=== block 1 ===
Block 1, cell classes on the final placement:
Scale: 4 px per µm. Fill, decap, tap and diode cells in grey.
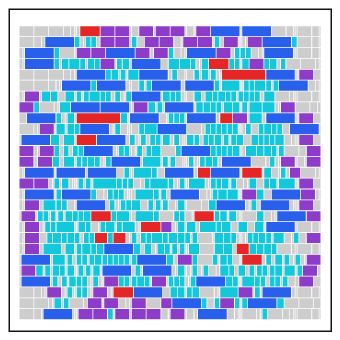
Block 1, cell sizes after repair:
Scale: 4 px per µm.
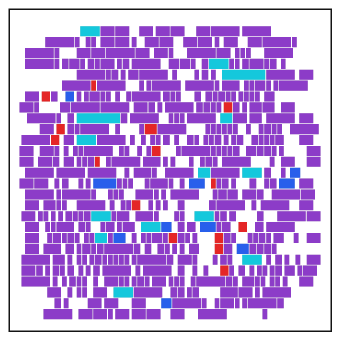
==> config.mk <==
export PLATFORM = sky130hd
export DESIGN_NAME = mem_dma
export DESIGN_NICKNAME = d
export VERILOG_FILES = /design/src/rtl/mem_dma.sv
export SDC_FILE = /design/constraint.sdc
export NUM_CORES = 1
export LEC_CHECK = 0
export ABC_AREA = 1
export CORE_MARGIN = 2
export CORE_UTILIZATION = 54
export CTS_CLUSTER_SIZE = 24
export DETAILED_ROUTE_END_ITERATION = 10
export HOLD_SLACK_MARGIN = 0.05
export PLACE_DENSITY = 0.85
export SETUP_SLACK_MARGIN = 0.5
export SYNTH_ARGS = -nofsm -noshare
export SYNTH_HDL_FRONTEND = slang
export SYNTH_SLANG_ARGS = --single-unit
==> constraint.sdc <==
create_clock -name clock -period 3.5 [get_ports clock]
set_input_delay 0.7 -clock clock [delete_from_list [all_inputs] [get_ports clock]]
set_output_delay 0.7 -clock clock [all_outputs]
set_load 0.05 [all_outputs]
==> src/rtl/mem_dma.sv <==
// Byte-granular DMA initiator: copies a source range to a destination range or
// fills a destination range with a constant byte, one memory access per cycle.
module mem_dma #(
  parameter int ADDR_WIDTH = 8,
  parameter int DATA_WIDTH = 8
) (
  input  logic                  clock,
  input  logic                  reset,
  input  logic                  start,
  input  logic                  mode,
  input  logic [ADDR_WIDTH-1:0] src_addr,
  input  logic [ADDR_WIDTH-1:0] dst_addr,
  input  logic [ADDR_WIDTH-1:0] length,
  input  logic [DATA_WIDTH-1:0] fill_value,
  output logic [ADDR_WIDTH-1:0] mem_address,
  output logic                  mem_write_enable,
  output logic [DATA_WIDTH-1:0] mem_write_data,
  input  logic [DATA_WIDTH-1:0] mem_data,
  output logic                  busy,
  output logic                  done,
  output logic [ADDR_WIDTH-1:0] remaining
);

  typedef enum logic [1:0] {
    ST_IDLE  = 2'd0,
    ST_READ  = 2'd1,
    ST_WRITE = 2'd2,
    ST_DONE  = 2'd3
  } state_t;

  localparam logic [ADDR_WIDTH-1:0] ONE_C = {{(ADDR_WIDTH-1){1'b0}}, 1'b1};

  state_t                  state_r, state_nxt_s;
  logic                    mode_r, mode_nxt_s;
  logic [DATA_WIDTH-1:0]   fill_r, fill_nxt_s;
  logic [ADDR_WIDTH-1:0]   src_ptr_r, src_ptr_nxt_s;
  logic [ADDR_WIDTH-1:0]   dst_ptr_r, dst_ptr_nxt_s;
  logic [ADDR_WIDTH-1:0]   remaining_nxt_s;
  logic [DATA_WIDTH-1:0]   buf_r, buf_nxt_s;

  logic [ADDR_WIDTH-1:0]   address_nxt_s;
  logic                    write_enable_nxt_s;
  logic [DATA_WIDTH-1:0]   write_data_nxt_s;
  logic                    busy_nxt_s;
  logic                    done_nxt_s;

  // Next-state, pointer and buffer update for the transfer sequencer.
  always_comb begin
    state_nxt_s     = state_r;
    mode_nxt_s      = mode_r;
    fill_nxt_s      = fill_r;
    src_ptr_nxt_s   = src_ptr_r;
    dst_ptr_nxt_s   = dst_ptr_r;
    remaining_nxt_s = remaining;
    buf_nxt_s       = buf_r;
    case (state_r)
      ST_IDLE: begin
        if (start) begin
          mode_nxt_s      = mode;
          fill_nxt_s      = fill_value;
          src_ptr_nxt_s   = src_addr;
          dst_ptr_nxt_s   = dst_addr;
          remaining_nxt_s = length;
          if (length == {ADDR_WIDTH{1'b0}}) begin
            state_nxt_s = ST_DONE;
          end else if (mode == 1'b0) begin
            state_nxt_s = ST_READ;
          end else begin
            state_nxt_s = ST_WRITE;
          end
        end else begin
          state_nxt_s = ST_IDLE;
        end
      end
      ST_READ: begin
        buf_nxt_s     = mem_data;
        src_ptr_nxt_s = src_ptr_r + ONE_C;
        state_nxt_s   = ST_WRITE;
      end
      ST_WRITE: begin
        dst_ptr_nxt_s   = dst_ptr_r + ONE_C;
        remaining_nxt_s = remaining - ONE_C;
        if (remaining == ONE_C) begin
          state_nxt_s = ST_DONE;
        end else if (mode_r == 1'b0) begin
          state_nxt_s = ST_READ;
        end else begin
          state_nxt_s = ST_WRITE;
        end
      end
      ST_DONE: begin
        state_nxt_s = ST_IDLE;
      end
      default: begin
        state_nxt_s = ST_IDLE;
      end
    endcase
  end

  // Memory-side outputs for the upcoming cycle, so they leave the block registered.
  always_comb begin
    address_nxt_s      = {ADDR_WIDTH{1'b0}};
    write_enable_nxt_s = 1'b0;
    write_data_nxt_s   = {DATA_WIDTH{1'b0}};
    busy_nxt_s         = 1'b0;
    done_nxt_s         = 1'b0;
    case (state_nxt_s)
      ST_IDLE: begin
        busy_nxt_s = 1'b0;
      end
      ST_READ: begin
        address_nxt_s = src_ptr_nxt_s;
        busy_nxt_s    = 1'b1;
      end
      ST_WRITE: begin
        address_nxt_s      = dst_ptr_nxt_s;
        write_enable_nxt_s = 1'b1;
        write_data_nxt_s   = mode_nxt_s ? fill_nxt_s : buf_nxt_s;
        busy_nxt_s         = 1'b1;
      end
      ST_DONE: begin
        busy_nxt_s = 1'b1;
        done_nxt_s = 1'b1;
      end
      default: begin
        busy_nxt_s = 1'b0;
      end
    endcase
  end

  // State, pointers and output registers.
  always_ff @(posedge clock) begin
    if (reset) begin
      state_r          <= ST_IDLE;
      mode_r           <= 1'b0;
      fill_r           <= {DATA_WIDTH{1'b0}};
      src_ptr_r        <= {ADDR_WIDTH{1'b0}};
      dst_ptr_r        <= {ADDR_WIDTH{1'b0}};
      remaining        <= {ADDR_WIDTH{1'b0}};
      buf_r            <= {DATA_WIDTH{1'b0}};
      mem_address      <= {ADDR_WIDTH{1'b0}};
      mem_write_enable <= 1'b0;
      mem_write_data   <= {DATA_WIDTH{1'b0}};
      busy             <= 1'b0;
      done             <= 1'b0;
    end else begin
      state_r          <= state_nxt_s;
      mode_r           <= mode_nxt_s;
      fill_r           <= fill_nxt_s;
      src_ptr_r        <= src_ptr_nxt_s;
      dst_ptr_r        <= dst_ptr_nxt_s;
      remaining        <= remaining_nxt_s;
      buf_r            <= buf_nxt_s;
      mem_address      <= address_nxt_s;
      mem_write_enable <= write_enable_nxt_s;
      mem_write_data   <= write_data_nxt_s;
      busy             <= busy_nxt_s;
      done             <= done_nxt_s;
    end
  end

endmodule

==> deck_impl_summary.md <==
Synthesis and Place & Route Summary

Job
  • OpenROAD warnings: 31

Status
  • Status: finished clean

Yosys
  • Ys Warns: 0

Worst setup path
  • R2R Setup Slk: 1.04 ns
  • Reg-to-Reg Start: state_r[0]
  • CP top delay family: buffers and inverters

Cells and area
  • # diodes: 0
  • #MultiIn Comb: 331

Global route
  • GR Layer Usage met1: roughly a third
  • Number of global-route vias before repair: 2851

Floorplanning
  • Well Taps: 72

Power and ir drop
  • Overall power: 2250 µW

Final timing
  • Max Slew Vio Count: 0
  • Fmax: 382 MHz

Place
  • Worst setup slack after placement: 0.522 ns

Worst hold path
  • Hold endpoint: buf_r[2]
Notes on 'cell classes on the final placement' of block 1 above:
legend:
  red:
    class: clock drivers and dummy loads
    cells: 16
  cyan:
    class: all other logic
    cells: 378
  purple:
    class: other buffers and delay cells
    cells: 73
  blue:
    class: flip-flops
    cells: 62
flop share of the area: 30.5%
final instance area: 4070 µm²

Notes on 'cell sizes after repair' of block 1 above:
legend:
  purple:
    size: drive 1 or less
    cells: 490
    share: 93%
    most_used: nand2_1
  cyan:
    size: drive 6 and up
    cells: 14
    share: 2.6%
    most_used: clkbuf_8
  red:
    size: drive 2
    cells: 15
    share: 2.8%
    most_used: or2_2
  blue:
    size: drive 3 to 4
    cells: 10
    share: 1.9%
    most_used: buf_4
P&R area growth vs syn: 30.2%
Buffers excl. clock: 73


=== block 2 ===
Block 2, cell classes on the final placement:
Scale: 2 px per µm. Fill, decap, tap and diode cells in grey.
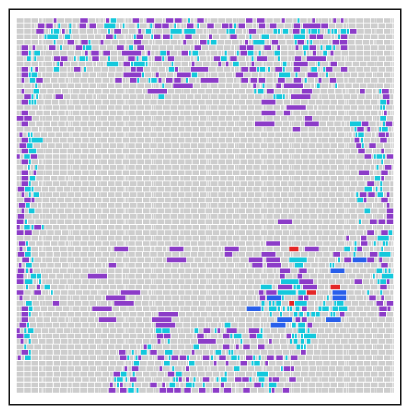
Block 2, routing congestion map:
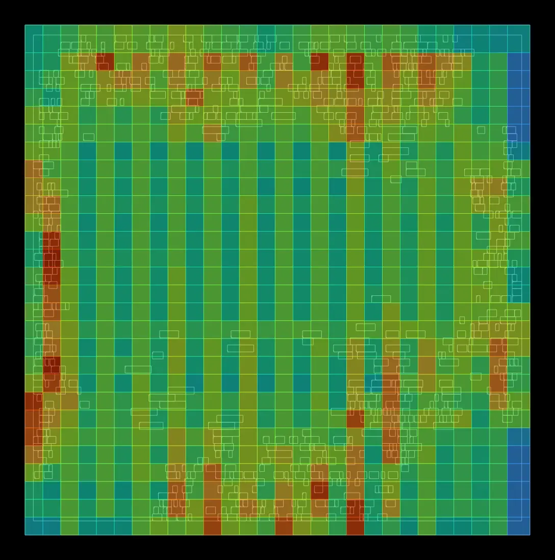
### config.mk
export PLATFORM = sky130hd
export DESIGN_NAME = dmem_arbiter
export DESIGN_NICKNAME = d
export VERILOG_FILES = /design/src/rtl/dmem_arb_pkg.sv /design/src/rtl/dmem_arb_sat_counter.sv /design/src/rtl/dmem_arbiter.sv
export SDC_FILE = /design/constraint.sdc
export NUM_CORES = 1
export LEC_CHECK = 0
export ABC_AREA = 1
export CAP_MARGIN = 20
export CORE_AREA = 3 3 192 194
export CTS_BUF_LIST = sky130_fd_sc_hd__clkbuf_2 sky130_fd_sc_hd__clkbuf_4 sky130_fd_sc_hd__clkbuf_8
export DETAILED_ROUTE_END_ITERATION = 8
export DIE_AREA = 0 0 195 197
export GPL_TIMING_DRIVEN = 1
export PLACE_DENSITY_LB_ADDON = 0.2
export SLEW_MARGIN = 10
export SYNTH_ARGS = -nofsm -noshare
export SYNTH_HDL_FRONTEND = slang
export SYNTH_SLANG_ARGS = --single-unit
### constraint.sdc
create_clock -name clk -period 2.3 [get_ports clk]
set_clock_uncertainty 0.15 [all_clocks]
set_input_delay 0.23 -clock clk [delete_from_list [all_inputs] [get_ports clk]]
set_output_delay 0.23 -clock clk [all_outputs]
set_load 0.01 [all_outputs]
### src/rtl/dmem_arb_pkg.sv
// Shared definitions for the data-memory arbiter: owner encodings, default widths
// and the statistics counter width.
package dmem_arb_pkg;

  localparam logic [1:0] OWN_IDLE = 2'b00;
  localparam logic [1:0] OWN_C    = 2'b01;
  localparam logic [1:0] OWN_N    = 2'b10;

  localparam int DEF_ADDR_W = 32;
  localparam int DEF_DATA_W = 64;
  localparam int STATS_W    = 32;

endpackage

### src/rtl/dmem_arb_sat_counter.sv
// Saturating event counter used for per-port wait-cycle statistics.
// Clear takes priority over a same-cycle increment.
module dmem_arb_sat_counter
  import dmem_arb_pkg::*;
#(
  parameter int WIDTH = STATS_W
) (
  input  logic             clk,
  input  logic             reset,
  input  logic             inc,
  input  logic             clr,
  output logic [WIDTH-1:0] cnt
);

  logic [WIDTH-1:0] cnt_q, cnt_d;

  always_comb begin
    cnt_d = cnt_q;
    if (clr) begin
      cnt_d = '0;
    end else if (inc && (cnt_q != '1)) begin
      cnt_d = cnt_q + WIDTH'(1);
    end
  end

  always_ff @(posedge clk) begin
    if (!reset) begin
      cnt_q <= '0;
    end else begin
      cnt_q <= cnt_d;
    end
  end

  assign cnt = cnt_q;

endmodule

### src/rtl/dmem_arbiter.sv
// Round-robin, burst-bounded arbiter sharing the data memory between the core (C)
// and the NIC (N). Optional wait statistics when DMEM_ARB_STATS_EN is defined.
module dmem_arbiter
  import dmem_arb_pkg::*;
#(
  parameter int ADDR_W    = DEF_ADDR_W,
  parameter int DATA_W    = DEF_DATA_W,
  parameter int MAX_BURST = 4
) (
  input  logic              clk,
  input  logic              reset,
  input  logic              c_req,
  input  logic              c_wr,
  input  logic [ADDR_W-1:0] c_addr,
  input  logic [DATA_W-1:0] c_wdata,
  output logic              c_gnt,
  output logic              c_rvalid,
  output logic [DATA_W-1:0] c_rdata,
  input  logic              n_req,
  input  logic              n_wr,
  input  logic [ADDR_W-1:0] n_addr,
  input  logic [DATA_W-1:0] n_wdata,
  output logic              n_gnt,
  output logic              n_rvalid,
  output logic [DATA_W-1:0] n_rdata,
  output logic              mem_en,
  output logic              mem_wr_en,
  output logic [ADDR_W-1:0] mem_addr,
  output logic [DATA_W-1:0] mem_wdata,
`ifdef DMEM_ARB_STATS_EN
  input  logic               stats_clr,
  output logic [STATS_W-1:0] c_wait_cnt,
  output logic [STATS_W-1:0] n_wait_cnt,
`endif
  input  logic [DATA_W-1:0] mem_rdata
);

  localparam int              CNT_W     = $clog2(MAX_BURST + 1);
  localparam logic [CNT_W-1:0] BURST_MAX = CNT_W'(MAX_BURST);

  logic [1:0]       owner_q, owner_d;
  logic [1:0]       last_q, last_d;
  logic [CNT_W-1:0] cnt_q, cnt_d;
  logic [1:0]       win;
  logic             burst_left;
  logic             c_rvalid_q, n_rvalid_q;

  // Winner selection: the owner keeps the memory until its burst budget is spent
  // and the peer is waiting; ties otherwise alternate away from the last winner.
  always_comb begin
    win        = OWN_IDLE;
    burst_left = (cnt_q < BURST_MAX);
    if (!reset) begin
      win = OWN_IDLE;
    end else if ((owner_q == OWN_C) && c_req && (burst_left || !n_req)) begin
      win = OWN_C;
    end else if ((owner_q == OWN_N) && n_req && (burst_left || !c_req)) begin
      win = OWN_N;
    end else if (c_req && n_req) begin
      win = (last_q == OWN_C) ? OWN_N : OWN_C;
    end else if (c_req) begin
      win = OWN_C;
    end else if (n_req) begin
      win = OWN_N;
    end
  end

  always_comb begin
    c_gnt     = 1'b0;
    n_gnt     = 1'b0;
    mem_en    = 1'b0;
    mem_wr_en = 1'b0;
    mem_addr  = '0;
    mem_wdata = '0;
    case (win)
      OWN_C: begin
        c_gnt     = 1'b1;
        mem_en    = 1'b1;
        mem_wr_en = c_wr;
        mem_addr  = c_addr;
        mem_wdata = c_wdata;
      end
      OWN_N: begin
        n_gnt     = 1'b1;
        mem_en    = 1'b1;
        mem_wr_en = n_wr;
        mem_addr  = n_addr;
        mem_wdata = n_wdata;
      end
      default: ;
    endcase
  end

  always_comb begin
    owner_d = owner_q;
    last_d  = last_q;
    cnt_d   = cnt_q;
    if (win != OWN_IDLE) begin
      owner_d = win;
      last_d  = win;
      if (win == owner_q) begin
        cnt_d = burst_left ? (cnt_q + CNT_W'(1)) : cnt_q;
      end else begin
        cnt_d = CNT_W'(1);
      end
    end else begin
      owner_d = OWN_IDLE;
      cnt_d   = '0;
    end
  end

  always_ff @(posedge clk) begin
    if (!reset) begin
      owner_q    <= OWN_IDLE;
      last_q     <= OWN_C;
      cnt_q      <= '0;
      c_rvalid_q <= 1'b0;
      n_rvalid_q <= 1'b0;
    end else begin
      owner_q    <= owner_d;
      last_q     <= last_d;
      cnt_q      <= cnt_d;
      c_rvalid_q <= c_gnt & ~c_wr;
      n_rvalid_q <= n_gnt & ~n_wr;
    end
  end

  assign c_rvalid = c_rvalid_q;
  assign n_rvalid = n_rvalid_q;
  assign c_rdata  = mem_rdata;
  assign n_rdata  = mem_rdata;

`ifdef DMEM_ARB_STATS_EN
  dmem_arb_sat_counter #(.WIDTH(STATS_W)) u_c_wait (
    .clk   (clk),
    .reset (reset),
    .inc   (c_req & ~c_gnt),
    .clr   (stats_clr),
    .cnt   (c_wait_cnt)
  );

  dmem_arb_sat_counter #(.WIDTH(STATS_W)) u_n_wait (
    .clk   (clk),
    .reset (reset),
    .inc   (n_req & ~n_gnt),
    .clr   (stats_clr),
    .cnt   (n_wait_cnt)
  );
`endif

endmodule

==> deck_impl_summary.md <==
Synthesis and Place & Route Summary

Cells and area
  • Inverters: 14
  • #MultiIn Comb: 334
  • Number of flip-flops under the largest register name: 3
  • Top Layout Cells: clkdlybuf4s50_1, nand2_1, buf_2, a21oi_2, buf_6
  • Util after Layout: 19.6%
  • P&R area growth vs syn: 145%

Yosys
  • Commonest cells in the netlist: nand2_1, buf_4, a21oi_1
  • Ys Warns: 0

Status
  • Violated checks: setup timing
  • Status: finished with violations

Worst setup path
  • Setup crit start kind: flip-flop
  • Levels on crit path: 11
  • R2r endpoint: c_rvalid
  • Worst EP required: 1.92 ns
  • CP endpoint: mem_wdata[46]

Final timing
  • Final Setup Violations: between 90 and 100
  • Post-route worst setup slack: -0.186 ns
  • Fmax: just over 400 MHz

Power and ir drop
  • Clock share of power: 10.0%
  • Largest power group: combinational cells
  • Switching Share: between 40% and 50%
  • Seq power: 170 µW

Clocking
  • CTS tree: done
  • # clock sinks: 9

Worst hold path
  • WHS Path Cells: 0
Notes on 'cell classes on the final placement' of block 2 above:
legend:
  purple:
    class: other buffers and delay cells
    cells: 375
  red:
    class: clock drivers and dummy loads
    cells: 4
  cyan:
    class: all other logic
    cells: 348
  blue:
    class: flip-flops
    cells: 9

Notes on 'routing congestion map' of block 2 above:
GR Layer Usage met1: 11.8%
DR WL/cell: 18.1 µm


=== block 3 ===
File: src/rtl/video_sync_gen.sv
// Horizontal/vertical timing generator: pixel-rate counters, registered blank/pixel/sync decodes
// and line/frame strobes. Define VSG_FRAME_INT_EN to build the Z80 frame interrupt (int_n).
module video_sync_gen #(
    parameter int H_TOTAL    = 448,
    parameter int H_SYNC_BEG = 8,
    parameter int H_SYNC_END = 40,
    parameter int H_BLNK_END = 88,
    parameter int H_PIX_BEG  = 104,
    parameter int H_PIX_END  = 360,
    parameter int VGA_HS_LEN = 27,
    parameter int V_TOTAL    = 320,
    parameter int V_SYNC_BEG = 2,
    parameter int V_SYNC_END = 4,
    parameter int V_BLNK_END = 16,
    parameter int V_PIX_BEG  = 80,
    parameter int V_PIX_END  = 272,
    parameter int INT_V      = 0,
    parameter int INT_H      = 0,
    parameter int INT_LEN    = 32
) (
    input  logic       clk,
    input  logic       rst,
    input  logic       ce,
    output logic [8:0] hcount,
    output logic [8:0] vcount,
    output logic       hblank,
    output logic       vblank,
    output logic       hpix,
    output logic       vpix,
    output logic       hsync,
    output logic       vsync,
    output logic       vga_hsync,
    output logic       line_start,
    output logic       frame_start,
    output logic       int_n
);

    localparam logic [8:0] H_LAST   = 9'(H_TOTAL - 1);
    localparam logic [8:0] V_LAST   = 9'(V_TOTAL - 1);
    localparam logic [8:0] HS_BEG   = 9'(H_SYNC_BEG);
    localparam logic [8:0] HS_END   = 9'(H_SYNC_END);
    localparam logic [8:0] HB_END   = 9'(H_BLNK_END);
    localparam logic [8:0] HP_BEG   = 9'(H_PIX_BEG);
    localparam logic [8:0] HP_END   = 9'(H_PIX_END);
    localparam logic [8:0] VS_BEG   = 9'(V_SYNC_BEG);
    localparam logic [8:0] VS_END   = 9'(V_SYNC_END);
    localparam logic [8:0] VB_END   = 9'(V_BLNK_END);
    localparam logic [8:0] VP_BEG   = 9'(V_PIX_BEG);
    localparam logic [8:0] VP_END   = 9'(V_PIX_END);
    // Scan-doubled VGA line sync: one pulse at each half of the TV line.
    localparam logic [8:0] VGA1_END = 9'(VGA_HS_LEN);
    localparam logic [8:0] VGA2_BEG = 9'(H_TOTAL / 2);
    localparam logic [8:0] VGA2_END = 9'(H_TOTAL / 2 + VGA_HS_LEN);

    logic       h_wrap;
    logic       v_wrap;
    logic [8:0] h_next;
    logic [8:0] v_next;

    always_comb begin
        h_wrap = (hcount == H_LAST);
        v_wrap = (vcount == V_LAST);
        h_next = h_wrap ? 9'd0 : hcount + 9'd1;
        v_next = vcount;
        if (h_wrap) begin
            v_next = v_wrap ? 9'd0 : vcount + 9'd1;
        end
    end

    always_ff @(posedge clk or posedge rst) begin
        if (rst) begin
            hcount <= 9'd0;
            vcount <= 9'd0;
        end else if (ce) begin
            hcount <= h_next;
            vcount <= v_next;
        end
    end

    // Decodes are refreshed every clk from the current counters, so they trail them by one clk.
    always_ff @(posedge clk or posedge rst) begin
        if (rst) begin
            hblank      <= 1'b0;
            vblank      <= 1'b0;
            hpix        <= 1'b0;
            vpix        <= 1'b0;
            hsync       <= 1'b0;
            vsync       <= 1'b0;
            vga_hsync   <= 1'b0;
            line_start  <= 1'b0;
            frame_start <= 1'b0;
        end else begin
            hblank      <= (hcount < HB_END);
            vblank      <= (vcount < VB_END);
            hpix        <= (hcount >= HP_BEG) && (hcount < HP_END);
            vpix        <= (vcount >= VP_BEG) && (vcount < VP_END);
            hsync       <= (hcount >= HS_BEG) && (hcount < HS_END);
            vsync       <= (vcount >= VS_BEG) && (vcount < VS_END);
            vga_hsync   <= (hcount < VGA1_END) ||
                           ((hcount >= VGA2_BEG) && (hcount < VGA2_END));
            line_start  <= ce && h_wrap;
            frame_start <= ce && h_wrap && v_wrap;
        end
    end

`ifdef VSG_FRAME_INT_EN
    localparam logic [8:0] INT_V9   = 9'(INT_V);
    localparam logic [8:0] INT_H9   = 9'(INT_H);
    localparam logic [5:0] INT_LEN6 = 6'(INT_LEN);

    logic [5:0] int_cnt;

    // Counter reaches zero on the INT_LEN-th ce tick after the trigger, releasing int_n.
    always_ff @(posedge clk or posedge rst) begin
        if (rst) begin
            int_cnt <= 6'd0;
            int_n   <= 1'b1;
        end else if (ce) begin
            if ((v_next == INT_V9) && (h_next == INT_H9)) begin
                int_cnt <= INT_LEN6;
                int_n   <= 1'b0;
            end else if (int_cnt != 6'd0) begin
                int_cnt <= int_cnt - 6'd1;
                if (int_cnt == 6'd1) begin
                    int_n <= 1'b1;
                end
            end
        end
    end
`else
    assign int_n = 1'b1;
`endif

endmodule

File: config.mk
export PLATFORM = sky130hd
export DESIGN_NAME = video_sync_gen
export DESIGN_NICKNAME = d
export VERILOG_FILES = /design/src/rtl/video_sync_gen.sv
export SDC_FILE = /design/constraint.sdc
export NUM_CORES = 1
export LEC_CHECK = 0
export CAP_MARGIN = 30
export CORE_ASPECT_RATIO = 0.9
export CORE_UTILIZATION = 53
export DETAILED_ROUTE_END_ITERATION = 10
export HOLD_SLACK_MARGIN = 0.02
export MAX_ROUTING_LAYER = met4
export PLACE_DENSITY = 0.84
export SKIP_LAST_GASP = 1
export SYNTH_ARGS = -nofsm -noshare
export SYNTH_HDL_FRONTEND = slang
export SYNTH_SLANG_ARGS = --single-unit
File: constraint.sdc
create_clock -name clk -period 4.05 [get_ports clk]
set_input_delay 0.81 -clock clk [delete_from_list [all_inputs] [get_ports clk]]
set_output_delay 0.81 -clock clk [all_outputs]
set_load 0.02 [all_outputs]
Block 3, logic cells by family:
Scale: 6 px per µm.
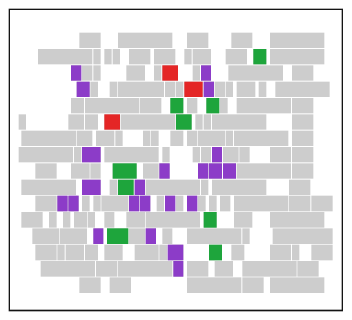
legend:
  red:
    family: AND-OR and OR-AND gates
    cells: 3
  green:
    family: AND and OR gates
    cells: 9
  purple:
    family: inverting AOI/OAI gates
    cells: 22
most instantiated logic cell after routing: clkdlybuf4s50_1
Comb area share: 35.5%
fin cells: 194

Block 3, cell classes on the final placement:
Scale: 6 px per µm. Fill, decap, tap and diode cells in grey.
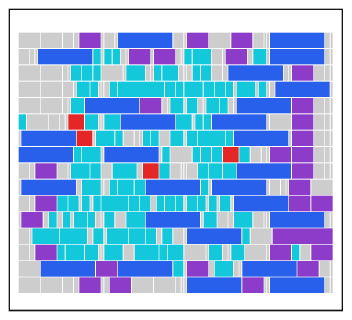
legend:
  red:
    class: clock drivers and dummy loads
    cells: 4
  cyan:
    class: all other logic
    cells: 106
  purple:
    class: other buffers and delay cells
    cells: 30
  blue:
    class: flip-flops
    cells: 27
Cell Rows: 16
flop share of the area: 40.1%

==> deck_impl_summary.md <==
Synthesis and Place & Route Summary

Status
  • Status: finished clean

Power and ir drop
  • Pint: 446 µW
  • Combinational group power: 212 µW
  • Largest power group: sequential cells
  • Clock share of power: 17.3%
  • LEAKAGE: roughly 0.00072 µW

Cells and area
  • Inverters: 8
  • Buffers excl. clock: 30

Route
  • DR WL/cell: 14.5 µm

Clocking
  • CTS tree: done
  • Clock Latency Late Sink: about 0.33 ns
  • Setup bufs post-CTS: 0

Worst setup path
  • CP max stage delay: approximately 0.69 ns
  • Levels on crit path: 1
  • CP top delay family: buffers and inverters

Yosys
  • Yosys top cell by instances: dfrtp_1
  • Mux area share: 0.832%
  • Netlist cell types: 40
  • Area leader share: 49.9%

Final timing
  • Max Slew Vio Count: 0
  • Fmax: 409 MHz

=== block 4 ===
[config.mk]
export PLATFORM = sky130hd
export DESIGN_NAME = game_hp_bar_runtime_flat
export DESIGN_NICKNAME = d
export VERILOG_FILES = /design/src/rtl/game_hp_bar_runtime_if.sv /design/src/rtl/game_hp_bar_runtime.sv /design/src/flat_wrapper.sv
export SDC_FILE = /design/constraint.sdc
export NUM_CORES = 1
export LEC_CHECK = 0
export CAP_MARGIN = 20
export CORE_MARGIN = 2
export CORE_UTILIZATION = 34
export DETAILED_ROUTE_END_ITERATION = 8
export PLACE_DENSITY_LB_ADDON = 0.08
export SLEW_MARGIN = 10
export SYNTH_ARGS = -nofsm -noshare
export SYNTH_HDL_FRONTEND = slang
export SYNTH_SLANG_ARGS = --single-unit
[constraint.sdc]
create_clock -name clk -period 8.62 [get_ports clk]
set_input_delay 1.724 -clock clk [delete_from_list [all_inputs] [get_ports clk]]
set_output_delay 1.724 -clock clk [all_outputs]
set_load 0.02 [all_outputs]
[src/rtl/game_hp_bar_runtime_if.sv]
// game_hp_bar_runtime_if: config, gameplay and pixel bus between the game fabric and the HP bar runtime
interface game_hp_bar_runtime_if #(
    parameter int COORD_WIDTH = 10,
    parameter int HP_WIDTH    = 10,
    parameter int SENS_WIDTH  = 7
);
    logic                   tick;
    logic                   hit;
    logic                   load_cfg;
    logic                   cfg_reset_hp;
    logic [COORD_WIDTH-1:0] cfg_x;
    logic [COORD_WIDTH-1:0] cfg_y;
    logic [COORD_WIDTH-1:0] cfg_w;
    logic [COORD_WIDTH-1:0] cfg_h;
    logic [SENS_WIDTH-1:0]  cfg_sens;
    logic [COORD_WIDTH-1:0] x;
    logic [COORD_WIDTH-1:0] y;
    logic [HP_WIDTH-1:0]    hp;
    logic [HP_WIDTH-1:0]    karma;
    logic                   is_player_dead;
    logic                   is_invulnerable;
    logic                   px_border;
    logic                   px_fill;
    logic                   px_karma;
    modport master (
        output tick, hit, load_cfg, cfg_reset_hp, cfg_x, cfg_y, cfg_w, cfg_h, cfg_sens, x, y,
        input  hp, karma, is_player_dead, is_invulnerable, px_border, px_fill, px_karma
    );
    modport slave (
        input  tick, hit, load_cfg, cfg_reset_hp, cfg_x, cfg_y, cfg_w, cfg_h, cfg_sens, x, y,
        output hp, karma, is_player_dead, is_invulnerable, px_border, px_fill, px_karma
    );
endinterface

[src/rtl/game_hp_bar_runtime.sv]
// game_hp_bar_runtime: HP/karma/i-frame runtime with registered health-bar pixel classification
module game_hp_bar_runtime #(
    parameter int COORD_WIDTH  = 10,
    parameter int HP_WIDTH     = 10,
    parameter int SENS_WIDTH   = 7,
    parameter int BORDER       = 2,
    parameter int IFRAME_TICKS = 50,
    parameter int KARMA_EN     = 1,
    parameter int KARMA_DRAIN  = 10
) (
    input  logic                  clk,
    input  logic                  reset,
    game_hp_bar_runtime_if.slave  bus
);
    localparam int IW = IFRAME_TICKS > 1 ? $clog2(IFRAME_TICKS + 1) : 1;
    localparam int DW = KARMA_DRAIN > 1 ? $clog2(KARMA_DRAIN) : 1;
    localparam int CW = COORD_WIDTH + 2;
    localparam logic [CW-1:0] BRD = CW'(BORDER);

    typedef enum logic [1:0] {ALIVE, HURT, DEAD} state_t;

    state_t                 state_q, state_d;
    logic [COORD_WIDTH-1:0] bx_q, bx_d, by_q, by_d, bw_q, bw_d, bh_q, bh_d;
    logic [SENS_WIDTH-1:0]  sens_q, sens_d, sens_cnt_q, sens_cnt_d;
    logic [HP_WIDTH-1:0]    hp_q, hp_d, karma_q, karma_d;
    logic [IW-1:0]          iframe_q, iframe_d;
    logic [DW-1:0]          drain_cnt_q, drain_cnt_d;
    logic                   px_border_q, px_border_d, px_fill_q, px_fill_d, px_karma_q, px_karma_d;
    logic                   dmg, drain, wrap, kadd, hdec;
    logic [1:0]             dec;
    logic [HP_WIDTH-1:0]    cfg_hp, karma_n;
    logic [CW-1:0]          px, py, bx, by, ix1, iy1, ox0, oy0, ox1, oy1, fy1, kx0, kx1;
    logic                   in_i, in_o, in_fy;

    always_comb begin
        state_d     = state_q;
        bx_d        = bx_q;
        by_d        = by_q;
        bw_d        = bw_q;
        bh_d        = bh_q;
        sens_d      = sens_q;
        sens_cnt_d  = sens_cnt_q;
        hp_d        = hp_q;
        karma_d     = karma_q;
        iframe_d    = iframe_q;
        drain_cnt_d = drain_cnt_q;
        dmg         = 1'b0;
        drain       = 1'b0;
        wrap        = 1'b0;
        kadd        = 1'b0;
        hdec        = 1'b0;
        dec         = 2'd0;
        karma_n     = karma_q;
        cfg_hp      = HP_WIDTH'(bus.cfg_w);
        if (bus.load_cfg) begin
            bx_d   = bus.cfg_x;
            by_d   = bus.cfg_y;
            bw_d   = bus.cfg_w;
            bh_d   = bus.cfg_h;
            sens_d = bus.cfg_sens;
            if (bus.cfg_reset_hp) begin
                hp_d       = cfg_hp;
                karma_d    = '0;
                sens_cnt_d = bus.cfg_sens;
                state_d    = ALIVE;
            end else begin
                hp_d    = hp_q > cfg_hp ? cfg_hp : hp_q;
                karma_d = karma_q > hp_d ? hp_d : karma_q;
            end
        end else if (bus.tick && state_q != DEAD) begin
            if (state_q == HURT) begin
                sens_cnt_d = sens_q;
                iframe_d   = iframe_q - IW'(1);
                state_d    = iframe_q == IW'(1) ? ALIVE : HURT;
            end else if (!bus.hit) begin
                sens_cnt_d = sens_q;
            end else if (sens_cnt_q != '0) begin
                sens_cnt_d = sens_cnt_q - SENS_WIDTH'(1);
            end else begin
                sens_cnt_d = sens_q;
                dmg        = 1'b1;
                if (IFRAME_TICKS != 0) begin
                    state_d  = HURT;
                    iframe_d = IW'(IFRAME_TICKS);
                end
            end
            if (KARMA_EN != 0) begin
                wrap        = drain_cnt_q == DW'(KARMA_DRAIN - 1);
                drain_cnt_d = wrap ? '0 : drain_cnt_q + DW'(1);
                drain       = wrap && karma_q != '0;
            end
            // karma never takes the last HP; that point falls through to a direct hit
            kadd    = dmg && KARMA_EN != 0 && hp_q != '0 && karma_q < hp_q - HP_WIDTH'(1);
            hdec    = dmg && !kadd;
            dec     = {1'b0, hdec} + {1'b0, drain};
            hp_d    = hp_q > HP_WIDTH'(dec) ? hp_q - HP_WIDTH'(dec) : '0;
            karma_n = karma_q + HP_WIDTH'(kadd) - HP_WIDTH'(drain);
            karma_d = karma_n > hp_d ? hp_d : karma_n;
            if (hp_d == '0) begin
                state_d = DEAD;
                karma_d = '0;
            end
        end
    end

    always_comb begin
        px    = CW'(bus.x);
        py    = CW'(bus.y);
        bx    = CW'(bx_q);
        by    = CW'(by_q);
        ix1   = bx + CW'(bw_q);
        iy1   = by + CW'(bh_q);
        fy1   = by + CW'(bh_q);
        ox0   = bx >= BRD ? bx - BRD : '0;
        oy0   = by >= BRD ? by - BRD : '0;
        ox1   = ix1 + BRD;
        oy1   = iy1 + BRD;
        kx0   = bx + CW'(hp_q - karma_q);
        kx1   = bx + CW'(hp_q);
        in_i  = px >= bx && px <= ix1 && py >= by && py <= iy1;
        in_o  = px >= ox0 && px <= ox1 && py >= oy0 && py <= oy1;
        in_fy = py >= by && py < fy1;
        px_border_d = in_o && !in_i;
        px_fill_d   = in_fy && px >= bx && px < kx0;
        px_karma_d  = in_fy && px >= kx0 && px < kx1;
    end

    always_ff @(posedge clk) begin
        if (reset) begin
            state_q     <= ALIVE;
            bx_q        <= '0;
            by_q        <= '0;
            bw_q        <= '0;
            bh_q        <= '0;
            sens_q      <= '0;
            sens_cnt_q  <= '1;
            hp_q        <= '0;
            karma_q     <= '0;
            iframe_q    <= '0;
            drain_cnt_q <= '0;
            px_border_q <= 1'b0;
            px_fill_q   <= 1'b0;
            px_karma_q  <= 1'b0;
        end else begin
            state_q     <= state_d;
            bx_q        <= bx_d;
            by_q        <= by_d;
            bw_q        <= bw_d;
            bh_q        <= bh_d;
            sens_q      <= sens_d;
            sens_cnt_q  <= sens_cnt_d;
            hp_q        <= hp_d;
            karma_q     <= karma_d;
            iframe_q    <= iframe_d;
            drain_cnt_q <= drain_cnt_d;
            px_border_q <= px_border_d;
            px_fill_q   <= px_fill_d;
            px_karma_q  <= px_karma_d;
        end
    end

    assign bus.hp              = hp_q;
    assign bus.karma           = karma_q;
    assign bus.is_player_dead  = state_q == DEAD;
    assign bus.is_invulnerable = state_q == HURT;
    assign bus.px_border       = px_border_q;
    assign bus.px_fill         = px_fill_q;
    assign bus.px_karma        = px_karma_q;
endmodule

[src/flat_wrapper.sv]
// flat-port wrapper written by rule: the top's interface ports become plain ports
module game_hp_bar_runtime_flat 
#(
    parameter int COORD_WIDTH  = 10,
    parameter int HP_WIDTH     = 10,
    parameter int SENS_WIDTH   = 7,
    parameter int BORDER       = 2,
    parameter int IFRAME_TICKS = 50,
    parameter int KARMA_EN     = 1,
    parameter int KARMA_DRAIN  = 10
)
  (clk, reset, bus_tick, bus_hit, bus_load_cfg, bus_cfg_reset_hp, bus_cfg_x, bus_cfg_y, bus_cfg_w, bus_cfg_h, bus_cfg_sens, bus_x, bus_y, bus_hp, bus_karma, bus_is_player_dead, bus_is_invulnerable, bus_px_border, bus_px_fill, bus_px_karma);
  game_hp_bar_runtime_if #(.COORD_WIDTH(COORD_WIDTH), .HP_WIDTH(HP_WIDTH), .SENS_WIDTH(SENS_WIDTH)) bus_i ();
  input  logic clk;
  input  logic reset;
  input wire logic [$bits(bus_i.tick)-1:0] bus_tick;
  input wire logic [$bits(bus_i.hit)-1:0] bus_hit;
  input wire logic [$bits(bus_i.load_cfg)-1:0] bus_load_cfg;
  input wire logic [$bits(bus_i.cfg_reset_hp)-1:0] bus_cfg_reset_hp;
  input wire logic [$bits(bus_i.cfg_x)-1:0] bus_cfg_x;
  input wire logic [$bits(bus_i.cfg_y)-1:0] bus_cfg_y;
  input wire logic [$bits(bus_i.cfg_w)-1:0] bus_cfg_w;
  input wire logic [$bits(bus_i.cfg_h)-1:0] bus_cfg_h;
  input wire logic [$bits(bus_i.cfg_sens)-1:0] bus_cfg_sens;
  input wire logic [$bits(bus_i.x)-1:0] bus_x;
  input wire logic [$bits(bus_i.y)-1:0] bus_y;
  output wire logic [$bits(bus_i.hp)-1:0] bus_hp;
  output wire logic [$bits(bus_i.karma)-1:0] bus_karma;
  output wire logic [$bits(bus_i.is_player_dead)-1:0] bus_is_player_dead;
  output wire logic [$bits(bus_i.is_invulnerable)-1:0] bus_is_invulnerable;
  output wire logic [$bits(bus_i.px_border)-1:0] bus_px_border;
  output wire logic [$bits(bus_i.px_fill)-1:0] bus_px_fill;
  output wire logic [$bits(bus_i.px_karma)-1:0] bus_px_karma;
  assign bus_i.tick = bus_tick;
  assign bus_i.hit = bus_hit;
  assign bus_i.load_cfg = bus_load_cfg;
  assign bus_i.cfg_reset_hp = bus_cfg_reset_hp;
  assign bus_i.cfg_x = bus_cfg_x;
  assign bus_i.cfg_y = bus_cfg_y;
  assign bus_i.cfg_w = bus_cfg_w;
  assign bus_i.cfg_h = bus_cfg_h;
  assign bus_i.cfg_sens = bus_cfg_sens;
  assign bus_i.x = bus_x;
  assign bus_i.y = bus_y;
  assign bus_hp = bus_i.hp;
  assign bus_karma = bus_i.karma;
  assign bus_is_player_dead = bus_i.is_player_dead;
  assign bus_is_invulnerable = bus_i.is_invulnerable;
  assign bus_px_border = bus_i.px_border;
  assign bus_px_fill = bus_i.px_fill;
  assign bus_px_karma = bus_i.px_karma;
  game_hp_bar_runtime #(.COORD_WIDTH(COORD_WIDTH), .HP_WIDTH(HP_WIDTH), .SENS_WIDTH(SENS_WIDTH), .BORDER(BORDER), .IFRAME_TICKS(IFRAME_TICKS), .KARMA_EN(KARMA_EN), .KARMA_DRAIN(KARMA_DRAIN)) u_core (.clk(clk), .reset(reset), .bus(bus_i));
endmodule
Block 4, logic cells by family:
Scale: 2 px per µm.
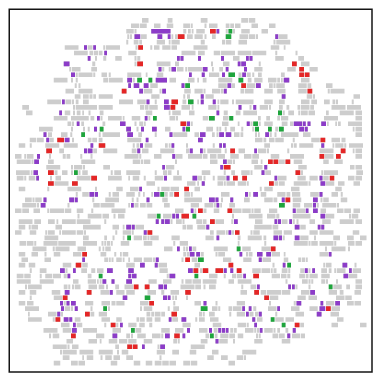
legend:
  green:
    family: AND and OR gates
    cells: 38
  purple:
    family: inverting AOI/OAI gates
    cells: 241
    where: spread over the die
  red:
    family: AND-OR and OR-AND gates
    cells: 72
    where: spread over the die

==> deck_impl_summary.md <==
Synthesis and Place & Route Summary

Worst setup path
  • Crit. End Element: flip-flop
  • Crit path buffers/inverters: 2
  • Levels on crit path: 28
  • R2r endpoint: u_core.bus.karma[1]

Power and ir drop
  • Combinational group power: 1990 µW
  • PwrDens: roughly 240 nW/µm²

Yosys
  • Mux area share: 7.14%
  • Synth Seq Share: 16.8%
  • Yosys top cell by instances: ha_1
  • Post-Syn Area per Cell: 8.08 µm²

Route
  • Routed wl met3: 1450 µm

Cells and area
  • Fin nets: roughly 1700
  • ClkCell Share: 2.52%
  • Inverters: 95

Status
  • Status: finished clean

Worst hold path
  • WHS Path Cells: 2
  • Hold wc startpoint: u_core.sens_q[6]

Floorplanning
  • Ports: 98

Clocking
  • CTS tree: done

=== block 5 ===
Block 5, cell sizes after repair:
Scale: 2 px per µm.
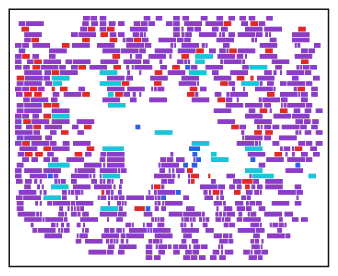
Block 5, routing congestion map:
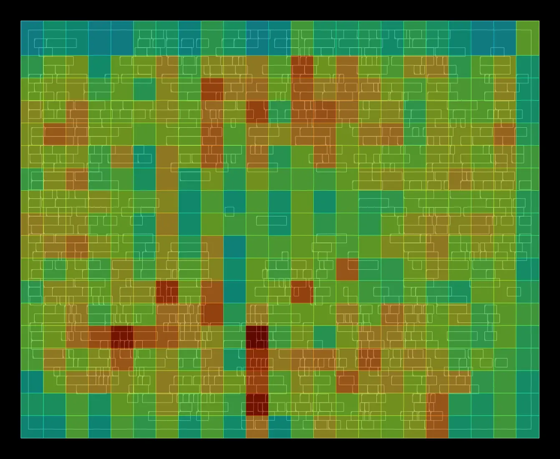
### config.mk
export PLATFORM = sky130hd
export DESIGN_NAME = afe_ro_buf_ctrl
export DESIGN_NICKNAME = d
export VERILOG_FILES = /design/src/rtl/afe_ro_buf_ctrl_pkg.sv /design/src/rtl/afe_ro_buf_ctrl_out_fifo.sv /design/src/rtl/afe_ro_buf_ctrl.sv
export SDC_FILE = /design/constraint.sdc
export NUM_CORES = 1
export LEC_CHECK = 0
export CAP_MARGIN = 20
export CORE_ASPECT_RATIO = 0.8
export CORE_MARGIN = 2
export CORE_UTILIZATION = 35
export CTS_CLUSTER_SIZE = 40
export DETAILED_ROUTE_END_ITERATION = 16
export HOLD_SLACK_MARGIN = 0.03
export SLEW_MARGIN = 20
export SYNTH_ARGS = -nofsm -noshare
export SYNTH_HDL_FRONTEND = slang
export SYNTH_SLANG_ARGS = --single-unit
### constraint.sdc
create_clock -name clk_i -period 9.5 [get_ports clk_i]
set_input_delay 1.9 -clock clk_i [delete_from_list [all_inputs] [get_ports clk_i]]
set_output_delay 1.9 -clock clk_i [all_outputs]
set_load 0.03 [all_outputs]
### src/rtl/afe_ro_buf_ctrl_pkg.sv
// Shared types for the AFE readout ring-buffer controller.
package afe_ro_buf_ctrl_pkg;

    // Output FIFO entries plus in-flight reads may never exceed this.
    localparam int unsigned OUT_CREDITS = 2;

    typedef enum logic [1:0] {
        ACC_IDLE,
        ACC_WRITE,
        ACC_READ
    } acc_e;

endpackage

### src/rtl/afe_ro_buf_ctrl_out_fifo.sv
// Two-entry valid/ready FIFO; entry q0 is always the head.
module afe_ro_out_fifo #(
    parameter int unsigned DATA_WIDTH = 32
) (
    input  logic                  clk_i,
    input  logic                  rst_ni,
    input  logic                  clr,
    input  logic                  push,
    input  logic [DATA_WIDTH-1:0] wdata,
    input  logic                  pop,
    output logic                  valid,
    output logic [DATA_WIDTH-1:0] rdata,
    output logic [1:0]            occ
);

    logic [DATA_WIDTH-1:0] q0;
    logic [DATA_WIDTH-1:0] q1;

    // NOTE: storage is reset as well so the head reads 0 after reset rather than X.
    always_ff @(posedge clk_i or negedge rst_ni) begin
        if (!rst_ni) begin
            occ <= 2'd0;
            q0  <= '0;
            q1  <= '0;
        end else if (clr) begin
            occ <= 2'd0;
        end else begin
            case ({push, pop})
                2'b10: begin
                    if (occ == 2'd0) q0 <= wdata;
                    else             q1 <= wdata;
                    occ <= occ + 2'd1;
                end
                2'b01: begin
                    q0  <= q1;
                    occ <= occ - 2'd1;
                end
                2'b11: begin
                    if (occ == 2'd1) begin
                        q0 <= wdata;
                    end else begin
                        q0 <= q1;
                        q1 <= wdata;
                    end
                end
                default: ;
            endcase
        end
    end

    assign valid = (occ != 2'd0);
    assign rdata = q0;

endmodule

### src/rtl/afe_ro_buf_ctrl.sv
// Ring-buffer controller owning the single SRAM port of the AFE sample buffer;
// writes have priority, idle cycles prefetch into a 2-entry output FIFO.
module afe_ro_buf_ctrl
    import afe_ro_buf_ctrl_pkg::*;
#(
    parameter int unsigned AFE_DATA_WIDTH = 32,
    parameter int unsigned ADDR_WIDTH     = 10
) (
    input  logic                      clk_i,
    input  logic                      rst_ni,
    input  logic                      clr_i,
    input  logic [ADDR_WIDTH:0]       thr_i,
    input  logic                      afe_valid_i,
    input  logic [AFE_DATA_WIDTH-1:0] afe_data_i,
    output logic                      out_valid_o,
    input  logic                      out_ready_i,
    output logic [AFE_DATA_WIDTH-1:0] out_data_o,
    output logic [ADDR_WIDTH:0]       fill_o,
    output logic                      ovf_o,
    output logic                      thr_evt_o,
    output logic                      sram_cen_o,
    output logic                      sram_wen_o,
    output logic [ADDR_WIDTH-1:0]     sram_addr_o,
    output logic [AFE_DATA_WIDTH-1:0] sram_wdata_o,
    input  logic [AFE_DATA_WIDTH-1:0] sram_rdata_i
);

    localparam logic [ADDR_WIDTH:0] FILL_FULL = {1'b1, {ADDR_WIDTH{1'b0}}};

    logic [ADDR_WIDTH-1:0]     wptr_q;
    logic [ADDR_WIDTH-1:0]     rptr_q;
    logic [ADDR_WIDTH:0]       fill_q;
    logic                      inflight_q;
    logic                      ovf_q;
    logic                      ge_q;
    logic                      evt_q;
    logic [ADDR_WIDTH-1:0]     addr_q;
    logic [AFE_DATA_WIDTH-1:0] wdata_q;

    acc_e       acc;
    logic       drop;
    logic       fill_ge;
    logic       credits_ok;
    logic [2:0] credits_used;
    logic [1:0] fifo_occ;
    logic       fifo_push;
    logic       fifo_pop;

    assign credits_used = {1'b0, fifo_occ} + {2'b00, inflight_q};
    assign credits_ok   = credits_used < 3'(OUT_CREDITS);
    assign fill_ge      = fill_q >= thr_i;
    assign drop         = afe_valid_i & ~clr_i & (fill_q == FILL_FULL);

    // A cycle carrying a sample is never a free cycle, even when the sample is dropped.
    // NOTE: acc gets its default before any branch so no latch is inferred.
    always_comb begin
        acc = ACC_IDLE;
        if (!clr_i) begin
            if (afe_valid_i) begin
                if (fill_q != FILL_FULL) acc = ACC_WRITE;
            end else if ((fill_q != '0) && credits_ok) begin
                acc = ACC_READ;
            end
        end
    end

    always_comb begin
        sram_cen_o   = (acc == ACC_IDLE);
        sram_wen_o   = (acc != ACC_WRITE);
        sram_addr_o  = addr_q;
        sram_wdata_o = wdata_q;
        case (acc)
            ACC_WRITE: begin
                sram_addr_o  = wptr_q;
                sram_wdata_o = afe_data_i;
            end
            ACC_READ: sram_addr_o = rptr_q;
            default: ;
        endcase
    end

    always_ff @(posedge clk_i or negedge rst_ni) begin
        if (!rst_ni) begin
            wptr_q     <= '0;
            rptr_q     <= '0;
            fill_q     <= '0;
            inflight_q <= 1'b0;
            ovf_q      <= 1'b0;
            ge_q       <= 1'b0;
            evt_q      <= 1'b0;
            addr_q     <= '0;
            wdata_q    <= '0;
        end else begin
            addr_q     <= sram_addr_o;
            wdata_q    <= sram_wdata_o;
            inflight_q <= (acc == ACC_READ);
            if (clr_i) begin
                wptr_q <= '0;
                rptr_q <= '0;
                fill_q <= '0;
                ovf_q  <= 1'b0;
                ge_q   <= 1'b0;
                evt_q  <= 1'b0;
            end else begin
                ge_q  <= fill_ge;
                evt_q <= fill_ge & ~ge_q;
                if (drop) ovf_q <= 1'b1;
                case (acc)
                    ACC_WRITE: begin
                        wptr_q <= wptr_q + 1'b1;
                        fill_q <= fill_q + 1'b1;
                    end
                    ACC_READ: begin
                        rptr_q <= rptr_q + 1'b1;
                        fill_q <= fill_q - 1'b1;
                    end
                    default: ;
                endcase
            end
        end
    end

    // Read data returns one cycle after the access; a flush discards it.
    assign fifo_push = inflight_q & ~clr_i;
    assign fifo_pop  = out_valid_o & out_ready_i;

    afe_ro_out_fifo #(
        .DATA_WIDTH (AFE_DATA_WIDTH)
    ) u_out_fifo (
        .clk_i  (clk_i),
        .rst_ni (rst_ni),
        .clr    (clr_i),
        .push   (fifo_push),
        .wdata  (sram_rdata_i),
        .pop    (fifo_pop),
        .valid  (out_valid_o),
        .rdata  (out_data_o),
        .occ    (fifo_occ)
    );

    assign fill_o    = fill_q;
    assign ovf_o     = ovf_q;
    assign thr_evt_o = evt_q;

endmodule

==> deck_impl_summary.md <==
Synthesis and Place & Route Summary

Yosys
  • Ys async rst share: 100%
  • Top cells by area: dfrtp_1, mux2_2, ha_1
  • Top_reg_cell synth: dfrtp_1
  • Top non-seq family: multiplexers
  • Area leader share: a little over half

Power and ir drop
  • Largest power group: combinational cells
  • PwrDens: 334 nW/µm²
  • Clock share of power: between 20% and 30%

Status
  • Status: finished clean

Cells and area
  • Final instance area: 9280 µm²
  • Buffers excl. clock: 177
  • # diodes: 0
  • ClkCell Share: 6.86%
  • Flop share of the area: 38.6%
  • P&R area growth vs syn: 38.2%
  • FILL cells: 1667

Worst setup path
  • Levels on crit path: 10
  • Critical path class: in -> out
  • Crit path buffers/inverters: 5
  • Reg-to-Reg Start: fill_o[4]

Clocking
  • # clock sinks: 143

Floorplanning
  • Die height: 128 µm
  • Well Taps: 258

Place
  • Placed Area: 8640 µm²
  • Worst setup slack after placement: 2.45 ns

Final timing
  • Final hold vios: 0
  • Worst slew pin tran: a little over 0.8 ns

Route
  • 1st-iter DRT viols: 255
## Picture notes: 'cell sizes after repair' of block 5
legend:
  blue:
    size: drive 3 to 4
    cells: 13
    share: 1.7%
    most_used: buf_4
  cyan:
    size: drive 6 and up
    cells: 26
    share: 3.4%
    most_used: clkbuf_16
  red:
    size: drive 2
    cells: 75
    share: 9.9%
    most_used: mux2_2
  purple:
    size: drive 1 or less
    cells: 646
    share: 85%
    most_used: clkdlybuf4s50_1

## Picture notes: 'routing congestion map' of block 5
DR WL/cell: 15.7 µm
Util after Layout: 49.2%
busiest grt layer: met2
total track usage: 16.2%
GR Layer Usage met3: 6.21%


=== block 6 ===
==> src/rtl/ads1299_cmd_tx_if.sv <==
// ads1299_cmd_tx_if
//   Command byte stream into the ADS1299 command transmitter.
//   cmd_data  : command byte, sent MSB first
//   cmd_valid : cmd_data is valid
//   cmd_last  : byte closes the frame (chip select released after it)
//   cmd_ready : transmitter accepts a byte this cycle
//   master    : producer of command bytes
//   slave     : the transmitter
interface ads1299_cmd_tx_if;
    logic [7:0] cmd_data;
    logic       cmd_valid;
    logic       cmd_last;
    logic       cmd_ready;

    modport master (
        output cmd_data,
        output cmd_valid,
        output cmd_last,
        input  cmd_ready
    );

    modport slave (
        input  cmd_data,
        input  cmd_valid,
        input  cmd_last,
        output cmd_ready
    );
endinterface

==> src/rtl/ads1299_cmd_tx.sv <==
// ads1299_cmd_tx
//   SPI command transmitter for the ADS1299 (host to device). Each frame of command
//   bytes is sent under one chip-select assertion, SPI mode 1 (SCLK idles low, MOSI
//   changes on the rising edge, MISO is sampled on the falling edge), with a decode
//   gap between bytes.
//
//   Optional build macro ADS_CMD_READBACK_EN: when defined, MISO is captured MSB
//   first and every completed byte is presented on rx_data with an rx_valid pulse.
//   When undefined, rx_data/rx_valid are held at 0 and ads_miso is ignored.
//
// Ports
//   clk        : system clock
//   rst        : asynchronous active-high reset
//   cmd        : command byte stream (slave side of ads1299_cmd_tx_if)
//   ads_sclk   : SPI clock, idle low
//   ads_cs_n   : chip select, active low
//   ads_mosi   : serial data to the device
//   ads_miso   : serial data from the device
//   busy       : high whenever the transmitter is not idle (used to mux the SPI bus)
//   frame_done : one-cycle pulse when a frame completes (cs_n released)
//   rx_data    : last byte captured from MISO
//   rx_valid   : one-cycle pulse, rx_data updated
module ads1299_cmd_tx #(
    parameter int unsigned CLK_DIV  = 25,
    parameter int unsigned BYTE_GAP = 100,
    parameter int unsigned CS_SETUP = 4,
    parameter int unsigned CS_HOLD  = 8,
    parameter int unsigned CS_IDLE  = 50
) (
    input  logic                   clk,
    input  logic                   rst,
    ads1299_cmd_tx_if.slave        cmd,
    output logic                   ads_sclk,
    output logic                   ads_cs_n,
    output logic                   ads_mosi,
    input  logic                   ads_miso,
    output logic                   busy,
    output logic                   frame_done,
    output logic [7:0]             rx_data,
    output logic                   rx_valid
);

    localparam int unsigned MAX_0 = (CLK_DIV > BYTE_GAP) ? CLK_DIV : BYTE_GAP;
    localparam int unsigned MAX_1 = (CS_SETUP > CS_HOLD) ? CS_SETUP : CS_HOLD;
    localparam int unsigned MAX_2 = (MAX_0 > MAX_1) ? MAX_0 : MAX_1;
    localparam int unsigned MAX_P = (MAX_2 > CS_IDLE) ? MAX_2 : CS_IDLE;
    localparam int unsigned CNT_W = $clog2(MAX_P + 1);

    typedef logic [CNT_W-1:0] cnt_t;

    localparam cnt_t CNT_MAX   = cnt_t'(MAX_P);
    localparam cnt_t DIV_END   = cnt_t'(CLK_DIV - 1);
    localparam cnt_t SETUP_END = cnt_t'(CS_SETUP - 1);
    localparam cnt_t HOLD_END  = cnt_t'(CS_HOLD - 1);
    localparam cnt_t IDLE_END  = cnt_t'(CS_IDLE - 1);
    localparam cnt_t GAP_END   = cnt_t'(BYTE_GAP);

    typedef enum logic [2:0] {
        StIdle,
        StSetup,
        StShift,
        StGap,
        StHold,
        StOff
    } state_e;

    state_e     state_q, state_d;
    cnt_t       cnt_q, cnt_d, cnt_sat;
    logic [2:0] bit_q, bit_d;
    logic [7:0] tx_q, tx_d;
    logic       last_q, last_d;
    logic       sclk_q, sclk_d;
    logic       cs_n_q, cs_n_d;
    logic       mosi_q, mosi_d;
    logic       done_q, done_d;
    logic       ready;
    logic       accept;

    // Ready is gated by rst so it reads 0 while reset is held, even though the
    // reset state is IDLE.
    assign ready = !rst && ((state_q == StIdle) || ((state_q == StGap) && (cnt_q >= GAP_END)));
    assign cmd.cmd_ready = ready;
    assign accept = cmd.cmd_valid && ready;

    // Shared phase counter; saturates instead of wrapping.
    assign cnt_sat = (cnt_q >= CNT_MAX) ? cnt_q : cnt_q + cnt_t'(1);

`ifdef ADS_CMD_READBACK_EN
    logic [7:0] rx_sr_q, rx_sr_d;
    logic [7:0] rx_data_q, rx_data_d;
    logic       rx_valid_q, rx_valid_d;
`else
    logic unused_miso;
    assign unused_miso = ads_miso;
`endif

    always_comb begin
        state_d = state_q;
        cnt_d   = cnt_sat;
        bit_d   = bit_q;
        tx_d    = tx_q;
        last_d  = last_q;
        sclk_d  = sclk_q;
        cs_n_d  = cs_n_q;
        mosi_d  = mosi_q;
        done_d  = 1'b0;
`ifdef ADS_CMD_READBACK_EN
        rx_sr_d    = rx_sr_q;
        rx_data_d  = rx_data_q;
        rx_valid_d = 1'b0;
`endif
        case (state_q)
            StIdle: begin
                cs_n_d = 1'b1;
                sclk_d = 1'b0;
                if (accept) begin
                    state_d = StSetup;
                    cs_n_d  = 1'b0;
                    tx_d    = cmd.cmd_data;
                    last_d  = cmd.cmd_last;
                    cnt_d   = '0;
                end
            end
            StSetup: begin
                // Leaving SETUP is the first rising SCLK of the frame.
                if (cnt_q == SETUP_END) begin
                    state_d = StShift;
                    sclk_d  = 1'b1;
                    mosi_d  = tx_q[7];
                    bit_d   = '0;
                    cnt_d   = '0;
                end
            end
            StShift: begin
                if (cnt_q == DIV_END) begin
                    cnt_d = '0;
                    if (sclk_q) begin
                        // Falling edge: sample MISO, advance TX.
                        sclk_d = 1'b0;
                        tx_d   = {tx_q[6:0], 1'b0};
`ifdef ADS_CMD_READBACK_EN
                        rx_sr_d = {rx_sr_q[6:0], ads_miso};
`endif
                        if (bit_q == 3'd7) begin
                            state_d = last_q ? StHold : StGap;
`ifdef ADS_CMD_READBACK_EN
                            rx_data_d  = {rx_sr_q[6:0], ads_miso};
                            rx_valid_d = 1'b1;
`endif
                        end
                    end else begin
                        // Rising edge: next bit onto MOSI.
                        sclk_d = 1'b1;
                        mosi_d = tx_q[7];
                        bit_d  = bit_q + 3'd1;
                    end
                end
            end
            StGap: begin
                sclk_d = 1'b0;
                if (accept) begin
                    state_d = StShift;
                    sclk_d  = 1'b1;
                    mosi_d  = cmd.cmd_data[7];
                    tx_d    = cmd.cmd_data;
                    last_d  = cmd.cmd_last;
                    bit_d   = '0;
                    cnt_d   = '0;
                end
            end
            StHold: begin
                if (cnt_q == HOLD_END) begin
                    state_d = StOff;
                    cs_n_d  = 1'b1;
                    done_d  = 1'b1;
                    mosi_d  = 1'b0;
                    cnt_d   = '0;
                end
            end
            StOff: begin
                if (cnt_q == IDLE_END) begin
                    state_d = StIdle;
                    cnt_d   = '0;
                end
            end
            default: begin
                state_d = StIdle;
                cs_n_d  = 1'b1;
                sclk_d  = 1'b0;
                mosi_d  = 1'b0;
                cnt_d   = '0;
            end
        endcase
    end

    always_ff @(posedge clk or posedge rst) begin
        if (rst) begin
            state_q <= StIdle;
            cnt_q   <= '0;
            bit_q   <= '0;
            tx_q    <= '0;
            last_q  <= 1'b0;
            sclk_q  <= 1'b0;
            cs_n_q  <= 1'b1;
            mosi_q  <= 1'b0;
            done_q  <= 1'b0;
        end else begin
            state_q <= state_d;
            cnt_q   <= cnt_d;
            bit_q   <= bit_d;
            tx_q    <= tx_d;
            last_q  <= last_d;
            sclk_q  <= sclk_d;
            cs_n_q  <= cs_n_d;
            mosi_q  <= mosi_d;
            done_q  <= done_d;
        end
    end

`ifdef ADS_CMD_READBACK_EN
    always_ff @(posedge clk or posedge rst) begin
        if (rst) begin
            rx_sr_q    <= '0;
            rx_data_q  <= '0;
            rx_valid_q <= 1'b0;
        end else begin
            rx_sr_q    <= rx_sr_d;
            rx_data_q  <= rx_data_d;
            rx_valid_q <= rx_valid_d;
        end
    end

    assign rx_data  = rx_data_q;
    assign rx_valid = rx_valid_q;
`else
    assign rx_data  = 8'h00;
    assign rx_valid = 1'b0;
`endif

    assign ads_sclk   = sclk_q;
    assign ads_cs_n   = cs_n_q;
    assign ads_mosi   = mosi_q;
    assign frame_done = done_q;
    assign busy       = (state_q != StIdle);

endmodule

==> src/flat_wrapper.sv <==
// flat-port wrapper written by rule: the top's interface ports become plain ports
module ads1299_cmd_tx_flat 
#(
    parameter int unsigned CLK_DIV  = 25,
    parameter int unsigned BYTE_GAP = 100,
    parameter int unsigned CS_SETUP = 4,
    parameter int unsigned CS_HOLD  = 8,
    parameter int unsigned CS_IDLE  = 50
)
  (clk, rst, ads_sclk, ads_cs_n, ads_mosi, ads_miso, busy, frame_done, rx_data, rx_valid, cmd_cmd_data, cmd_cmd_valid, cmd_cmd_last, cmd_cmd_ready);
  ads1299_cmd_tx_if cmd_i ();
  input  logic clk;
  input  logic rst;
  output logic ads_sclk;
  output logic ads_cs_n;
  output logic ads_mosi;
  input  logic ads_miso;
  output logic busy;
  output logic frame_done;
  output logic [7:0] rx_data;
  output logic rx_valid;
  input wire logic [$bits(cmd_i.cmd_data)-1:0] cmd_cmd_data;
  input wire logic [$bits(cmd_i.cmd_valid)-1:0] cmd_cmd_valid;
  input wire logic [$bits(cmd_i.cmd_last)-1:0] cmd_cmd_last;
  output wire logic [$bits(cmd_i.cmd_ready)-1:0] cmd_cmd_ready;
  assign cmd_i.cmd_data = cmd_cmd_data;
  assign cmd_i.cmd_valid = cmd_cmd_valid;
  assign cmd_i.cmd_last = cmd_cmd_last;
  assign cmd_cmd_ready = cmd_i.cmd_ready;
  ads1299_cmd_tx #(.CLK_DIV(CLK_DIV), .BYTE_GAP(BYTE_GAP), .CS_SETUP(CS_SETUP), .CS_HOLD(CS_HOLD), .CS_IDLE(CS_IDLE)) u_core (.clk(clk), .rst(rst), .cmd(cmd_i), .ads_sclk(ads_sclk), .ads_cs_n(ads_cs_n), .ads_mosi(ads_mosi), .ads_miso(ads_miso), .busy(busy), .frame_done(frame_done), .rx_data(rx_data), .rx_valid(rx_valid));
endmodule
==> config.mk <==
export PLATFORM = sky130hd
export DESIGN_NAME = ads1299_cmd_tx_flat
export DESIGN_NICKNAME = d
export VERILOG_FILES = /design/src/rtl/ads1299_cmd_tx_if.sv /design/src/rtl/ads1299_cmd_tx.sv /design/src/flat_wrapper.sv
export SDC_FILE = /design/constraint.sdc
export NUM_CORES = 1
export LEC_CHECK = 0
export CORE_AREA = 2 2 71 59
export CTS_CLUSTER_SIZE = 14
export DETAILED_ROUTE_END_ITERATION = 10
export DIE_AREA = 0 0 73 61
export PLACE_DENSITY_LB_ADDON = 0.08
export SLEW_MARGIN = 40
export SYNTH_ARGS = -nofsm -noshare
export SYNTH_HDL_FRONTEND = slang
export SYNTH_SLANG_ARGS = --single-unit
==> constraint.sdc <==
create_clock -name clk -period 7 [get_ports clk]
set_input_delay 1.4 -clock clk [delete_from_list [all_inputs] [get_ports clk]]
set_output_delay 1.4 -clock clk [all_outputs]
set_load 0.02 [all_outputs]
Block 6, cell sizes after repair:
Scale: 4 px per µm.
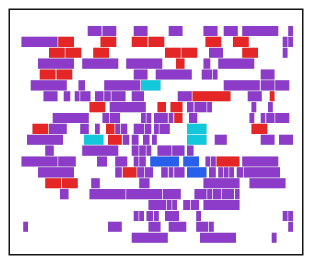
legend:
  cyan:
    size: drive 6 and up
    cells: 4
    share: 2.3%
    most_used: clkbuf_8
  blue:
    size: drive 3 to 4
    cells: 3
    share: 1.7%
  purple:
    size: drive 1 or less
    cells: 141
    share: 80%
    most_used: dfrtp_1
  red:
    size: drive 2
    cells: 29
    share: 16%
    most_used: mux2_2
post-route worst setup slack: 3.03 ns
final instance area: 1840 µm²
P&R area growth vs syn: 13.5%

Block 6, cell classes on the final placement:
Scale: 4 px per µm. Fill, decap, tap and diode cells in grey.
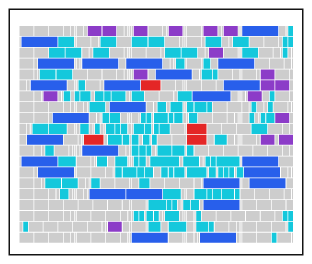
legend:
  blue:
    class: flip-flops
    cells: 26
  purple:
    class: other buffers and delay cells
    cells: 17
  red:
    class: clock drivers and dummy loads
    cells: 4
  cyan:
    class: all other logic
    cells: 130
flop share of the area: 35.4%
Util after Layout: 49.3%
Cell Rows: 20
Placeable Area: 3730 µm²

==> deck_impl_summary.md <==
Synthesis and Place & Route Summary

Status
  • Status: finished clean

Worst setup path
  • Worst EP required: between 5 and 6 ns
  • Worst Path Max Fanout: 3

Cells and area
  • Number of flip-flops under the largest register name: 8
  • Biggest register: u_core.tx_q
  • Buffers excl. clock: 17
  • # diodes: 0
  • Comb area share: about half
  • Flop area: 652 µm²

Job
  • Number of max-cap violations: 0
  • OpenROAD warnings: 29

Place
  • Dpl cells: 217
  • Port Buffers: 17
  • Hpwl dp: 2350 µm

Yosys
  • Synth Seq Share: about two fifths
  • Ys async rst share: 100%

Global route
  • Pin count of the biggest net entering global routing: 27

Route
  • Via count: 1238

Floorplanning
  • Well Taps: roughly 44

=== block 7 ===
### src/rtl/uart_rx_pkg.sv
// Shared types and constants for the UART receive front end.
// Combinational definitions only: no latency, no flow control.
package uart_rx_pkg;

  typedef enum logic [1:0] {
    IDLE  = 2'd0,
    START = 2'd1,
    FRAME = 2'd2
  } rx_state_t;

  localparam logic [3:0] BIT_IDLE       = 4'd0;
  localparam logic [3:0] BIT_START      = 4'd1;
  localparam logic [3:0] BIT_LAST_NOPAR = 4'd10;
  localparam logic [3:0] BIT_LAST_PAR   = 4'd11;

  function automatic bit prescale_ok(input int p, input int w);
    return ((p == 8) || (p == 16) || (p == 32)) && (w == $clog2(p));
  endfunction

endpackage

### src/rtl/uart_rx_majority3.sv
// Mid-bit 2-of-3 voter: two early sample flops, vote registered on the third strobe.
// sampled_bit updates one cycle after smp2; always accepts strobes, no backpressure.
module uart_rx_majority3 (
  input  logic CLK,
  input  logic RST,
  input  logic rx_s,
  input  logic smp0,
  input  logic smp1,
  input  logic smp2,
  output logic sampled_bit
);

  logic s0_q, s1_q, vote_q;

  // The third sample is taken straight from rx_s so the vote lands one cycle after it.
  always_ff @(posedge CLK) begin
    if (RST) begin
      s0_q   <= 1'b0;
      s1_q   <= 1'b0;
      vote_q <= 1'b0;
    end else begin
      if (smp0) s0_q <= rx_s;
      if (smp1) s1_q <= rx_s;
      if (smp2) vote_q <= (s0_q & s1_q) | (s0_q & rx_s) | (s1_q & rx_s);
    end
  end

  assign sampled_bit = vote_q;

endmodule

### src/rtl/uart_rx_bit_sampler.sv
// UART RX front end: synchroniser, start detect, bit timing and majority sampling.
// Start edge 3 cycles after an RX_IN fall; free-running serial input, no backpressure.
module uart_rx_bit_sampler
  import uart_rx_pkg::*;
#(
  parameter int PRESCALE = 8,
  parameter int EDGE_W   = 3
) (
  input  logic              CLK,
  input  logic              RST,
  input  logic              RX_EN,
  input  logic              PAR_EN,
  input  logic              RX_IN,
  output logic              sampled_bit,
  output logic              sample_valid,
  output logic [EDGE_W-1:0] edge_cnt,
  output logic [3:0]        bit_cnt,
  output logic              busy,
  output logic              start_glitch,
  output logic              frame_done
);

  localparam logic [EDGE_W-1:0] EDGE_MAX  = EDGE_W'(PRESCALE - 1);
  localparam logic [EDGE_W-1:0] SMP0_POS  = EDGE_W'(PRESCALE / 2 - 1);
  localparam logic [EDGE_W-1:0] SMP1_POS  = EDGE_W'(PRESCALE / 2);
  localparam logic [EDGE_W-1:0] SMP2_POS  = EDGE_W'(PRESCALE / 2 + 1);
  localparam logic [EDGE_W-1:0] VALID_POS = EDGE_W'(PRESCALE / 2 + 2);

  if (!prescale_ok(PRESCALE, EDGE_W)) begin : g_bad_prescale
    $error("uart_rx_bit_sampler: PRESCALE must be 8/16/32 and EDGE_W its log2");
  end

  logic        rx_meta_q, rx_s_q, rx_prev_q;
  logic [1:0]  sync_vld_q;
  logic        armed_q, armed_d;
  rx_state_t   state_q, state_d;
  logic [EDGE_W-1:0] edge_q, edge_d;
  logic [3:0]  bit_q, bit_d;
  logic        par_q, par_d;
  logic        in_frame, start_edge, at_valid, last_bit;
  logic        smp0, smp1, smp2;

  assign in_frame   = (state_q != IDLE);
  assign start_edge = RX_EN & armed_q & rx_prev_q & ~rx_s_q;
  // sync_vld_q keeps the reset-value 1s in the synchroniser from arming the detector.
  assign armed_d    = RX_EN & (armed_q | (sync_vld_q[1] & rx_s_q));
  assign at_valid   = in_frame & (edge_q == VALID_POS);
  assign last_bit   = (bit_q == (par_q ? BIT_LAST_PAR : BIT_LAST_NOPAR));

  assign smp0 = in_frame & RX_EN & (edge_q == SMP0_POS);
  assign smp1 = in_frame & RX_EN & (edge_q == SMP1_POS);
  assign smp2 = in_frame & RX_EN & (edge_q == SMP2_POS);

  always_ff @(posedge CLK) begin
    if (RST) begin
      rx_meta_q  <= 1'b1;
      rx_s_q     <= 1'b1;
      rx_prev_q  <= 1'b1;
      sync_vld_q <= 2'b00;
      armed_q    <= 1'b0;
      state_q    <= IDLE;
      edge_q     <= '0;
      bit_q      <= BIT_IDLE;
      par_q      <= 1'b0;
    end else begin
      rx_meta_q  <= RX_IN;
      rx_s_q     <= rx_meta_q;
      rx_prev_q  <= rx_s_q;
      sync_vld_q <= {sync_vld_q[0], 1'b1};
      armed_q    <= armed_d;
      state_q    <= state_d;
      edge_q     <= edge_d;
      bit_q      <= bit_d;
      par_q      <= par_d;
    end
  end

  always_comb begin
    state_d = state_q;
    edge_d  = edge_q;
    bit_d   = bit_q;
    par_d   = par_q;
    if (!RX_EN) begin
      state_d = IDLE;
      edge_d  = '0;
      bit_d   = BIT_IDLE;
    end else begin
      case (state_q)
        IDLE: begin
          if (start_edge) begin
            state_d = START;
            edge_d  = '0;
            bit_d   = BIT_START;
            par_d   = PAR_EN;
          end
        end
        START, FRAME: begin
          if (edge_q == EDGE_MAX) begin
            edge_d = '0;
            bit_d  = bit_q + 4'd1;
          end else begin
            edge_d = edge_q + 1'b1;
          end
          // Leaving at the stop sample re-arms detection half a bit early.
          if (at_valid) begin
            if (state_q == START) begin
              if (sampled_bit) begin
                state_d = IDLE;
                edge_d  = '0;
                bit_d   = BIT_IDLE;
              end else begin
                state_d = FRAME;
              end
            end else if (last_bit) begin
              state_d = IDLE;
              edge_d  = '0;
              bit_d   = BIT_IDLE;
            end
          end
        end
        default: begin
          state_d = IDLE;
          edge_d  = '0;
          bit_d   = BIT_IDLE;
        end
      endcase
    end
  end

  uart_rx_majority3 u_vote (
    .CLK         (CLK),
    .RST         (RST),
    .rx_s        (rx_s_q),
    .smp0        (smp0),
    .smp1        (smp1),
    .smp2        (smp2),
    .sampled_bit (sampled_bit)
  );

  assign sample_valid = at_valid;
  assign edge_cnt     = edge_q;
  assign bit_cnt      = bit_q;
  assign busy         = in_frame;
  assign start_glitch = at_valid & (state_q == START) & sampled_bit & RX_EN & ~RST;
  assign frame_done   = at_valid & (state_q == FRAME) & last_bit & RX_EN & ~RST;

endmodule

### config.mk
export PLATFORM = sky130hd
export DESIGN_NAME = uart_rx_bit_sampler
export DESIGN_NICKNAME = d
export VERILOG_FILES = /design/src/rtl/uart_rx_pkg.sv /design/src/rtl/uart_rx_majority3.sv /design/src/rtl/uart_rx_bit_sampler.sv
export SDC_FILE = /design/constraint.sdc
export NUM_CORES = 1
export LEC_CHECK = 0
export ABC_AREA = 1
export CORE_MARGIN = 2
export CORE_UTILIZATION = 40
export CTS_BUF_LIST = sky130_fd_sc_hd__clkbuf_16
export CTS_CLUSTER_SIZE = 25
export DETAILED_ROUTE_END_ITERATION = 10
export GPL_ROUTABILITY_DRIVEN = 0
export SLEW_MARGIN = 20
export SYNTH_ARGS = -nofsm -noshare
export SYNTH_HDL_FRONTEND = slang
export SYNTH_SLANG_ARGS = --single-unit
### constraint.sdc
create_clock -name CLK -period 1.7 [get_ports CLK]
set_input_delay 0.17 -clock CLK [delete_from_list [all_inputs] [get_ports CLK]]
set_output_delay 0.17 -clock CLK [all_outputs]
set_load 0.03 [all_outputs]
Block 7, M3 wires:
Scale: 8 px per µm.
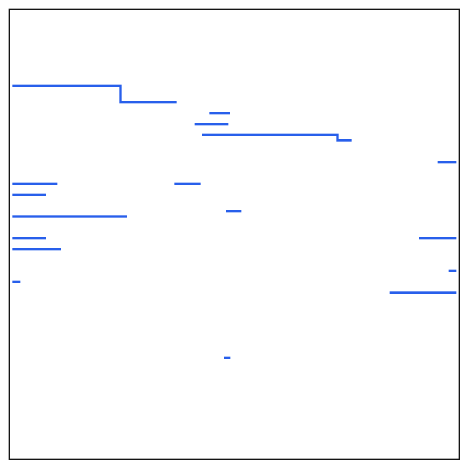
main direction: horizontal
longest straight run: 16.8 µm
via count: 957
Total Routed Length: 2260 µm
GR Layer Usage met3: 3.49%

Block 7, routing congestion map:
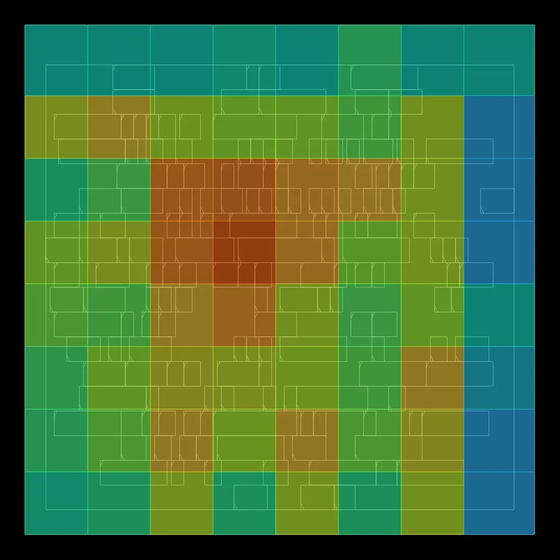
total track usage: 16.5%
GR Layer Usage met1: 21.8%
busiest grt layer: met2

Block 7, cell sizes after repair:
Scale: 6 px per µm.
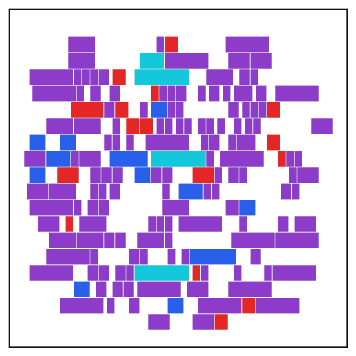
legend:
  blue:
    size: drive 3 to 4
    cells: 12
    share: 7.1%
    most_used: buf_4
  cyan:
    size: drive 6 and up
    cells: 4
    share: 2.4%
    most_used: clkbuf_16
  purple:
    size: drive 1 or less
    cells: 137
    share: 81%
    most_used: nand2_1
  red:
    size: drive 2
    cells: 16
    share: 9.5%
    most_used: nand2_2

==> deck_impl_summary.md <==
Synthesis and Place & Route Summary

Status
  • Status: finished clean

Clocking
  • Setup bufs post-CTS: 1
  • Clk slew on worst S/H paths: roughly 0.060 ns

Floorplanning
  • Ports: 17
  • Chip footprint: 3140 µm²

Worst setup path
  • CP max stage delay: between 0.3 and 0.4 ns
  • Worst reg-to-reg path cell count: 7

Cells and area
  • Fin cells: 199
  • Inverters: 27
  • Util after Layout: 55.5%

Yosys
  • Post-Syn Area per Cell: 7.48 µm²
  • Floorplan Nets: 162
  • Post-synth EDFFs: 0
  • Mux area share: 0%

Final timing
  • Worst slew pin tran: 0.316 ns
  • Worst hold slack: 0.406 ns
  • Fmax: 615 MHz

Global route
  • Pin count of the biggest net entering global routing: 13

Worst hold path
  • Hold endpoint: rx_s_q

Place
  • Port Buffers: 16

=== block 8 ===
Block 8, cell classes on the final placement:
Scale: 2 px per µm. Fill, decap, tap and diode cells in grey.
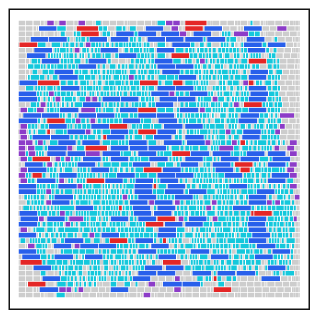
Block 8, M3 wires:
Scale: 3 px per µm.
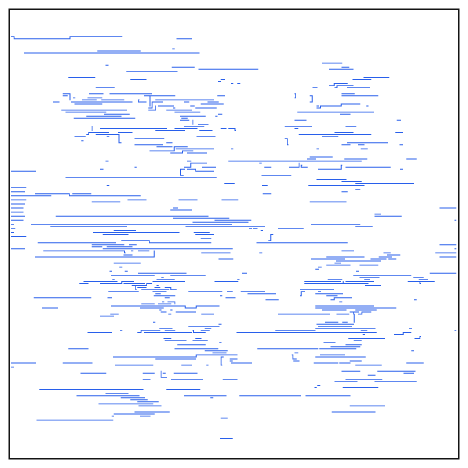
Block 8, logic cells by family:
Scale: 2 px per µm.
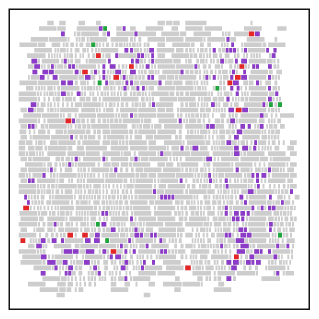
===== config.mk =====
export PLATFORM = sky130hd
export DESIGN_NAME = clock_enable_gen
export DESIGN_NICKNAME = d
export VERILOG_FILES = /design/src/rtl/clock_enable_pkg.sv /design/src/rtl/clock_enable_channel.sv /design/src/rtl/clock_enable_gen.sv
export SDC_FILE = /design/constraint.sdc
export NUM_CORES = 1
export LEC_CHECK = 0
export ABC_AREA = 1
export CORE_MARGIN = 4
export CORE_UTILIZATION = 68
export DETAILED_ROUTE_END_ITERATION = 8
export PLACE_DENSITY = 0.95
export SLEW_MARGIN = 20
export SYNTH_ARGS = -nofsm -noshare
export SYNTH_HDL_FRONTEND = slang
export SYNTH_HIERARCHICAL = 1
export SYNTH_SLANG_ARGS = --single-unit

===== constraint.sdc =====
create_clock -name clock -period 3.55 [get_ports clock]
set_input_delay 1.065 -clock clock [delete_from_list [all_inputs] [get_ports clock]]
set_output_delay 1.065 -clock clock [all_outputs]
set_load 0.02 [all_outputs]

===== src/rtl/clock_enable_pkg.sv =====
// Shared constants and types for the clock-enable generator and its channels.
// Holds the default channel count, counter width and reset divisor.
package clock_enable_pkg;

  localparam int NUM_CH_DEF      = 4;
  localparam int CNT_W_DEF       = 16;
  localparam int DEFAULT_DIV_DEF = 50;

  typedef logic [CNT_W_DEF-1:0] div_t;

  // Width of a channel index: at least one bit, even for a single channel.
  function automatic int ch_idx_w(input int n);
    return (n > 1) ? $clog2(n) : 1;
  endfunction

endpackage


===== src/rtl/clock_enable_channel.sv =====
// One divider channel: down-counter, shadowed divisor and registered tick/square outputs.
// Latency: outputs registered, tick on the D-th enabled edge; no backpressure, strobes act immediately.
module clock_enable_channel #(
  parameter int CNT_W       = 16,
  parameter int DEFAULT_DIV = 50
) (
  input  logic             clock,
  input  logic             reset_n,
  input  logic             en_i,
  input  logic             resync_i,
  input  logic             wr_i,
  input  logic [CNT_W-1:0] div_i,
  output logic             tick_o,
  output logic             clk_o,
  output logic             pending_o
);

  localparam logic [CNT_W-1:0] RST_DIV = CNT_W'(DEFAULT_DIV);
  localparam logic [CNT_W-1:0] RST_CNT = (DEFAULT_DIV <= 1) ? '0 : CNT_W'(DEFAULT_DIV - 1);

  // A divisor of zero behaves as one, so both reload to a count of zero.
  function automatic logic [CNT_W-1:0] reload_val(input logic [CNT_W-1:0] d);
    return (d == '0) ? '0 : d - CNT_W'(1);
  endfunction

  logic [CNT_W-1:0] cnt_q, cnt_d;
  logic [CNT_W-1:0] active_q, active_d;
  logic [CNT_W-1:0] shadow_q, shadow_d;
  logic             pending_q, pending_d;
  logic             tick_q, tick_d;
  logic             clk_q, clk_d;
  logic             reload;
  logic             apply;
  logic [CNT_W-1:0] div_next;

  always_comb begin
    reload   = en_i && (cnt_q == '0);
    // Shadow moves over only on a period boundary or a resync; a same-cycle
    // write lands in the shadow afterwards and stays pending.
    apply    = pending_q && (resync_i || reload);
    div_next = apply ? shadow_q : active_q;

    active_d  = div_next;
    shadow_d  = wr_i ? div_i : shadow_q;
    pending_d = wr_i || (pending_q && !apply);

    cnt_d  = cnt_q;
    tick_d = 1'b0;
    clk_d  = clk_q;
    if (resync_i) begin
      cnt_d = reload_val(div_next);
      clk_d = 1'b0;
    end else if (!en_i) begin
      cnt_d = reload_val(active_q);
    end else if (reload) begin
      cnt_d  = reload_val(div_next);
      tick_d = 1'b1;
      clk_d  = ~clk_q;
    end else begin
      cnt_d = cnt_q - CNT_W'(1);
    end
  end

  always_ff @(posedge clock or negedge reset_n) begin
    if (!reset_n) begin
      cnt_q     <= RST_CNT;
      active_q  <= RST_DIV;
      shadow_q  <= RST_DIV;
      pending_q <= 1'b0;
      tick_q    <= 1'b0;
      clk_q     <= 1'b0;
    end else begin
      cnt_q     <= cnt_d;
      active_q  <= active_d;
      shadow_q  <= shadow_d;
      pending_q <= pending_d;
      tick_q    <= tick_d;
      clk_q     <= clk_d;
    end
  end

  assign tick_o    = tick_q;
  assign clk_o     = clk_q;
  assign pending_o = pending_q;

endmodule


===== src/rtl/clock_enable_gen.sv =====
// Multi-channel clock-enable generator: divisor write decode and resync fan-out to NUM_CH channels.
// Latency: one cycle from a write to pending; no backpressure, out-of-range writes are dropped.
module clock_enable_gen
  import clock_enable_pkg::*;
#(
  parameter int  NUM_CH      = NUM_CH_DEF,
  parameter int  CNT_W       = CNT_W_DEF,
  parameter int  DEFAULT_DIV = DEFAULT_DIV_DEF,
  localparam int CH_W        = ch_idx_w(NUM_CH)
) (
  input  logic              clock,
  input  logic              reset_n,
  input  logic [NUM_CH-1:0] ch_en,
  input  logic              resync,
  input  logic              cfg_we,
  input  logic [CH_W-1:0]   cfg_ch,
  input  logic [CNT_W-1:0]  cfg_div,
  output logic [NUM_CH-1:0] tick,
  output logic [NUM_CH-1:0] clk_out,
  output logic [NUM_CH-1:0] pending
);

  localparam logic [CH_W:0] NUM_CH_W = (CH_W + 1)'(NUM_CH);

  logic cfg_ok;
  assign cfg_ok = cfg_we && ({1'b0, cfg_ch} < NUM_CH_W);

  for (genvar i = 0; i < NUM_CH; i++) begin : g_ch
    logic wr;
    assign wr = cfg_ok && (cfg_ch == CH_W'(i));

    clock_enable_channel #(
      .CNT_W       (CNT_W),
      .DEFAULT_DIV (DEFAULT_DIV)
    ) u_ch (
      .clock     (clock),
      .reset_n   (reset_n),
      .en_i      (ch_en[i]),
      .resync_i  (resync),
      .wr_i      (wr),
      .div_i     (cfg_div),
      .tick_o    (tick[i]),
      .clk_o     (clk_out[i]),
      .pending_o (pending[i])
    );
  end

endmodule


==> deck_impl_summary.md <==
Synthesis and Place & Route Summary

Route
  • Vias per cell: between 6 and 7
  • Drt drc: 0
  • DR WL/cell: between 15 and 20 µm
  • Total Routed Length: approximately 37000 µm
  • Highest metal used: met4

Status
  • Status: finished clean

Global route
  • Pin count of the biggest net entering global routing: 96

Cells and area
  • Inverters: ~200
  • Seq_cells: 204
  • Flop area: 5150 µm²
  • Signal buf overhead: 5.67%
  • Largest class: multi-input combinational cells

Yosys
  • And+or+nand+nor area frac: 32.9%
  • Netlist cell types: 49
  • Top cells by area: dfrtp_1, nand2_1, dfstp_2

Floorplanning
  • Ports: 38

Worst hold path
  • Worst Hold Class: reg -> reg

Clocking
  • Clock Latency Late Sink: approximately 0.52 ns
  • H-tree Lvls: 1

Worst setup path
  • Worst reg-to-reg path cell count: 20
About 'cell classes on the final placement' of block 8:
legend:
  cyan:
    class: all other logic
    cells: 1531
  blue:
    class: flip-flops
    cells: 204
  red:
    class: clock drivers and dummy loads
    cells: 40
  purple:
    class: other buffers and delay cells
    cells: 93
Placeable Area: 19500 µm²
Cell Rows: 51
final instance area: 15300 µm²
Util after Layout: 78.1%

About 'M3 wires' of block 8:
wire length on this layer: 3230 µm
nets with wire on the layer: 279
main direction: horizontal

About 'logic cells by family' of block 8:
legend:
  green:
    family: AND and OR gates
    cells: 9
    where: spread over the die
  red:
    family: AND-OR and OR-AND gates
    cells: 17
    where: spread over the die
  purple:
    family: inverting AOI/OAI gates
    cells: 240
    where: spread over the die
Comb area share: 48.1%
most instantiated logic cell after routing: nand2_1


=== block 9 ===
Block 9, M3 wires:
Scale: 4 px per µm.
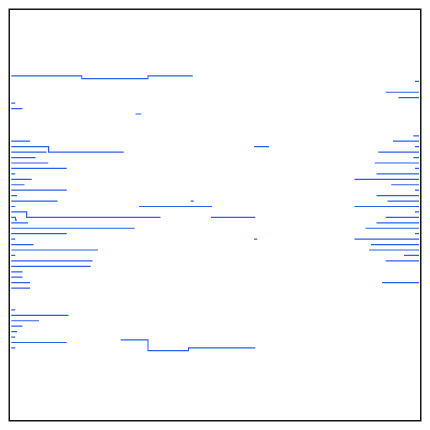
Block 9, routing congestion map:
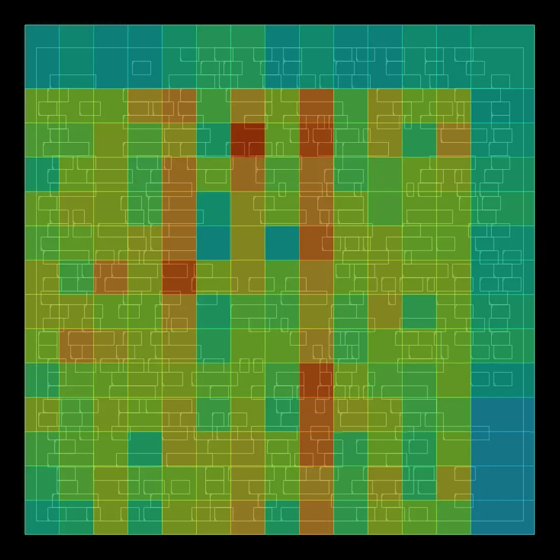
[config.mk]
export PLATFORM = sky130hd
export DESIGN_NAME = lc4_div_mod_unit
export DESIGN_NICKNAME = d
export VERILOG_FILES = /design/src/rtl/lc4_div_mod_unit.sv
export SDC_FILE = /design/constraint.sdc
export NUM_CORES = 1
export LEC_CHECK = 0
export CELL_PAD_IN_SITES_DETAIL_PLACEMENT = 1
export CELL_PAD_IN_SITES_GLOBAL_PLACEMENT = 2
export CORE_MARGIN = 2
export CORE_UTILIZATION = 27
export DETAILED_ROUTE_END_ITERATION = 6
export GPL_TIMING_DRIVEN = 0
export PLACE_DENSITY_LB_ADDON = 0.15
export SLEW_MARGIN = 25
export SYNTH_ARGS = -nofsm -noshare
export SYNTH_HDL_FRONTEND = slang
export SYNTH_SLANG_ARGS = --single-unit
[constraint.sdc]
create_clock -name clk -period 4 [get_ports clk]
set_input_delay 1.2 -clock clk [delete_from_list [all_inputs] [get_ports clk]]
set_output_delay 1.2 -clock clk [all_outputs]
set_load 0.02 [all_outputs]
[src/rtl/lc4_div_mod_unit.sv]
`default_nettype none
// ============================================================================
// Module   : lc4_div_mod_unit
// Purpose  : Multicycle DIV/MOD execute stage placed around the combinational
//            lc4_divider. It accepts one request per valid/ready handshake and
//            latches the operands. The operands stay stable on the divider
//            inputs for LATENCY cycles, because the divider is a declared
//            multicycle path. The unit then captures the quotient or the
//            remainder and presents it to writeback with a destination tag.
// Revision : 1.0 - initial release
// ----------------------------------------------------------------------------
// Parameters
//   LATENCY  cycles the operands are held before the divider is sampled (>= 1)
//   TAG_W    destination register tag width
// Ports
//   clk, rst_n                       clock (rising edge), async active-low reset
//   i_flush                          synchronous squash of any in-flight op
//   i_req_valid / o_req_ready        request handshake
//   i_op, i_dividend, i_divisor,     request payload (op 0 = DIV, 1 = MOD)
//   i_rd
//   o_div_dividend / o_div_divisor   registered operands to the divider
//   i_div_quotient / i_div_remainder divider results
//   o_rsp_valid / i_rsp_ready        response handshake
//   o_result, o_rd, o_div_by_zero    response payload
// ============================================================================
module lc4_div_mod_unit #(
  parameter int LATENCY = 2,
  parameter int TAG_W   = 3
) (
  input  logic             clk,
  input  logic             rst_n,
  input  logic             i_flush,
  input  logic             i_req_valid,
  output logic             o_req_ready,
  input  logic             i_op,
  input  logic [15:0]      i_dividend,
  input  logic [15:0]      i_divisor,
  input  logic [TAG_W-1:0] i_rd,
  output logic [15:0]      o_div_dividend,
  output logic [15:0]      o_div_divisor,
  input  logic [15:0]      i_div_quotient,
  input  logic [15:0]      i_div_remainder,
  output logic             o_rsp_valid,
  input  logic             i_rsp_ready,
  output logic [15:0]      o_result,
  output logic [TAG_W-1:0] o_rd,
  output logic             o_div_by_zero
);

  // The counter must be able to hold LATENCY-1. It must also be at least one
  // bit wide, so that LATENCY == 1 still synthesizes.
  localparam int              CNT_W    = (LATENCY > 1) ? $clog2(LATENCY) : 1;
  localparam logic [CNT_W-1:0] CNT_INIT = CNT_W'(LATENCY - 1);
  localparam logic [CNT_W-1:0] CNT_ONE  = CNT_W'(1);

  typedef enum logic [1:0] {
    ST_IDLE = 2'd0,
    ST_BUSY = 2'd1,
    ST_DONE = 2'd2
  } state_t;

  state_t             state;
  logic [CNT_W-1:0]   cnt;
  logic [15:0]        dividend_held;
  logic [15:0]        divisor_held;
  logic               op_held;
  logic               zero_held;
  logic [TAG_W-1:0]   rd_held;
  logic               rsp_valid;
  logic [15:0]        result;
  logic [TAG_W-1:0]   rd_out;
  logic               dbz;

  logic               accept;
  logic [15:0]        captured;

  // The unit is ready when it is idle. It is also ready when the pending
  // result drains on this same edge, which allows back-to-back operation.
  assign o_req_ready = (state == ST_IDLE) | ((state == ST_DONE) & i_rsp_ready);
  assign accept      = i_req_valid & o_req_ready & ~i_flush;

  // A divide-by-zero request also passes through BUSY, but with a zero count.
  // The divider output is ignored in that case, and the result is forced to 0.
  assign captured = zero_held ? 16'h0000
                              : (op_held ? i_div_remainder : i_div_quotient);

  always_ff @(posedge clk or negedge rst_n) begin
    if (!rst_n) begin
      state         <= ST_IDLE;
      cnt           <= '0;
      dividend_held <= '0;
      divisor_held  <= '0;
      op_held       <= 1'b0;
      zero_held     <= 1'b0;
      rd_held       <= '0;
      rsp_valid     <= 1'b0;
      result        <= '0;
      rd_out        <= '0;
      dbz           <= 1'b0;
    end else if (i_flush) begin
      // A squash takes priority over both drain and accept. The operand
      // registers keep their values, so the divider inputs do not toggle.
      state     <= ST_IDLE;
      rsp_valid <= 1'b0;
    end else begin
      case (state)
        ST_IDLE: begin
          state <= ST_IDLE;
        end
        ST_BUSY: begin
          if (cnt == '0) begin
            result    <= captured;
            dbz       <= zero_held;
            rd_out    <= rd_held;
            rsp_valid <= 1'b1;
            state     <= ST_DONE;
          end else begin
            cnt <= cnt - CNT_ONE;
          end
        end
        ST_DONE: begin
          if (i_rsp_ready) begin
            rsp_valid <= 1'b0;
            state     <= ST_IDLE;
          end
        end
        default: begin
          state     <= ST_IDLE;
          rsp_valid <= 1'b0;
        end
      endcase

      // An accept can only happen in IDLE or on a draining DONE. In either
      // case it overrides the state update made above.
      if (accept) begin
        dividend_held <= i_dividend;
        divisor_held  <= i_divisor;
        op_held       <= i_op;
        rd_held       <= i_rd;
        zero_held     <= (i_divisor == 16'h0000);
        cnt           <= (i_divisor == 16'h0000) ? '0 : CNT_INIT;
        state         <= ST_BUSY;
      end
    end
  end

  assign o_div_dividend = dividend_held;
  assign o_div_divisor  = divisor_held;
  assign o_rsp_valid    = rsp_valid;
  assign o_result       = result;
  assign o_rd           = rd_out;
  assign o_div_by_zero  = dbz;

endmodule
`default_nettype wire

==> deck_impl_summary.md <==
Synthesis and Place & Route Summary

Floorplanning
  • Die width: 103 µm
  • Ports: 127

Worst setup path
  • CP top delay family: buffers and inverters
  • Arrival time worst endpoint: 2.50 ns
  • CP endpoint: o_req_ready
  • Crit. End Element: primary output
  • CP max stage delay: 0.62 ns

Cells and area
  • Buffers excl. clock: 139
  • #MultiIn Comb: 109
  • Signal buf overhead: 32.0%
  • # diodes: 0
  • Fin cells: 456
  • Share of cells above drive strength 1: 25.1%
  • ClkCell Share: 4.49%
  • Inverters: 2

Power and ir drop
  • Combinational group power: 1050 µW
  • Sequential share of power: 36.5%
  • LEAKAGE: 0.00177 µW
  • Largest power group: combinational cells

Place
  • Hpwl dp: 5330 µm

Status
  • Status: finished clean

Final timing
  • Final Setup Violations: 0
  • Fmax: 270 MHz

Yosys
  • Mux area share: 23.7%
  • Ys async rst share: 100%
  • Yosys aoi share: under 10%

Worst hold path
  • Hold wc startpoint: o_result[13]

Clocking
  • CTS Buf Count: 9
Notes on 'M3 wires' of block 9 above:
nets with wire on the layer: 68
main direction: horizontal
share of all routed wire: 9.0%
wire length on this layer: 640 µm
longest straight run: 33.4 µm

Notes on 'routing congestion map' of block 9 above:
DR WL/cell: 15.6 µm
met2 Track Usage GR: 21.6%
busiest grt layer: met2
Util after Layout: 45.7%


=== block 10 ===
===== src/rtl/biriscv_fetch_align.sv =====
// Fetch stage feeding the decode FIFO: aligned I-cache reads, one outstanding request,
// stale-response drop after redirect, 1-entry skid. Define BIRISCV_FETCH_BPU_EN to follow BPU predictions.
module biriscv_fetch_align #(
  parameter logic [31:0] BOOT_VECTOR = 32'h80000000
) (
  input  logic        clk_i,
  input  logic        rst_i,
  input  logic        branch_request_i,
  input  logic [31:0] branch_pc_i,
  input  logic [1:0]  branch_priv_i,
  input  logic [31:0] next_pc_f_i,
  input  logic [1:0]  next_taken_f_i,
  input  logic        icache_accept_i,
  input  logic        icache_valid_i,
  input  logic        icache_error_i,
  input  logic        icache_page_fault_i,
  input  logic [63:0] icache_inst_i,
  input  logic        fetch_accept_i,
  output logic        icache_rd_o,
  output logic [31:0] icache_pc_o,
  output logic [1:0]  icache_priv_o,
  output logic [31:0] pc_f_o,
  output logic        fetch_valid_o,
  output logic [63:0] fetch_instr_o,
  output logic [31:0] fetch_pc_o,
  output logic [1:0]  fetch_pred_branch_o,
  output logic        fetch_fault_fetch_o,
  output logic        fetch_fault_page_o
);
  localparam logic [31:0] NOP = 32'h00000013;

  typedef struct packed {
    logic [63:0] instr;
    logic [31:0] pc;
    logic [1:0]  pred;
    logic        fault_fetch;
    logic        fault_page;
  } pkt_t;

  logic        active_q, outstanding_q, drop_q, skid_q, fault_stall_q;
  logic [31:0] pc_f_q, pc_q;
  logic [1:0]  priv_q, pred_q;
  pkt_t        skid_pkt_q, live_pkt, out_pkt;
  logic [31:0] pc_next, pc_seq;
  logic [1:0]  pred_f;
  logic        rd, req, live_valid, fault_any, valid;

  assign pc_seq = {pc_f_q[31:3] + 29'd1, 3'b000};

`ifdef BIRISCV_FETCH_BPU_EN
  assign pred_f  = next_taken_f_i;
  assign pc_next = (next_taken_f_i != 2'b00) ? next_pc_f_i : pc_seq;
`else
  logic unused_bpu;
  assign unused_bpu = ^{next_pc_f_i, next_taken_f_i};
  assign pred_f  = 2'b00;
  assign pc_next = pc_seq;
`endif

  // A new read may overlap the response only if that response is consumed or discarded now
  assign rd  = active_q & ~branch_request_i & ~fault_stall_q & ~skid_q &
               (~outstanding_q | (icache_valid_i & (fetch_accept_i | drop_q)));
  assign req = rd & icache_accept_i;

  assign live_valid = icache_valid_i & ~drop_q;
  assign live_pkt   = '{instr: icache_inst_i, pc: pc_q, pred: pred_q,
                        fault_fetch: icache_error_i, fault_page: icache_page_fault_i};
  assign out_pkt    = skid_q ? skid_pkt_q : live_pkt;
  assign fault_any  = out_pkt.fault_fetch | out_pkt.fault_page;
  assign valid      = (skid_q | live_valid) & ~branch_request_i;

  assign icache_rd_o         = rd;
  assign icache_pc_o         = {pc_f_q[31:3], 3'b000};
  assign icache_priv_o       = priv_q;
  assign pc_f_o              = pc_f_q;
  assign fetch_valid_o       = valid;
  assign fetch_pc_o          = out_pkt.pc;
  assign fetch_pred_branch_o = out_pkt.pred;
  assign fetch_fault_fetch_o = out_pkt.fault_fetch;
  assign fetch_fault_page_o  = out_pkt.fault_page;
  // Entering mid-line: slot0 precedes the target, so it becomes a NOP
  assign fetch_instr_o = fault_any    ? 64'd0 :
                         out_pkt.pc[2] ? {out_pkt.instr[63:32], NOP} : out_pkt.instr;

  always_ff @(posedge clk_i) begin
    if (rst_i) begin
      active_q      <= 1'b0;
      outstanding_q <= 1'b0;
      drop_q        <= 1'b0;
      skid_q        <= 1'b0;
      fault_stall_q <= 1'b0;
      pc_f_q        <= BOOT_VECTOR;
      pc_q          <= 32'd0;
      priv_q        <= 2'b11;
      pred_q        <= 2'b00;
      skid_pkt_q    <= '0;
    end else begin
      active_q <= 1'b1;
      if (branch_request_i) begin
        pc_f_q        <= branch_pc_i;
        priv_q        <= branch_priv_i;
        skid_q        <= 1'b0;
        fault_stall_q <= 1'b0;
        // Remember to discard the response still in flight
        drop_q        <= outstanding_q & ~icache_valid_i;
        if (icache_valid_i)
          outstanding_q <= 1'b0;
      end else begin
        if (req) begin
          outstanding_q <= 1'b1;
          pc_q          <= pc_f_q;
          pred_q        <= pred_f;
          pc_f_q        <= pc_next;
        end else if (icache_valid_i) begin
          outstanding_q <= 1'b0;
        end
        if (icache_valid_i)
          drop_q <= 1'b0;
        if (skid_q) begin
          if (fetch_accept_i)
            skid_q <= 1'b0;
        end else if (live_valid & ~fetch_accept_i) begin
          skid_q     <= 1'b1;
          skid_pkt_q <= live_pkt;
        end
        if (valid & fetch_accept_i & fault_any)
          fault_stall_q <= 1'b1;
      end
    end
  end
endmodule

===== config.mk =====
export PLATFORM = sky130hd
export DESIGN_NAME = biriscv_fetch_align
export DESIGN_NICKNAME = d
export VERILOG_FILES = /design/src/rtl/biriscv_fetch_align.sv
export SDC_FILE = /design/constraint.sdc
export NUM_CORES = 1
export LEC_CHECK = 0
export CAP_MARGIN = 30
export CORE_UTILIZATION = 46
export CTS_BUF_LIST = sky130_fd_sc_hd__clkbuf_8
export CTS_CLUSTER_DIAMETER = 60
export CTS_CLUSTER_SIZE = 30
export DETAILED_ROUTE_END_ITERATION = 12
export PLACE_DENSITY = 0.83
export SLEW_MARGIN = 10
export SYNTH_ARGS = -nofsm -noshare
export SYNTH_HDL_FRONTEND = slang
export SYNTH_SLANG_ARGS = --single-unit

===== constraint.sdc =====
create_clock -name clk_i -period 2.2 [get_ports clk_i]
set_input_delay 0.44 -clock clk_i [delete_from_list [all_inputs] [get_ports clk_i]]
set_output_delay 0.44 -clock clk_i [all_outputs]
set_load 0.02 [all_outputs]

Block 10, routing congestion map:
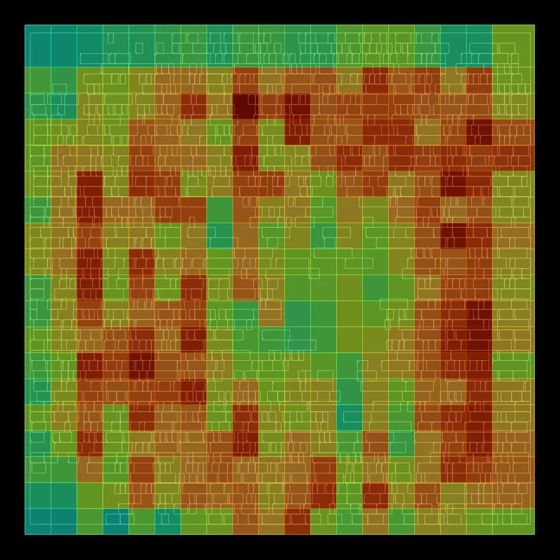
total track usage: 28.3%
GR Layer Usage met1: 33.0%
GR Layer Usage met3: 6.62%
Util after Layout: 70.5%
busiest grt layer: met2

Block 10, logic cells by family:
Scale: 3 px per µm.
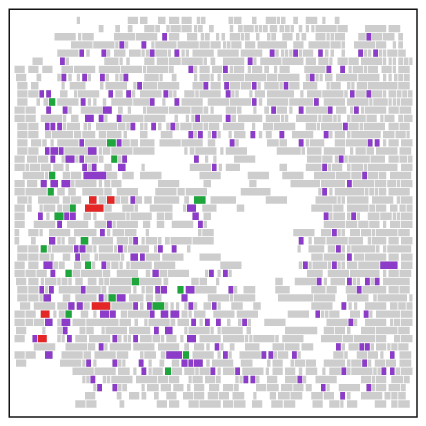
legend:
  red:
    family: AND-OR and OR-AND gates
    cells: 6
  green:
    family: AND and OR gates
    cells: 19
  purple:
    family: inverting AOI/OAI gates
    cells: 209
    where: spread over the die
Comb area share: 37.2%
fin cells: 1553
most instantiated logic cell after routing: nand2_1

Block 10, M3 wires:
Scale: 3 px per µm.
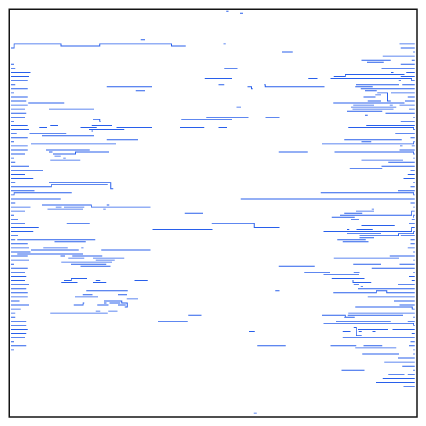
nets with wire on the layer: 253
wire length on this layer: 2320 µm

==> deck_impl_summary.md <==
Synthesis and Place & Route Summary

Yosys
  • Post-Syn Area per Cell: 7.85 µm²
  • Synthesized registers: 169
  • Top_reg_cell synth: dfxtp_1
  • Post-synth EDFFs: 0

Final timing
  • Final hold vios: 0
  • Fin Setup TNS: -11.02 ns
  • Final Setup Violations: 61
  • Post-route worst setup slack: -0.390 ns
  • Max transition margin: approximately 65%

Status
  • Status: finished with violations
  • Violated checks: setup timing

Worst setup path
  • CP max stage delay: 0.41 ns
  • Crit-path cells: nor3_2 -> a21oi_4 -> buf_12 -> buf_4 -> nor2_1 -> buf_2

Floorplanning
  • Die width: ~140 µm
  • Ports: 308

Power and ir drop
  • Overall power: 6880 µW

=== block 11 ===
**src/rtl/accum_pkg.sv**
```systemverilog
// Shared types and constants for the accum_stream16 packet accumulator.
package accum_pkg;

    typedef enum logic [1:0] {
        IDLE,
        ACCUM,
        DONE
    } state_t;

    localparam int CNT_W_DEF  = 8;
    localparam int BEAT_W_DEF = 16;

    localparam logic [15:0] ZERO_OPND = 16'h0000;

endpackage

```
**src/rtl/cla16bit.sv**
```systemverilog
// 16-bit recursive-doubling (Kogge-Stone) adder, no carry-in.
module cla16bit (
    input  logic [15:0] A,
    input  logic [15:0] B,
    output logic [15:0] Sum,
    output logic        cout
);

    function automatic logic [16:0] ks_add(input logic [15:0] a,
                                           input logic [15:0] b);
        logic [15:0] g;
        logic [15:0] p;
        logic [15:0] gn;
        logic [15:0] pn;
        logic [15:0] p0;
        int          d;
        g  = a & b;
        p  = a ^ b;
        p0 = p;
        for (int l = 0; l < 4; l++) begin
            d = 1 << l;
            for (int i = 0; i < 16; i++) begin
                if (i >= d) begin
                    gn[i] = g[i] | (p[i] & g[i-d]);
                    pn[i] = p[i] & p[i-d];
                end else begin
                    gn[i] = g[i];
                    pn[i] = p[i];
                end
            end
            g = gn;
            p = pn;
        end
        // g[i] is now the carry out of bit i
        return {g[15], p0 ^ {g[14:0], 1'b0}};
    endfunction

    assign {cout, Sum} = ks_add(A, B);

endmodule

```
**src/rtl/accum_stream16.sv**
```systemverilog
// Packet accumulator behind cla16bit; carry-outs counted into the upper field.
// Define ACCUM_SAT_EN to saturate out_data to all-ones on counter overflow.
module accum_stream16
    import accum_pkg::*;
#(
    parameter int CNT_W  = CNT_W_DEF,
    parameter int BEAT_W = BEAT_W_DEF
) (
    input  logic                clk,
    input  logic                rst_n,
    input  logic                in_valid,
    output logic                in_ready,
    input  logic [15:0]         in_data,
    input  logic                in_last,
    output logic                out_valid,
    input  logic                out_ready,
    output logic [16+CNT_W-1:0] out_data,
    output logic                out_ovf,
    output logic [BEAT_W-1:0]   out_beats
);

    state_t              state_q, state_d;
    logic [15:0]         lo_q, lo_d;
    logic [CNT_W-1:0]    hi_q, hi_d;
    logic                ovf_q, ovf_d;
    logic [BEAT_W-1:0]   beats_q, beats_d;
    logic [16+CNT_W-1:0] res_q, res_d;
    logic                rovf_q, rovf_d;
    logic [BEAT_W-1:0]   rbeats_q, rbeats_d;

    logic                idle;
    logic                accept;
    logic [15:0]         op_a;
    logic [15:0]         sum;
    logic                cout;
    logic [CNT_W-1:0]    base_hi, nxt_hi;
    logic                base_ovf, nxt_ovf;
    logic [BEAT_W-1:0]   base_beats, nxt_beats;
    logic [16+CNT_W-1:0] nxt_res;

    cla16bit u_add (
        .A    (op_a),
        .B    (in_data),
        .Sum  (sum),
        .cout (cout)
    );

    assign in_ready  = (state_q != DONE);
    assign out_valid = (state_q == DONE);
    assign out_data  = res_q;
    assign out_ovf   = rovf_q;
    assign out_beats = rbeats_q;
    assign accept    = in_valid & in_ready;

    always_comb begin
        idle       = (state_q == IDLE);
        op_a       = idle ? ZERO_OPND : lo_q;
        base_hi    = idle ? '0 : hi_q;
        base_ovf   = idle ? 1'b0 : ovf_q;
        base_beats = idle ? '0 : beats_q;
        nxt_hi     = base_hi + CNT_W'(cout);
        nxt_ovf    = base_ovf | (cout & (&base_hi));
        nxt_beats  = (&base_beats) ? base_beats
                                   : base_beats + BEAT_W'(1);
`ifdef ACCUM_SAT_EN
        nxt_res    = nxt_ovf ? '1 : {nxt_hi, sum};
`else
        nxt_res    = {nxt_hi, sum};
`endif

        state_d  = state_q;
        lo_d     = lo_q;
        hi_d     = hi_q;
        ovf_d    = ovf_q;
        beats_d  = beats_q;
        res_d    = res_q;
        rovf_d   = rovf_q;
        rbeats_d = rbeats_q;

        if (accept) begin
            lo_d    = sum;
            hi_d    = nxt_hi;
            ovf_d   = nxt_ovf;
            beats_d = nxt_beats;
            if (in_last) begin
                state_d  = DONE;
                res_d    = nxt_res;
                rovf_d   = nxt_ovf;
                rbeats_d = nxt_beats;
            end else begin
                state_d = ACCUM;
            end
        end else if (out_valid && out_ready) begin
            state_d = IDLE;
            lo_d    = '0;
            hi_d    = '0;
            ovf_d   = 1'b0;
            beats_d = '0;
        end
    end

    always_ff @(posedge clk or negedge rst_n) begin
        if (!rst_n) begin
            state_q  <= IDLE;
            lo_q     <= '0;
            hi_q     <= '0;
            ovf_q    <= 1'b0;
            beats_q  <= '0;
            res_q    <= '0;
            rovf_q   <= 1'b0;
            rbeats_q <= '0;
        end else begin
            state_q  <= state_d;
            lo_q     <= lo_d;
            hi_q     <= hi_d;
            ovf_q    <= ovf_d;
            beats_q  <= beats_d;
            res_q    <= res_d;
            rovf_q   <= rovf_d;
            rbeats_q <= rbeats_d;
        end
    end

endmodule
```
**config.mk**
```make
export PLATFORM = sky130hd
export DESIGN_NAME = accum_stream16
export DESIGN_NICKNAME = d
export VERILOG_FILES = /design/src/rtl/accum_pkg.sv /design/src/rtl/cla16bit.sv /design/src/rtl/accum_stream16.sv
export SDC_FILE = /design/constraint.sdc
export NUM_CORES = 1
export LEC_CHECK = 0
export ABC_CLOCK_PERIOD_IN_PS = 10000
export CAP_MARGIN = 20
export CORE_MARGIN = 5
export CORE_UTILIZATION = 50
export CTS_CLUSTER_DIAMETER = 150
export DETAILED_ROUTE_END_ITERATION = 8
export PLACE_DENSITY = 0.81
export SETUP_SLACK_MARGIN = 0.15
export SKIP_LAST_GASP = 1
export SYNTH_ARGS = -nofsm -noshare
export SYNTH_HDL_FRONTEND = slang
export SYNTH_SLANG_ARGS = --single-unit
```
**constraint.sdc**
```tcl
create_clock -name clk -period 10 [get_ports clk]
set_clock_uncertainty 0.1 [all_clocks]
set_input_delay 1 -clock clk [delete_from_list [all_inputs] [get_ports clk]]
set_output_delay 1 -clock clk [all_outputs]
set_load 0.02 [all_outputs]
```
==> deck_impl_summary.md <==
Synthesis and Place & Route Summary

Cells and area
  • Largest class: multi-input combinational cells
  • Seq_cells: 84
  • Top Layout Cells: nand2_1, dfrtp_1, clkdlybuf4s50_1, o21ai_0, a21oi_1
  • Buffers excl. clock: 67
  • Fin cells: around 730
  • Clock buffer count: 11
  • P&R area growth vs syn: 18.0%

Worst setup path
  • R2R Setup Slk: 5.23 ns
  • Levels on crit path: 16
  • Worst EP required: 10.15 ns
  • R2r endpoint: hi_q[6]

Global route
  • Busiest grt layer: met2
  • Met2 Track Usage GR: 33.1%
  • Number of global-route vias before repair: ~4100
  • Antenna violations before repair: 0

Power and ir drop
  • PwrDens: around 230 nW/µm²
  • Largest power group: combinational cells
  • Pint: approximately 810 µW

Yosys
  • Netlist cell types: 54
  • Mapped Area: 4880 µm²
  • Post-Syn Area per Cell: ~9 µm²

Clocking
  • H-tree Lvls: 3
  • Clock tree buffer depth: 2
  • Clock Latency Late Sink: 0.37 ns

Floorplanning
  • Die width: around 110 µm

Final timing
  • Max transition margin: 38.8%
  • Fin crit period: 4.77 ns
  • Final Setup Violations: 0

Route
  • Highest metal used: met4

Status
  • Status: finished clean
Block 11, logic cells by family:
Scale: 3 px per µm.
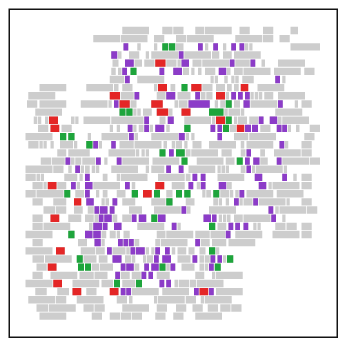
legend:
  green:
    family: AND and OR gates
    cells: 37
  red:
    family: AND-OR and OR-AND gates
    cells: 25
  purple:
    family: inverting AOI/OAI gates
    cells: 130

Block 11, M3 wires:
Scale: 4 px per µm.
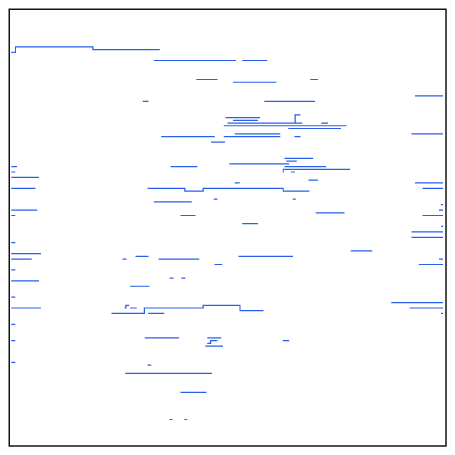
longest straight run: 30.4 µm
main direction: horizontal
nets with wire on the layer: 72
wire length on this layer: 608 µm


=== block 12 ===
Block 12, cell sizes after repair:
Scale: 2 px per µm.
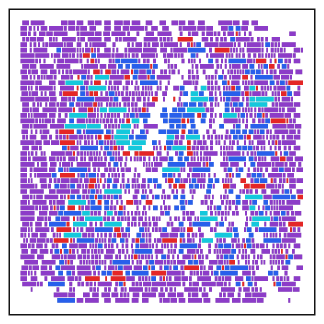
Block 12, cell classes on the final placement:
Scale: 2 px per µm. Fill, decap, tap and diode cells in grey.
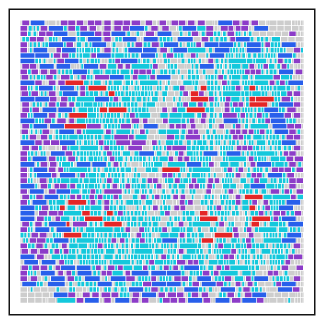
$ cat src/rtl/bsg_cache_amo_exec.sv
// Word-granular AMO_W read-modify-write sequencer between cache decode and the data-memory arbiter.
// Optional macro BSG_CACHE_AMO_SKIP_WRITE_EN: skip the write-back when the new value equals the old one.

package bsg_cache_amo_exec_pkg;

    typedef struct packed {
        logic [1:0] size_op;
        logic       sigext_op;
        logic       ld_op;
        logic       st_op;
        logic       atomic_op;
        logic       amoswap_op;
        logic       amoadd_op;
        logic       amoxor_op;
        logic       amoand_op;
        logic       amoor_op;
        logic       amomin_op;
        logic       amomax_op;
        logic       amominu_op;
        logic       amomaxu_op;
    } bsg_cache_decode_s;

    typedef struct packed {
        logic swap_op;
        logic add_op;
        logic xor_op;
        logic and_op;
        logic or_op;
        logic min_op;
        logic max_op;
        logic minu_op;
        logic maxu_op;
    } amo_op_s;

    typedef enum logic [2:0] {
        S_IDLE,
        S_RD_REQ,
        S_RD_WAIT,
        S_WR_REQ,
        S_RESP
    } amo_state_e;

endpackage

module bsg_cache_amo_exec
    import bsg_cache_amo_exec_pkg::*;
#(
    parameter int unsigned addr_width_p = 32,
    parameter int unsigned data_width_p = 32
) (
    input  logic                          clk_i,
    input  logic                          reset_i,
    input  logic                          v_i,
    input  bsg_cache_decode_s             decode_i,
    input  logic [addr_width_p-1:0]       addr_i,
    input  logic [data_width_p-1:0]       data_i,
    output logic                          ready_o,
    output logic                          mem_v_o,
    output logic                          mem_w_o,
    output logic [addr_width_p-1:0]       mem_addr_o,
    output logic [data_width_p-1:0]       mem_data_o,
    output logic [(data_width_p/8)-1:0]   mem_mask_o,
    input  logic                          mem_yumi_i,
    input  logic                          mem_data_v_i,
    input  logic [data_width_p-1:0]       mem_data_i,
    output logic                          v_o,
    output logic [data_width_p-1:0]       data_o,
    input  logic                          yumi_i
);

    localparam int unsigned mask_width_lp = data_width_p / 8;

    if (data_width_p != 32) begin : g_width_check
        $error("bsg_cache_amo_exec: data_width_p must be 32");
    end

    amo_state_e              state_r, state_n;
    amo_op_s                 op_r, op_in;
    logic [data_width_p-1:0] operand_r;
    logic [data_width_p-1:0] amo_result;
    logic                    accept, capture, skip_write;

    // Fields of the decode bundle this block never looks at.
    logic unused_inputs;
    assign unused_inputs = ^{decode_i.size_op, decode_i.sigext_op, decode_i.ld_op,
                             decode_i.st_op, addr_i[1:0]};

    assign op_in = '{
        swap_op: decode_i.amoswap_op,
        add_op:  decode_i.amoadd_op,
        xor_op:  decode_i.amoxor_op,
        and_op:  decode_i.amoand_op,
        or_op:   decode_i.amoor_op,
        min_op:  decode_i.amomin_op,
        max_op:  decode_i.amomax_op,
        minu_op: decode_i.amominu_op,
        maxu_op: decode_i.amomaxu_op
    };

    // New value from the returning memory word; ties in min/max keep the old word.
    always_comb begin
        amo_result = mem_data_i;
        if (op_r.swap_op)
            amo_result = operand_r;
        else if (op_r.add_op)
            amo_result = data_width_p'(mem_data_i + operand_r);
        else if (op_r.xor_op)
            amo_result = mem_data_i ^ operand_r;
        else if (op_r.and_op)
            amo_result = mem_data_i & operand_r;
        else if (op_r.or_op)
            amo_result = mem_data_i | operand_r;
        else if (op_r.min_op)
            amo_result = ($signed(operand_r) < $signed(mem_data_i)) ? operand_r : mem_data_i;
        else if (op_r.max_op)
            amo_result = ($signed(operand_r) > $signed(mem_data_i)) ? operand_r : mem_data_i;
        else if (op_r.minu_op)
            amo_result = (operand_r < mem_data_i) ? operand_r : mem_data_i;
        else if (op_r.maxu_op)
            amo_result = (operand_r > mem_data_i) ? operand_r : mem_data_i;
    end

`ifdef BSG_CACHE_AMO_SKIP_WRITE_EN
    assign skip_write = (amo_result == mem_data_i);
`else
    assign skip_write = 1'b0;
`endif

    always_ff @(posedge clk_i) begin
        if (reset_i)
            state_r <= S_IDLE;
        else
            state_r <= state_n;
    end

    always_comb begin
        state_n = state_r;
        accept  = 1'b0;
        capture = 1'b0;
        case (state_r)
            S_IDLE: begin
                accept = v_i & decode_i.atomic_op;
                if (accept)
                    state_n = S_RD_REQ;
            end
            S_RD_REQ: begin
                if (mem_yumi_i)
                    state_n = S_RD_WAIT;
            end
            S_RD_WAIT: begin
                capture = mem_data_v_i;
                if (mem_data_v_i)
                    state_n = skip_write ? S_RESP : S_WR_REQ;
            end
            S_WR_REQ: begin
                if (mem_yumi_i)
                    state_n = S_RESP;
            end
            S_RESP: begin
                if (yumi_i)
                    state_n = S_IDLE;
            end
            default: state_n = S_IDLE;
        endcase
    end

    // Handshake outputs are registered copies of the next-state decode.
    always_ff @(posedge clk_i) begin
        if (reset_i) begin
            ready_o    <= 1'b1;
            mem_v_o    <= 1'b0;
            mem_w_o    <= 1'b0;
            mem_mask_o <= '0;
            v_o        <= 1'b0;
        end else begin
            ready_o    <= (state_n == S_IDLE);
            mem_v_o    <= (state_n == S_RD_REQ) || (state_n == S_WR_REQ);
            mem_w_o    <= (state_n == S_WR_REQ);
            mem_mask_o <= {mask_width_lp{state_n == S_WR_REQ}};
            v_o        <= (state_n == S_RESP);
        end
    end

    always_ff @(posedge clk_i) begin
        if (reset_i) begin
            mem_addr_o <= '0;
            operand_r  <= '0;
            op_r       <= '0;
            mem_data_o <= '0;
            data_o     <= '0;
        end else begin
            if (accept) begin
                mem_addr_o <= {addr_i[addr_width_p-1:2], 2'b00};
                operand_r  <= data_i;
                op_r       <= op_in;
            end
            if (capture) begin
                data_o     <= mem_data_i;
                mem_data_o <= amo_result;
            end
        end
    end

endmodule

$ cat config.mk
export PLATFORM = sky130hd
export DESIGN_NAME = bsg_cache_amo_exec
export DESIGN_NICKNAME = d
export VERILOG_FILES = /design/src/rtl/bsg_cache_amo_exec.sv
export SDC_FILE = /design/constraint.sdc
export NUM_CORES = 1
export LEC_CHECK = 0
export ABC_AREA = 1
export CAP_MARGIN = 20
export CORE_MARGIN = 5
export CORE_UTILIZATION = 53
export DETAILED_ROUTE_END_ITERATION = 7
export PLACE_DENSITY = 0.82
export REMOVE_ABC_BUFFERS = 1
export SLEW_MARGIN = 5
export SYNTH_ARGS = -nofsm -noshare
export SYNTH_HDL_FRONTEND = slang
export SYNTH_SLANG_ARGS = --single-unit
$ cat constraint.sdc
create_clock -name clk_i -period 3.2 [get_ports clk_i]
set_clock_uncertainty 0.2 [all_clocks]
set_input_delay 0.32 -clock clk_i [delete_from_list [all_inputs] [get_ports clk_i]]
set_output_delay 0.32 -clock clk_i [all_outputs]
set_load 0.03 [all_outputs]
==> deck_impl_summary.md <==
Synthesis and Place & Route Summary

Status
  • Status: finished clean

Power and ir drop
  • Overall power: 6500 µW

Cells and area
  • Largest registers in the final layout: data_o: 32 flops, mem_data_o: 32 flops, operand_r: 32 flops
  • Buffers excl. clock: 436
  • #MultiIn Comb: 1266
  • Inverters: 177

Yosys
  • Post-synth EDFFs: 0
  • Commonest cells in the netlist: nand2_1, a21oi_1, nor2_1
  • Yosys top cell by instances: nand2_1
  • Ys Warns: 0
  • Mux area share: 0%
  • Yosys aoi share: 25.9%

Place
  • Dpl cells: 2275

Worst setup path
  • Worst reg-to-reg path cell count: 21
  • R2R Setup Slk: roughly 0.080 ns
  • Crit path buffers/inverters: 5
  • Critical path class: in -> reg

Worst hold path
  • Hold wc startpoint: mem_data_i[17]

Floorplanning
  • Ports: 221
  • Cell Rows: 52
  • Die height: 152 µm

Final timing
  • Worst hold slack: 0.127 ns

Route
  • Total Routed Length: 40900 µm
  • Via count: 13100
## Picture notes: 'cell sizes after repair' of block 12
legend:
  red:
    size: drive 2
    cells: 121
    share: 5.9%
    most_used: inv_2
  purple:
    size: drive 1 or less
    cells: 1624
    share: 79%
    most_used: nand2_1
  cyan:
    size: drive 6 and up
    cells: 44
    share: 2.1%
    most_used: clkbuf_16
  blue:
    size: drive 3 to 4
    cells: 264
    share: 13%
    most_used: buf_4

## Picture notes: 'cell classes on the final placement' of block 12
legend:
  blue:
    class: flip-flops
    cells: 142
  cyan:
    class: all other logic
    cells: 1443
  red:
    class: clock drivers and dummy loads
    cells: 32
  purple:
    class: other buffers and delay cells
    cells: 436


=== block 13 ===
Block 13, routing congestion map:
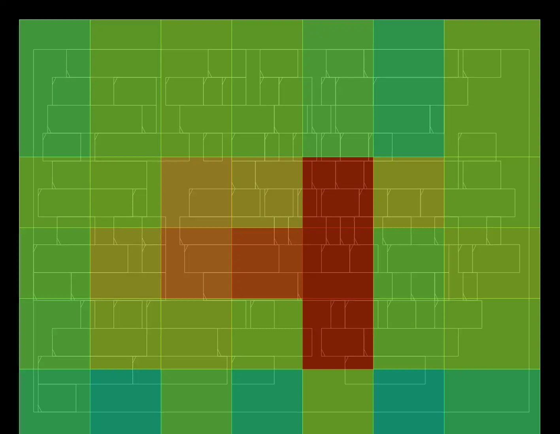
Block 13, logic cells by family:
Scale: 8 px per µm.
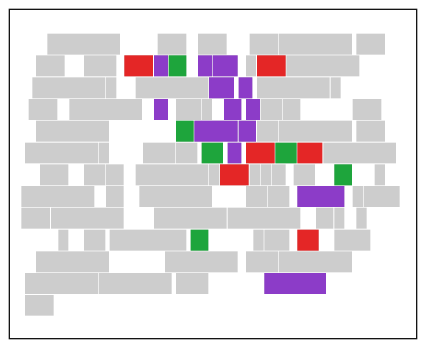
## src/rtl/water_level_pkg.sv

```systemverilog
// Shared level encoding for the tank water-level monitor: level enum,
// one-hot indicator codes and the decode helpers used by the top level.
package water_level_pkg;

  typedef enum logic [1:0] {
    LVL_EMPTY  = 2'd0,
    LVL_LOW    = 2'd1,
    LVL_MEDIUM = 2'd2,
    LVL_HIGH   = 2'd3
  } level_e;

  localparam logic [3:0] IND_NONE   = 4'b0000;
  localparam logic [3:0] IND_EMPTY  = 4'b0001;
  localparam logic [3:0] IND_LOW    = 4'b0010;
  localparam logic [3:0] IND_MEDIUM = 4'b0100;
  localparam logic [3:0] IND_HIGH   = 4'b1000;

  function automatic logic [3:0] level_to_ind(input level_e lvl);
    logic [3:0] ind;
    case (lvl)
      LVL_EMPTY:  ind = IND_EMPTY;
      LVL_LOW:    ind = IND_LOW;
      LVL_MEDIUM: ind = IND_MEDIUM;
      LVL_HIGH:   ind = IND_HIGH;
      default:    ind = IND_NONE;
    endcase
    return ind;
  endfunction

  // Vector is {high, medium, low, empty}; the highest wet band wins.
  function automatic level_e decode_level(input logic [3:0] v);
    level_e lvl;
    if (v[3])      lvl = LVL_HIGH;
    else if (v[2]) lvl = LVL_MEDIUM;
    else if (v[1]) lvl = LVL_LOW;
    else           lvl = LVL_EMPTY;
    return lvl;
  endfunction

endpackage

```

## src/rtl/water_level_indicator_debounce.sv

```systemverilog
// Multi-bit synchronizer plus stability filter. Emits a one-cycle strobe
// when the synchronized vector has held for DEBOUNCE_CYCLES edges.
module sensor_debounce #(
  parameter int WIDTH           = 4,
  parameter int SYNC_STAGES     = 2,
  parameter int DEBOUNCE_CYCLES = 4
) (
  input  logic             clk,
  input  logic             rst,
  input  logic [WIDTH-1:0] din,
  output logic [WIDTH-1:0] acc_vec,
  output logic             acc_stb
);

  localparam int CW = (DEBOUNCE_CYCLES > 1) ? $clog2(DEBOUNCE_CYCLES) : 1;
  localparam logic [CW-1:0] CNT_MAX = CW'(DEBOUNCE_CYCLES - 1);

  generate
    if (SYNC_STAGES < 2)     begin : g_bad_sync $error("SYNC_STAGES must be >= 2"); end
    if (DEBOUNCE_CYCLES < 1) begin : g_bad_deb  $error("DEBOUNCE_CYCLES must be >= 1"); end
  endgenerate

  logic [SYNC_STAGES-1:0][WIDTH-1:0] sync_q;
  logic [SYNC_STAGES-1:0]            vld_pipe;
  logic [WIDTH-1:0]                  cand;
  logic                              cand_vld;
  logic [CW-1:0]                     cnt;
  logic [WIDTH-1:0]                  sync_v;
  logic                              sync_vld;
  logic                              changed;

  assign sync_v   = sync_q[SYNC_STAGES-1];
  // Synchronizer contents are reset values, not pin samples, until this rises.
  assign sync_vld = vld_pipe[SYNC_STAGES-1];
  assign changed  = sync_vld && (!cand_vld || (sync_v != cand));
  assign acc_vec  = sync_v;

  generate
    if (DEBOUNCE_CYCLES == 1) begin : g_nofilt
      assign acc_stb = changed;
    end else begin : g_filt
      assign acc_stb = sync_vld && cand_vld && (sync_v == cand) &&
                       (cnt == CW'(DEBOUNCE_CYCLES - 2));
    end
  endgenerate

  always_ff @(posedge clk or posedge rst) begin
    if (rst) begin
      sync_q   <= '0;
      vld_pipe <= '0;
      cand     <= '0;
      cand_vld <= 1'b0;
      cnt      <= '0;
    end else begin
      sync_q   <= {sync_q[SYNC_STAGES-2:0], din};
      vld_pipe <= {vld_pipe[SYNC_STAGES-2:0], 1'b1};
      if (changed) begin
        cand     <= sync_v;
        cand_vld <= 1'b1;
        cnt      <= '0;
      end else if (sync_vld && (cnt != CNT_MAX)) begin
        cnt <= cnt + 1'b1;
      end
    end
  end

endmodule

```

## src/rtl/water_level_indicator.sv

```systemverilog
// Tank level monitor: debounced band sensors -> one-hot level indicator,
// fault flag for non-one-hot readings, and pump enable with hysteresis.
module water_level_indicator
  import water_level_pkg::*;
#(
  parameter int SYNC_STAGES     = 2,
  parameter int DEBOUNCE_CYCLES = 4
) (
  input  logic       clk,
  input  logic       rst,
  input  logic       sensor_empty,
  input  logic       sensor_low,
  input  logic       sensor_medium,
  input  logic       sensor_high,
  output logic [3:0] indicator,
  output logic       pump_on,
  output logic       sensor_fault
);

  logic [3:0] acc_vec;
  logic       acc_stb;
  level_e     lvl;
  logic       none_set;
  logic       one_hot;

  sensor_debounce #(
    .WIDTH          (4),
    .SYNC_STAGES    (SYNC_STAGES),
    .DEBOUNCE_CYCLES(DEBOUNCE_CYCLES)
  ) u_debounce (
    .clk    (clk),
    .rst    (rst),
    .din    ({sensor_high, sensor_medium, sensor_low, sensor_empty}),
    .acc_vec(acc_vec),
    .acc_stb(acc_stb)
  );

  assign lvl      = decode_level(acc_vec);
  assign none_set = (acc_vec == 4'b0000);
  assign one_hot  = !none_set && ((acc_vec & (acc_vec - 4'd1)) == 4'b0000);

  always_ff @(posedge clk or posedge rst) begin
    if (rst) begin
      indicator    <= IND_NONE;
      pump_on      <= 1'b0;
      sensor_fault <= 1'b0;
    end else if (acc_stb) begin
      sensor_fault <= !one_hot;
      // An all-dry reading carries no level, so display and pump hold.
      if (!none_set) begin
        indicator <= level_to_ind(lvl);
        case (lvl)
          LVL_EMPTY, LVL_LOW: pump_on <= 1'b1;
          LVL_HIGH:           pump_on <= 1'b0;
          default:            pump_on <= pump_on;
        endcase
      end
    end
  end

endmodule

```

## config.mk

```make
export PLATFORM = sky130hd
export DESIGN_NAME = water_level_indicator
export DESIGN_NICKNAME = d
export VERILOG_FILES = /design/src/rtl/water_level_pkg.sv /design/src/rtl/water_level_indicator_debounce.sv /design/src/rtl/water_level_indicator.sv
export SDC_FILE = /design/constraint.sdc
export NUM_CORES = 1
export LEC_CHECK = 0
export CAP_MARGIN = 30
export CORE_ASPECT_RATIO = 0.8
export CORE_UTILIZATION = 52
export CTS_CLUSTER_DIAMETER = 100
export CTS_CLUSTER_SIZE = 16
export DETAILED_ROUTE_END_ITERATION = 16
export PLACE_DENSITY = 0.84
export SLEW_MARGIN = 20
export SYNTH_ARGS = -nofsm -noshare
export SYNTH_HDL_FRONTEND = slang
export SYNTH_HIERARCHICAL = 1
export SYNTH_SLANG_ARGS = --single-unit
```

## constraint.sdc

```tcl
create_clock -name clk -period 2.3 [get_ports clk]
set_clock_uncertainty 0.2 [all_clocks]
set_input_delay 0.46 -clock clk [delete_from_list [all_inputs] [get_ports clk]]
set_output_delay 0.46 -clock clk [all_outputs]
set_load 0.01 [all_outputs]
```

==> deck_impl_summary.md <==
Synthesis and Place & Route Summary

Status
  • Status: finished clean

Worst setup path
  • Reg-to-Reg Start: u_debounce/acc_vec[2]
  • Crit. End Element: flip-flop
  • Worst reg-to-reg path cell count: 6
  • CP max stage delay: 0.50 ns

Cells and area
  • #MultiIn Comb: 42
  • ClkCell Share: 2.60%
  • FILL cells: 136

Yosys
  • Yosys top cell by instances: dfrtp_1
  • Yosys aoi share: between 15 and 20%

Global route
  • Number of global-route vias before repair: between 600 and 700
  • Pin count of the biggest net entering global routing: 18

Final timing
  • Worst hold slack: 0.164 ns

Power and ir drop
  • Max IR drop VDD: 589 µV
  • LEAKAGE: between 0.0005 and 0.0006 µW
  • Net switching power: 198 µW
  • PwrDens: 654 nW/µm²

Worst hold path
  • Hold endpoint: u_debounce/acc_vec[0]
  • Worst Hold Class: reg -> reg

Route
  • Met2 Wirelength: 805 µm

Clocking
  • Setup bufs post-CTS: 0
Notes on 'routing congestion map' of block 13 above:
busiest grt layer: met2
Util after Layout: 67.5%
total track usage: 20.7%

Notes on 'logic cells by family' of block 13 above:
legend:
  purple:
    family: inverting AOI/OAI gates
    cells: 13
  green:
    family: AND and OR gates
    cells: 6
    where: centre
  red:
    family: AND-OR and OR-AND gates
    cells: 6
Comb area share: 29.6%
most instantiated logic cell after routing: dfrtp_1
fin cells: 116


=== block 14 ===
Block 14, logic cells by family:
Scale: 4 px per µm.
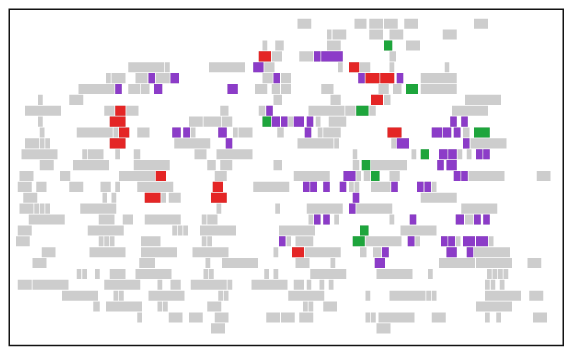
`src/rtl/prog_loader_if.sv`:
```
// Byte-stream input and program-memory write port of the boot loader.
// Handshake: a byte moves on a rising clk edge where byte_valid && byte_ready;
// byte_in is a don't-care otherwise, and the source may drop byte_valid at any time.
interface prog_loader_if;
  logic [7:0]  byte_in;
  logic        byte_valid;
  logic        byte_ready;
  logic        load_en;
  logic [7:0]  load_addr;
  logic [11:0] load_I;

  modport master (
    output byte_in, byte_valid,
    input  byte_ready, load_en, load_addr, load_I
  );

  modport slave (
    input  byte_in, byte_valid,
    output byte_ready, load_en, load_addr, load_I
  );
endinterface

```
`src/rtl/prog_loader.sv`:
```
// Boot loader: parses a count/instruction/checksum byte frame and writes
// 12-bit words to program memory, enabling the CPU only on a verified image.
module prog_loader (
  input  logic              clk,
  input  logic              rst_n,
  input  logic              start,
  prog_loader_if.slave      bus,
  output logic              busy,
  output logic              done,
  output logic              err,
  output logic              cpu_en,
  output logic [2:0]        state_dbg
);

  typedef enum logic [2:0] {
    S_IDLE  = 3'd0,
    S_COUNT = 3'd1,
    S_HI    = 3'd2,
    S_LO    = 3'd3,
    S_CHECK = 3'd4,
    S_DONE  = 3'd5,
    S_ERR   = 3'd6
  } state_t;

  state_t      state_q, state_d;
  logic [8:0]  left_q;      // instructions still to be written in this frame
  logic [7:0]  addr_q;      // address of the next write
  logic [7:0]  cks_q;
  logic [3:0]  hi_q;
  logic        load_en_q;
  logic [7:0]  load_addr_q;
  logic [11:0] load_I_q;
  logic        accept;

  assign accept    = bus.byte_valid && bus.byte_ready;
  assign state_dbg = state_q;

  always_ff @(posedge clk or negedge rst_n) begin
    if (!rst_n) state_q <= S_IDLE;
    else        state_q <= state_d;
  end

  always_comb begin
    state_d        = state_q;
    bus.byte_ready = 1'b0;
    busy           = 1'b0;
    done           = 1'b0;
    err            = 1'b0;
    case (state_q)
      S_IDLE: if (start) state_d = S_COUNT;
      S_COUNT: begin
        bus.byte_ready = 1'b1;
        busy           = 1'b1;
        if (accept) state_d = S_HI;
      end
      S_HI: begin
        bus.byte_ready = 1'b1;
        busy           = 1'b1;
        if (accept) state_d = (bus.byte_in[7:4] != 4'h0) ? S_ERR : S_LO;
      end
      S_LO: begin
        bus.byte_ready = 1'b1;
        busy           = 1'b1;
        if (accept) state_d = (left_q == 9'd1) ? S_CHECK : S_HI;
      end
      S_CHECK: begin
        bus.byte_ready = 1'b1;
        busy           = 1'b1;
        if (accept) state_d = (bus.byte_in == cks_q) ? S_DONE : S_ERR;
      end
      S_DONE: begin
        done = 1'b1;
        if (start) state_d = S_COUNT;
      end
      S_ERR: begin
        err = 1'b1;
        if (start) state_d = S_COUNT;
      end
      default: state_d = S_IDLE;
    endcase
  end

  assign cpu_en = done;

  // Datapath: address, remaining count, checksum and the registered write port.
  always_ff @(posedge clk or negedge rst_n) begin
    if (!rst_n) begin
      left_q      <= 9'd0;
      addr_q      <= 8'd0;
      cks_q       <= 8'd0;
      hi_q        <= 4'd0;
      load_en_q   <= 1'b0;
      load_addr_q <= 8'd0;
      load_I_q    <= 12'd0;
    end else begin
      load_en_q <= 1'b0;
      if (accept) begin
        case (state_q)
          S_COUNT: begin
            left_q <= (bus.byte_in == 8'd0) ? 9'd256 : {1'b0, bus.byte_in};
            addr_q <= 8'd0;
            cks_q  <= bus.byte_in;
          end
          S_HI: begin
            if (bus.byte_in[7:4] == 4'h0) begin
              hi_q  <= bus.byte_in[3:0];
              cks_q <= cks_q ^ bus.byte_in;
            end
          end
          S_LO: begin
            cks_q       <= cks_q ^ bus.byte_in;
            load_en_q   <= 1'b1;
            load_addr_q <= addr_q;
            load_I_q    <= {hi_q, bus.byte_in};
            addr_q      <= addr_q + 8'd1;
            left_q      <= left_q - 9'd1;
          end
          default: ;
        endcase
      end
    end
  end

  assign bus.load_en   = load_en_q;
  assign bus.load_addr = load_addr_q;
  assign bus.load_I    = load_I_q;

endmodule

```
`src/flat_wrapper.sv`:
```
// flat-port wrapper written by rule: the top's interface ports become plain ports
module prog_loader_flat 
  (clk, rst_n, start, busy, done, err, cpu_en, state_dbg, bus_byte_in, bus_byte_valid, bus_byte_ready, bus_load_en, bus_load_addr, bus_load_I);
  prog_loader_if bus_i ();
  input  logic clk;
  input  logic rst_n;
  input  logic start;
  output logic busy;
  output logic done;
  output logic err;
  output logic cpu_en;
  output logic [2:0] state_dbg;
  input wire logic [$bits(bus_i.byte_in)-1:0] bus_byte_in;
  input wire logic [$bits(bus_i.byte_valid)-1:0] bus_byte_valid;
  output wire logic [$bits(bus_i.byte_ready)-1:0] bus_byte_ready;
  output wire logic [$bits(bus_i.load_en)-1:0] bus_load_en;
  output wire logic [$bits(bus_i.load_addr)-1:0] bus_load_addr;
  output wire logic [$bits(bus_i.load_I)-1:0] bus_load_I;
  assign bus_i.byte_in = bus_byte_in;
  assign bus_i.byte_valid = bus_byte_valid;
  assign bus_byte_ready = bus_i.byte_ready;
  assign bus_load_en = bus_i.load_en;
  assign bus_load_addr = bus_i.load_addr;
  assign bus_load_I = bus_i.load_I;
  prog_loader u_core (.clk(clk), .rst_n(rst_n), .start(start), .bus(bus_i), .busy(busy), .done(done), .err(err), .cpu_en(cpu_en), .state_dbg(state_dbg));
endmodule
```
`config.mk`:
```
export PLATFORM = sky130hd
export DESIGN_NAME = prog_loader_flat
export DESIGN_NICKNAME = d
export VERILOG_FILES = /design/src/rtl/prog_loader_if.sv /design/src/rtl/prog_loader.sv /design/src/flat_wrapper.sv
export SDC_FILE = /design/constraint.sdc
export NUM_CORES = 1
export LEC_CHECK = 0
export ABC_AREA = 0
export CELL_PAD_IN_SITES_DETAIL_PLACEMENT = 0
export CELL_PAD_IN_SITES_GLOBAL_PLACEMENT = 1
export CORE_ASPECT_RATIO = 0.6
export CORE_UTILIZATION = 25
export DETAILED_ROUTE_END_ITERATION = 8
export PLACE_DENSITY_LB_ADDON = 0.1
export SYNTH_ARGS = -nofsm -noshare
export SYNTH_HDL_FRONTEND = slang
export SYNTH_SLANG_ARGS = --single-unit
```
`constraint.sdc`:
```
create_clock -name clk -period 3.6 [get_ports clk]
set_input_delay 0.72 -clock clk [delete_from_list [all_inputs] [get_ports clk]]
set_output_delay 0.72 -clock clk [all_outputs]
set_load 0.01 [all_outputs]
```
==> deck_impl_summary.md <==
Synthesis and Place & Route Summary

Global route
  • GR Layer Usage met3: 3.16%

Status
  • Status: finished clean

Place
  • Worst setup slack after placement: 0.625 ns

Final timing
  • Max transition margin: a little over half
  • Final Setup Violations: 0
  • Skew final: 0.00498 ns
  • Worst slew pin tran: around 0.71 ns

Worst setup path
  • Arrival time worst endpoint: around 2 ns
  • Crit path from: u_core.state_dbg[1]
  • CP max stage delay: 0.61 ns
  • Worst reg-to-reg path cell count: 4
  • Crit-path cells: inv_1 -> nor3_1 -> clkdlybuf4s50_1

Power and ir drop
  • Clock share of power: 19.3%

Cells and area
  • Flop share of the area: 38.0%
  • Buffers excl. clock: 52
  • Seq_cells: 53

Yosys
  • Top non-seq family: simple AND/OR/NAND/NOR gates
  • Ys async rst share: 100%
Notes on 'logic cells by family' of block 14 above:
legend:
  purple:
    family: inverting AOI/OAI gates
    cells: 62
  red:
    family: AND-OR and OR-AND gates
    cells: 15
  green:
    family: AND and OR gates
    cells: 10


=== block 15 ===
<file path="config.mk">
export PLATFORM = sky130hd
export DESIGN_NAME = serial_magnitude_select
export DESIGN_NICKNAME = d
export VERILOG_FILES = /design/src/rtl/serial_magnitude_select.sv
export SDC_FILE = /design/constraint.sdc
export NUM_CORES = 1
export LEC_CHECK = 0
export CAP_MARGIN = 20
export CELL_PAD_IN_SITES_DETAIL_PLACEMENT = 1
export CELL_PAD_IN_SITES_GLOBAL_PLACEMENT = 1
export CORE_MARGIN = 5
export CORE_UTILIZATION = 34
export DETAILED_ROUTE_END_ITERATION = 8
export PLACE_DENSITY = 0.68
export SYNTH_ARGS = -nofsm -noshare
export SYNTH_HDL_FRONTEND = slang
export SYNTH_SLANG_ARGS = --single-unit
</file>
<file path="constraint.sdc">
create_clock -name clk -period 4.9 [get_ports clk]
set_input_delay 0.735 -clock clk [delete_from_list [all_inputs] [get_ports clk]]
set_output_delay 0.735 -clock clk [all_outputs]
set_load 0.05 [all_outputs]
</file>
<file path="src/rtl/serial_magnitude_select.sv">
// Iterative MSB-first magnitude comparator: scans two operands BPC bits per cycle
// from the top down and returns the larger or smaller one (signed or unsigned).
//
// state | meaning
// IDLE  | waiting for start; last result held on outputs
// SCAN  | examining one BPC-bit group per cycle, top group first
module serial_magnitude_select #(
    parameter int WIDTH = 8,
    parameter int BPC   = 1,
    parameter int CW    = $clog2(WIDTH/BPC+1)
) (
    input  logic             clk,
    input  logic             rst,
    input  logic             start,
    input  logic [WIDTH-1:0] a,
    input  logic [WIDTH-1:0] b,
    input  logic             mode_min,
    input  logic             mode_signed,
    output logic             busy,
    output logic             done,
    output logic [WIDTH-1:0] result,
    output logic             a_wins,
    output logic             tie,
    output logic [CW-1:0]    cycles
);

    localparam int NG = WIDTH / BPC;
    localparam int GW = (NG > 1) ? $clog2(NG) : 1;
    localparam logic [GW-1:0] G_TOP = GW'(NG - 1);

    generate
        if (WIDTH < 2 || (WIDTH % BPC) != 0) begin : g_bad_param
            $error("serial_magnitude_select: WIDTH must be >= 2 and a multiple of BPC");
        end
    endgenerate

    typedef enum logic {
        IDLE = 1'b0,
        SCAN = 1'b1
    } state_t;

    state_t           state_q, state_n;
    logic [WIDTH-1:0] a_q, a_n;
    logic [WIDTH-1:0] b_q, b_n;
    logic             min_q, min_n;
    logic             signed_q, signed_n;
    logic [GW-1:0]    g_q, g_n;
    logic [CW-1:0]    cnt_q, cnt_n;

    logic             busy_n;
    logic             done_n;
    logic [WIDTH-1:0] result_n;
    logic             a_wins_n;
    logic             tie_n;
    logic [CW-1:0]    cycles_n;

    logic [BPC-1:0]   grp_a;
    logic [BPC-1:0]   grp_b;
    logic [BPC-1:0]   grp_diff;
    logic             found;
    logic             hi_a;
    logic             hi_top;
    logic             sign_flip;
    logic             win_a;
    logic [CW-1:0]    cnt_inc;

    // Group select by constant slices keeps the mux free of variable shifts.
    always_comb begin
        grp_a = '0;
        grp_b = '0;
        for (int j = 0; j < NG; j++) begin
            if (g_q == GW'(j)) begin
                grp_a = a_q[j*BPC +: BPC];
                grp_b = b_q[j*BPC +: BPC];
            end
        end
    end

    assign grp_diff = grp_a ^ grp_b;

    // Ascending scan: the last hit is the most significant differing bit.
    always_comb begin
        found  = 1'b0;
        hi_a   = 1'b0;
        hi_top = 1'b0;
        for (int i = 0; i < BPC; i++) begin
            if (grp_diff[i]) begin
                found  = 1'b1;
                hi_a   = grp_a[i];
                hi_top = (i == BPC - 1);
            end
        end
    end

    // A sign-bit difference means the operand holding 0 is the larger one.
    assign sign_flip = signed_q && (g_q == G_TOP) && hi_top;
    assign win_a     = hi_a ^ sign_flip ^ min_q;
    assign cnt_inc   = cnt_q + CW'(1);

    always_comb begin
        state_n  = state_q;
        a_n      = a_q;
        b_n      = b_q;
        min_n    = min_q;
        signed_n = signed_q;
        g_n      = g_q;
        cnt_n    = cnt_q;
        busy_n   = busy;
        done_n   = 1'b0;
        result_n = result;
        a_wins_n = a_wins;
        tie_n    = tie;
        cycles_n = cycles;

        case (state_q)
            IDLE: begin
                if (start) begin
                    a_n      = a;
                    b_n      = b;
                    min_n    = mode_min;
                    signed_n = mode_signed;
                    g_n      = G_TOP;
                    cnt_n    = '0;
                    busy_n   = 1'b1;
                    state_n  = SCAN;
                end
            end
            SCAN: begin
                if (found) begin
                    result_n = win_a ? a_q : b_q;
                    a_wins_n = win_a;
                    tie_n    = 1'b0;
                    cycles_n = cnt_inc;
                    done_n   = 1'b1;
                    busy_n   = 1'b0;
                    state_n  = IDLE;
                end else if (g_q == '0) begin
                    result_n = a_q;
                    a_wins_n = 1'b0;
                    tie_n    = 1'b1;
                    cycles_n = cnt_inc;
                    done_n   = 1'b1;
                    busy_n   = 1'b0;
                    state_n  = IDLE;
                end else begin
                    g_n   = g_q - GW'(1);
                    cnt_n = cnt_inc;
                end
            end
            default: begin
                busy_n  = 1'b0;
                state_n = IDLE;
            end
        endcase
    end

    always_ff @(posedge clk) begin
        if (rst) begin
            state_q  <= IDLE;
            a_q      <= '0;
            b_q      <= '0;
            min_q    <= 1'b0;
            signed_q <= 1'b0;
            g_q      <= '0;
            cnt_q    <= '0;
            busy     <= 1'b0;
            done     <= 1'b0;
            result   <= '0;
            a_wins   <= 1'b0;
            tie      <= 1'b0;
            cycles   <= '0;
        end else begin
            state_q  <= state_n;
            a_q      <= a_n;
            b_q      <= b_n;
            min_q    <= min_n;
            signed_q <= signed_n;
            g_q      <= g_n;
            cnt_q    <= cnt_n;
            busy     <= busy_n;
            done     <= done_n;
            result   <= result_n;
            a_wins   <= a_wins_n;
            tie      <= tie_n;
            cycles   <= cycles_n;
        end
    end

endmodule
</file>
Block 15, cell classes on the final placement:
Scale: 4 px per µm. Fill, decap, tap and diode cells in grey.
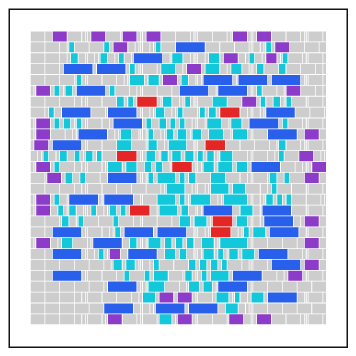
legend:
  purple:
    class: other buffers and delay cells
    cells: 38
  blue:
    class: flip-flops
    cells: 42
  cyan:
    class: all other logic
    cells: 155
  red:
    class: clock drivers and dummy loads
    cells: 8
Placeable Area: 5440 µm²
Cell Rows: 27

Block 15, logic cells by family:
Scale: 4 px per µm.
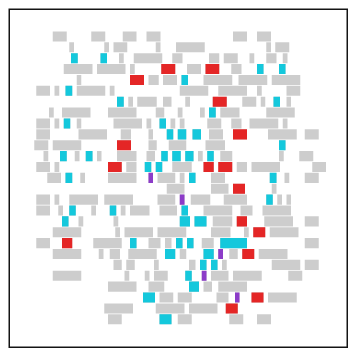
legend:
  red:
    family: AND-OR and OR-AND gates
    cells: 16
  purple:
    family: inverters
    cells: 5
  cyan:
    family: inverting AOI/OAI gates
    cells: 45
most instantiated logic cell after routing: nand2_1
Comb area share: 39.6%

==> deck_impl_summary.md <==
Synthesis and Place & Route Summary

Status
  • Status: finished clean

Clocking
  • CTS tree: done
  • Clock tree buffer depth: 2
  • Post-CTS sizing: 0

Power and ir drop
  • Overall power: 864 µW
  • Net switching power: between 200 and 300 µW
  • LEAKAGE: 0.000874 µW
  • Clock share of power: between 20% and 30%

Floorplanning
  • Chip footprint: 7080 µm²

Cells and area
  • Inverters: 5
  • #MultiIn Comb: 150
  • Seq_cells: approximately 42
  • Signal buf overhead: 15.8%
  • Flop share of the area: between 30% and 40%

Worst setup path
  • Slowest CP cell: ha_1
  • R2r endpoint: cnt_q[3]
  • CP endpoint: cnt_q[3]
  • CP max stage delay: 0.47 ns
  • Arrival time worst endpoint: 3.15 ns

Place
  • Port Buffers: 36

Yosys
  • Synth Seq Share: a little under half
  • Synthesized registers: 42

Worst hold path
  • Hold wc startpoint: cycles[0]

Final timing
  • Worst hold slack: 0.465 ns
  • Final period utilization: 59.6%

Route
  • Vias per cell: roughly 5.0
  • Via count: around 1600

Global route
  • Met2 Track Usage GR: 22.5%
  • Pin count of the biggest net entering global routing: 37

Job
  • Number of max-cap violations: 0

=== block 16 ===
===== config.mk =====
export PLATFORM = sky130hd
export DESIGN_NAME = load_store_unit
export DESIGN_NICKNAME = d
export VERILOG_FILES = /design/src/rtl/load_store_unit.sv
export SDC_FILE = /design/constraint.sdc
export NUM_CORES = 1
export LEC_CHECK = 0
export CAP_MARGIN = 20
export CORE_ASPECT_RATIO = 1.1
export CORE_MARGIN = 2
export CORE_UTILIZATION = 30
export CTS_BUF_LIST = sky130_fd_sc_hd__clkbuf_16
export CTS_CLUSTER_DIAMETER = 50
export DETAILED_ROUTE_END_ITERATION = 8
export SLEW_MARGIN = 20
export SYNTH_ARGS = -nofsm -noshare
export SYNTH_HDL_FRONTEND = slang
export SYNTH_SLANG_ARGS = --single-unit

===== constraint.sdc =====
create_clock -name clk -period 2.65 [get_ports clk]
set_input_delay 0.3975 -clock clk [delete_from_list [all_inputs] [get_ports clk]]
set_output_delay 0.3975 -clock clk [all_outputs]
set_load 0.1 [all_outputs]

===== src/rtl/load_store_unit.sv =====
// RV32I load/store unit in front of a word-wide data memory.
// Sub-word stores use read-modify-write; every response is a one-cycle pulse.
module load_store_unit #(
    parameter int ADDR_BITS = 14
) (
    input  logic        clk,
    input  logic        resetn,
    input  logic        req_valid,
    output logic        req_ready,
    input  logic        req_we,
    input  logic [2:0]  req_funct3,
    input  logic [31:0] req_addr,
    input  logic [31:0] req_wdata,
    output logic        rsp_valid,
    output logic [31:0] rsp_rdata,
    output logic        rsp_error,
    output logic [31:0] mem_address,
    output logic [31:0] mem_data_in,
    input  logic [31:0] mem_data_out,
    output logic        mem_we
);

    typedef enum logic [2:0] {
        IDLE,
        LOAD,
        STORE_RD,
        STORE_WR,
        RESP
    } state_t;

    state_t      state_q;
    logic [2:0]  f3_q;
    logic [1:0]  lane_q;
    logic [15:0] wdata_q;
    logic        err_q;

    logic        req_fault;
    logic        oor;
    logic        mis;
    logic        ill;
    logic [31:0] lane_data;
    logic [31:0] load_ext;
    logic [31:0] merged;

    always_comb begin
        oor = |req_addr[31:ADDR_BITS];
        mis = (req_funct3[1:0] == 2'd1 && req_addr[0])
            || (req_funct3[1:0] == 2'd2 && req_addr[1:0] != 2'b00);
        if (req_we) begin
            ill = req_funct3 > 3'd2;
        end else begin
            ill = req_funct3 == 3'd3 || req_funct3[2:1] == 2'b11;
        end
        req_fault = oor || mis || ill;
    end

    always_comb begin
        lane_data = mem_data_out >> {lane_q, 3'b000};
        unique case (f3_q)
            3'd0: load_ext = {{24{lane_data[7]}}, lane_data[7:0]};
            3'd1: load_ext = {{16{lane_data[15]}}, lane_data[15:0]};
            3'd4: load_ext = {24'h0, lane_data[7:0]};
            3'd5: load_ext = {16'h0, lane_data[15:0]};
            default: load_ext = mem_data_out;
        endcase
    end

    always_comb begin
        merged = mem_data_out;
        if (f3_q[0]) begin
            if (lane_q[1]) merged[31:16] = wdata_q;
            else           merged[15:0]  = wdata_q;
        end else begin
            unique case (lane_q)
                2'd0: merged[7:0]   = wdata_q[7:0];
                2'd1: merged[15:8]  = wdata_q[7:0];
                2'd2: merged[23:16] = wdata_q[7:0];
                default: merged[31:24] = wdata_q[7:0];
            endcase
        end
    end

    always_ff @(posedge clk or negedge resetn) begin
        if (!resetn) begin
            state_q     <= IDLE;
            req_ready   <= 1'b1;
            rsp_valid   <= 1'b0;
            rsp_rdata   <= 32'h0;
            rsp_error   <= 1'b0;
            mem_we      <= 1'b0;
            mem_address <= 32'h0;
            mem_data_in <= 32'h0;
            f3_q        <= 3'd0;
            lane_q      <= 2'd0;
            wdata_q     <= 16'h0;
            err_q       <= 1'b0;
        end else begin
            mem_we    <= 1'b0;
            rsp_valid <= 1'b0;
            unique case (state_q)
                IDLE: begin
                    if (req_valid && req_ready) begin
                        req_ready   <= 1'b0;
                        f3_q        <= req_funct3;
                        lane_q      <= req_addr[1:0];
                        wdata_q     <= req_wdata[15:0];
                        err_q       <= req_fault;
                        mem_address <= {{(32-ADDR_BITS){1'b0}},
                                        req_addr[ADDR_BITS-1:2], 2'b00};
                        // Faults idle through the LOAD slot so that
                        // loads, SW and errors share one latency.
                        if (req_fault || !req_we) begin
                            state_q <= LOAD;
                        end else if (req_funct3 == 3'd2) begin
                            state_q     <= STORE_WR;
                            mem_we      <= 1'b1;
                            mem_data_in <= req_wdata;
                        end else begin
                            state_q <= STORE_RD;
                        end
                    end
                end
                LOAD: begin
                    rsp_rdata <= err_q ? 32'h0 : load_ext;
                    rsp_error <= err_q;
                    rsp_valid <= 1'b1;
                    state_q   <= RESP;
                end
                STORE_RD: begin
                    mem_data_in <= merged;
                    mem_we      <= 1'b1;
                    state_q     <= STORE_WR;
                end
                STORE_WR: begin
                    rsp_rdata <= 32'h0;
                    rsp_error <= 1'b0;
                    rsp_valid <= 1'b1;
                    state_q   <= RESP;
                end
                RESP: begin
                    req_ready <= 1'b1;
                    state_q   <= IDLE;
                end
                default: begin
                    req_ready <= 1'b1;
                    state_q   <= IDLE;
                end
            endcase
        end
    end

endmodule

==> deck_impl_summary.md <==
Synthesis and Place & Route Summary

Worst setup path
  • Reg-to-Reg Start: state_q[2]
  • Worst EP required: between 2 and 3 ns
  • R2R Setup Slk: 0.52 ns
  • Critical path class: in -> reg

Route
  • DR WL/cell: 19.8 µm
  • Met1 WL: approximately 9000 µm

Clocking
  • CTS root buffer: clkbuf_16
  • CTS tree: done

Place
  • Gpl congestion: 0.855

Cells and area
  • Largest registers in the final layout: mem_data_in: 32 flops, rsp_rdata: 32 flops, wdata_q: 16 flops

Power and ir drop
  • Max IR drop VDD: 788 µV

Yosys
  • Top cells by area: dfrtp_1, a22oi_1, mux2_2

Status
  • Status: finished clean

Global route
  • Number of global-route vias before repair: 5432

Final timing
  • Fin crit period: 2.21 ns
Block 16, cell sizes after repair:
Scale: 2 px per µm.
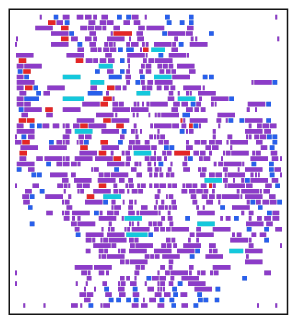
legend:
  cyan:
    size: drive 6 and up
    cells: 16
    share: 2.1%
    most_used: clkbuf_16
  blue:
    size: drive 3 to 4
    cells: 109
    share: 14%
    most_used: buf_4
  red:
    size: drive 2
    cells: 30
    share: 3.9%
    most_used: mux2_2
  purple:
    size: drive 1 or less
    cells: 623
    share: 80%
    most_used: dfrtp_1
final instance area: 8130 µm²
Buffers excl. clock: 209
P&R area growth vs syn: 36.5%
post-route worst setup slack: 0.437 ns

Block 16, cell classes on the final placement:
Scale: 2 px per µm. Fill, decap, tap and diode cells in grey.
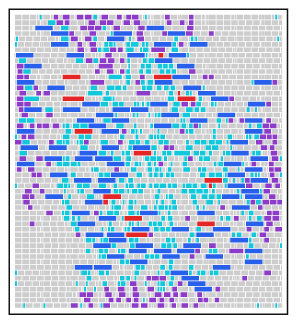
legend:
  red:
    class: clock drivers and dummy loads
    cells: 15
  purple:
    class: other buffers and delay cells
    cells: 209
  cyan:
    class: all other logic
    cells: 449
  blue:
    class: flip-flops
    cells: 105

Block 16, logic cells by family:
Scale: 2 px per µm.
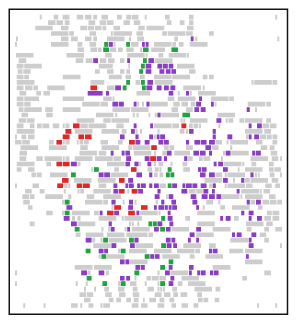
legend:
  red:
    family: AND-OR and OR-AND gates
    cells: 25
  purple:
    family: inverting AOI/OAI gates
    cells: 199
  green:
    family: AND and OR gates
    cells: 40
most instantiated logic cell after routing: dfrtp_1
Comb area share: 36.2%
fin cells: 1030


=== block 17 ===
Block 17, logic cells by family:
Scale: 4 px per µm.
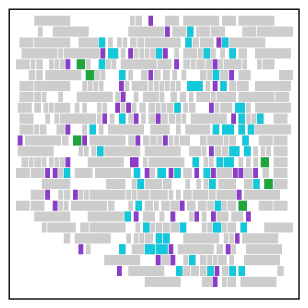
Block 17, M3 wires:
Scale: 6 px per µm.
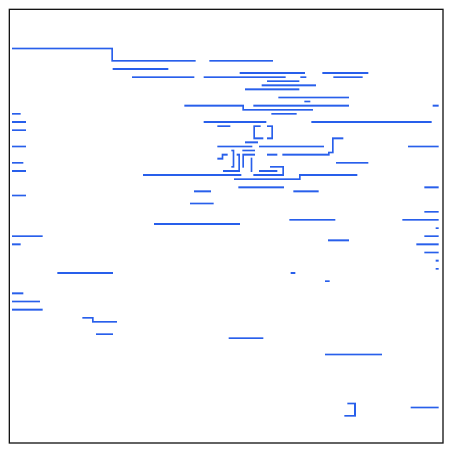
Block 17, cell classes on the final placement:
Scale: 4 px per µm. Fill, decap, tap and diode cells in grey.
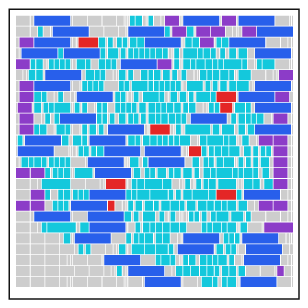
`config.mk`:
```
export PLATFORM = sky130hd
export DESIGN_NAME = readout_sequencer
export DESIGN_NICKNAME = d
export VERILOG_FILES = /design/src/rtl/readout_pkg.sv /design/src/rtl/readout_pending_tracker.sv /design/src/rtl/readout_sequencer.sv
export SDC_FILE = /design/constraint.sdc
export NUM_CORES = 1
export LEC_CHECK = 0
export ABC_AREA = 1
export ABC_CLOCK_PERIOD_IN_PS = 7900
export CAP_MARGIN = 20
export CORE_UTILIZATION = 61
export DETAILED_ROUTE_END_ITERATION = 6
export GPL_ROUTABILITY_DRIVEN = 1
export PLACE_DENSITY = 0.95
export SYNTH_ARGS = -nofsm -noshare
export SYNTH_HDL_FRONTEND = slang
export SYNTH_HIERARCHICAL = 1
export SYNTH_SLANG_ARGS = --single-unit
```
`constraint.sdc`:
```
create_clock -name clk -period 7.9 [get_ports clk]
set_input_delay 1.58 -clock clk [delete_from_list [all_inputs] [get_ports clk]]
set_output_delay 1.58 -clock clk [all_outputs]
set_load 0.01 [all_outputs]
```
`src/rtl/readout_pkg.sv`:
```
// readout_pkg: shared constants for the spectrogram readout sequencer.
//   - FSM state encoding (also visible on state_o for debug)
//   - bank service modes (FULL bank / PART bank at event end)
//   - cnt_width(): bits needed to hold values 0..max_val
package readout_pkg;

    localparam logic [2:0] ST_IDLE       = 3'd0;
    localparam logic [2:0] ST_HDR_LOAD   = 3'd1;
    localparam logic [2:0] ST_HDR_SHIFT  = 3'd2;
    localparam logic [2:0] ST_WORD_LOAD  = 3'd3;
    localparam logic [2:0] ST_WORD_SHIFT = 3'd4;
    localparam logic [2:0] ST_WAIT       = 3'd5;

    localparam logic MODE_FULL = 1'b0;
    localparam logic MODE_PART = 1'b1;

    function automatic int cnt_width(input int max_val);
        return (max_val < 2) ? 1 : $clog2(max_val + 1);
    endfunction

endpackage

```
`src/rtl/readout_pending_tracker.sv`:
```
// readout_pending_tracker: records events from the memorisation block until
// the sequencer starts serving them.
//   clk, reset_n        clock, async active-low reset
//   bank_full[NBANK]    pulse per completely filled bank
//   mem_done, idx_final event end; last written address of the partial bank
//   pop_full, pop_part  sequencer consumed one full / the partial bank
//   pend_full           number of full banks waiting (0..NBANK)
//   pend_part, part_idx partial bank waiting and its last address
//   overrun             sticky: an event could not be recorded
module readout_pending_tracker
    import readout_pkg::*;
#(
    parameter int ADDR_W = 8,
    parameter int NBANK  = 2,
    parameter int CNT_W  = 2
) (
    input  logic              clk,
    input  logic              reset_n,
    input  logic [NBANK-1:0]  bank_full,
    input  logic              mem_done,
    input  logic [ADDR_W-1:0] idx_final,
    input  logic              pop_full,
    input  logic              pop_part,
    output logic [CNT_W-1:0]  pend_full,
    output logic              pend_part,
    output logic [ADDR_W-1:0] part_idx,
    output logic              overrun
);

    logic [CNT_W-1:0]  pend_full_q, pend_full_d;
    logic              pend_part_q, pend_part_d;
    logic [ADDR_W-1:0] part_idx_q, part_idx_d;
    logic              overrun_q, overrun_d;
    logic [CNT_W:0]    inc;
    logic [CNT_W:0]    sum;

    always_comb begin
        inc = '0;
        for (int i = 0; i < NBANK; i++) begin
            inc = inc + (CNT_W+1)'(bank_full[i]);
        end
        // One extra bit so a burst of increments cannot wrap before saturation.
        sum = {1'b0, pend_full_q} + inc - (CNT_W+1)'(pop_full);

        overrun_d   = overrun_q;
        pend_full_d = sum[CNT_W-1:0];
        if (sum > (CNT_W+1)'(NBANK)) begin
            pend_full_d = CNT_W'(NBANK);
            overrun_d   = 1'b1;
        end

        pend_part_d = pend_part_q & ~pop_part;
        part_idx_d  = part_idx_q;
        if (mem_done) begin
            if (pend_part_d) begin
                overrun_d = 1'b1;
            end else begin
                pend_part_d = 1'b1;
                part_idx_d  = idx_final;
            end
        end
    end

    always_ff @(posedge clk or negedge reset_n) begin
        if (!reset_n) begin
            pend_full_q <= '0;
            pend_part_q <= 1'b0;
            part_idx_q  <= '0;
            overrun_q   <= 1'b0;
        end else begin
            pend_full_q <= pend_full_d;
            pend_part_q <= pend_part_d;
            part_idx_q  <= part_idx_d;
            overrun_q   <= overrun_d;
        end
    end

    assign pend_full = pend_full_q;
    assign pend_part = pend_part_q;
    assign part_idx  = part_idx_q;
    assign overrun   = overrun_q;

endmodule

```
`src/rtl/readout_sequencer.sv`:
```
// readout_sequencer: serialises an event header followed by spectrogram words
// read from an NBANK-bank channel memory into the serial shift chain.
//   clk, reset_n      clock, async active-low reset
//   bank_full         pulse per completely filled bank
//   mem_done          event ended; idx_final = last written address
//   shift_en          downstream ready; 0 freezes the sequencer
//   addr_out, re      memory read {rd_bank, idx}, one cycle before WORD_LOAD
//   sl_time, sl_ch    load timestamp / memory word into the shift chain
//   selection_bit     0 = timestamp chain, 1 = channel chain
//   serial_readout    shift active
//   sending_data      frame in progress
//   overrun           sticky event-lost flag
//   state_o           current state
//
// state      | meaning
// IDLE       | nothing pending
// HDR_LOAD   | load timestamp into the chain
// HDR_SHIFT  | shift TS_W header bits
// WORD_LOAD  | load memory word (read issued the cycle before)
// WORD_SHIFT | shift the rest of the word
// WAIT       | full bank done, waiting for next bank or timeout
module readout_sequencer
    import readout_pkg::*;
#(
    parameter int ADDR_W     = 8,
    parameter int DEPTH      = 200,
    parameter int BANK_W     = 1,
    parameter int TS_W       = 31,
    parameter int WORD_SHIFT = 2,
    parameter int WAIT_TO    = 4096
) (
    input  logic                     clk,
    input  logic                     reset_n,
    input  logic [2**BANK_W-1:0]     bank_full,
    input  logic                     mem_done,
    input  logic [ADDR_W-1:0]        idx_final,
    input  logic                     shift_en,
    output logic [BANK_W+ADDR_W-1:0] addr_out,
    output logic                     re,
    output logic                     sl_time,
    output logic                     sl_ch,
    output logic                     selection_bit,
    output logic                     serial_readout,
    output logic                     sending_data,
    output logic                     overrun,
    output logic [2:0]               state_o
);

    localparam int NBANK   = 2**BANK_W;
    localparam int PF_W    = cnt_width(NBANK);
    localparam int CNT_MAX = (TS_W > WAIT_TO) ? ((TS_W > WORD_SHIFT) ? TS_W : WORD_SHIFT)
                                              : ((WAIT_TO > WORD_SHIFT) ? WAIT_TO : WORD_SHIFT);
    localparam int TW      = cnt_width(CNT_MAX);

    logic [2:0]        state_q, state_d;
    logic [TW-1:0]     cnt_q, cnt_d;
    logic [ADDR_W-1:0] idx_q, idx_d;
    logic [BANK_W-1:0] rd_bank_q, rd_bank_d;
    logic              mode_q, mode_d;
    logic              last_q, last_d;
    logic [ADDR_W-1:0] last_idx_q, last_idx_d;

    logic [PF_W-1:0]   pend_full;
    logic              pend_part;
    logic [ADDR_W-1:0] part_idx;
    logic              pop_full, pop_part;
    logic              pend_any, full_avail, bank_start, go_load;
    logic [ADDR_W-1:0] start_last, cmp_last;

    readout_pending_tracker #(
        .ADDR_W (ADDR_W),
        .NBANK  (NBANK),
        .CNT_W  (PF_W)
    ) u_tracker (
        .clk       (clk),
        .reset_n   (reset_n),
        .bank_full (bank_full),
        .mem_done  (mem_done),
        .idx_final (idx_final),
        .pop_full  (pop_full),
        .pop_part  (pop_part),
        .pend_full (pend_full),
        .pend_part (pend_part),
        .part_idx  (part_idx),
        .overrun   (overrun)
    );

    always_comb begin
        full_avail = (pend_full != '0);
        pend_any   = full_avail | pend_part;
        bank_start = ((state_q == ST_HDR_SHIFT) && (cnt_q == '0)) ||
                     ((state_q == ST_WAIT) && pend_any);
        go_load    = bank_start ||
                     ((state_q == ST_WORD_SHIFT) && (cnt_q == '0) && !last_q);
        // part_idx is latched at bank start so a new mem_done arriving while
        // this bank is served cannot move its end point.
        start_last = full_avail ? ADDR_W'(DEPTH - 1) : part_idx;
        cmp_last   = bank_start ? start_last : last_idx_q;

        state_d    = state_q;
        cnt_d      = cnt_q;
        idx_d      = idx_q;
        rd_bank_d  = rd_bank_q;
        mode_d     = mode_q;
        last_d     = last_q;
        last_idx_d = last_idx_q;
        pop_full   = 1'b0;
        pop_part   = 1'b0;

        if (shift_en) begin
            if (go_load) begin
                idx_d  = idx_q + ADDR_W'(1);
                last_d = (idx_q == cmp_last);
            end
            if (bank_start) begin
                mode_d     = full_avail ? MODE_FULL : MODE_PART;
                last_idx_d = start_last;
                pop_full   = full_avail;
                pop_part   = !full_avail;
            end
            case (state_q)
                ST_IDLE: begin
                    if (pend_any) state_d = ST_HDR_LOAD;
                end
                ST_HDR_LOAD: begin
                    state_d = ST_HDR_SHIFT;
                    cnt_d   = TW'(TS_W - 1);
                end
                ST_HDR_SHIFT: begin
                    if (cnt_q == '0) state_d = ST_WORD_LOAD;
                    else             cnt_d   = cnt_q - TW'(1);
                end
                ST_WORD_LOAD: begin
                    state_d = ST_WORD_SHIFT;
                    cnt_d   = TW'(WORD_SHIFT - 2);
                end
                ST_WORD_SHIFT: begin
                    if (cnt_q != '0) begin
                        cnt_d = cnt_q - TW'(1);
                    end else if (!last_q) begin
                        state_d = ST_WORD_LOAD;
                    end else begin
                        // Clearing idx here means addr_out already shows
                        // address 0 in the cycle the next bank starts.
                        rd_bank_d = rd_bank_q + BANK_W'(1);
                        idx_d     = '0;
                        if (mode_q == MODE_FULL) begin
                            state_d = ST_WAIT;
                            cnt_d   = (WAIT_TO > 0) ? TW'(WAIT_TO - 1) : '0;
                        end else begin
                            state_d = ST_IDLE;
                        end
                    end
                end
                ST_WAIT: begin
                    if (pend_any)                         state_d = ST_WORD_LOAD;
                    else if ((WAIT_TO > 0) && (cnt_q == '0)) state_d = ST_IDLE;
                    else if (cnt_q != '0)                 cnt_d   = cnt_q - TW'(1);
                end
                default: state_d = ST_IDLE;
            endcase
        end
    end

    always_ff @(posedge clk or negedge reset_n) begin
        if (!reset_n) begin
            state_q    <= ST_IDLE;
            cnt_q      <= '0;
            idx_q      <= '0;
            rd_bank_q  <= '0;
            mode_q     <= MODE_FULL;
            last_q     <= 1'b0;
            last_idx_q <= '0;
        end else begin
            state_q    <= state_d;
            cnt_q      <= cnt_d;
            idx_q      <= idx_d;
            rd_bank_q  <= rd_bank_d;
            mode_q     <= mode_d;
            last_q     <= last_d;
            last_idx_q <= last_idx_d;
        end
    end

    // re follows go_load regardless of shift_en so it holds during a stall.
    assign re             = go_load;
    assign addr_out       = {rd_bank_q, idx_q};
    assign sl_time        = (state_q == ST_HDR_LOAD);
    assign sl_ch          = (state_q == ST_WORD_LOAD);
    assign selection_bit  = (state_q == ST_WORD_LOAD) || (state_q == ST_WORD_SHIFT) ||
                            (state_q == ST_WAIT);
    assign serial_readout = (state_q == ST_HDR_SHIFT) || selection_bit;
    assign sending_data   = (state_q == ST_HDR_LOAD) || (state_q == ST_HDR_SHIFT) ||
                            (state_q == ST_WORD_LOAD) || (state_q == ST_WORD_SHIFT);
    assign state_o        = state_q;

endmodule

```
==> deck_impl_summary.md <==
Synthesis and Place & Route Summary

Clocking
  • # clock sinks: 47
  • Clk slew on worst S/H paths: about 0.09 ns
  • CTS root buffer: clkbuf_8

Place
  • Dpl cells: 500

Route
  • Drt drc: 10

Final timing
  • Final hold vios: 0
  • Unrepaired setup endpoints after global routing: no
  • Fmax: 240 MHz
  • Final Setup Violations: 0

Worst setup path
  • R2r endpoint: u_tracker/overrun
  • Setup crit start kind: primary input

Yosys
  • Mapped Area: 2990 µm²
  • Netlist cell types: 38
  • Adder share: 3.43%
  • Largest area contributor in the netlist: dfrtp_1
  • Ys async rst share: 100%

Power and ir drop
  • Switching Share: 43.5%

Cells and area
  • Seq_cells: 47

Status
  • Violated checks: DRC
  • Status: finished with violations

Global route
  • GR Layer Usage met1: 37.2%
  • Busiest grt layer: met2

Floorplanning
  • Cell Rows: 25
About 'logic cells by family' of block 17:
legend:
  purple:
    family: inverters
    cells: 57
  cyan:
    family: inverting AOI/OAI gates
    cells: 55
  green:
    family: AND and OR gates
    cells: 6
Comb area share: 44.7%
most instantiated logic cell after routing: nand2_1

About 'M3 wires' of block 17:
wire length on this layer: 455 µm
main direction: horizontal
longest straight run: 19.8 µm
nets with wire on the layer: 59
share of all routed wire: 6.8%

About 'cell classes on the final placement' of block 17:
legend:
  blue:
    class: flip-flops
    cells: 47
  cyan:
    class: all other logic
    cells: 354
  purple:
    class: other buffers and delay cells
    cells: 33
  red:
    class: clock drivers and dummy loads
    cells: 8


=== block 18 ===
Block 18, routing congestion map:
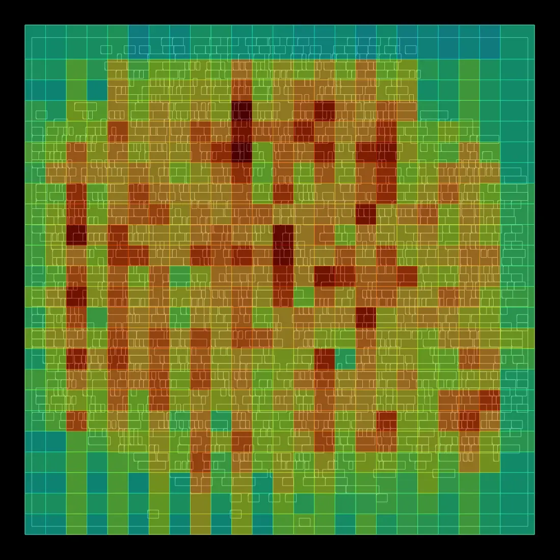
Block 18, M3 wires:
Scale: 3 px per µm.
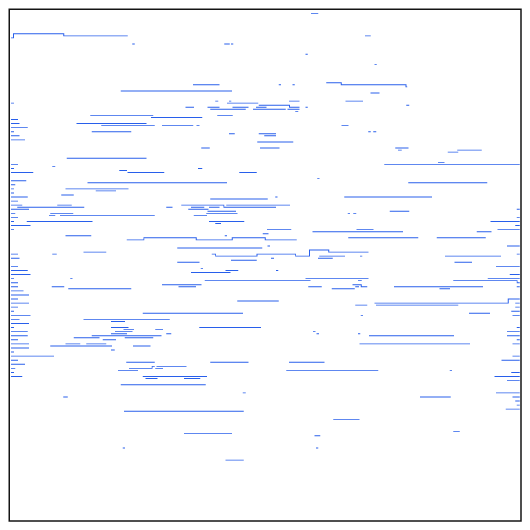
Block 18, logic cells by family:
Scale: 2 px per µm.
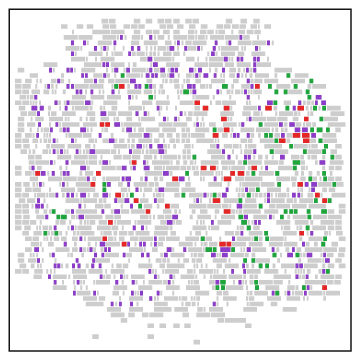
<file path="src/rtl/spi_read_segmenter.sv">
// spi_read_segmenter
//   Front end of the SPI flash read engine. Takes one host read request
//   (inclusive start/end address and bus mode) and splits it into segments
//   that never cross a die boundary and never exceed MAX_BURST bytes. Each
//   segment is handed to the engine with start_flag/start_addr/end_addr/mode
//   and switch_die_need, and sequenced with the engine's busy/completed
//   handshake. The request ends with a one-cycle done or err pulse.
//
// Ports
//   iCLK_25M_CKMNG_MAIN_PLD      clock (25 MHz)
//   PWRGD_P1V2_MAX10_AUX_PLD_R   synchronous active-low reset
//   req_valid/req_ready          host handshake, ready only in IDLE
//   req_start/req_end/req_mode   inclusive byte range and mode (11 illegal)
//   start_flag                   level request to the engine, held until completed
//   start_addr/end_addr/mode     current segment, stable while start_flag=1
//   switch_die_need              segment lives on a different die than the last one
//   busy/completed               engine status
//   done/err                     one-cycle completion / failure pulses
//   seg_count                    segments issued for the current or last request
module spi_read_segmenter #(
  parameter int DIE_LOG2   = 25,
  parameter int MAX_BURST  = 256,
  parameter int GAP_CYCLES = 4,
  parameter int TIMEOUT    = 65535
) (
  input  logic        iCLK_25M_CKMNG_MAIN_PLD,
  input  logic        PWRGD_P1V2_MAX10_AUX_PLD_R,
  input  logic        req_valid,
  output logic        req_ready,
  input  logic [31:0] req_start,
  input  logic [31:0] req_end,
  input  logic [1:0]  req_mode,
  output logic        start_flag,
  output logic [31:0] start_addr,
  output logic [31:0] end_addr,
  output logic [1:0]  mode,
  output logic        switch_die_need,
  input  logic        busy,
  input  logic        completed,
  output logic        done,
  output logic        err,
  output logic [15:0] seg_count
);

  localparam int          BURST_LOG2   = (MAX_BURST > 1) ? $clog2(MAX_BURST) : 0;
  localparam logic [31:0] GAP_LIMIT    = GAP_CYCLES;
  localparam logic [31:0] TIMEOUT_LAST = TIMEOUT - 1;

  typedef enum logic [2:0] {
    IDLE, CALC, ISSUE, WAIT_DONE, GAP, DONE
  } state_t;

  state_t state_reg, state_next;

  logic [31:0]         cur_reg;
  logic [31:0]         req_end_reg;
  logic [1:0]          req_mode_reg;
  logic [31-DIE_LOG2:0] cur_die_reg;
  logic                sw_pending_reg;
  logic [31:0]         start_addr_reg, end_addr_reg;
  logic [1:0]          mode_reg;
  logic                start_flag_reg, switch_reg, done_reg, err_reg;
  logic [15:0]         seg_count_reg;
  logic [31:0]         wait_cnt_reg, gap_cnt_reg;

  // Low-bit masks: OR-ing them into cur gives the last byte of the die and
  // of the aligned burst that cur sits in.
  logic [31:0] die_mask, burst_mask;
  generate
    for (genvar gi = 0; gi < 32; gi++) begin : g_mask
      assign die_mask[gi]   = (gi < DIE_LOG2);
      assign burst_mask[gi] = (gi < BURST_LOG2);
    end
  endgenerate

  logic [31:0] die_last, burst_last, seg_end;
  logic        accept, illegal, engine_idle, gap_done, timed_out, last_seg;

  always_comb begin
    die_last   = cur_reg | die_mask;
    burst_last = cur_reg | burst_mask;
    seg_end    = req_end_reg;
    if (die_last < seg_end)   seg_end = die_last;
    if (burst_last < seg_end) seg_end = burst_last;
  end

  assign req_ready   = (state_reg == IDLE);
  assign accept      = req_valid & req_ready;
  assign illegal     = (req_end < req_start) || (req_mode == 2'b11);
  assign engine_idle = !busy && !completed;
  assign gap_done    = engine_idle && ((gap_cnt_reg + 32'd1) >= GAP_LIMIT);
  assign timed_out   = (wait_cnt_reg >= TIMEOUT_LAST);
  // End detection by equality keeps req_end=0xFFFF_FFFF safe from wrap.
  assign last_seg    = (end_addr_reg == req_end_reg);

  always_ff @(posedge iCLK_25M_CKMNG_MAIN_PLD) begin
    if (!PWRGD_P1V2_MAX10_AUX_PLD_R) state_reg <= IDLE;
    else                             state_reg <= state_next;
  end

  always_comb begin
    state_next = state_reg;
    case (state_reg)
      IDLE:      if (accept && !illegal) state_next = CALC;
      CALC:      state_next = ISSUE;
      ISSUE:     state_next = WAIT_DONE;
      WAIT_DONE: begin
        if (completed)      state_next = GAP;
        else if (timed_out) state_next = IDLE;
      end
      GAP:       if (gap_done) state_next = last_seg ? DONE : CALC;
      DONE:      state_next = IDLE;
      default:   state_next = IDLE;
    endcase
  end

  always_ff @(posedge iCLK_25M_CKMNG_MAIN_PLD) begin
    if (!PWRGD_P1V2_MAX10_AUX_PLD_R) begin
      cur_reg        <= '0;
      req_end_reg    <= '0;
      req_mode_reg   <= '0;
      cur_die_reg    <= '0;
      sw_pending_reg <= 1'b0;
      start_addr_reg <= '0;
      end_addr_reg   <= '0;
      mode_reg       <= '0;
      start_flag_reg <= 1'b0;
      switch_reg     <= 1'b0;
      done_reg       <= 1'b0;
      err_reg        <= 1'b0;
      seg_count_reg  <= '0;
      wait_cnt_reg   <= '0;
      gap_cnt_reg    <= '0;
    end else begin
      done_reg <= (state_reg == GAP) && gap_done && last_seg;
      err_reg  <= ((state_reg == IDLE) && accept && illegal) ||
                  ((state_reg == WAIT_DONE) && !completed && timed_out);
      case (state_reg)
        IDLE: begin
          if (accept) begin
            cur_reg       <= req_start;
            req_end_reg   <= req_end;
            req_mode_reg  <= req_mode;
            seg_count_reg <= '0;
          end
        end
        CALC: begin
          start_addr_reg <= cur_reg;
          end_addr_reg   <= seg_end;
          mode_reg       <= req_mode_reg;
          sw_pending_reg <= (cur_reg[31:DIE_LOG2] != cur_die_reg);
        end
        ISSUE: begin
          start_flag_reg <= 1'b1;
          switch_reg     <= sw_pending_reg;
          seg_count_reg  <= seg_count_reg + 16'd1;
          cur_die_reg    <= start_addr_reg[31:DIE_LOG2];
          wait_cnt_reg   <= '0;
          gap_cnt_reg    <= '0;
        end
        WAIT_DONE: begin
          if (completed || timed_out) begin
            start_flag_reg <= 1'b0;
            switch_reg     <= 1'b0;
          end else begin
            wait_cnt_reg <= wait_cnt_reg + 32'd1;
          end
        end
        GAP: begin
          // The idle count restarts whenever the engine shows activity.
          if (!engine_idle) begin
            gap_cnt_reg <= '0;
          end else if (gap_done) begin
            gap_cnt_reg <= '0;
            if (!last_seg) cur_reg <= end_addr_reg + 32'd1;
          end else begin
            gap_cnt_reg <= gap_cnt_reg + 32'd1;
          end
        end
        default: ;
      endcase
    end
  end

  assign start_flag      = start_flag_reg;
  assign start_addr      = start_addr_reg;
  assign end_addr        = end_addr_reg;
  assign mode            = mode_reg;
  assign switch_die_need = switch_reg;
  assign done            = done_reg;
  assign err             = err_reg;
  assign seg_count       = seg_count_reg;

endmodule

</file>
<file path="config.mk">
export PLATFORM = sky130hd
export DESIGN_NAME = spi_read_segmenter
export DESIGN_NICKNAME = d
export VERILOG_FILES = /design/src/rtl/spi_read_segmenter.sv
export SDC_FILE = /design/constraint.sdc
export NUM_CORES = 1
export LEC_CHECK = 0
export CELL_PAD_IN_SITES_DETAIL_PLACEMENT = 0
export CELL_PAD_IN_SITES_GLOBAL_PLACEMENT = 1
export CORE_MARGIN = 2
export CORE_UTILIZATION = 44
export DETAILED_ROUTE_END_ITERATION = 10
export PLACE_DENSITY = 0.95
export SETUP_SLACK_MARGIN = 0.3
export SYNTH_ARGS = -nofsm -noshare
export SYNTH_HDL_FRONTEND = slang
export SYNTH_SLANG_ARGS = --single-unit
export TNS_END_PERCENT = 20
</file>
<file path="constraint.sdc">
create_clock -name iCLK_25M_CKMNG_MAIN_PLD -period 11 [get_ports iCLK_25M_CKMNG_MAIN_PLD]
set_input_delay 1.65 -clock iCLK_25M_CKMNG_MAIN_PLD [delete_from_list [all_inputs] [get_ports iCLK_25M_CKMNG_MAIN_PLD]]
set_output_delay 1.65 -clock iCLK_25M_CKMNG_MAIN_PLD [all_outputs]
set_load 0.03 [all_outputs]
</file>
==> deck_impl_summary.md <==
Synthesis and Place & Route Summary

Worst setup path
  • Worst reg-to-reg path cell count: 18
  • Crit path from: cur_reg[29]

Power and ir drop
  • Largest power group: sequential cells
  • Pint: 1730 µW
  • Overall power: 2710 µW
  • Clock group: 908 µW

Place
  • Hpwl dp: approximately 26000 µm
  • Dpl cells: 1973

Yosys
  • Ys async rst share: 0%
  • Adder share: between 6 and 7%

Route
  • DRT Pass-1 Iters: 7
  • Routed wl met3: roughly 2200 µm

Clocking
  • # hold bufs at CTS: 0

Floorplanning
  • Chip footprint: 28900 µm²

Status
  • Status: finished clean

Cells and area
  • # diodes: 0

Final timing
  • Max Slew Vio Count: 0
Notes on 'routing congestion map' of block 18 above:
DR WL/cell: 17.9 µm
met2 Track Usage GR: 39.8%

Notes on 'M3 wires' of block 18 above:
nets with wire on the layer: 194
main direction: horizontal

Notes on 'logic cells by family' of block 18 above:
legend:
  green:
    family: AND and OR gates
    cells: 97
  red:
    family: AND-OR and OR-AND gates
    cells: 44
  purple:
    family: inverting AOI/OAI gates
    cells: 293
    where: spread over the die
most instantiated logic cell after routing: nand2_1
fin cells: 2021
Comb area share: 47.8%


=== block 19 ===
Block 19, routing congestion map:
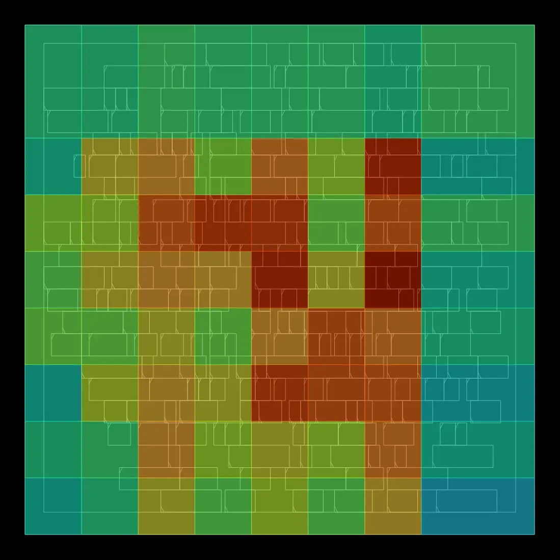
`src/rtl/pin_pkg.sv`:
```
// ============================================================================
// Module      : pin_pkg
// Description : Shared PIN packet type, key codes and entry-FSM state encoding
// Revision    : 1.0 - initial release
// ============================================================================
`default_nettype none

package pin_pkg;

    localparam int         PIN_DIGITS    = 4;
    localparam logic [3:0] KEY_BACKSPACE = 4'hA;
    localparam logic [3:0] KEY_ENTER     = 4'hB;
    localparam logic [3:0] DIGIT_BLANK   = 4'hF;
    localparam logic [3:0] KEY_DIGIT_MAX = 4'h9;

    typedef struct packed {
        logic       status;
        logic [3:0] digit1;
        logic [3:0] digit2;
        logic [3:0] digit3;
        logic [3:0] digit4;
    } pinPac_t;

    typedef enum logic [1:0] {
        ST_IDLE    = 2'd0,
        ST_COLLECT = 2'd1,
        ST_DONE    = 2'd2
    } entry_state_t;

    localparam pinPac_t c_PIN_BLANK = '{
        status: 1'b0,
        digit1: DIGIT_BLANK,
        digit2: DIGIT_BLANK,
        digit3: DIGIT_BLANK,
        digit4: DIGIT_BLANK
    };

    // Slots are numbered 1..4 in key order; any other slot leaves the packet untouched.
    function automatic pinPac_t pin_set_slot(input pinPac_t pin,
                                             input logic [2:0] slot,
                                             input logic [3:0] value);
        pinPac_t w_pin;
        w_pin = pin;
        case (slot)
            3'd1:    w_pin.digit1 = value;
            3'd2:    w_pin.digit2 = value;
            3'd3:    w_pin.digit3 = value;
            3'd4:    w_pin.digit4 = value;
            default: w_pin = pin;
        endcase
        return w_pin;
    endfunction

endpackage

`default_nettype wire

```
`src/rtl/inactivity_timer.sv`:
```
// ============================================================================
// Module      : inactivity_timer
// Description : Counts idle cycles; expire pulses on the idle cycle that
//               completes TIMEOUT_CYCLES-1 consecutive run cycles.
// Revision    : 1.0 - initial release
// ============================================================================
`default_nettype none

module inactivity_timer #(
    parameter int TIMEOUT_CYCLES = 5000,
    parameter int CNT_W          = $clog2(TIMEOUT_CYCLES)
) (
    input  logic clk,
    input  logic rst,
    input  logic clear,
    input  logic run,
    output logic expire
);

    // The counter holds completed idle cycles, so the terminal cycle sees TIMEOUT_CYCLES-2.
    localparam logic [CNT_W-1:0] c_LAST = CNT_W'(TIMEOUT_CYCLES - 2);

    logic [CNT_W-1:0] r_count;
    logic             w_terminal;

    assign w_terminal = (r_count == c_LAST);
    assign expire     = run && !clear && w_terminal;

    always_ff @(posedge clk) begin
        if (rst || clear) begin
            r_count <= '0;
        end else if (run) begin
            if (w_terminal) begin
                r_count <= '0;
            end else begin
                r_count <= r_count + 1'b1;
            end
        end
    end

endmodule

`default_nettype wire

```
`src/rtl/pin_entry_collector.sv`:
```
// ============================================================================
// Module      : pin_entry_collector
// Description : Assembles keypad digits into a 4-digit pinPac_t with
//               backspace, entry-error and inactivity-timeout handling.
// Revision    : 1.0 - initial release
// ============================================================================
`default_nettype none

module pin_entry_collector
    import pin_pkg::*;
#(
    parameter int TIMEOUT_CYCLES = 5000,
    parameter int CNT_W          = $clog2(TIMEOUT_CYCLES)
) (
    input  logic       clk,
    input  logic       rst,
    input  logic       enable,
    input  logic       key_valid,
    input  logic [3:0] key_code,
    output pinPac_t    pin_out,
    output logic [2:0] digit_count,
    output logic       entry_error,
    output logic       timeout
);

    localparam logic [2:0] c_FULL_COUNT = 3'(PIN_DIGITS);

    entry_state_t r_state;
    pinPac_t      r_pin;
    logic [2:0]   r_count;
    logic         r_error;
    logic         r_timeout;

    logic w_is_digit;
    logic w_key_known;
    logic w_in_collect;
    logic w_clear;
    logic w_run;
    logic w_expire;

    assign w_is_digit   = (key_code <= KEY_DIGIT_MAX);
    assign w_key_known  = (key_code <= KEY_ENTER);
    assign w_in_collect = (r_state == ST_COLLECT);

    // Codes 0xC-0xF neither restart nor advance the idle count.
    assign w_clear = !w_in_collect || !enable || (key_valid && w_key_known);
    assign w_run   = w_in_collect && (r_count != 3'd0) && !key_valid;

    inactivity_timer #(
        .TIMEOUT_CYCLES (TIMEOUT_CYCLES),
        .CNT_W          (CNT_W)
    ) u_inactivity_timer (
        .clk    (clk),
        .rst    (rst),
        .clear  (w_clear),
        .run    (w_run),
        .expire (w_expire)
    );

    always_ff @(posedge clk) begin
        r_error   <= 1'b0;
        r_timeout <= 1'b0;
        if (rst || !enable) begin
            r_state <= ST_IDLE;
            r_pin   <= c_PIN_BLANK;
            r_count <= 3'd0;
        end else begin
            case (r_state)
                ST_IDLE: begin
                    r_state <= ST_COLLECT;
                end
                ST_COLLECT: begin
                    if (key_valid) begin
                        if (w_is_digit) begin
                            if (r_count < c_FULL_COUNT) begin
                                r_pin   <= pin_set_slot(r_pin, r_count + 3'd1, key_code);
                                r_count <= r_count + 3'd1;
                            end
                        end else if (key_code == KEY_BACKSPACE) begin
                            if (r_count != 3'd0) begin
                                r_pin   <= pin_set_slot(r_pin, r_count, DIGIT_BLANK);
                                r_count <= r_count - 3'd1;
                            end
                        end else if (key_code == KEY_ENTER) begin
                            if (r_count == c_FULL_COUNT) begin
                                r_pin.status <= 1'b1;
                                r_state      <= ST_DONE;
                            end else begin
                                r_pin   <= c_PIN_BLANK;
                                r_count <= 3'd0;
                                r_error <= 1'b1;
                            end
                        end
                    end else if (w_expire) begin
                        r_pin     <= c_PIN_BLANK;
                        r_count   <= 3'd0;
                        r_timeout <= 1'b1;
                    end
                end
                ST_DONE: begin
                    r_state <= ST_DONE;
                end
                default: begin
                    r_state <= ST_IDLE;
                    r_pin   <= c_PIN_BLANK;
                    r_count <= 3'd0;
                end
            endcase
        end
    end

    assign pin_out     = r_pin;
    assign digit_count = r_count;
    assign entry_error = r_error;
    assign timeout     = r_timeout;

endmodule

`default_nettype wire

```
`config.mk`:
```
export PLATFORM = sky130hd
export DESIGN_NAME = pin_entry_collector
export DESIGN_NICKNAME = d
export VERILOG_FILES = /design/src/rtl/pin_pkg.sv /design/src/rtl/inactivity_timer.sv /design/src/rtl/pin_entry_collector.sv
export SDC_FILE = /design/constraint.sdc
export NUM_CORES = 1
export LEC_CHECK = 0
export ABC_CLOCK_PERIOD_IN_PS = 5190
export CAP_MARGIN = 20
export CORE_MARGIN = 2
export CORE_UTILIZATION = 57
export CTS_CLUSTER_DIAMETER = 120
export DETAILED_ROUTE_END_ITERATION = 12
export HOLD_SLACK_MARGIN = 0.02
export PLACE_DENSITY = 0.84
export SLEW_MARGIN = 20
export SYNTH_ARGS = -nofsm -noshare
export SYNTH_HDL_FRONTEND = slang
export SYNTH_HIERARCHICAL = 1
export SYNTH_SLANG_ARGS = --single-unit
```
`constraint.sdc`:
```
create_clock -name clk -period 5.19 [get_ports clk]
set_clock_uncertainty 0.05 [all_clocks]
set_input_delay 1.038 -clock clk [delete_from_list [all_inputs] [get_ports clk]]
set_output_delay 1.038 -clock clk [all_outputs]
set_load 0.01 [all_outputs]
```
==> deck_impl_summary.md <==
Synthesis and Place & Route Summary

Cells and area
  • Flop area: 741 µm²
  • Comb area share: 47.4%
  • Flop share of the area: 31.8%
  • Util after Layout: 71.0%

Yosys
  • Yosys aoi share: 8.26%
  • Synth Seq Share: 38.5%
  • And+or+nand+nor area frac: 26.0%
  • Synth Instances: between 200 and 250
  • Yosys top cell by instances: nor2_1
  • Mux area share: 9.89%
  • Synthesized registers: 37

Place
  • Hpwl dp: between 2000 and 3000 µm
  • Gpl congestion: about 0.9
  • Port Buffers: 29

Global route
  • Total congestion overflow: 0
  • Met2 Track Usage GR: 40.5%

Route
  • Drt drc: 0
  • DRT Pass-1 Iters: 4

Clocking
  • CTS tree: done

Worst setup path
  • R2r endpoint: pin_out[9]
  • Levels on crit path: 11

Status
  • Status: finished clean

Job
  • OpenROAD warnings: 34
  • Number of max-cap violations: 0

Floorplanning
  • Die height: 62.1 µm
## Picture notes: 'routing congestion map' of block 19
GR Layer Usage met3: 7.25%
DR WL/cell: 13.7 µm
total track usage: 23.4%
GR Layer Usage met1: 25.9%


=== block 20 ===
`src/rtl/seq_det_pkg.sv`:
```
// Shared constants and helpers for the programmable serial pattern detector.
// Default pattern/length plus length-width and clamp helpers.
package seq_det_pkg;

    localparam logic [3:0] DEFAULT_PAT = 4'b1011;
    localparam int         DEFAULT_LEN = 4;

    // Width needed to hold a length value 0..pat_w inclusive.
    function automatic int len_w(input int pat_w);
        return $clog2(pat_w + 1);
    endfunction

    function automatic int clamp_len(input int len, input int max_len);
        return (len > max_len) ? max_len : len;
    endfunction

endpackage

```
`src/rtl/seq_det_sat_cnt.sv`:
```
// Saturating up-counter with synchronous clear; clear wins over increment.
// Holds at all-ones once reached.
module seq_det_sat_cnt #(
    parameter int CNT_W = 8
) (
    input  logic             clk,
    input  logic             rst,
    input  logic             i_inc,
    input  logic             i_clr,
    output logic [CNT_W-1:0] o_cnt,
    output logic             o_sat
);

    logic [CNT_W-1:0] r_cnt;

    always_ff @(posedge clk or posedge rst) begin
        if (rst)
            r_cnt <= '0;
        else if (i_clr)
            r_cnt <= '0;
        else if (i_inc && !(&r_cnt))
            r_cnt <= r_cnt + CNT_W'(1);
    end

    assign o_cnt = r_cnt;
    assign o_sat = &r_cnt;

endmodule

```
`src/rtl/seq_detector_param.sv`:
```
// Runtime-programmable serial bit-pattern detector with overlap control,
// Mealy and registered match outputs, and a saturating match counter.
import seq_det_pkg::*;

module seq_detector_param #(
    parameter int               PAT_W       = 4,
    parameter int               CNT_W       = 8,
    parameter logic [PAT_W-1:0] DEFAULT_PAT = PAT_W'(seq_det_pkg::DEFAULT_PAT),
    parameter int               DEFAULT_LEN = seq_det_pkg::DEFAULT_LEN
) (
    input  logic                         clk,
    input  logic                         rst,
    input  logic                         i_valid,
    input  logic                         i_seq,
    input  logic                         i_load,
    input  logic [PAT_W-1:0]             i_pat,
    input  logic [$clog2(PAT_W+1)-1:0]   i_len,
    input  logic                         i_overlap,
    input  logic                         i_clr_cnt,
    output logic                         o_det,
    output logic                         o_det_q,
    output logic [CNT_W-1:0]             o_cnt,
    output logic                         o_cnt_sat
);

    localparam int LEN_W = len_w(PAT_W);

    logic [PAT_W-1:0] r_hist;
    logic [LEN_W-1:0] r_fill;
    logic [PAT_W-1:0] r_pat;
    logic [LEN_W-1:0] r_len;
    logic             r_ovl;
    logic             r_det_q;

    logic [PAT_W-1:0] w_win;
    logic [PAT_W-1:0] w_mask;
    logic [LEN_W:0]   w_fill_inc;
    logic             w_match;
    logic             w_det;

    assign w_win = {r_hist[PAT_W-2:0], i_seq};

    always_comb begin
        w_mask = '0;
        for (int k = 0; k < PAT_W; k++)
            w_mask[k] = (k < int'(r_len));
    end

    // fill gates the compare so bits consumed by a non-overlapping match,
    // or bits from before a flush, can never complete a new match.
    assign w_fill_inc = {1'b0, r_fill} + (LEN_W+1)'(1);
    assign w_match    = (((w_win ^ r_pat) & w_mask) == '0) && (w_fill_inc >= {1'b0, r_len});
    assign w_det      = i_valid & ~i_load & ~rst & w_match & (r_len != '0);

    always_ff @(posedge clk or posedge rst) begin
        if (rst) begin
            r_pat  <= DEFAULT_PAT;
            r_len  <= LEN_W'(clamp_len(DEFAULT_LEN, PAT_W));
            r_ovl  <= 1'b1;
            r_hist <= '0;
            r_fill <= '0;
        end else if (i_load) begin
            r_pat  <= i_pat;
            r_len  <= LEN_W'(clamp_len(int'(i_len), PAT_W));
            r_ovl  <= i_overlap;
            r_hist <= '0;
            r_fill <= '0;
        end else if (i_valid) begin
            r_hist <= w_win;
            if (w_det && !r_ovl)
                r_fill <= '0;
            else if (r_fill != LEN_W'(PAT_W))
                r_fill <= r_fill + LEN_W'(1);
        end
    end

    always_ff @(posedge clk or posedge rst) begin
        if (rst)
            r_det_q <= 1'b0;
        else
            r_det_q <= w_det;
    end

    seq_det_sat_cnt #(
        .CNT_W (CNT_W)
    ) u_cnt (
        .clk   (clk),
        .rst   (rst),
        .i_inc (w_det),
        .i_clr (i_clr_cnt),
        .o_cnt (o_cnt),
        .o_sat (o_cnt_sat)
    );

    assign o_det   = w_det;
    assign o_det_q = r_det_q;

endmodule

```
`config.mk`:
```
export PLATFORM = sky130hd
export DESIGN_NAME = seq_detector_param
export DESIGN_NICKNAME = d
export VERILOG_FILES = /design/src/rtl/seq_det_pkg.sv /design/src/rtl/seq_det_sat_cnt.sv /design/src/rtl/seq_detector_param.sv
export SDC_FILE = /design/constraint.sdc
export NUM_CORES = 1
export LEC_CHECK = 0
export ABC_AREA = 1
export CORE_MARGIN = 8
export CORE_UTILIZATION = 57
export CTS_BUF_LIST = sky130_fd_sc_hd__clkbuf_8
export DETAILED_ROUTE_END_ITERATION = 8
export PLACE_DENSITY_LB_ADDON = 0.1
export SYNTH_ARGS = -nofsm -noshare
export SYNTH_HDL_FRONTEND = slang
export SYNTH_HIERARCHICAL = 1
export SYNTH_SLANG_ARGS = --single-unit
```
`constraint.sdc`:
```
create_clock -name clk -period 2.94 [get_ports clk]
set_clock_uncertainty 0.05 [all_clocks]
set_input_delay 0.588 -clock clk [delete_from_list [all_inputs] [get_ports clk]]
set_output_delay 0.588 -clock clk [all_outputs]
set_load 0.02 [all_outputs]
```
Block 20, routing congestion map:
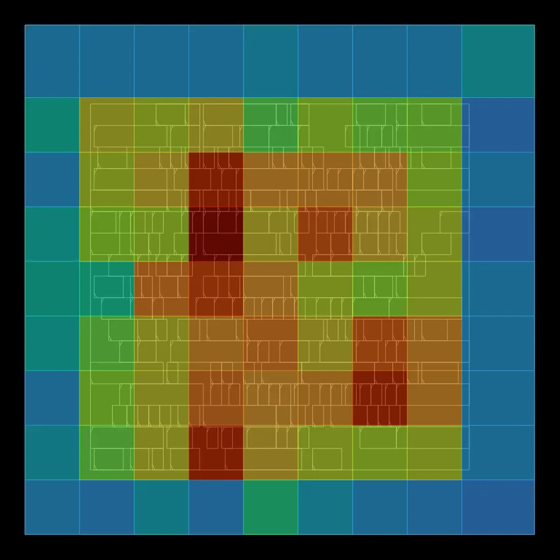
Util after Layout: 75.5%
GR Layer Usage met1: 21.5%
GR Layer Usage met3: 3.66%
total track usage: 17.1%

==> deck_impl_summary.md <==
Synthesis and Place & Route Summary

Power and ir drop
  • Max IR drop VDD: 382 µV
  • Combinational group power: 216 µW
  • Sequential share of power: between 40% and 50%
  • Net switching power: 261 µW

Worst setup path
  • CP endpoint: o_det
  • Worst Path Max Fanout: 4
  • CP top delay family: adder cells
  • Crit path from: r_fill[0]
  • Worst EP required: 2.30 ns

Cells and area
  • Top Layout Cells: nand2_1, inv_1, clkdlybuf4s50_1, dfrtp_1, nor2_1
  • Final instance area: 1670 µm²

Place
  • Hpwl dp: 2550 µm

Global route
  • Pin count of the biggest net entering global routing: 16

Clocking
  • CTS root buffer: clkbuf_8
  • Clock Latency Late Sink: 0.27 ns

Worst hold path
  • Hold wc startpoint: r_pat[3]

Status
  • Status: finished clean

Floorplanning
  • Chip footprint: 4140 µm²

Yosys
  • Top cells by area: dfrtp_1, nand2_1, dfstp_2
  • Adder share: between 5 and 6%
Block 20, logic cells by family:
Scale: 6 px per µm.
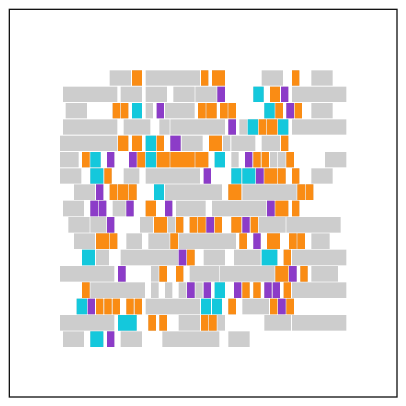
legend:
  purple:
    family: inverters
    cells: 32
  orange:
    family: NAND gates
    cells: 77
  cyan:
    family: inverting AOI/OAI gates
    cells: 21
most instantiated logic cell after routing: nand2_1
Comb area share: 37.3%
fin cells: 237


=== block 21 ===
Block 21, routing congestion map:
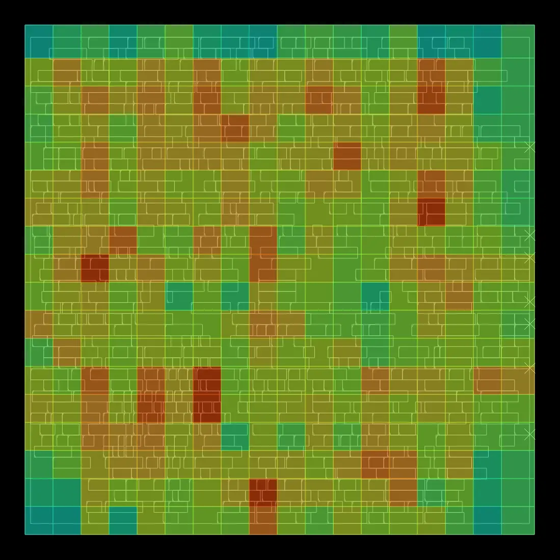
Block 21, M3 wires:
Scale: 4 px per µm.
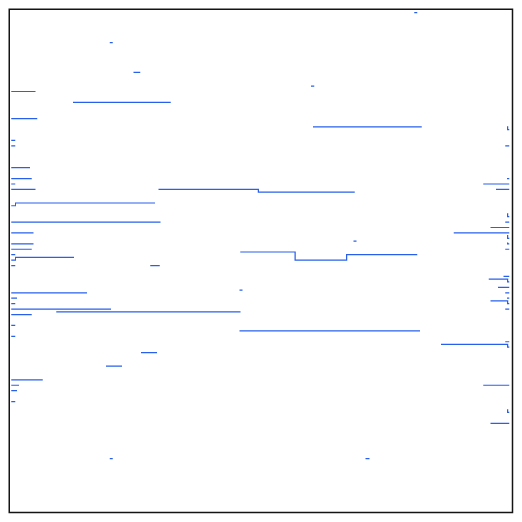
--- src/rtl/shiftreg_frame_loader.sv ---
// Serial configuration loader: shifts MSB-first frames from SDI into a dynamic
// or static shift register, latches complete frames and flags protocol errors.
// Optional feature macro SHIFTREG_PARITY_EN: each frame carries one trailing
// even-parity bit and a bad frame sets ERR_PAR instead of updating the latch.
module shiftreg_frame_loader #(
  parameter int unsigned       DYN_W     = 16,
  parameter int unsigned       STAT_W    = 88,
  parameter logic [DYN_W-1:0]  DYN_INIT  = 16'hABCD,
  parameter logic [STAT_W-1:0] STAT_INIT = 88'h123456789ABCDEF1234567,
  parameter int unsigned       CNT_W     = 7
) (
  input  logic              CLK,
  input  logic              RST_N,
  input  logic              SELDYN,
  input  logic              SELSTAT,
  input  logic              SDI,
  input  logic              CLR_ERR,
  output logic [DYN_W-1:0]  DYNLATCH,
  output logic [STAT_W-1:0] STATLATCH,
  output logic              DYN_VALID,
  output logic              STAT_VALID,
  output logic              BUSY,
  output logic              SDO,
  output logic              ERR_ABORT,
  output logic              ERR_OVR,
  output logic              ERR_SEL
`ifdef SHIFTREG_PARITY_EN
  ,
  output logic              ERR_PAR
`endif
);

`ifdef SHIFTREG_PARITY_EN
  localparam int unsigned PAR_BITS = 1;
`else
  localparam int unsigned PAR_BITS = 0;
`endif
  // Count value on entry to the final (completing) edge of each frame type
  localparam logic [CNT_W-1:0] DYN_LAST  = CNT_W'(DYN_W + PAR_BITS - 1);
  localparam logic [CNT_W-1:0] STAT_LAST = CNT_W'(STAT_W + PAR_BITS - 1);

  typedef enum logic [2:0] {IDLE, SH_DYN, SH_STAT, HOLD, CONFLICT} state_t;

  state_t              state, state_next;
  logic [CNT_W-1:0]    cnt, cnt_next;
  logic [DYN_W-1:0]    dyn_sh, dyn_sh_next, dyn_lat_next;
  logic [STAT_W-1:0]   stat_sh, stat_sh_next, stat_lat_next;
  logic                dyn_upd, dyn_upd_next, stat_upd, stat_upd_next;
  logic                sdo_next;
  logic                abort_ev, ovr_ev, sel_ev;
  logic                err_abort_next, err_ovr_next, err_sel_next;
`ifdef SHIFTREG_PARITY_EN
  logic                par_ev, err_par_next;
`endif

  // State register
  always_ff @(posedge CLK or negedge RST_N) begin
    if (!RST_N) state <= IDLE;
    else        state <= state_next;
  end

  // Next-state, shifting, latching and error-event decode
  always_comb begin
    state_next    = state;
    cnt_next      = cnt;
    dyn_sh_next   = DYN_INIT;
    stat_sh_next  = STAT_INIT;
    dyn_lat_next  = DYNLATCH;
    stat_lat_next = STATLATCH;
    dyn_upd_next  = 1'b0;
    stat_upd_next = 1'b0;
    sdo_next      = 1'b0;
    abort_ev      = 1'b0;
    ovr_ev        = 1'b0;
    sel_ev        = SELDYN & SELSTAT;
`ifdef SHIFTREG_PARITY_EN
    par_ev        = 1'b0;
`endif
    case (state)
      IDLE: begin
        cnt_next = '0;
        if (sel_ev) begin
          state_next = CONFLICT;
        end else if (SELDYN) begin
          dyn_sh_next = {dyn_sh[DYN_W-2:0], SDI};
          cnt_next    = CNT_W'(1);
          sdo_next    = SDI;
          state_next  = SH_DYN;
        end else if (SELSTAT) begin
          stat_sh_next = {stat_sh[STAT_W-2:0], SDI};
          cnt_next     = CNT_W'(1);
          sdo_next     = SDI;
          state_next   = SH_STAT;
        end
      end
      SH_DYN: begin
        if (SELDYN && !SELSTAT) begin
          sdo_next = SDI;
          cnt_next = cnt + CNT_W'(1);
          if (cnt == DYN_LAST) begin
`ifdef SHIFTREG_PARITY_EN
            if (^{dyn_sh, SDI} == 1'b0) begin
              dyn_lat_next = dyn_sh;
              dyn_upd_next = 1'b1;
            end else begin
              par_ev = 1'b1;
            end
`else
            dyn_lat_next = {dyn_sh[DYN_W-2:0], SDI};
            dyn_upd_next = 1'b1;
`endif
            state_next = HOLD;
          end else begin
            dyn_sh_next = {dyn_sh[DYN_W-2:0], SDI};
          end
        end else begin
          abort_ev   = 1'b1;
          cnt_next   = '0;
          state_next = sel_ev ? CONFLICT : IDLE;
        end
      end
      SH_STAT: begin
        if (SELSTAT && !SELDYN) begin
          sdo_next = SDI;
          cnt_next = cnt + CNT_W'(1);
          if (cnt == STAT_LAST) begin
`ifdef SHIFTREG_PARITY_EN
            if (^{stat_sh, SDI} == 1'b0) begin
              stat_lat_next = stat_sh;
              stat_upd_next = 1'b1;
            end else begin
              par_ev = 1'b1;
            end
`else
            stat_lat_next = {stat_sh[STAT_W-2:0], SDI};
            stat_upd_next = 1'b1;
`endif
            state_next = HOLD;
          end else begin
            stat_sh_next = {stat_sh[STAT_W-2:0], SDI};
          end
        end else begin
          abort_ev   = 1'b1;
          cnt_next   = '0;
          state_next = sel_ev ? CONFLICT : IDLE;
        end
      end
      HOLD: begin
        // A select still high after completion means the sender ran long
        if (SELDYN || SELSTAT) begin
          ovr_ev = 1'b1;
        end else begin
          cnt_next   = '0;
          state_next = IDLE;
        end
      end
      CONFLICT: begin
        cnt_next = '0;
        if (!SELDYN && !SELSTAT) state_next = IDLE;
      end
      default: begin
        cnt_next   = '0;
        state_next = IDLE;
      end
    endcase
    // Sticky flags: a same-edge error event overrides the clear
    err_abort_next = (ERR_ABORT & ~CLR_ERR) | abort_ev;
    err_ovr_next   = (ERR_OVR & ~CLR_ERR) | ovr_ev;
    err_sel_next   = (ERR_SEL & ~CLR_ERR) | sel_ev;
`ifdef SHIFTREG_PARITY_EN
    err_par_next   = (ERR_PAR & ~CLR_ERR) | par_ev;
`endif
  end

  // Datapath and output registers
  always_ff @(posedge CLK or negedge RST_N) begin
    if (!RST_N) begin
      cnt        <= '0;
      dyn_sh     <= DYN_INIT;
      stat_sh    <= STAT_INIT;
      DYNLATCH   <= DYN_INIT;
      STATLATCH  <= STAT_INIT;
      dyn_upd    <= 1'b0;
      stat_upd   <= 1'b0;
      DYN_VALID  <= 1'b0;
      STAT_VALID <= 1'b0;
      BUSY       <= 1'b0;
      SDO        <= 1'b0;
      ERR_ABORT  <= 1'b0;
      ERR_OVR    <= 1'b0;
      ERR_SEL    <= 1'b0;
`ifdef SHIFTREG_PARITY_EN
      ERR_PAR    <= 1'b0;
`endif
    end else begin
      cnt        <= cnt_next;
      dyn_sh     <= dyn_sh_next;
      stat_sh    <= stat_sh_next;
      DYNLATCH   <= dyn_lat_next;
      STATLATCH  <= stat_lat_next;
      dyn_upd    <= dyn_upd_next;
      stat_upd   <= stat_upd_next;
      DYN_VALID  <= dyn_upd;
      STAT_VALID <= stat_upd;
      BUSY       <= (state_next != IDLE);
      SDO        <= sdo_next;
      ERR_ABORT  <= err_abort_next;
      ERR_OVR    <= err_ovr_next;
      ERR_SEL    <= err_sel_next;
`ifdef SHIFTREG_PARITY_EN
      ERR_PAR    <= err_par_next;
`endif
    end
  end

endmodule

--- config.mk ---
export PLATFORM = sky130hd
export DESIGN_NAME = shiftreg_frame_loader
export DESIGN_NICKNAME = d
export VERILOG_FILES = /design/src/rtl/shiftreg_frame_loader.sv
export SDC_FILE = /design/constraint.sdc
export NUM_CORES = 1
export LEC_CHECK = 0
export CORE_UTILIZATION = 54
export CTS_CLUSTER_DIAMETER = 120
export CTS_CLUSTER_SIZE = 20
export DETAILED_ROUTE_END_ITERATION = 10
export PLACE_DENSITY = 0.8
export SLEW_MARGIN = 25
export SYNTH_ARGS = -nofsm -noshare
export SYNTH_HDL_FRONTEND = slang
export SYNTH_SLANG_ARGS = --single-unit
--- constraint.sdc ---
create_clock -name CLK -period 2.4 [get_ports CLK]
set_clock_uncertainty 0.15 [all_clocks]
set_input_delay 0.24 -clock CLK [delete_from_list [all_inputs] [get_ports CLK]]
set_output_delay 0.24 -clock CLK [all_outputs]
set_load 0.01 [all_outputs]
==> deck_impl_summary.md <==
Synthesis and Place & Route Summary

Clocking
  • # clock sinks: 225
  • Setup bufs post-CTS: 0

Floorplanning
  • Chip footprint: 15700 µm²
  • Ports: approximately 120

Route
  • Drt drc: 7
  • DRT Pass-1 Iters: 9

Yosys
  • Mux area share: 14.4%
  • Post-synth EDFFs: 0
  • Ys Warns: 0
  • Largest area contributor in the netlist: dfrtp_1
  • Top cells by area: dfrtp_1, dfstp_2, mux2_2

Status
  • Status: finished with violations
  • Violated checks: DRC

Worst setup path
  • Slowest CP cell: dfrtp_1

Cells and area
  • Clock buffer count: 24
  • ClkCell Share: 4.18%

Power and ir drop
  • Clock group: 2450 µW
  • Switching Share: 23.6%
About 'routing congestion map' of block 21:
met2 Track Usage GR: 32.0%
GR Layer Usage met1: 27.1%
DR WL/cell: 16.7 µm
GR Layer Usage met3: 3.00%

About 'M3 wires' of block 21:
longest straight run: 45.8 µm
share of all routed wire: 3.6%
wire length on this layer: 527 µm
main direction: horizontal
Total Routed Length: 14500 µm
via count: 4460


=== block 22 ===
Block 22, cell classes on the final placement:
Scale: 6 px per µm. Fill, decap, tap and diode cells in grey.
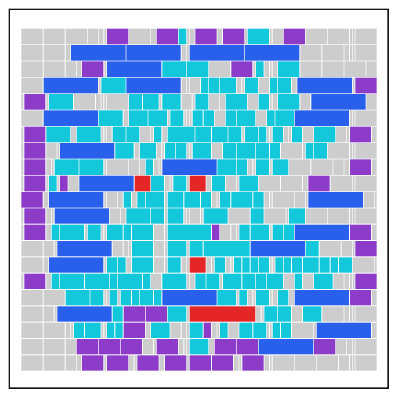
### src/rtl/johnson_seq_ctrl.sv
// Johnson (twisted-ring) sequencing controller.
// Runs the ring forward or in reverse for a programmed number of revolutions,
// with pause, orderly drain to all-zero, one-hot phase decode, and recovery
// from non-Johnson codes.
module johnson_seq_ctrl #(
  parameter int W     = 4,
  parameter int CNT_W = 8
) (
  input  logic             clk,
  input  logic             rst,
  input  logic             start,
  input  logic             stop,
  input  logic             pause,
  input  logic             dir,
  input  logic [CNT_W-1:0] cycles,
  input  logic             load,
  input  logic [W-1:0]     load_val,
  output logic [W-1:0]     q,
  output logic [2*W-1:0]   phase,
  output logic             busy,
  output logic             done,
  output logic [CNT_W-1:0] rev_cnt,
  output logic             err
);

  typedef enum logic [1:0] {
    IDLE  = 2'd0,
    RUN   = 2'd1,
    PAUSE = 2'd2,
    DRAIN = 2'd3
  } state_t;

  // One forward step of the ring: shift right, feed back inverted LSB.
  function automatic logic [W-1:0] step_fwd(input logic [W-1:0] v);
    return {~v[0], v[W-1:1]};
  endfunction

  // One reverse step of the ring: shift left, feed back inverted MSB.
  function automatic logic [W-1:0] step_rev(input logic [W-1:0] v);
    return {v[W-2:0], ~v[W-1]};
  endfunction

  // One-hot decode by forward-sequence index; all-zero for illegal codes.
  function automatic logic [2*W-1:0] decode(input logic [W-1:0] v);
    logic [2*W-1:0] hot;
    logic [W-1:0]   code;
    hot  = {(2*W){1'b0}};
    code = {W{1'b0}};
    for (int k = 0; k < 2*W; k++) begin
      if (v == code) begin
        hot[k] = 1'b1;
      end else begin
        hot[k] = 1'b0;
      end
      code = step_fwd(code);
    end
    return hot;
  endfunction

  state_t           state_r, state_s;
  logic [W-1:0]     q_r, q_s;
  logic [CNT_W-1:0] rev_r, rev_s;
  logic [CNT_W-1:0] cyc_r, cyc_s;
  logic             dir_r, dir_s;
  logic             err_r, err_s;
  logic             done_r, done_s;
  logic             busy_r, busy_s;

  logic [2*W-1:0]   phase_s;
  logic             legal_s;
  logic [W-1:0]     step_s;
  logic             wrap_s;
  logic [CNT_W-1:0] rev_inc_s;

  assign phase_s   = decode(q_r);
  assign legal_s   = |phase_s;
  assign step_s    = dir_r ? step_rev(q_r) : step_fwd(q_r);
  // A revolution closes when a nonzero code steps onto all-zero.
  assign wrap_s    = (q_r != {W{1'b0}}) && (step_s == {W{1'b0}});
  assign rev_inc_s = rev_r + {{(CNT_W-1){1'b0}}, 1'b1};

  // Next-state and next-register computation for the sequencer.
  always_comb begin
    state_s = state_r;
    q_s     = q_r;
    rev_s   = rev_r;
    cyc_s   = cyc_r;
    dir_s   = dir_r;
    err_s   = err_r;
    done_s  = 1'b0;
    case (state_r)
      IDLE: begin
        if (start && !stop) begin
          dir_s   = dir;
          cyc_s   = cycles;
          rev_s   = {CNT_W{1'b0}};
          err_s   = 1'b0;
          state_s = RUN;
        end else if (!start && load) begin
          q_s = load_val;
        end else begin
          state_s = IDLE;
        end
      end
      RUN: begin
        if (!legal_s) begin
          // Recovery takes priority: park on all-zero, stay in RUN.
          q_s   = {W{1'b0}};
          err_s = 1'b1;
        end else if (stop) begin
          state_s = DRAIN;
        end else if (pause) begin
          state_s = PAUSE;
        end else begin
          q_s = step_s;
          if (wrap_s) begin
            rev_s = rev_inc_s;
            if ((cyc_r != {CNT_W{1'b0}}) && (rev_inc_s == cyc_r)) begin
              state_s = IDLE;
              done_s  = 1'b1;
            end else begin
              state_s = RUN;
            end
          end else begin
            rev_s = rev_r;
          end
        end
      end
      PAUSE: begin
        if (stop) begin
          state_s = DRAIN;
        end else if (!pause) begin
          state_s = RUN;
        end else begin
          state_s = PAUSE;
        end
      end
      DRAIN: begin
        if (!legal_s) begin
          q_s   = {W{1'b0}};
          err_s = 1'b1;
        end else if (q_r == {W{1'b0}}) begin
          state_s = IDLE;
          done_s  = 1'b1;
        end else begin
          q_s = step_s;
          if (wrap_s) begin
            // Stepping onto zero finishes the drain on the same edge.
            rev_s   = rev_inc_s;
            state_s = IDLE;
            done_s  = 1'b1;
          end else begin
            state_s = DRAIN;
          end
        end
      end
      default: begin
        state_s = IDLE;
        q_s     = {W{1'b0}};
      end
    endcase
    busy_s = (state_s != IDLE);
  end

  // State and output registers with asynchronous reset.
  always_ff @(posedge clk or posedge rst) begin
    if (rst) begin
      state_r <= IDLE;
      q_r     <= {W{1'b0}};
      rev_r   <= {CNT_W{1'b0}};
      cyc_r   <= {CNT_W{1'b0}};
      dir_r   <= 1'b0;
      err_r   <= 1'b0;
      done_r  <= 1'b0;
      busy_r  <= 1'b0;
    end else begin
      state_r <= state_s;
      q_r     <= q_s;
      rev_r   <= rev_s;
      cyc_r   <= cyc_s;
      dir_r   <= dir_s;
      err_r   <= err_s;
      done_r  <= done_s;
      busy_r  <= busy_s;
    end
  end

  assign q       = q_r;
  assign phase   = phase_s;
  assign busy    = busy_r;
  assign done    = done_r;
  assign rev_cnt = rev_r;
  assign err     = err_r;

endmodule
### config.mk
export PLATFORM = sky130hd
export DESIGN_NAME = johnson_seq_ctrl
export DESIGN_NICKNAME = d
export VERILOG_FILES = /design/src/rtl/johnson_seq_ctrl.sv
export SDC_FILE = /design/constraint.sdc
export NUM_CORES = 1
export LEC_CHECK = 0
export ABC_AREA = 0
export CAP_MARGIN = 40
export CORE_MARGIN = 1.5
export CORE_UTILIZATION = 50
export DETAILED_ROUTE_END_ITERATION = 12
export PLACE_DENSITY = 0.83
export RECOVER_POWER = 100
export SYNTH_ARGS = -nofsm -noshare
export SYNTH_HDL_FRONTEND = slang
export SYNTH_SLANG_ARGS = --single-unit
### constraint.sdc
create_clock -name clk -period 2.9 [get_ports clk]
set_input_delay 0.58 -clock clk [delete_from_list [all_inputs] [get_ports clk]]
set_output_delay 0.58 -clock clk [all_outputs]
set_load 0.01 [all_outputs]
==> deck_impl_summary.md <==
Synthesis and Place & Route Summary

Worst setup path
  • Slowest CP cell: dfrtp_1
  • CP top delay family: buffers and inverters
  • Crit. End Element: primary output

Route
  • Met1 WL: 1930 µm
  • 1st-iter DRT viols: 116
  • Total Routed Length: 3900 µm
  • Routed wl met3: 162 µm

Global route
  • GR Layer Usage met1: 30.6%
  • First-pass GRT wire length: 6690 µm
  • GR Layer Usage met3: 3.60%

Place
  • Worst setup slack after placement: roughly 0.48 ns

Yosys
  • Ys async rst share: 100%
  • Synth Instances: between 150 and 200
  • Netlist cell types: 49
  • Top_reg_cell synth: dfrtp_1
  • Top non-seq family: simple AND/OR/NAND/NOR gates
  • Post-synth EDFFs: 0

Power and ir drop
  • Net switching power: 868 µW
  • Largest power group: combinational cells

Status
  • Status: finished clean

Cells and area
  • Largest class: multi-input combinational cells
  • Flop area: about 650 µm²
  • #MultiIn Comb: about 150

Clocking
  • CTS root buffer: clkbuf_4
  • # clock sinks: 26
## Picture notes: 'cell classes on the final placement' of block 22
legend:
  blue:
    class: flip-flops
    cells: 26
  purple:
    class: other buffers and delay cells
    cells: 44
  red:
    class: clock drivers and dummy loads
    cells: 4
  cyan:
    class: all other logic
    cells: 158
flop share of the area: 28.6%
final instance area: 2270 µm²


=== block 23 ===
Block 23, M3 wires:
Scale: 2 px per µm.
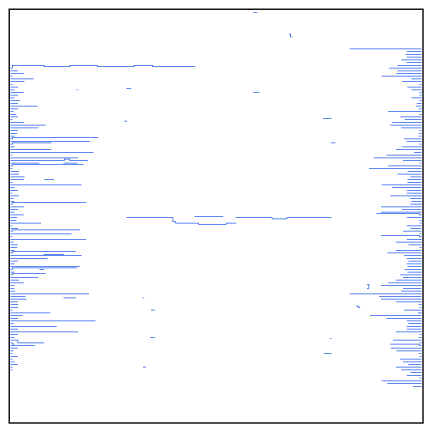
Block 23, routing congestion map:
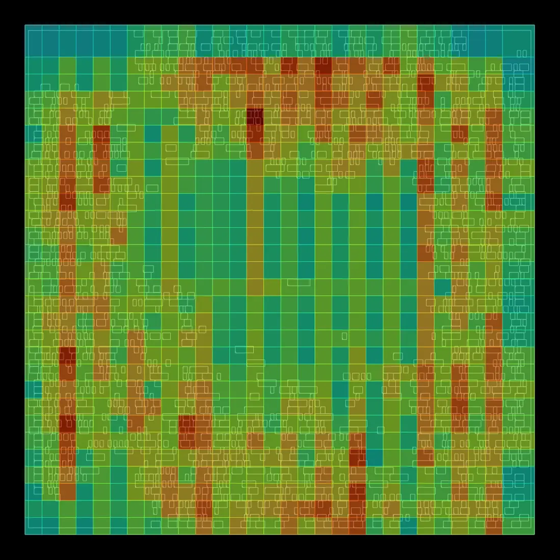
`src/rtl/apb_rr_master_arb.sv`:
```
// Round-robin APB master: accept-to-response 3 cycles plus slave wait states, one transfer per 3 cycles peak.
// Backpressure: req_ready_o only in IDLE, pready_i stretches ACCESS; optional watchdog via APB_ARB_TIMEOUT_EN.
module apb_rr_master_arb #(
  parameter int unsigned NumReq        = 4,
  parameter int unsigned AddrWidth     = 32,
  parameter int unsigned DataWidth     = 32,
  parameter int unsigned TimeoutCycles = 16
) (
  input  logic                            clk_i,
  input  logic                            rst_ni,
  input  logic [NumReq-1:0]               req_valid_i,
  output logic [NumReq-1:0]               req_ready_o,
  input  logic [NumReq*AddrWidth-1:0]     req_addr_i,
  input  logic [NumReq-1:0]               req_write_i,
  input  logic [NumReq*DataWidth-1:0]     req_wdata_i,
  input  logic [NumReq*DataWidth/8-1:0]   req_strb_i,
  output logic [NumReq-1:0]               rsp_valid_o,
  output logic [DataWidth-1:0]            rsp_rdata_o,
  output logic                            rsp_err_o,
  output logic [AddrWidth-1:0]            paddr_o,
  output logic                            pwrite_o,
  output logic [DataWidth-1:0]            pwdata_o,
  output logic [DataWidth/8-1:0]          pstrb_o,
  output logic                            psel_o,
  output logic                            penable_o,
  input  logic [DataWidth-1:0]            prdata_i,
  input  logic                            pready_i,
  input  logic                            pslverr_i
);

  localparam int unsigned IdxW  = (NumReq > 1) ? $clog2(NumReq) : 1;
  localparam int unsigned StrbW = DataWidth / 8;

  typedef enum logic [1:0] {
    IDLE   = 2'd0,
    SETUP  = 2'd1,
    ACCESS = 2'd2
  } state_t;

  typedef struct packed {
    logic [AddrWidth-1:0] addr;
    logic                 write;
    logic [DataWidth-1:0] wdata;
    logic [StrbW-1:0]     strb;
  } apb_req_t;

  state_t              state_q, state_d;
  logic [IdxW-1:0]     rr_ptr_q;
  logic [IdxW-1:0]     idx_q;
  logic [IdxW-1:0]     grant_idx;
  logic [IdxW-1:0]     next_ptr;
  logic                grant_found;
  apb_req_t            req_q;
  apb_req_t            grant_req;
  logic [NumReq-1:0]   rsp_valid_q;
  logic [DataWidth-1:0] rsp_rdata_q;
  logic                rsp_err_q;
  logic                xfer_abort;
  logic                xfer_done;

  logic [AddrWidth-1:0] addr_a  [NumReq];
  logic [DataWidth-1:0] wdata_a [NumReq];
  logic [StrbW-1:0]     strb_a  [NumReq];

  for (genvar g = 0; g < NumReq; g++) begin : g_unpack
    assign addr_a[g]  = req_addr_i[g*AddrWidth +: AddrWidth];
    assign wdata_a[g] = req_wdata_i[g*DataWidth +: DataWidth];
    assign strb_a[g]  = req_strb_i[g*StrbW +: StrbW];
  end

  // First valid requester at or above the pointer, wrapping at NumReq.
  always_comb begin
    int unsigned      cand;
    logic [IdxW-1:0]  cand_idx;
    cand        = 0;
    cand_idx    = '0;
    grant_found = 1'b0;
    grant_idx   = '0;
    for (int unsigned k = 0; k < NumReq; k++) begin
      cand     = (32'(rr_ptr_q) + k) % NumReq;
      cand_idx = IdxW'(cand);
      if (!grant_found && req_valid_i[cand_idx]) begin
        grant_found = 1'b1;
        grant_idx   = cand_idx;
      end
    end
  end

  always_comb begin
    grant_req.addr  = addr_a[grant_idx];
    grant_req.write = req_write_i[grant_idx];
    grant_req.wdata = wdata_a[grant_idx];
    grant_req.strb  = strb_a[grant_idx];
  end

`ifdef APB_ARB_TIMEOUT_EN
  localparam int unsigned CntW = $clog2(TimeoutCycles + 1);
  logic [CntW-1:0] wd_cnt_q;

  always_ff @(posedge clk_i) begin
    if (!rst_ni) begin
      wd_cnt_q <= '0;
    end else if (state_q == SETUP) begin
      wd_cnt_q <= '0;
    end else if (state_q == ACCESS && !pready_i) begin
      wd_cnt_q <= wd_cnt_q + 1'b1;
    end
  end

  // Abort on the stalled cycle that would bring the count to the limit; pready_i wins a tie.
  assign xfer_abort = (state_q == ACCESS) && !pready_i &&
                      (wd_cnt_q == CntW'(TimeoutCycles - 1));
`else
  assign xfer_abort = (TimeoutCycles == 0) ? 1'b0 : 1'b0;
`endif

  assign xfer_done = (state_q == ACCESS) && (pready_i || xfer_abort);
  assign next_ptr  = (idx_q == IdxW'(NumReq - 1)) ? '0 : idx_q + 1'b1;

  always_comb begin
    state_d     = state_q;
    req_ready_o = '0;
    case (state_q)
      IDLE: begin
        if (grant_found) begin
          req_ready_o[grant_idx] = 1'b1;
          state_d                = SETUP;
        end
      end
      SETUP:   state_d = ACCESS;
      ACCESS:  if (xfer_done) state_d = IDLE;
      default: state_d = IDLE;
    endcase
  end

  always_ff @(posedge clk_i) begin
    if (!rst_ni) begin
      state_q     <= IDLE;
      rr_ptr_q    <= '0;
      idx_q       <= '0;
      req_q       <= '0;
      rsp_valid_q <= '0;
      rsp_rdata_q <= '0;
      rsp_err_q   <= 1'b0;
    end else begin
      state_q     <= state_d;
      rsp_valid_q <= '0;
      if (state_q == IDLE && grant_found) begin
        req_q <= grant_req;
        idx_q <= grant_idx;
      end
      if (xfer_done) begin
        rsp_valid_q[idx_q] <= 1'b1;
        rsp_rdata_q        <= (xfer_abort || req_q.write) ? '0 : prdata_i;
        rsp_err_q          <= xfer_abort || pslverr_i;
        rr_ptr_q           <= next_ptr;
      end
    end
  end

  assign psel_o      = (state_q == SETUP) || (state_q == ACCESS);
  assign penable_o   = (state_q == ACCESS);
  assign paddr_o     = req_q.addr;
  assign pwrite_o    = req_q.write;
  assign pwdata_o    = req_q.wdata;
  assign pstrb_o     = req_q.strb;
  assign rsp_valid_o = rsp_valid_q;
  assign rsp_rdata_o = rsp_rdata_q;
  assign rsp_err_o   = rsp_err_q;

endmodule

```
`config.mk`:
```
export PLATFORM = sky130hd
export DESIGN_NAME = apb_rr_master_arb
export DESIGN_NICKNAME = d
export VERILOG_FILES = /design/src/rtl/apb_rr_master_arb.sv
export SDC_FILE = /design/constraint.sdc
export NUM_CORES = 1
export LEC_CHECK = 0
export ABC_AREA = 1
export CAP_MARGIN = 20
export CELL_PAD_IN_SITES_DETAIL_PLACEMENT = 1
export CELL_PAD_IN_SITES_GLOBAL_PLACEMENT = 2
export CORE_UTILIZATION = 18
export CTS_BUF_LIST = sky130_fd_sc_hd__clkbuf_16
export CTS_CLUSTER_DIAMETER = 200
export CTS_CLUSTER_SIZE = 25
export DETAILED_ROUTE_END_ITERATION = 8
export PLACE_DENSITY = 0.83
export SLEW_MARGIN = 20
export SYNTH_ARGS = -nofsm -noshare
export SYNTH_HDL_FRONTEND = slang
export SYNTH_SLANG_ARGS = --single-unit
```
`constraint.sdc`:
```
create_clock -name clk_i -period 3.4 [get_ports clk_i]
set_clock_uncertainty 0.2 [all_clocks]
set_input_delay 1.02 -clock clk_i [delete_from_list [all_inputs] [get_ports clk_i]]
set_output_delay 1.02 -clock clk_i [all_outputs]
set_load 0.005 [all_outputs]
```
==> deck_impl_summary.md <==
Synthesis and Place & Route Summary

Cells and area
  • Signal buf overhead: 36.3%
  • # diodes: 0

Power and ir drop
  • Pint: 4650 µW
  • Max IR drop VDD: 438 µV

Route
  • DRT Pass-1 Iters: 4
  • Met2 Wirelength: approximately 17000 µm
  • Routed wl met3: 2590 µm

Final timing
  • Max transition margin: 30.6%
  • Post-route worst setup slack: -0.0672 ns
  • Final Setup Violations: 4
  • Final hold vios: 0

Status
  • Violated checks: setup timing
  • Status: finished with violations

Floorplanning
  • Ports: 428

Worst hold path
  • WHS Path Cells: 2

Worst setup path
  • Crit path from: req_valid_i[1]

Yosys
  • Synth Instances: about 1300
About 'M3 wires' of block 23:
longest straight run: 42.8 µm
nets with wire on the layer: 246
share of all routed wire: 7.4%
main direction: horizontal

About 'routing congestion map' of block 23:
busiest grt layer: met2
DR WL/cell: 15.9 µm
total track usage: 16.0%
GR Layer Usage met1: 18.9%
GR Layer Usage met3: 4.32%


=== block 24 ===
### src/rtl/rs_latch_sequencer.sv
`default_nettype none
// ============================================================================
// Module   : rs_latch_sequencer
// Purpose  : Initiator for a gated RS latch. It accepts hold/set/reset
//            commands over a valid/ready handshake. For each command it
//            drives a setup -> enable-pulse -> hold -> settle waveform on
//            R/S/E. It then samples Q/Q_L through a 2-flop synchronizer and
//            returns a pass/fail response.
// Ports    : clk, rst_n           - clock, async active-low reset
//            cmd_valid/cmd_ready - command handshake, cmd_op (00 hold,
//                                  01 set, 10 reset, 11 illegal)
//            resp_valid/resp_ready - response handshake, resp_ok, resp_q
//            R, S, E             - latch drive (registered)
//            Q, Q_L              - latch readback (asynchronous to clk)
// Revision : 1.0 - initial release
// ============================================================================
module rs_latch_sequencer #(
  parameter int SETUP_CYC  = 2,
  parameter int PULSE_CYC  = 3,
  parameter int SETTLE_CYC = 2
) (
  input  logic       clk,
  input  logic       rst_n,
  input  logic       cmd_valid,
  input  logic [1:0] cmd_op,
  output logic       cmd_ready,
  output logic       resp_valid,
  input  logic       resp_ready,
  output logic       resp_ok,
  output logic       resp_q,
  output logic       R,
  output logic       S,
  output logic       E,
  input  logic       Q,
  input  logic       Q_L
);

  localparam logic [1:0] C_OP_HOLD    = 2'b00;
  localparam logic [1:0] C_OP_SET     = 2'b01;
  localparam logic [1:0] C_OP_RESET   = 2'b10;
  localparam logic [1:0] C_OP_ILLEGAL = 2'b11;

  localparam int C_MAX_AB  = (SETUP_CYC > PULSE_CYC) ? SETUP_CYC : PULSE_CYC;
  localparam int C_MAX_CYC = (C_MAX_AB > SETTLE_CYC) ? C_MAX_AB : SETTLE_CYC;
  // The counter holds (cycles - 1), so it only has to reach C_MAX_CYC-1.
  localparam int C_CNT_W   = (C_MAX_CYC > 1) ? $clog2(C_MAX_CYC) : 1;

  typedef enum logic [2:0] {
    ST_IDLE   = 3'd0,
    ST_SETUP  = 3'd1,
    ST_PULSE  = 3'd2,
    ST_HOLD   = 3'd3,
    ST_SETTLE = 3'd4,
    ST_RESP   = 3'd5
  } state_t;

  state_t             r_state;
  logic [C_CNT_W-1:0] r_cnt;
  logic [1:0]         r_op;
  logic               r_known_q;
  logic               r_known_valid;
  logic               r_q_s1, r_q_s2;
  logic               r_ql_s1, r_ql_s2;

  // Judge logic: only the second synchronizer stage is looked at.
  logic w_exp_any;
  logic w_exp_q;
  logic w_ok;
  logic w_is_setrst;

  always_comb begin
    w_is_setrst = (r_op == C_OP_SET) || (r_op == C_OP_RESET);
    w_exp_any   = (r_op == C_OP_HOLD) && !r_known_valid;
    w_exp_q     = (r_op == C_OP_SET)   ? 1'b1 :
                  (r_op == C_OP_RESET) ? 1'b0 : r_known_q;
    w_ok        = (r_op != C_OP_ILLEGAL) && (r_q_s2 != r_ql_s2) &&
                  (w_exp_any || (r_q_s2 == w_exp_q));
  end

  always_ff @(posedge clk or negedge rst_n) begin
    if (!rst_n) begin
      r_state       <= ST_IDLE;
      r_cnt         <= '0;
      r_op          <= C_OP_HOLD;
      r_known_q     <= 1'b0;
      r_known_valid <= 1'b0;
      r_q_s1        <= 1'b0;
      r_q_s2        <= 1'b0;
      r_ql_s1       <= 1'b0;
      r_ql_s2       <= 1'b0;
      cmd_ready     <= 1'b1;
      resp_valid    <= 1'b0;
      resp_ok       <= 1'b0;
      resp_q        <= 1'b0;
      R             <= 1'b0;
      S             <= 1'b0;
      E             <= 1'b0;
    end else begin
      r_q_s1  <= Q;
      r_q_s2  <= r_q_s1;
      r_ql_s1 <= Q_L;
      r_ql_s2 <= r_ql_s1;

      case (r_state)
        ST_IDLE: begin
          if (cmd_valid && cmd_ready) begin
            r_op      <= cmd_op;
            cmd_ready <= 1'b0;
            if (cmd_op == C_OP_ILLEGAL) begin
              // An illegal op skips the latch entirely. It passes through a
              // single zero-length settle cycle, which samples the current
              // synchronized Q and lands the response one edge later.
              r_state <= ST_SETTLE;
              r_cnt   <= '0;
            end else begin
              r_state <= ST_SETUP;
              r_cnt   <= C_CNT_W'(SETUP_CYC - 1);
              // Decoded from a 2-bit op, so R and S can never both be 1.
              S       <= (cmd_op == C_OP_SET);
              R       <= (cmd_op == C_OP_RESET);
            end
          end
        end

        ST_SETUP: begin
          if (r_cnt == '0) begin
            r_state <= ST_PULSE;
            r_cnt   <= C_CNT_W'(PULSE_CYC - 1);
            E       <= 1'b1;
          end else begin
            r_cnt <= r_cnt - 1'b1;
          end
        end

        ST_PULSE: begin
          if (r_cnt == '0) begin
            r_state <= ST_HOLD;
            E       <= 1'b0;
          end else begin
            r_cnt <= r_cnt - 1'b1;
          end
        end

        ST_HOLD: begin
          // R/S have been held one extra cycle past the falling edge of E.
          r_state <= ST_SETTLE;
          r_cnt   <= C_CNT_W'(SETTLE_CYC - 1);
          R       <= 1'b0;
          S       <= 1'b0;
        end

        ST_SETTLE: begin
          if (r_cnt == '0) begin
            r_state    <= ST_RESP;
            resp_valid <= 1'b1;
            resp_q     <= r_q_s2;
            resp_ok    <= w_ok;
            // Only set/reset teach the tracker. A failure forgets the state.
            if (w_is_setrst) begin
              r_known_valid <= w_ok;
              if (w_ok) begin
                r_known_q <= w_exp_q;
              end
            end
          end else begin
            r_cnt <= r_cnt - 1'b1;
          end
        end

        ST_RESP: begin
          if (resp_ready) begin
            r_state    <= ST_IDLE;
            resp_valid <= 1'b0;
            cmd_ready  <= 1'b1;
          end
        end

        default: begin
          r_state    <= ST_IDLE;
          cmd_ready  <= 1'b1;
          resp_valid <= 1'b0;
          R          <= 1'b0;
          S          <= 1'b0;
          E          <= 1'b0;
        end
      endcase
    end
  end

endmodule
`default_nettype wire

### config.mk
export PLATFORM = sky130hd
export DESIGN_NAME = rs_latch_sequencer
export DESIGN_NICKNAME = d
export VERILOG_FILES = /design/src/rtl/rs_latch_sequencer.sv
export SDC_FILE = /design/constraint.sdc
export NUM_CORES = 1
export LEC_CHECK = 0
export CORE_MARGIN = 2
export CORE_UTILIZATION = 58
export DETAILED_ROUTE_END_ITERATION = 12
export GPL_TIMING_DRIVEN = 1
export PLACE_DENSITY = 0.83
export RECOVER_POWER = 50
export SLEW_MARGIN = 25
export SYNTH_ARGS = -nofsm -noshare
export SYNTH_HDL_FRONTEND = slang
export SYNTH_SLANG_ARGS = --single-unit
export TNS_END_PERCENT = 1
### constraint.sdc
create_clock -name clk -period 3.7 [get_ports clk]
set_input_delay 0.74 -clock clk [delete_from_list [all_inputs] [get_ports clk]]
set_output_delay 0.74 -clock clk [all_outputs]
set_load 0.1 [all_outputs]
Block 24, routing congestion map:
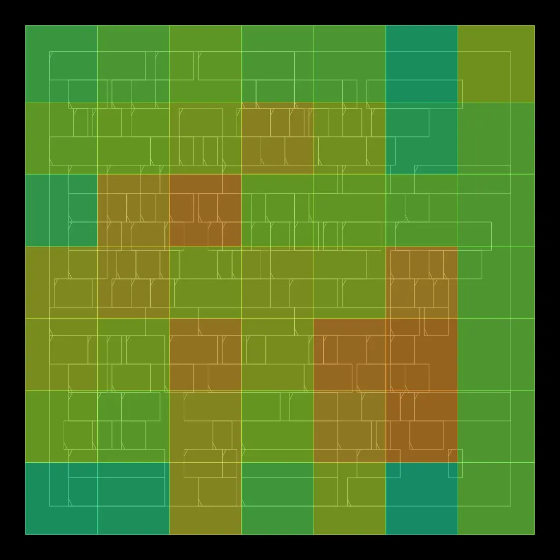
DR WL/cell: 13.6 µm
busiest grt layer: met2
GR Layer Usage met1: 26.0%
met2 Track Usage GR: 33.1%
total track usage: 19.6%

==> deck_impl_summary.md <==
Synthesis and Place & Route Summary

Route
  • Vias per cell: 5.66
  • Total Routed Length: 2130 µm

Cells and area
  • Fin cells: 157
  • Inverters: 11
  • Final instance area: 1350 µm²
  • Largest registers in the final layout: r_state: 3 flops, r_cnt: 2 flops, r_op: 2 flops
  • Comb gate area: just under 600 µm²

Final timing
  • Skew final: between 0.004 and 0.005 ns
  • Fin crit period: 2.76 ns
  • Fmax: 362 MHz
  • Final period utilization: 74.7%

Place
  • Port Buffers: 14

Yosys
  • Yosys stat area: 1160 µm²
  • Top cells by area: dfrtp_1, ha_1, o21ai_0
  • And+or+nand+nor area frac: 19.9%
  • Post-synth EDFFs: 0

Global route
  • Number of global-route vias before repair: 861
  • First-pass GRT wire length: between 3000 and 4000 µm

Clocking
  • Clock Latency Late Sink: 0.30 ns
  • Setup bufs post-CTS: 0

Power and ir drop
  • Clock group: 178 µW
  • Largest power group: sequential cells
  • Sequential share of power: between 50% and 60%
  • Seq power: 222 µW
  • LEAKAGE: 0.000560 µW

Worst setup path
  • R2r endpoint: r_cnt[1]

Floorplanning
  • Placeable Area: approximately 1900 µm²

Status
  • Status: finished clean
Block 24, M3 wires:
Scale: 10 px per µm.
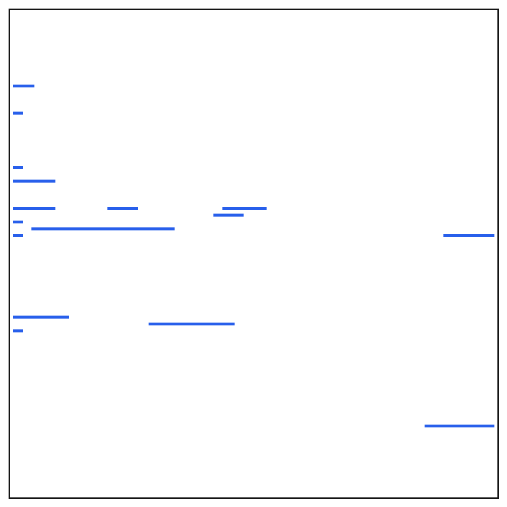
longest straight run: 14.0 µm
wire length on this layer: 61.9 µm
nets with wire on the layer: 15
main direction: horizontal
share of all routed wire: 2.9%


=== block 25 ===
File: config.mk
export PLATFORM = sky130hd
export DESIGN_NAME = inst_buffer_flat
export DESIGN_NICKNAME = d
export VERILOG_FILES = /design/src/rtl/inst_buffer_pkg.sv /design/src/rtl/inst_buffer_if.sv /design/src/rtl/inst_buffer_mem.sv /design/src/rtl/inst_buffer.sv /design/src/flat_wrapper.sv
export SDC_FILE = /design/constraint.sdc
export NUM_CORES = 1
export LEC_CHECK = 0
export CORE_MARGIN = 2
export CORE_UTILIZATION = 25
export CTS_BUF_LIST = sky130_fd_sc_hd__clkbuf_4 sky130_fd_sc_hd__clkbuf_8
export CTS_CLUSTER_SIZE = 8
export DETAILED_ROUTE_END_ITERATION = 8
export DONT_BUFFER_PORTS = 1
export MAX_ROUTING_LAYER = met4
export PLACE_DENSITY = 0.39
export SKIP_LAST_GASP = 1
export SYNTH_ARGS = -nofsm -noshare
export SYNTH_HDL_FRONTEND = slang
export SYNTH_HIERARCHICAL = 1
export SYNTH_SLANG_ARGS = --single-unit
File: constraint.sdc
create_clock -name clk -period 16.75 [get_ports clk]
set_input_delay 3.35 -clock clk [delete_from_list [all_inputs] [get_ports clk]]
set_output_delay 3.35 -clock clk [all_outputs]
set_load 0.02 [all_outputs]
File: src/rtl/inst_buffer_pkg.sv
// Shared core constants for the instruction buffer between fetch and decode.
package inst_buffer_pkg;

   localparam int unsigned CORE_INST_WIDTH  = 32;
   localparam int unsigned CORE_PC_WIDTH    = 32;

   // Buffer depth sits next to the issue width so dual-issue can widen both together.
   localparam int unsigned SUPER_SCALAR_NUM = 1;
   localparam int unsigned IB_DEPTH         = 4;
   localparam int unsigned IB_DEPTH_BIT     = 2;

   // addi x0,x0,0
   localparam logic [CORE_INST_WIDTH-1:0] NOP_INST_VAL = 32'h0000_0013;

endpackage

File: src/rtl/inst_buffer_if.sv
// Fetch / dispatch / execute side signals of the instruction buffer.
interface inst_buffer_if
   import inst_buffer_pkg::*;
#(
   parameter int unsigned INST_WIDTH = CORE_INST_WIDTH,
   parameter int unsigned PC_WIDTH   = CORE_PC_WIDTH,
   parameter int unsigned DEPTH_BIT  = IB_DEPTH_BIT
);

   logic                  ifu_instBuffer_vld;
   logic [INST_WIDTH-1:0] ifu_instBuffer_inst;
   logic [PC_WIDTH-1:0]   ifu_instBuffer_pc;
   logic                  instBuffer_ifu_rdy;
   logic                  dispatcher_instBuffer_stall;
   logic                  iex_instBuffer_flush;
   logic [INST_WIDTH-1:0] instBuffer_idu_inst_in;
   logic [PC_WIDTH-1:0]   instBuffer_idu_pc;
   logic                  instBuffer_idu_vld;
   logic [DEPTH_BIT:0]    instBuffer_cnt;

   // Pipeline side: fetch, dispatch and execute drive the buffer.
   modport master (
      output ifu_instBuffer_vld,
      output ifu_instBuffer_inst,
      output ifu_instBuffer_pc,
      input  instBuffer_ifu_rdy,
      output dispatcher_instBuffer_stall,
      output iex_instBuffer_flush,
      input  instBuffer_idu_inst_in,
      input  instBuffer_idu_pc,
      input  instBuffer_idu_vld,
      input  instBuffer_cnt
   );

   // Buffer side.
   modport slave (
      input  ifu_instBuffer_vld,
      input  ifu_instBuffer_inst,
      input  ifu_instBuffer_pc,
      output instBuffer_ifu_rdy,
      input  dispatcher_instBuffer_stall,
      input  iex_instBuffer_flush,
      output instBuffer_idu_inst_in,
      output instBuffer_idu_pc,
      output instBuffer_idu_vld,
      output instBuffer_cnt
   );

endinterface

File: src/rtl/inst_buffer_mem.sv
// Entry storage: one synchronous write port, one asynchronous read port, no reset.
module inst_buffer_mem #(
   parameter int unsigned DEPTH     = 4,
   parameter int unsigned ADDR_BITS = 2,
   parameter int unsigned WIDTH     = 64
) (
   input  logic                 clk,
   input  logic                 i_we,
   input  logic [ADDR_BITS-1:0] i_waddr,
   input  logic [WIDTH-1:0]     i_wdata,
   input  logic [ADDR_BITS-1:0] i_raddr,
   output logic [WIDTH-1:0]     o_rdata
);

   logic [WIDTH-1:0] r_mem [DEPTH];

   // Capture the pushed entry; contents are don't-care until written.
   always_ff @(posedge clk) begin
      if (i_we) begin
         r_mem[i_waddr] <= i_wdata;
      end
   end

   // Head read is combinational so decode sees the entry in the cycle after its push.
   always_comb begin
      o_rdata = r_mem[i_raddr];
   end

endmodule

File: src/rtl/inst_buffer.sv
// Circular instruction FIFO between fetch and decode; presents a NOP when empty.
module inst_buffer
   import inst_buffer_pkg::*;
#(
   parameter int unsigned               DEPTH      = IB_DEPTH,
   parameter int unsigned               DEPTH_BIT  = IB_DEPTH_BIT,
   parameter int unsigned               INST_WIDTH = CORE_INST_WIDTH,
   parameter int unsigned               PC_WIDTH   = CORE_PC_WIDTH,
   parameter logic [INST_WIDTH-1:0]     NOP_INST   = NOP_INST_VAL
) (
   input logic        clk,
   input logic        rst_n,
   inst_buffer_if.slave io_bus
);

   localparam int unsigned           EntryWidth = INST_WIDTH + PC_WIDTH;
   localparam logic [DEPTH_BIT-1:0] PtrOne     = DEPTH_BIT'(1);
   localparam logic [DEPTH_BIT:0]   CntOne     = (DEPTH_BIT + 1)'(1);
   localparam logic [DEPTH_BIT:0]   CntFull    = (DEPTH_BIT + 1)'(DEPTH);

   logic [DEPTH_BIT-1:0]  r_wr_ptr;
   logic [DEPTH_BIT-1:0]  r_rd_ptr;
   logic [DEPTH_BIT:0]    r_cnt;
   logic [DEPTH_BIT:0]    w_cnt_nxt;
   logic                  w_rdy;
   logic                  w_vld;
   logic                  w_push;
   logic                  w_pop;
   logic [EntryWidth-1:0] w_wdata;
   logic [EntryWidth-1:0] w_rdata;

   // Handshake decode; rdy and vld come from registered count only.
   always_comb begin
      w_rdy   = (r_cnt != CntFull);
      w_vld   = (r_cnt != '0);
      w_push  = io_bus.ifu_instBuffer_vld & w_rdy & ~io_bus.iex_instBuffer_flush;
      w_pop   = w_vld & ~io_bus.dispatcher_instBuffer_stall & ~io_bus.iex_instBuffer_flush;
      w_wdata = {io_bus.ifu_instBuffer_inst, io_bus.ifu_instBuffer_pc};
   end

   // Occupancy next-state; simultaneous push and pop cancel out.
   always_comb begin
      w_cnt_nxt = r_cnt;
      unique case ({w_push, w_pop})
         2'b10:   w_cnt_nxt = r_cnt + CntOne;
         2'b01:   w_cnt_nxt = r_cnt - CntOne;
         default: w_cnt_nxt = r_cnt;
      endcase
   end

   // Pointer and count state; flush overrides any push or pop in the same cycle.
   always_ff @(posedge clk or negedge rst_n) begin
      if (!rst_n) begin
         r_wr_ptr <= '0;
         r_rd_ptr <= '0;
         r_cnt    <= '0;
      end else if (io_bus.iex_instBuffer_flush) begin
         r_wr_ptr <= '0;
         r_rd_ptr <= '0;
         r_cnt    <= '0;
      end else begin
         if (w_push) begin
            r_wr_ptr <= r_wr_ptr + PtrOne;
         end
         if (w_pop) begin
            r_rd_ptr <= r_rd_ptr + PtrOne;
         end
         r_cnt <= w_cnt_nxt;
      end
   end

   inst_buffer_mem #(
      .DEPTH     (DEPTH),
      .ADDR_BITS (DEPTH_BIT),
      .WIDTH     (EntryWidth)
   ) u_mem (
      .clk     (clk),
      .i_we    (w_push),
      .i_waddr (r_wr_ptr),
      .i_wdata (w_wdata),
      .i_raddr (r_rd_ptr),
      .o_rdata (w_rdata)
   );

   // Head outputs, forced to a canonical NOP when empty so decode never sees stale bits.
   always_comb begin
      io_bus.instBuffer_ifu_rdy     = w_rdy;
      io_bus.instBuffer_idu_vld     = w_vld;
      io_bus.instBuffer_cnt         = r_cnt;
      io_bus.instBuffer_idu_inst_in = w_vld ? w_rdata[EntryWidth-1:PC_WIDTH] : NOP_INST;
      io_bus.instBuffer_idu_pc      = w_vld ? w_rdata[PC_WIDTH-1:0] : '0;
   end

   a_cnt_range: assert property (@(posedge clk) disable iff (!rst_n) r_cnt <= CntFull)
      else $error("instruction buffer occupancy out of range");

endmodule

File: src/flat_wrapper.sv
// flat-port wrapper written by rule: the top's interface ports become plain ports
module inst_buffer_flat import inst_buffer_pkg::*;
#(
   parameter int unsigned               DEPTH      = IB_DEPTH,
   parameter int unsigned               DEPTH_BIT  = IB_DEPTH_BIT,
   parameter int unsigned               INST_WIDTH = CORE_INST_WIDTH,
   parameter int unsigned               PC_WIDTH   = CORE_PC_WIDTH,
   parameter logic [INST_WIDTH-1:0]     NOP_INST   = NOP_INST_VAL
)
  (clk, rst_n, io_bus_ifu_instBuffer_vld, io_bus_ifu_instBuffer_inst, io_bus_ifu_instBuffer_pc, io_bus_instBuffer_ifu_rdy, io_bus_dispatcher_instBuffer_stall, io_bus_iex_instBuffer_flush, io_bus_instBuffer_idu_inst_in, io_bus_instBuffer_idu_pc, io_bus_instBuffer_idu_vld, io_bus_instBuffer_cnt);
  inst_buffer_if #(.INST_WIDTH(INST_WIDTH), .PC_WIDTH(PC_WIDTH), .DEPTH_BIT(DEPTH_BIT)) io_bus_i ();
  input logic clk;
  input logic rst_n;
  input wire logic [$bits(io_bus_i.ifu_instBuffer_vld)-1:0] io_bus_ifu_instBuffer_vld;
  input wire logic [$bits(io_bus_i.ifu_instBuffer_inst)-1:0] io_bus_ifu_instBuffer_inst;
  input wire logic [$bits(io_bus_i.ifu_instBuffer_pc)-1:0] io_bus_ifu_instBuffer_pc;
  output wire logic [$bits(io_bus_i.instBuffer_ifu_rdy)-1:0] io_bus_instBuffer_ifu_rdy;
  input wire logic [$bits(io_bus_i.dispatcher_instBuffer_stall)-1:0] io_bus_dispatcher_instBuffer_stall;
  input wire logic [$bits(io_bus_i.iex_instBuffer_flush)-1:0] io_bus_iex_instBuffer_flush;
  output wire logic [$bits(io_bus_i.instBuffer_idu_inst_in)-1:0] io_bus_instBuffer_idu_inst_in;
  output wire logic [$bits(io_bus_i.instBuffer_idu_pc)-1:0] io_bus_instBuffer_idu_pc;
  output wire logic [$bits(io_bus_i.instBuffer_idu_vld)-1:0] io_bus_instBuffer_idu_vld;
  output wire logic [$bits(io_bus_i.instBuffer_cnt)-1:0] io_bus_instBuffer_cnt;
  assign io_bus_i.ifu_instBuffer_vld = io_bus_ifu_instBuffer_vld;
  assign io_bus_i.ifu_instBuffer_inst = io_bus_ifu_instBuffer_inst;
  assign io_bus_i.ifu_instBuffer_pc = io_bus_ifu_instBuffer_pc;
  assign io_bus_instBuffer_ifu_rdy = io_bus_i.instBuffer_ifu_rdy;
  assign io_bus_i.dispatcher_instBuffer_stall = io_bus_dispatcher_instBuffer_stall;
  assign io_bus_i.iex_instBuffer_flush = io_bus_iex_instBuffer_flush;
  assign io_bus_instBuffer_idu_inst_in = io_bus_i.instBuffer_idu_inst_in;
  assign io_bus_instBuffer_idu_pc = io_bus_i.instBuffer_idu_pc;
  assign io_bus_instBuffer_idu_vld = io_bus_i.instBuffer_idu_vld;
  assign io_bus_instBuffer_cnt = io_bus_i.instBuffer_cnt;
  inst_buffer #(.DEPTH(DEPTH), .DEPTH_BIT(DEPTH_BIT), .INST_WIDTH(INST_WIDTH), .PC_WIDTH(PC_WIDTH), .NOP_INST(NOP_INST)) u_core (.clk(clk), .rst_n(rst_n), .io_bus(io_bus_i));
endmodule
Block 25, logic cells by family:
Scale: 2 px per µm.
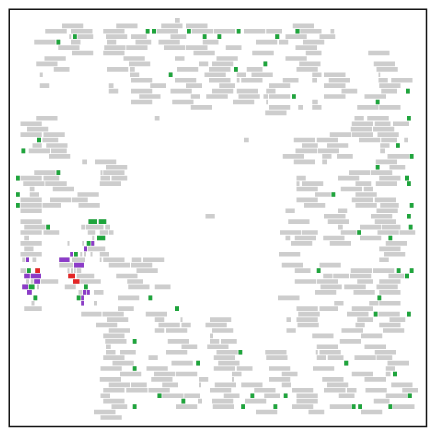
legend:
  red:
    family: AND-OR and OR-AND gates
    cells: 3
  purple:
    family: inverting AOI/OAI gates
    cells: 15
  green:
    family: AND and OR gates
    cells: 71
    where: spread over the die
most instantiated logic cell after routing: edfxtp_1
Comb area share: 19.0%
fin cells: 1062

Block 25, cell classes on the final placement:
Scale: 2 px per µm. Fill, decap, tap and diode cells in grey.
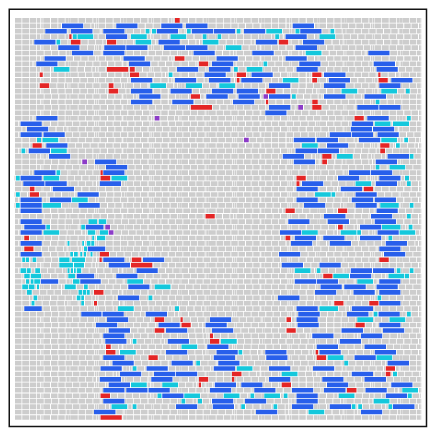
legend:
  blue:
    class: flip-flops
    cells: 263
  purple:
    class: other buffers and delay cells
    cells: 7
  red:
    class: clock drivers and dummy loads
    cells: 80
  cyan:
    class: all other logic
    cells: 180
Cell Rows: 74
final instance area: 11800 µm²
Placeable Area: 40900 µm²
flop share of the area: 66.7%

Block 25, cell sizes after repair:
Scale: 2 px per µm.
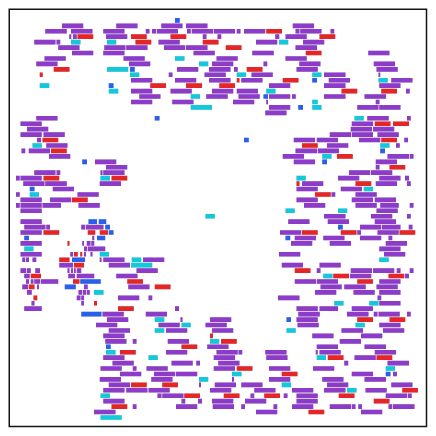
legend:
  red:
    size: drive 2
    cells: 76
    share: 14%
    most_used: mux4_2
  cyan:
    size: drive 6 and up
    cells: 53
    share: 10%
    most_used: clkbuf_8
  blue:
    size: drive 3 to 4
    cells: 27
    share: 5.1%
    most_used: clkbuf_4
  purple:
    size: drive 1 or less
    cells: 374
    share: 71%
    most_used: edfxtp_1

==> deck_impl_summary.md <==
Synthesis and Place & Route Summary

Clocking
  • # hold bufs at CTS: 0

Final timing
  • Unrepaired setup endpoints after global routing: no
  • Max transition margin: between 20% and 30%
  • Fin Setup TNS: 0 ns
  • Post-route worst setup slack: 10.27 ns

Cells and area
  • # diodes: 0
  • Clock buffer count: 60
  • Comb gate area: ~2200 µm²

Power and ir drop
  • Overall power: 1520 µW
  • Largest power group: sequential cells

Place
  • Gpl congestion: 0.645

Yosys
  • Commonest cells in the netlist: edfxtp_1, and2_1, mux4_2
  • Area leader share: 74.0%

Worst hold path
  • Worst Hold Class: reg -> reg

Worst setup path
  • Arrival time worst endpoint: 3.13 ns
  • CP top delay family: flip-flops
  • Worst EP required: roughly 13 ns

Global route
  • GR Layer Usage met1: 11.9%

Status
  • Status: finished clean

=== block 26 ===
Block 26, cell classes on the final placement:
Scale: 1.5 px per µm. Fill, decap, tap and diode cells in grey.
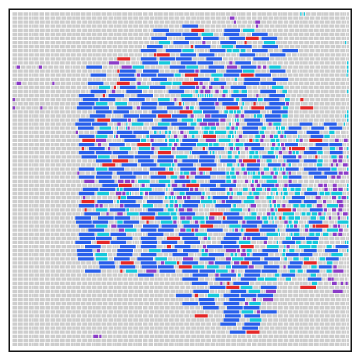
Block 26, routing congestion map:
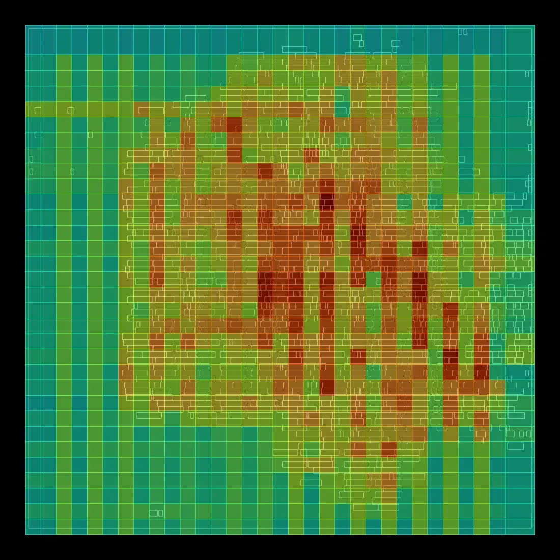
## src/rtl/ghostbus_top_if.sv

```systemverilog
// gb_* host bus bundle: word address, write data/strobe, read strobe and registered read data.
interface ghostbus_top_if;
  logic [23:0] gb_addr;
  logic [31:0] gb_wdata;
  logic        gb_wen;
  logic        gb_rstb;
  logic [31:0] gb_rdata;

  modport master (output gb_addr, gb_wdata, gb_wen, gb_rstb, input gb_rdata);
  modport slave  (input gb_addr, gb_wdata, gb_wen, gb_rstb, output gb_rdata);
endinterface

```

## src/rtl/ghostbus_top.sv

```systemverilog
// ghostbus root block: top CSRs, per-copy foo CSR/RAM pairs and optional baz CSR/RAM,
// with a two-stage registered read path on the gb_* bus.
module ghostbus_top #(
  parameter int FOO_COPIES = 4,
  parameter int TOP_BAZ    = 1
) (
  input  logic          gb_clk,
  input  logic          gb_rst_n,
  ghostbus_top_if.slave gb
);

  localparam bit         HAS_BAZ = (TOP_BAZ != 0);
  localparam logic [3:0] BAZ_RST = 4'(TOP_BAZ);

  logic [7:0]  top_reg_q, top_reg_d;
  logic [3:0]  top_baz_q, top_baz_d;
  logic [3:0]  top_foo_q [4];
  logic [3:0]  top_foo_d [4];
  logic [7:0]  baz_ram_q [8];
  logic [7:0]  baz_ram_d [8];
  logic [7:0]  foo_ram_q [4][8];
  logic [7:0]  foo_ram_d [4][8];

  logic [31:0] rd1_data_q, rd1_data_d;
  logic        rd1_vld_q, rd1_vld_d;
  logic [31:0] rd2_data_q, rd2_data_d;
  logic        rd2_vld_q, rd2_vld_d;
  logic [31:0] rdata_q, rdata_d;

  logic        sel_top, sel_baz, sel_foo, sel_bram, sel_fram;
  logic [31:0] rd_mux;
  logic        wdata_unused;

  assign wdata_unused = ^gb.gb_wdata[31:8];
  assign gb.gb_rdata  = rdata_q;

  // Address decode; foo slots beyond FOO_COPIES and the baz region when absent decode as unmapped.
  always_comb begin
    sel_top  = (gb.gb_addr == 24'h000000);
    sel_baz  = HAS_BAZ && (gb.gb_addr == 24'h000001);
    sel_foo  = (gb.gb_addr[23:2] == 22'h1) && (32'(gb.gb_addr[1:0]) < FOO_COPIES);
    sel_bram = HAS_BAZ && (gb.gb_addr[23:3] == 21'h1);
    sel_fram = (gb.gb_addr[23:5] == 19'h1) && (32'(gb.gb_addr[4:3]) < FOO_COPIES);
  end

  always_comb begin
    rd_mux = '0;
    if (sel_top)  rd_mux = {24'b0, top_reg_q};
    if (sel_baz)  rd_mux = {28'b0, top_baz_q};
    if (sel_foo)  rd_mux = {28'b0, top_foo_q[gb.gb_addr[1:0]]};
    if (sel_bram) rd_mux = {24'b0, baz_ram_q[gb.gb_addr[2:0]]};
    if (sel_fram) rd_mux = {24'b0, foo_ram_q[gb.gb_addr[4:3]][gb.gb_addr[2:0]]};
  end

  // RAMs have no reset, so their writes are explicitly blocked while gb_rst_n is low.
  always_comb begin
    top_reg_d = top_reg_q;
    top_baz_d = top_baz_q;
    top_foo_d = top_foo_q;
    baz_ram_d = baz_ram_q;
    foo_ram_d = foo_ram_q;
    if (gb.gb_wen) begin
      if (sel_top)              top_reg_d = gb.gb_wdata[7:0];
      if (sel_baz)              top_baz_d = gb.gb_wdata[3:0];
      if (sel_foo)              top_foo_d[gb.gb_addr[1:0]] = gb.gb_wdata[3:0];
      if (sel_bram && gb_rst_n) baz_ram_d[gb.gb_addr[2:0]] = gb.gb_wdata[7:0];
      if (sel_fram && gb_rst_n) foo_ram_d[gb.gb_addr[4:3]][gb.gb_addr[2:0]] = gb.gb_wdata[7:0];
    end
  end

  // Read value is captured at the strobe edge (so a same-cycle write is not seen) and
  // travels two more stages; gb_rdata only changes when a result lands.
  always_comb begin
    rd1_vld_d  = gb.gb_rstb;
    rd1_data_d = gb.gb_rstb ? rd_mux : rd1_data_q;
    rd2_vld_d  = rd1_vld_q;
    rd2_data_d = rd1_data_q;
    rdata_d    = rd2_vld_q ? rd2_data_q : rdata_q;
  end

  always_ff @(posedge gb_clk or negedge gb_rst_n) begin
    if (!gb_rst_n) begin
      top_reg_q  <= 8'h00;
      top_baz_q  <= BAZ_RST;
      for (int i = 0; i < 4; i++) top_foo_q[i] <= 4'(i);
      rd1_data_q <= '0;
      rd1_vld_q  <= 1'b0;
      rd2_data_q <= '0;
      rd2_vld_q  <= 1'b0;
      rdata_q    <= '0;
    end else begin
      top_reg_q  <= top_reg_d;
      top_baz_q  <= top_baz_d;
      top_foo_q  <= top_foo_d;
      rd1_data_q <= rd1_data_d;
      rd1_vld_q  <= rd1_vld_d;
      rd2_data_q <= rd2_data_d;
      rd2_vld_q  <= rd2_vld_d;
      rdata_q    <= rdata_d;
    end
  end

  always_ff @(posedge gb_clk) begin
    baz_ram_q <= baz_ram_d;
    foo_ram_q <= foo_ram_d;
  end

endmodule

```

## src/flat_wrapper.sv

```systemverilog
// flat-port wrapper written by rule: the top's interface ports become plain ports
module ghostbus_top_flat 
#(
  parameter int FOO_COPIES = 4,
  parameter int TOP_BAZ    = 1
)
  (gb_clk, gb_rst_n, gb_gb_addr, gb_gb_wdata, gb_gb_wen, gb_gb_rstb, gb_gb_rdata);
  ghostbus_top_if gb_i ();
  input  logic gb_clk;
  input  logic gb_rst_n;
  input wire logic [$bits(gb_i.gb_addr)-1:0] gb_gb_addr;
  input wire logic [$bits(gb_i.gb_wdata)-1:0] gb_gb_wdata;
  input wire logic [$bits(gb_i.gb_wen)-1:0] gb_gb_wen;
  input wire logic [$bits(gb_i.gb_rstb)-1:0] gb_gb_rstb;
  output wire logic [$bits(gb_i.gb_rdata)-1:0] gb_gb_rdata;
  assign gb_i.gb_addr = gb_gb_addr;
  assign gb_i.gb_wdata = gb_gb_wdata;
  assign gb_i.gb_wen = gb_gb_wen;
  assign gb_i.gb_rstb = gb_gb_rstb;
  assign gb_gb_rdata = gb_i.gb_rdata;
  ghostbus_top #(.FOO_COPIES(FOO_COPIES), .TOP_BAZ(TOP_BAZ)) u_core (.gb_clk(gb_clk), .gb_rst_n(gb_rst_n), .gb(gb_i));
endmodule
```

## config.mk

```make
export PLATFORM = sky130hd
export DESIGN_NAME = ghostbus_top_flat
export DESIGN_NICKNAME = d
export VERILOG_FILES = /design/src/rtl/ghostbus_top_if.sv /design/src/rtl/ghostbus_top.sv /design/src/flat_wrapper.sv
export SDC_FILE = /design/constraint.sdc
export NUM_CORES = 1
export LEC_CHECK = 0
export CORE_UTILIZATION = 30
export CTS_CLUSTER_DIAMETER = 100
export DETAILED_ROUTE_END_ITERATION = 8
export GPL_ROUTABILITY_DRIVEN = 0
export GPL_TIMING_DRIVEN = 1
export RECOVER_POWER = 100
export REMOVE_ABC_BUFFERS = 1
export SLEW_MARGIN = 40
export SYNTH_ARGS = -nofsm -noshare
export SYNTH_HDL_FRONTEND = slang
export SYNTH_SLANG_ARGS = --single-unit
export TNS_END_PERCENT = 50
```

## constraint.sdc

```tcl
create_clock -name gb_clk -period 1.7 [get_ports gb_clk]
set_input_delay 0.255 -clock gb_clk [delete_from_list [all_inputs] [get_ports gb_clk]]
set_output_delay 0.255 -clock gb_clk [all_outputs]
set_load 0.02 [all_outputs]
```

==> deck_impl_summary.md <==
Synthesis and Place & Route Summary

Status
  • Status: finished clean

Final timing
  • Fin Setup TNS: 0 ns
  • Max transition margin: ~17%

Global route
  • GR Layer Usage met1: 19.8%

Route
  • 1st-iter DRT viols: 802
  • Met1 WL: 16200 µm

Yosys
  • Synthesized registers: around 370
  • Largest area contributor in the netlist: edfxtp_1
  • Ys async rst share: 14.4%
  • Yosys stat cell total: between 800 and 900

Cells and area
  • Largest registers in the final layout: u_core.foo_ram_q: 256 flops, u_core.baz_ram_q: 64 flops, u_core.top_foo_q: 16 flops
  • # diodes: 0
  • Flop share of the area: 56.8%
  • P&R area growth vs syn: 27.2%

Power and ir drop
  • Net switching power: 4230 µW
  • Clock group: approximately 8400 µW
  • Combinational group power: 1250 µW

Worst setup path
  • R2r endpoint: u_core.rd1_data_q[0]
  • Arrival time worst endpoint: roughly 2.1 ns
  • Setup crit start kind: flip-flop

Place
  • Port Buffers: between 40 and 50
About 'cell classes on the final placement' of block 26:
legend:
  cyan:
    class: all other logic
    cells: 391
  purple:
    class: other buffers and delay cells
    cells: 235
  blue:
    class: flip-flops
    cells: 374
  red:
    class: clock drivers and dummy loads
    cells: 72
Util after Layout: 38.6%
Cell Rows: 82

About 'routing congestion map' of block 26:
busiest grt layer: met2
met2 Track Usage GR: 24.4%
total track usage: 14.7%
DR WL/cell: 21.2 µm
GR Layer Usage met3: 2.61%



## Gallery

Logic cells by family.
image #1
Scale: 8 px per µm.
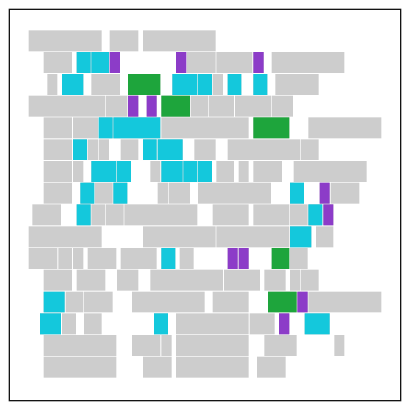
image #2
Scale: 4 px per µm.
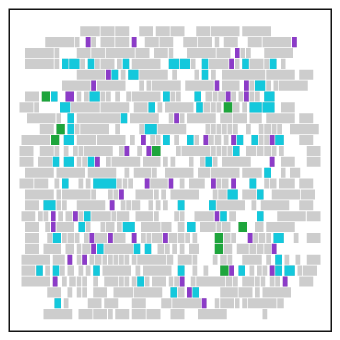
image #3
Scale: 2 px per µm.
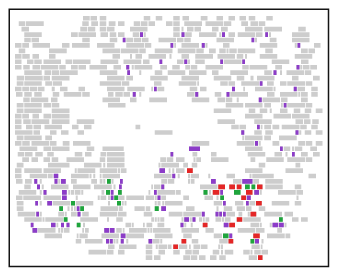
image #4
Scale: 6 px per µm.
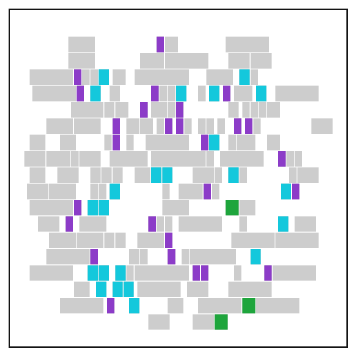
image #5
Scale: 1.5 px per µm.
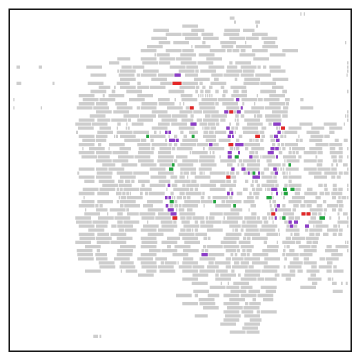
image #6
Scale: 2 px per µm.
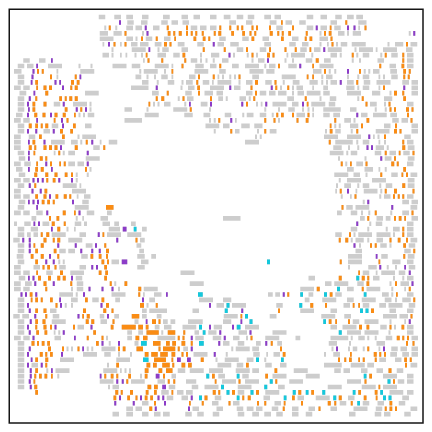
image #3 -> block 5
image #1 -> block 24
image #4 -> block 7
image #5 -> block 26
image #2 -> block 1
image #6 -> block 23

Key to image #6:
legend:
  cyan:
    family: inverting AOI/OAI gates
    cells: 46
  orange:
    family: NAND gates
    cells: 536
    where: spread over the die
  purple:
    family: inverters
    cells: 193
    where: spread over the die


==> layout pictures side by side <==
Cell classes on the final placement.
panel A
Scale: 8 px per µm. Fill, decap, tap and diode cells in grey.
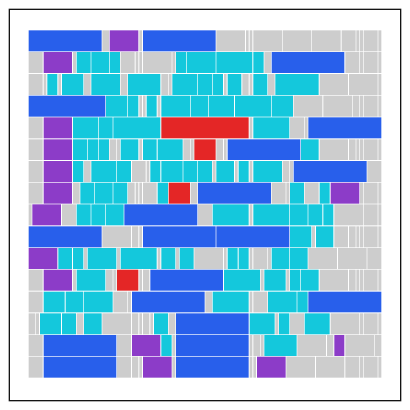
panel B
Scale: 3 px per µm. Fill, decap, tap and diode cells in grey.
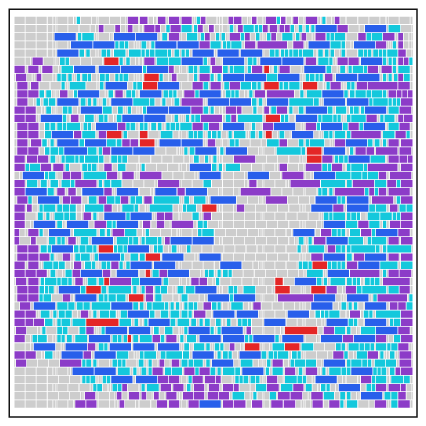
panel C
Scale: 2 px per µm. Fill, decap, tap and diode cells in grey.
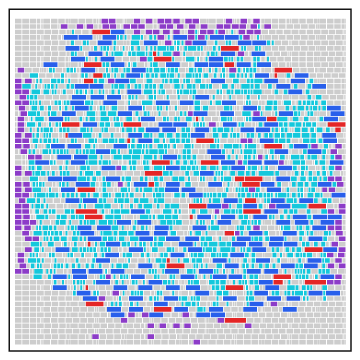
panel D
Scale: 3 px per µm. Fill, decap, tap and diode cells in grey.
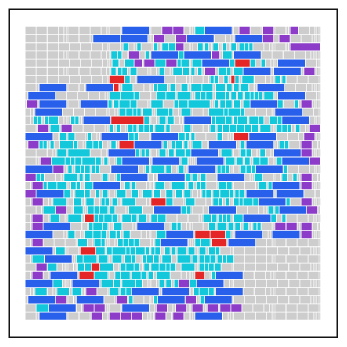
panel E
Scale: 2 px per µm. Fill, decap, tap and diode cells in grey.
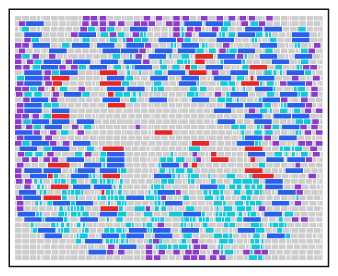
panel F
Scale: 4 px per µm. Fill, decap, tap and diode cells in grey.
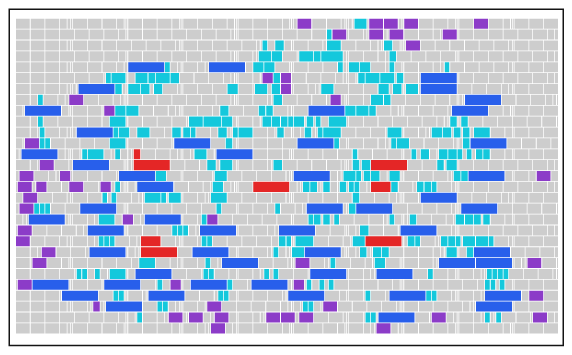
- block 5 = panel E
- block 18 = panel C
- block 14 = panel F
- block 10 = panel B
- block 24 = panel A
- block 11 = panel D
Of these, fewest sequential cells: panel A

No activity file was given, so power comes from the tool's default toggle rates.
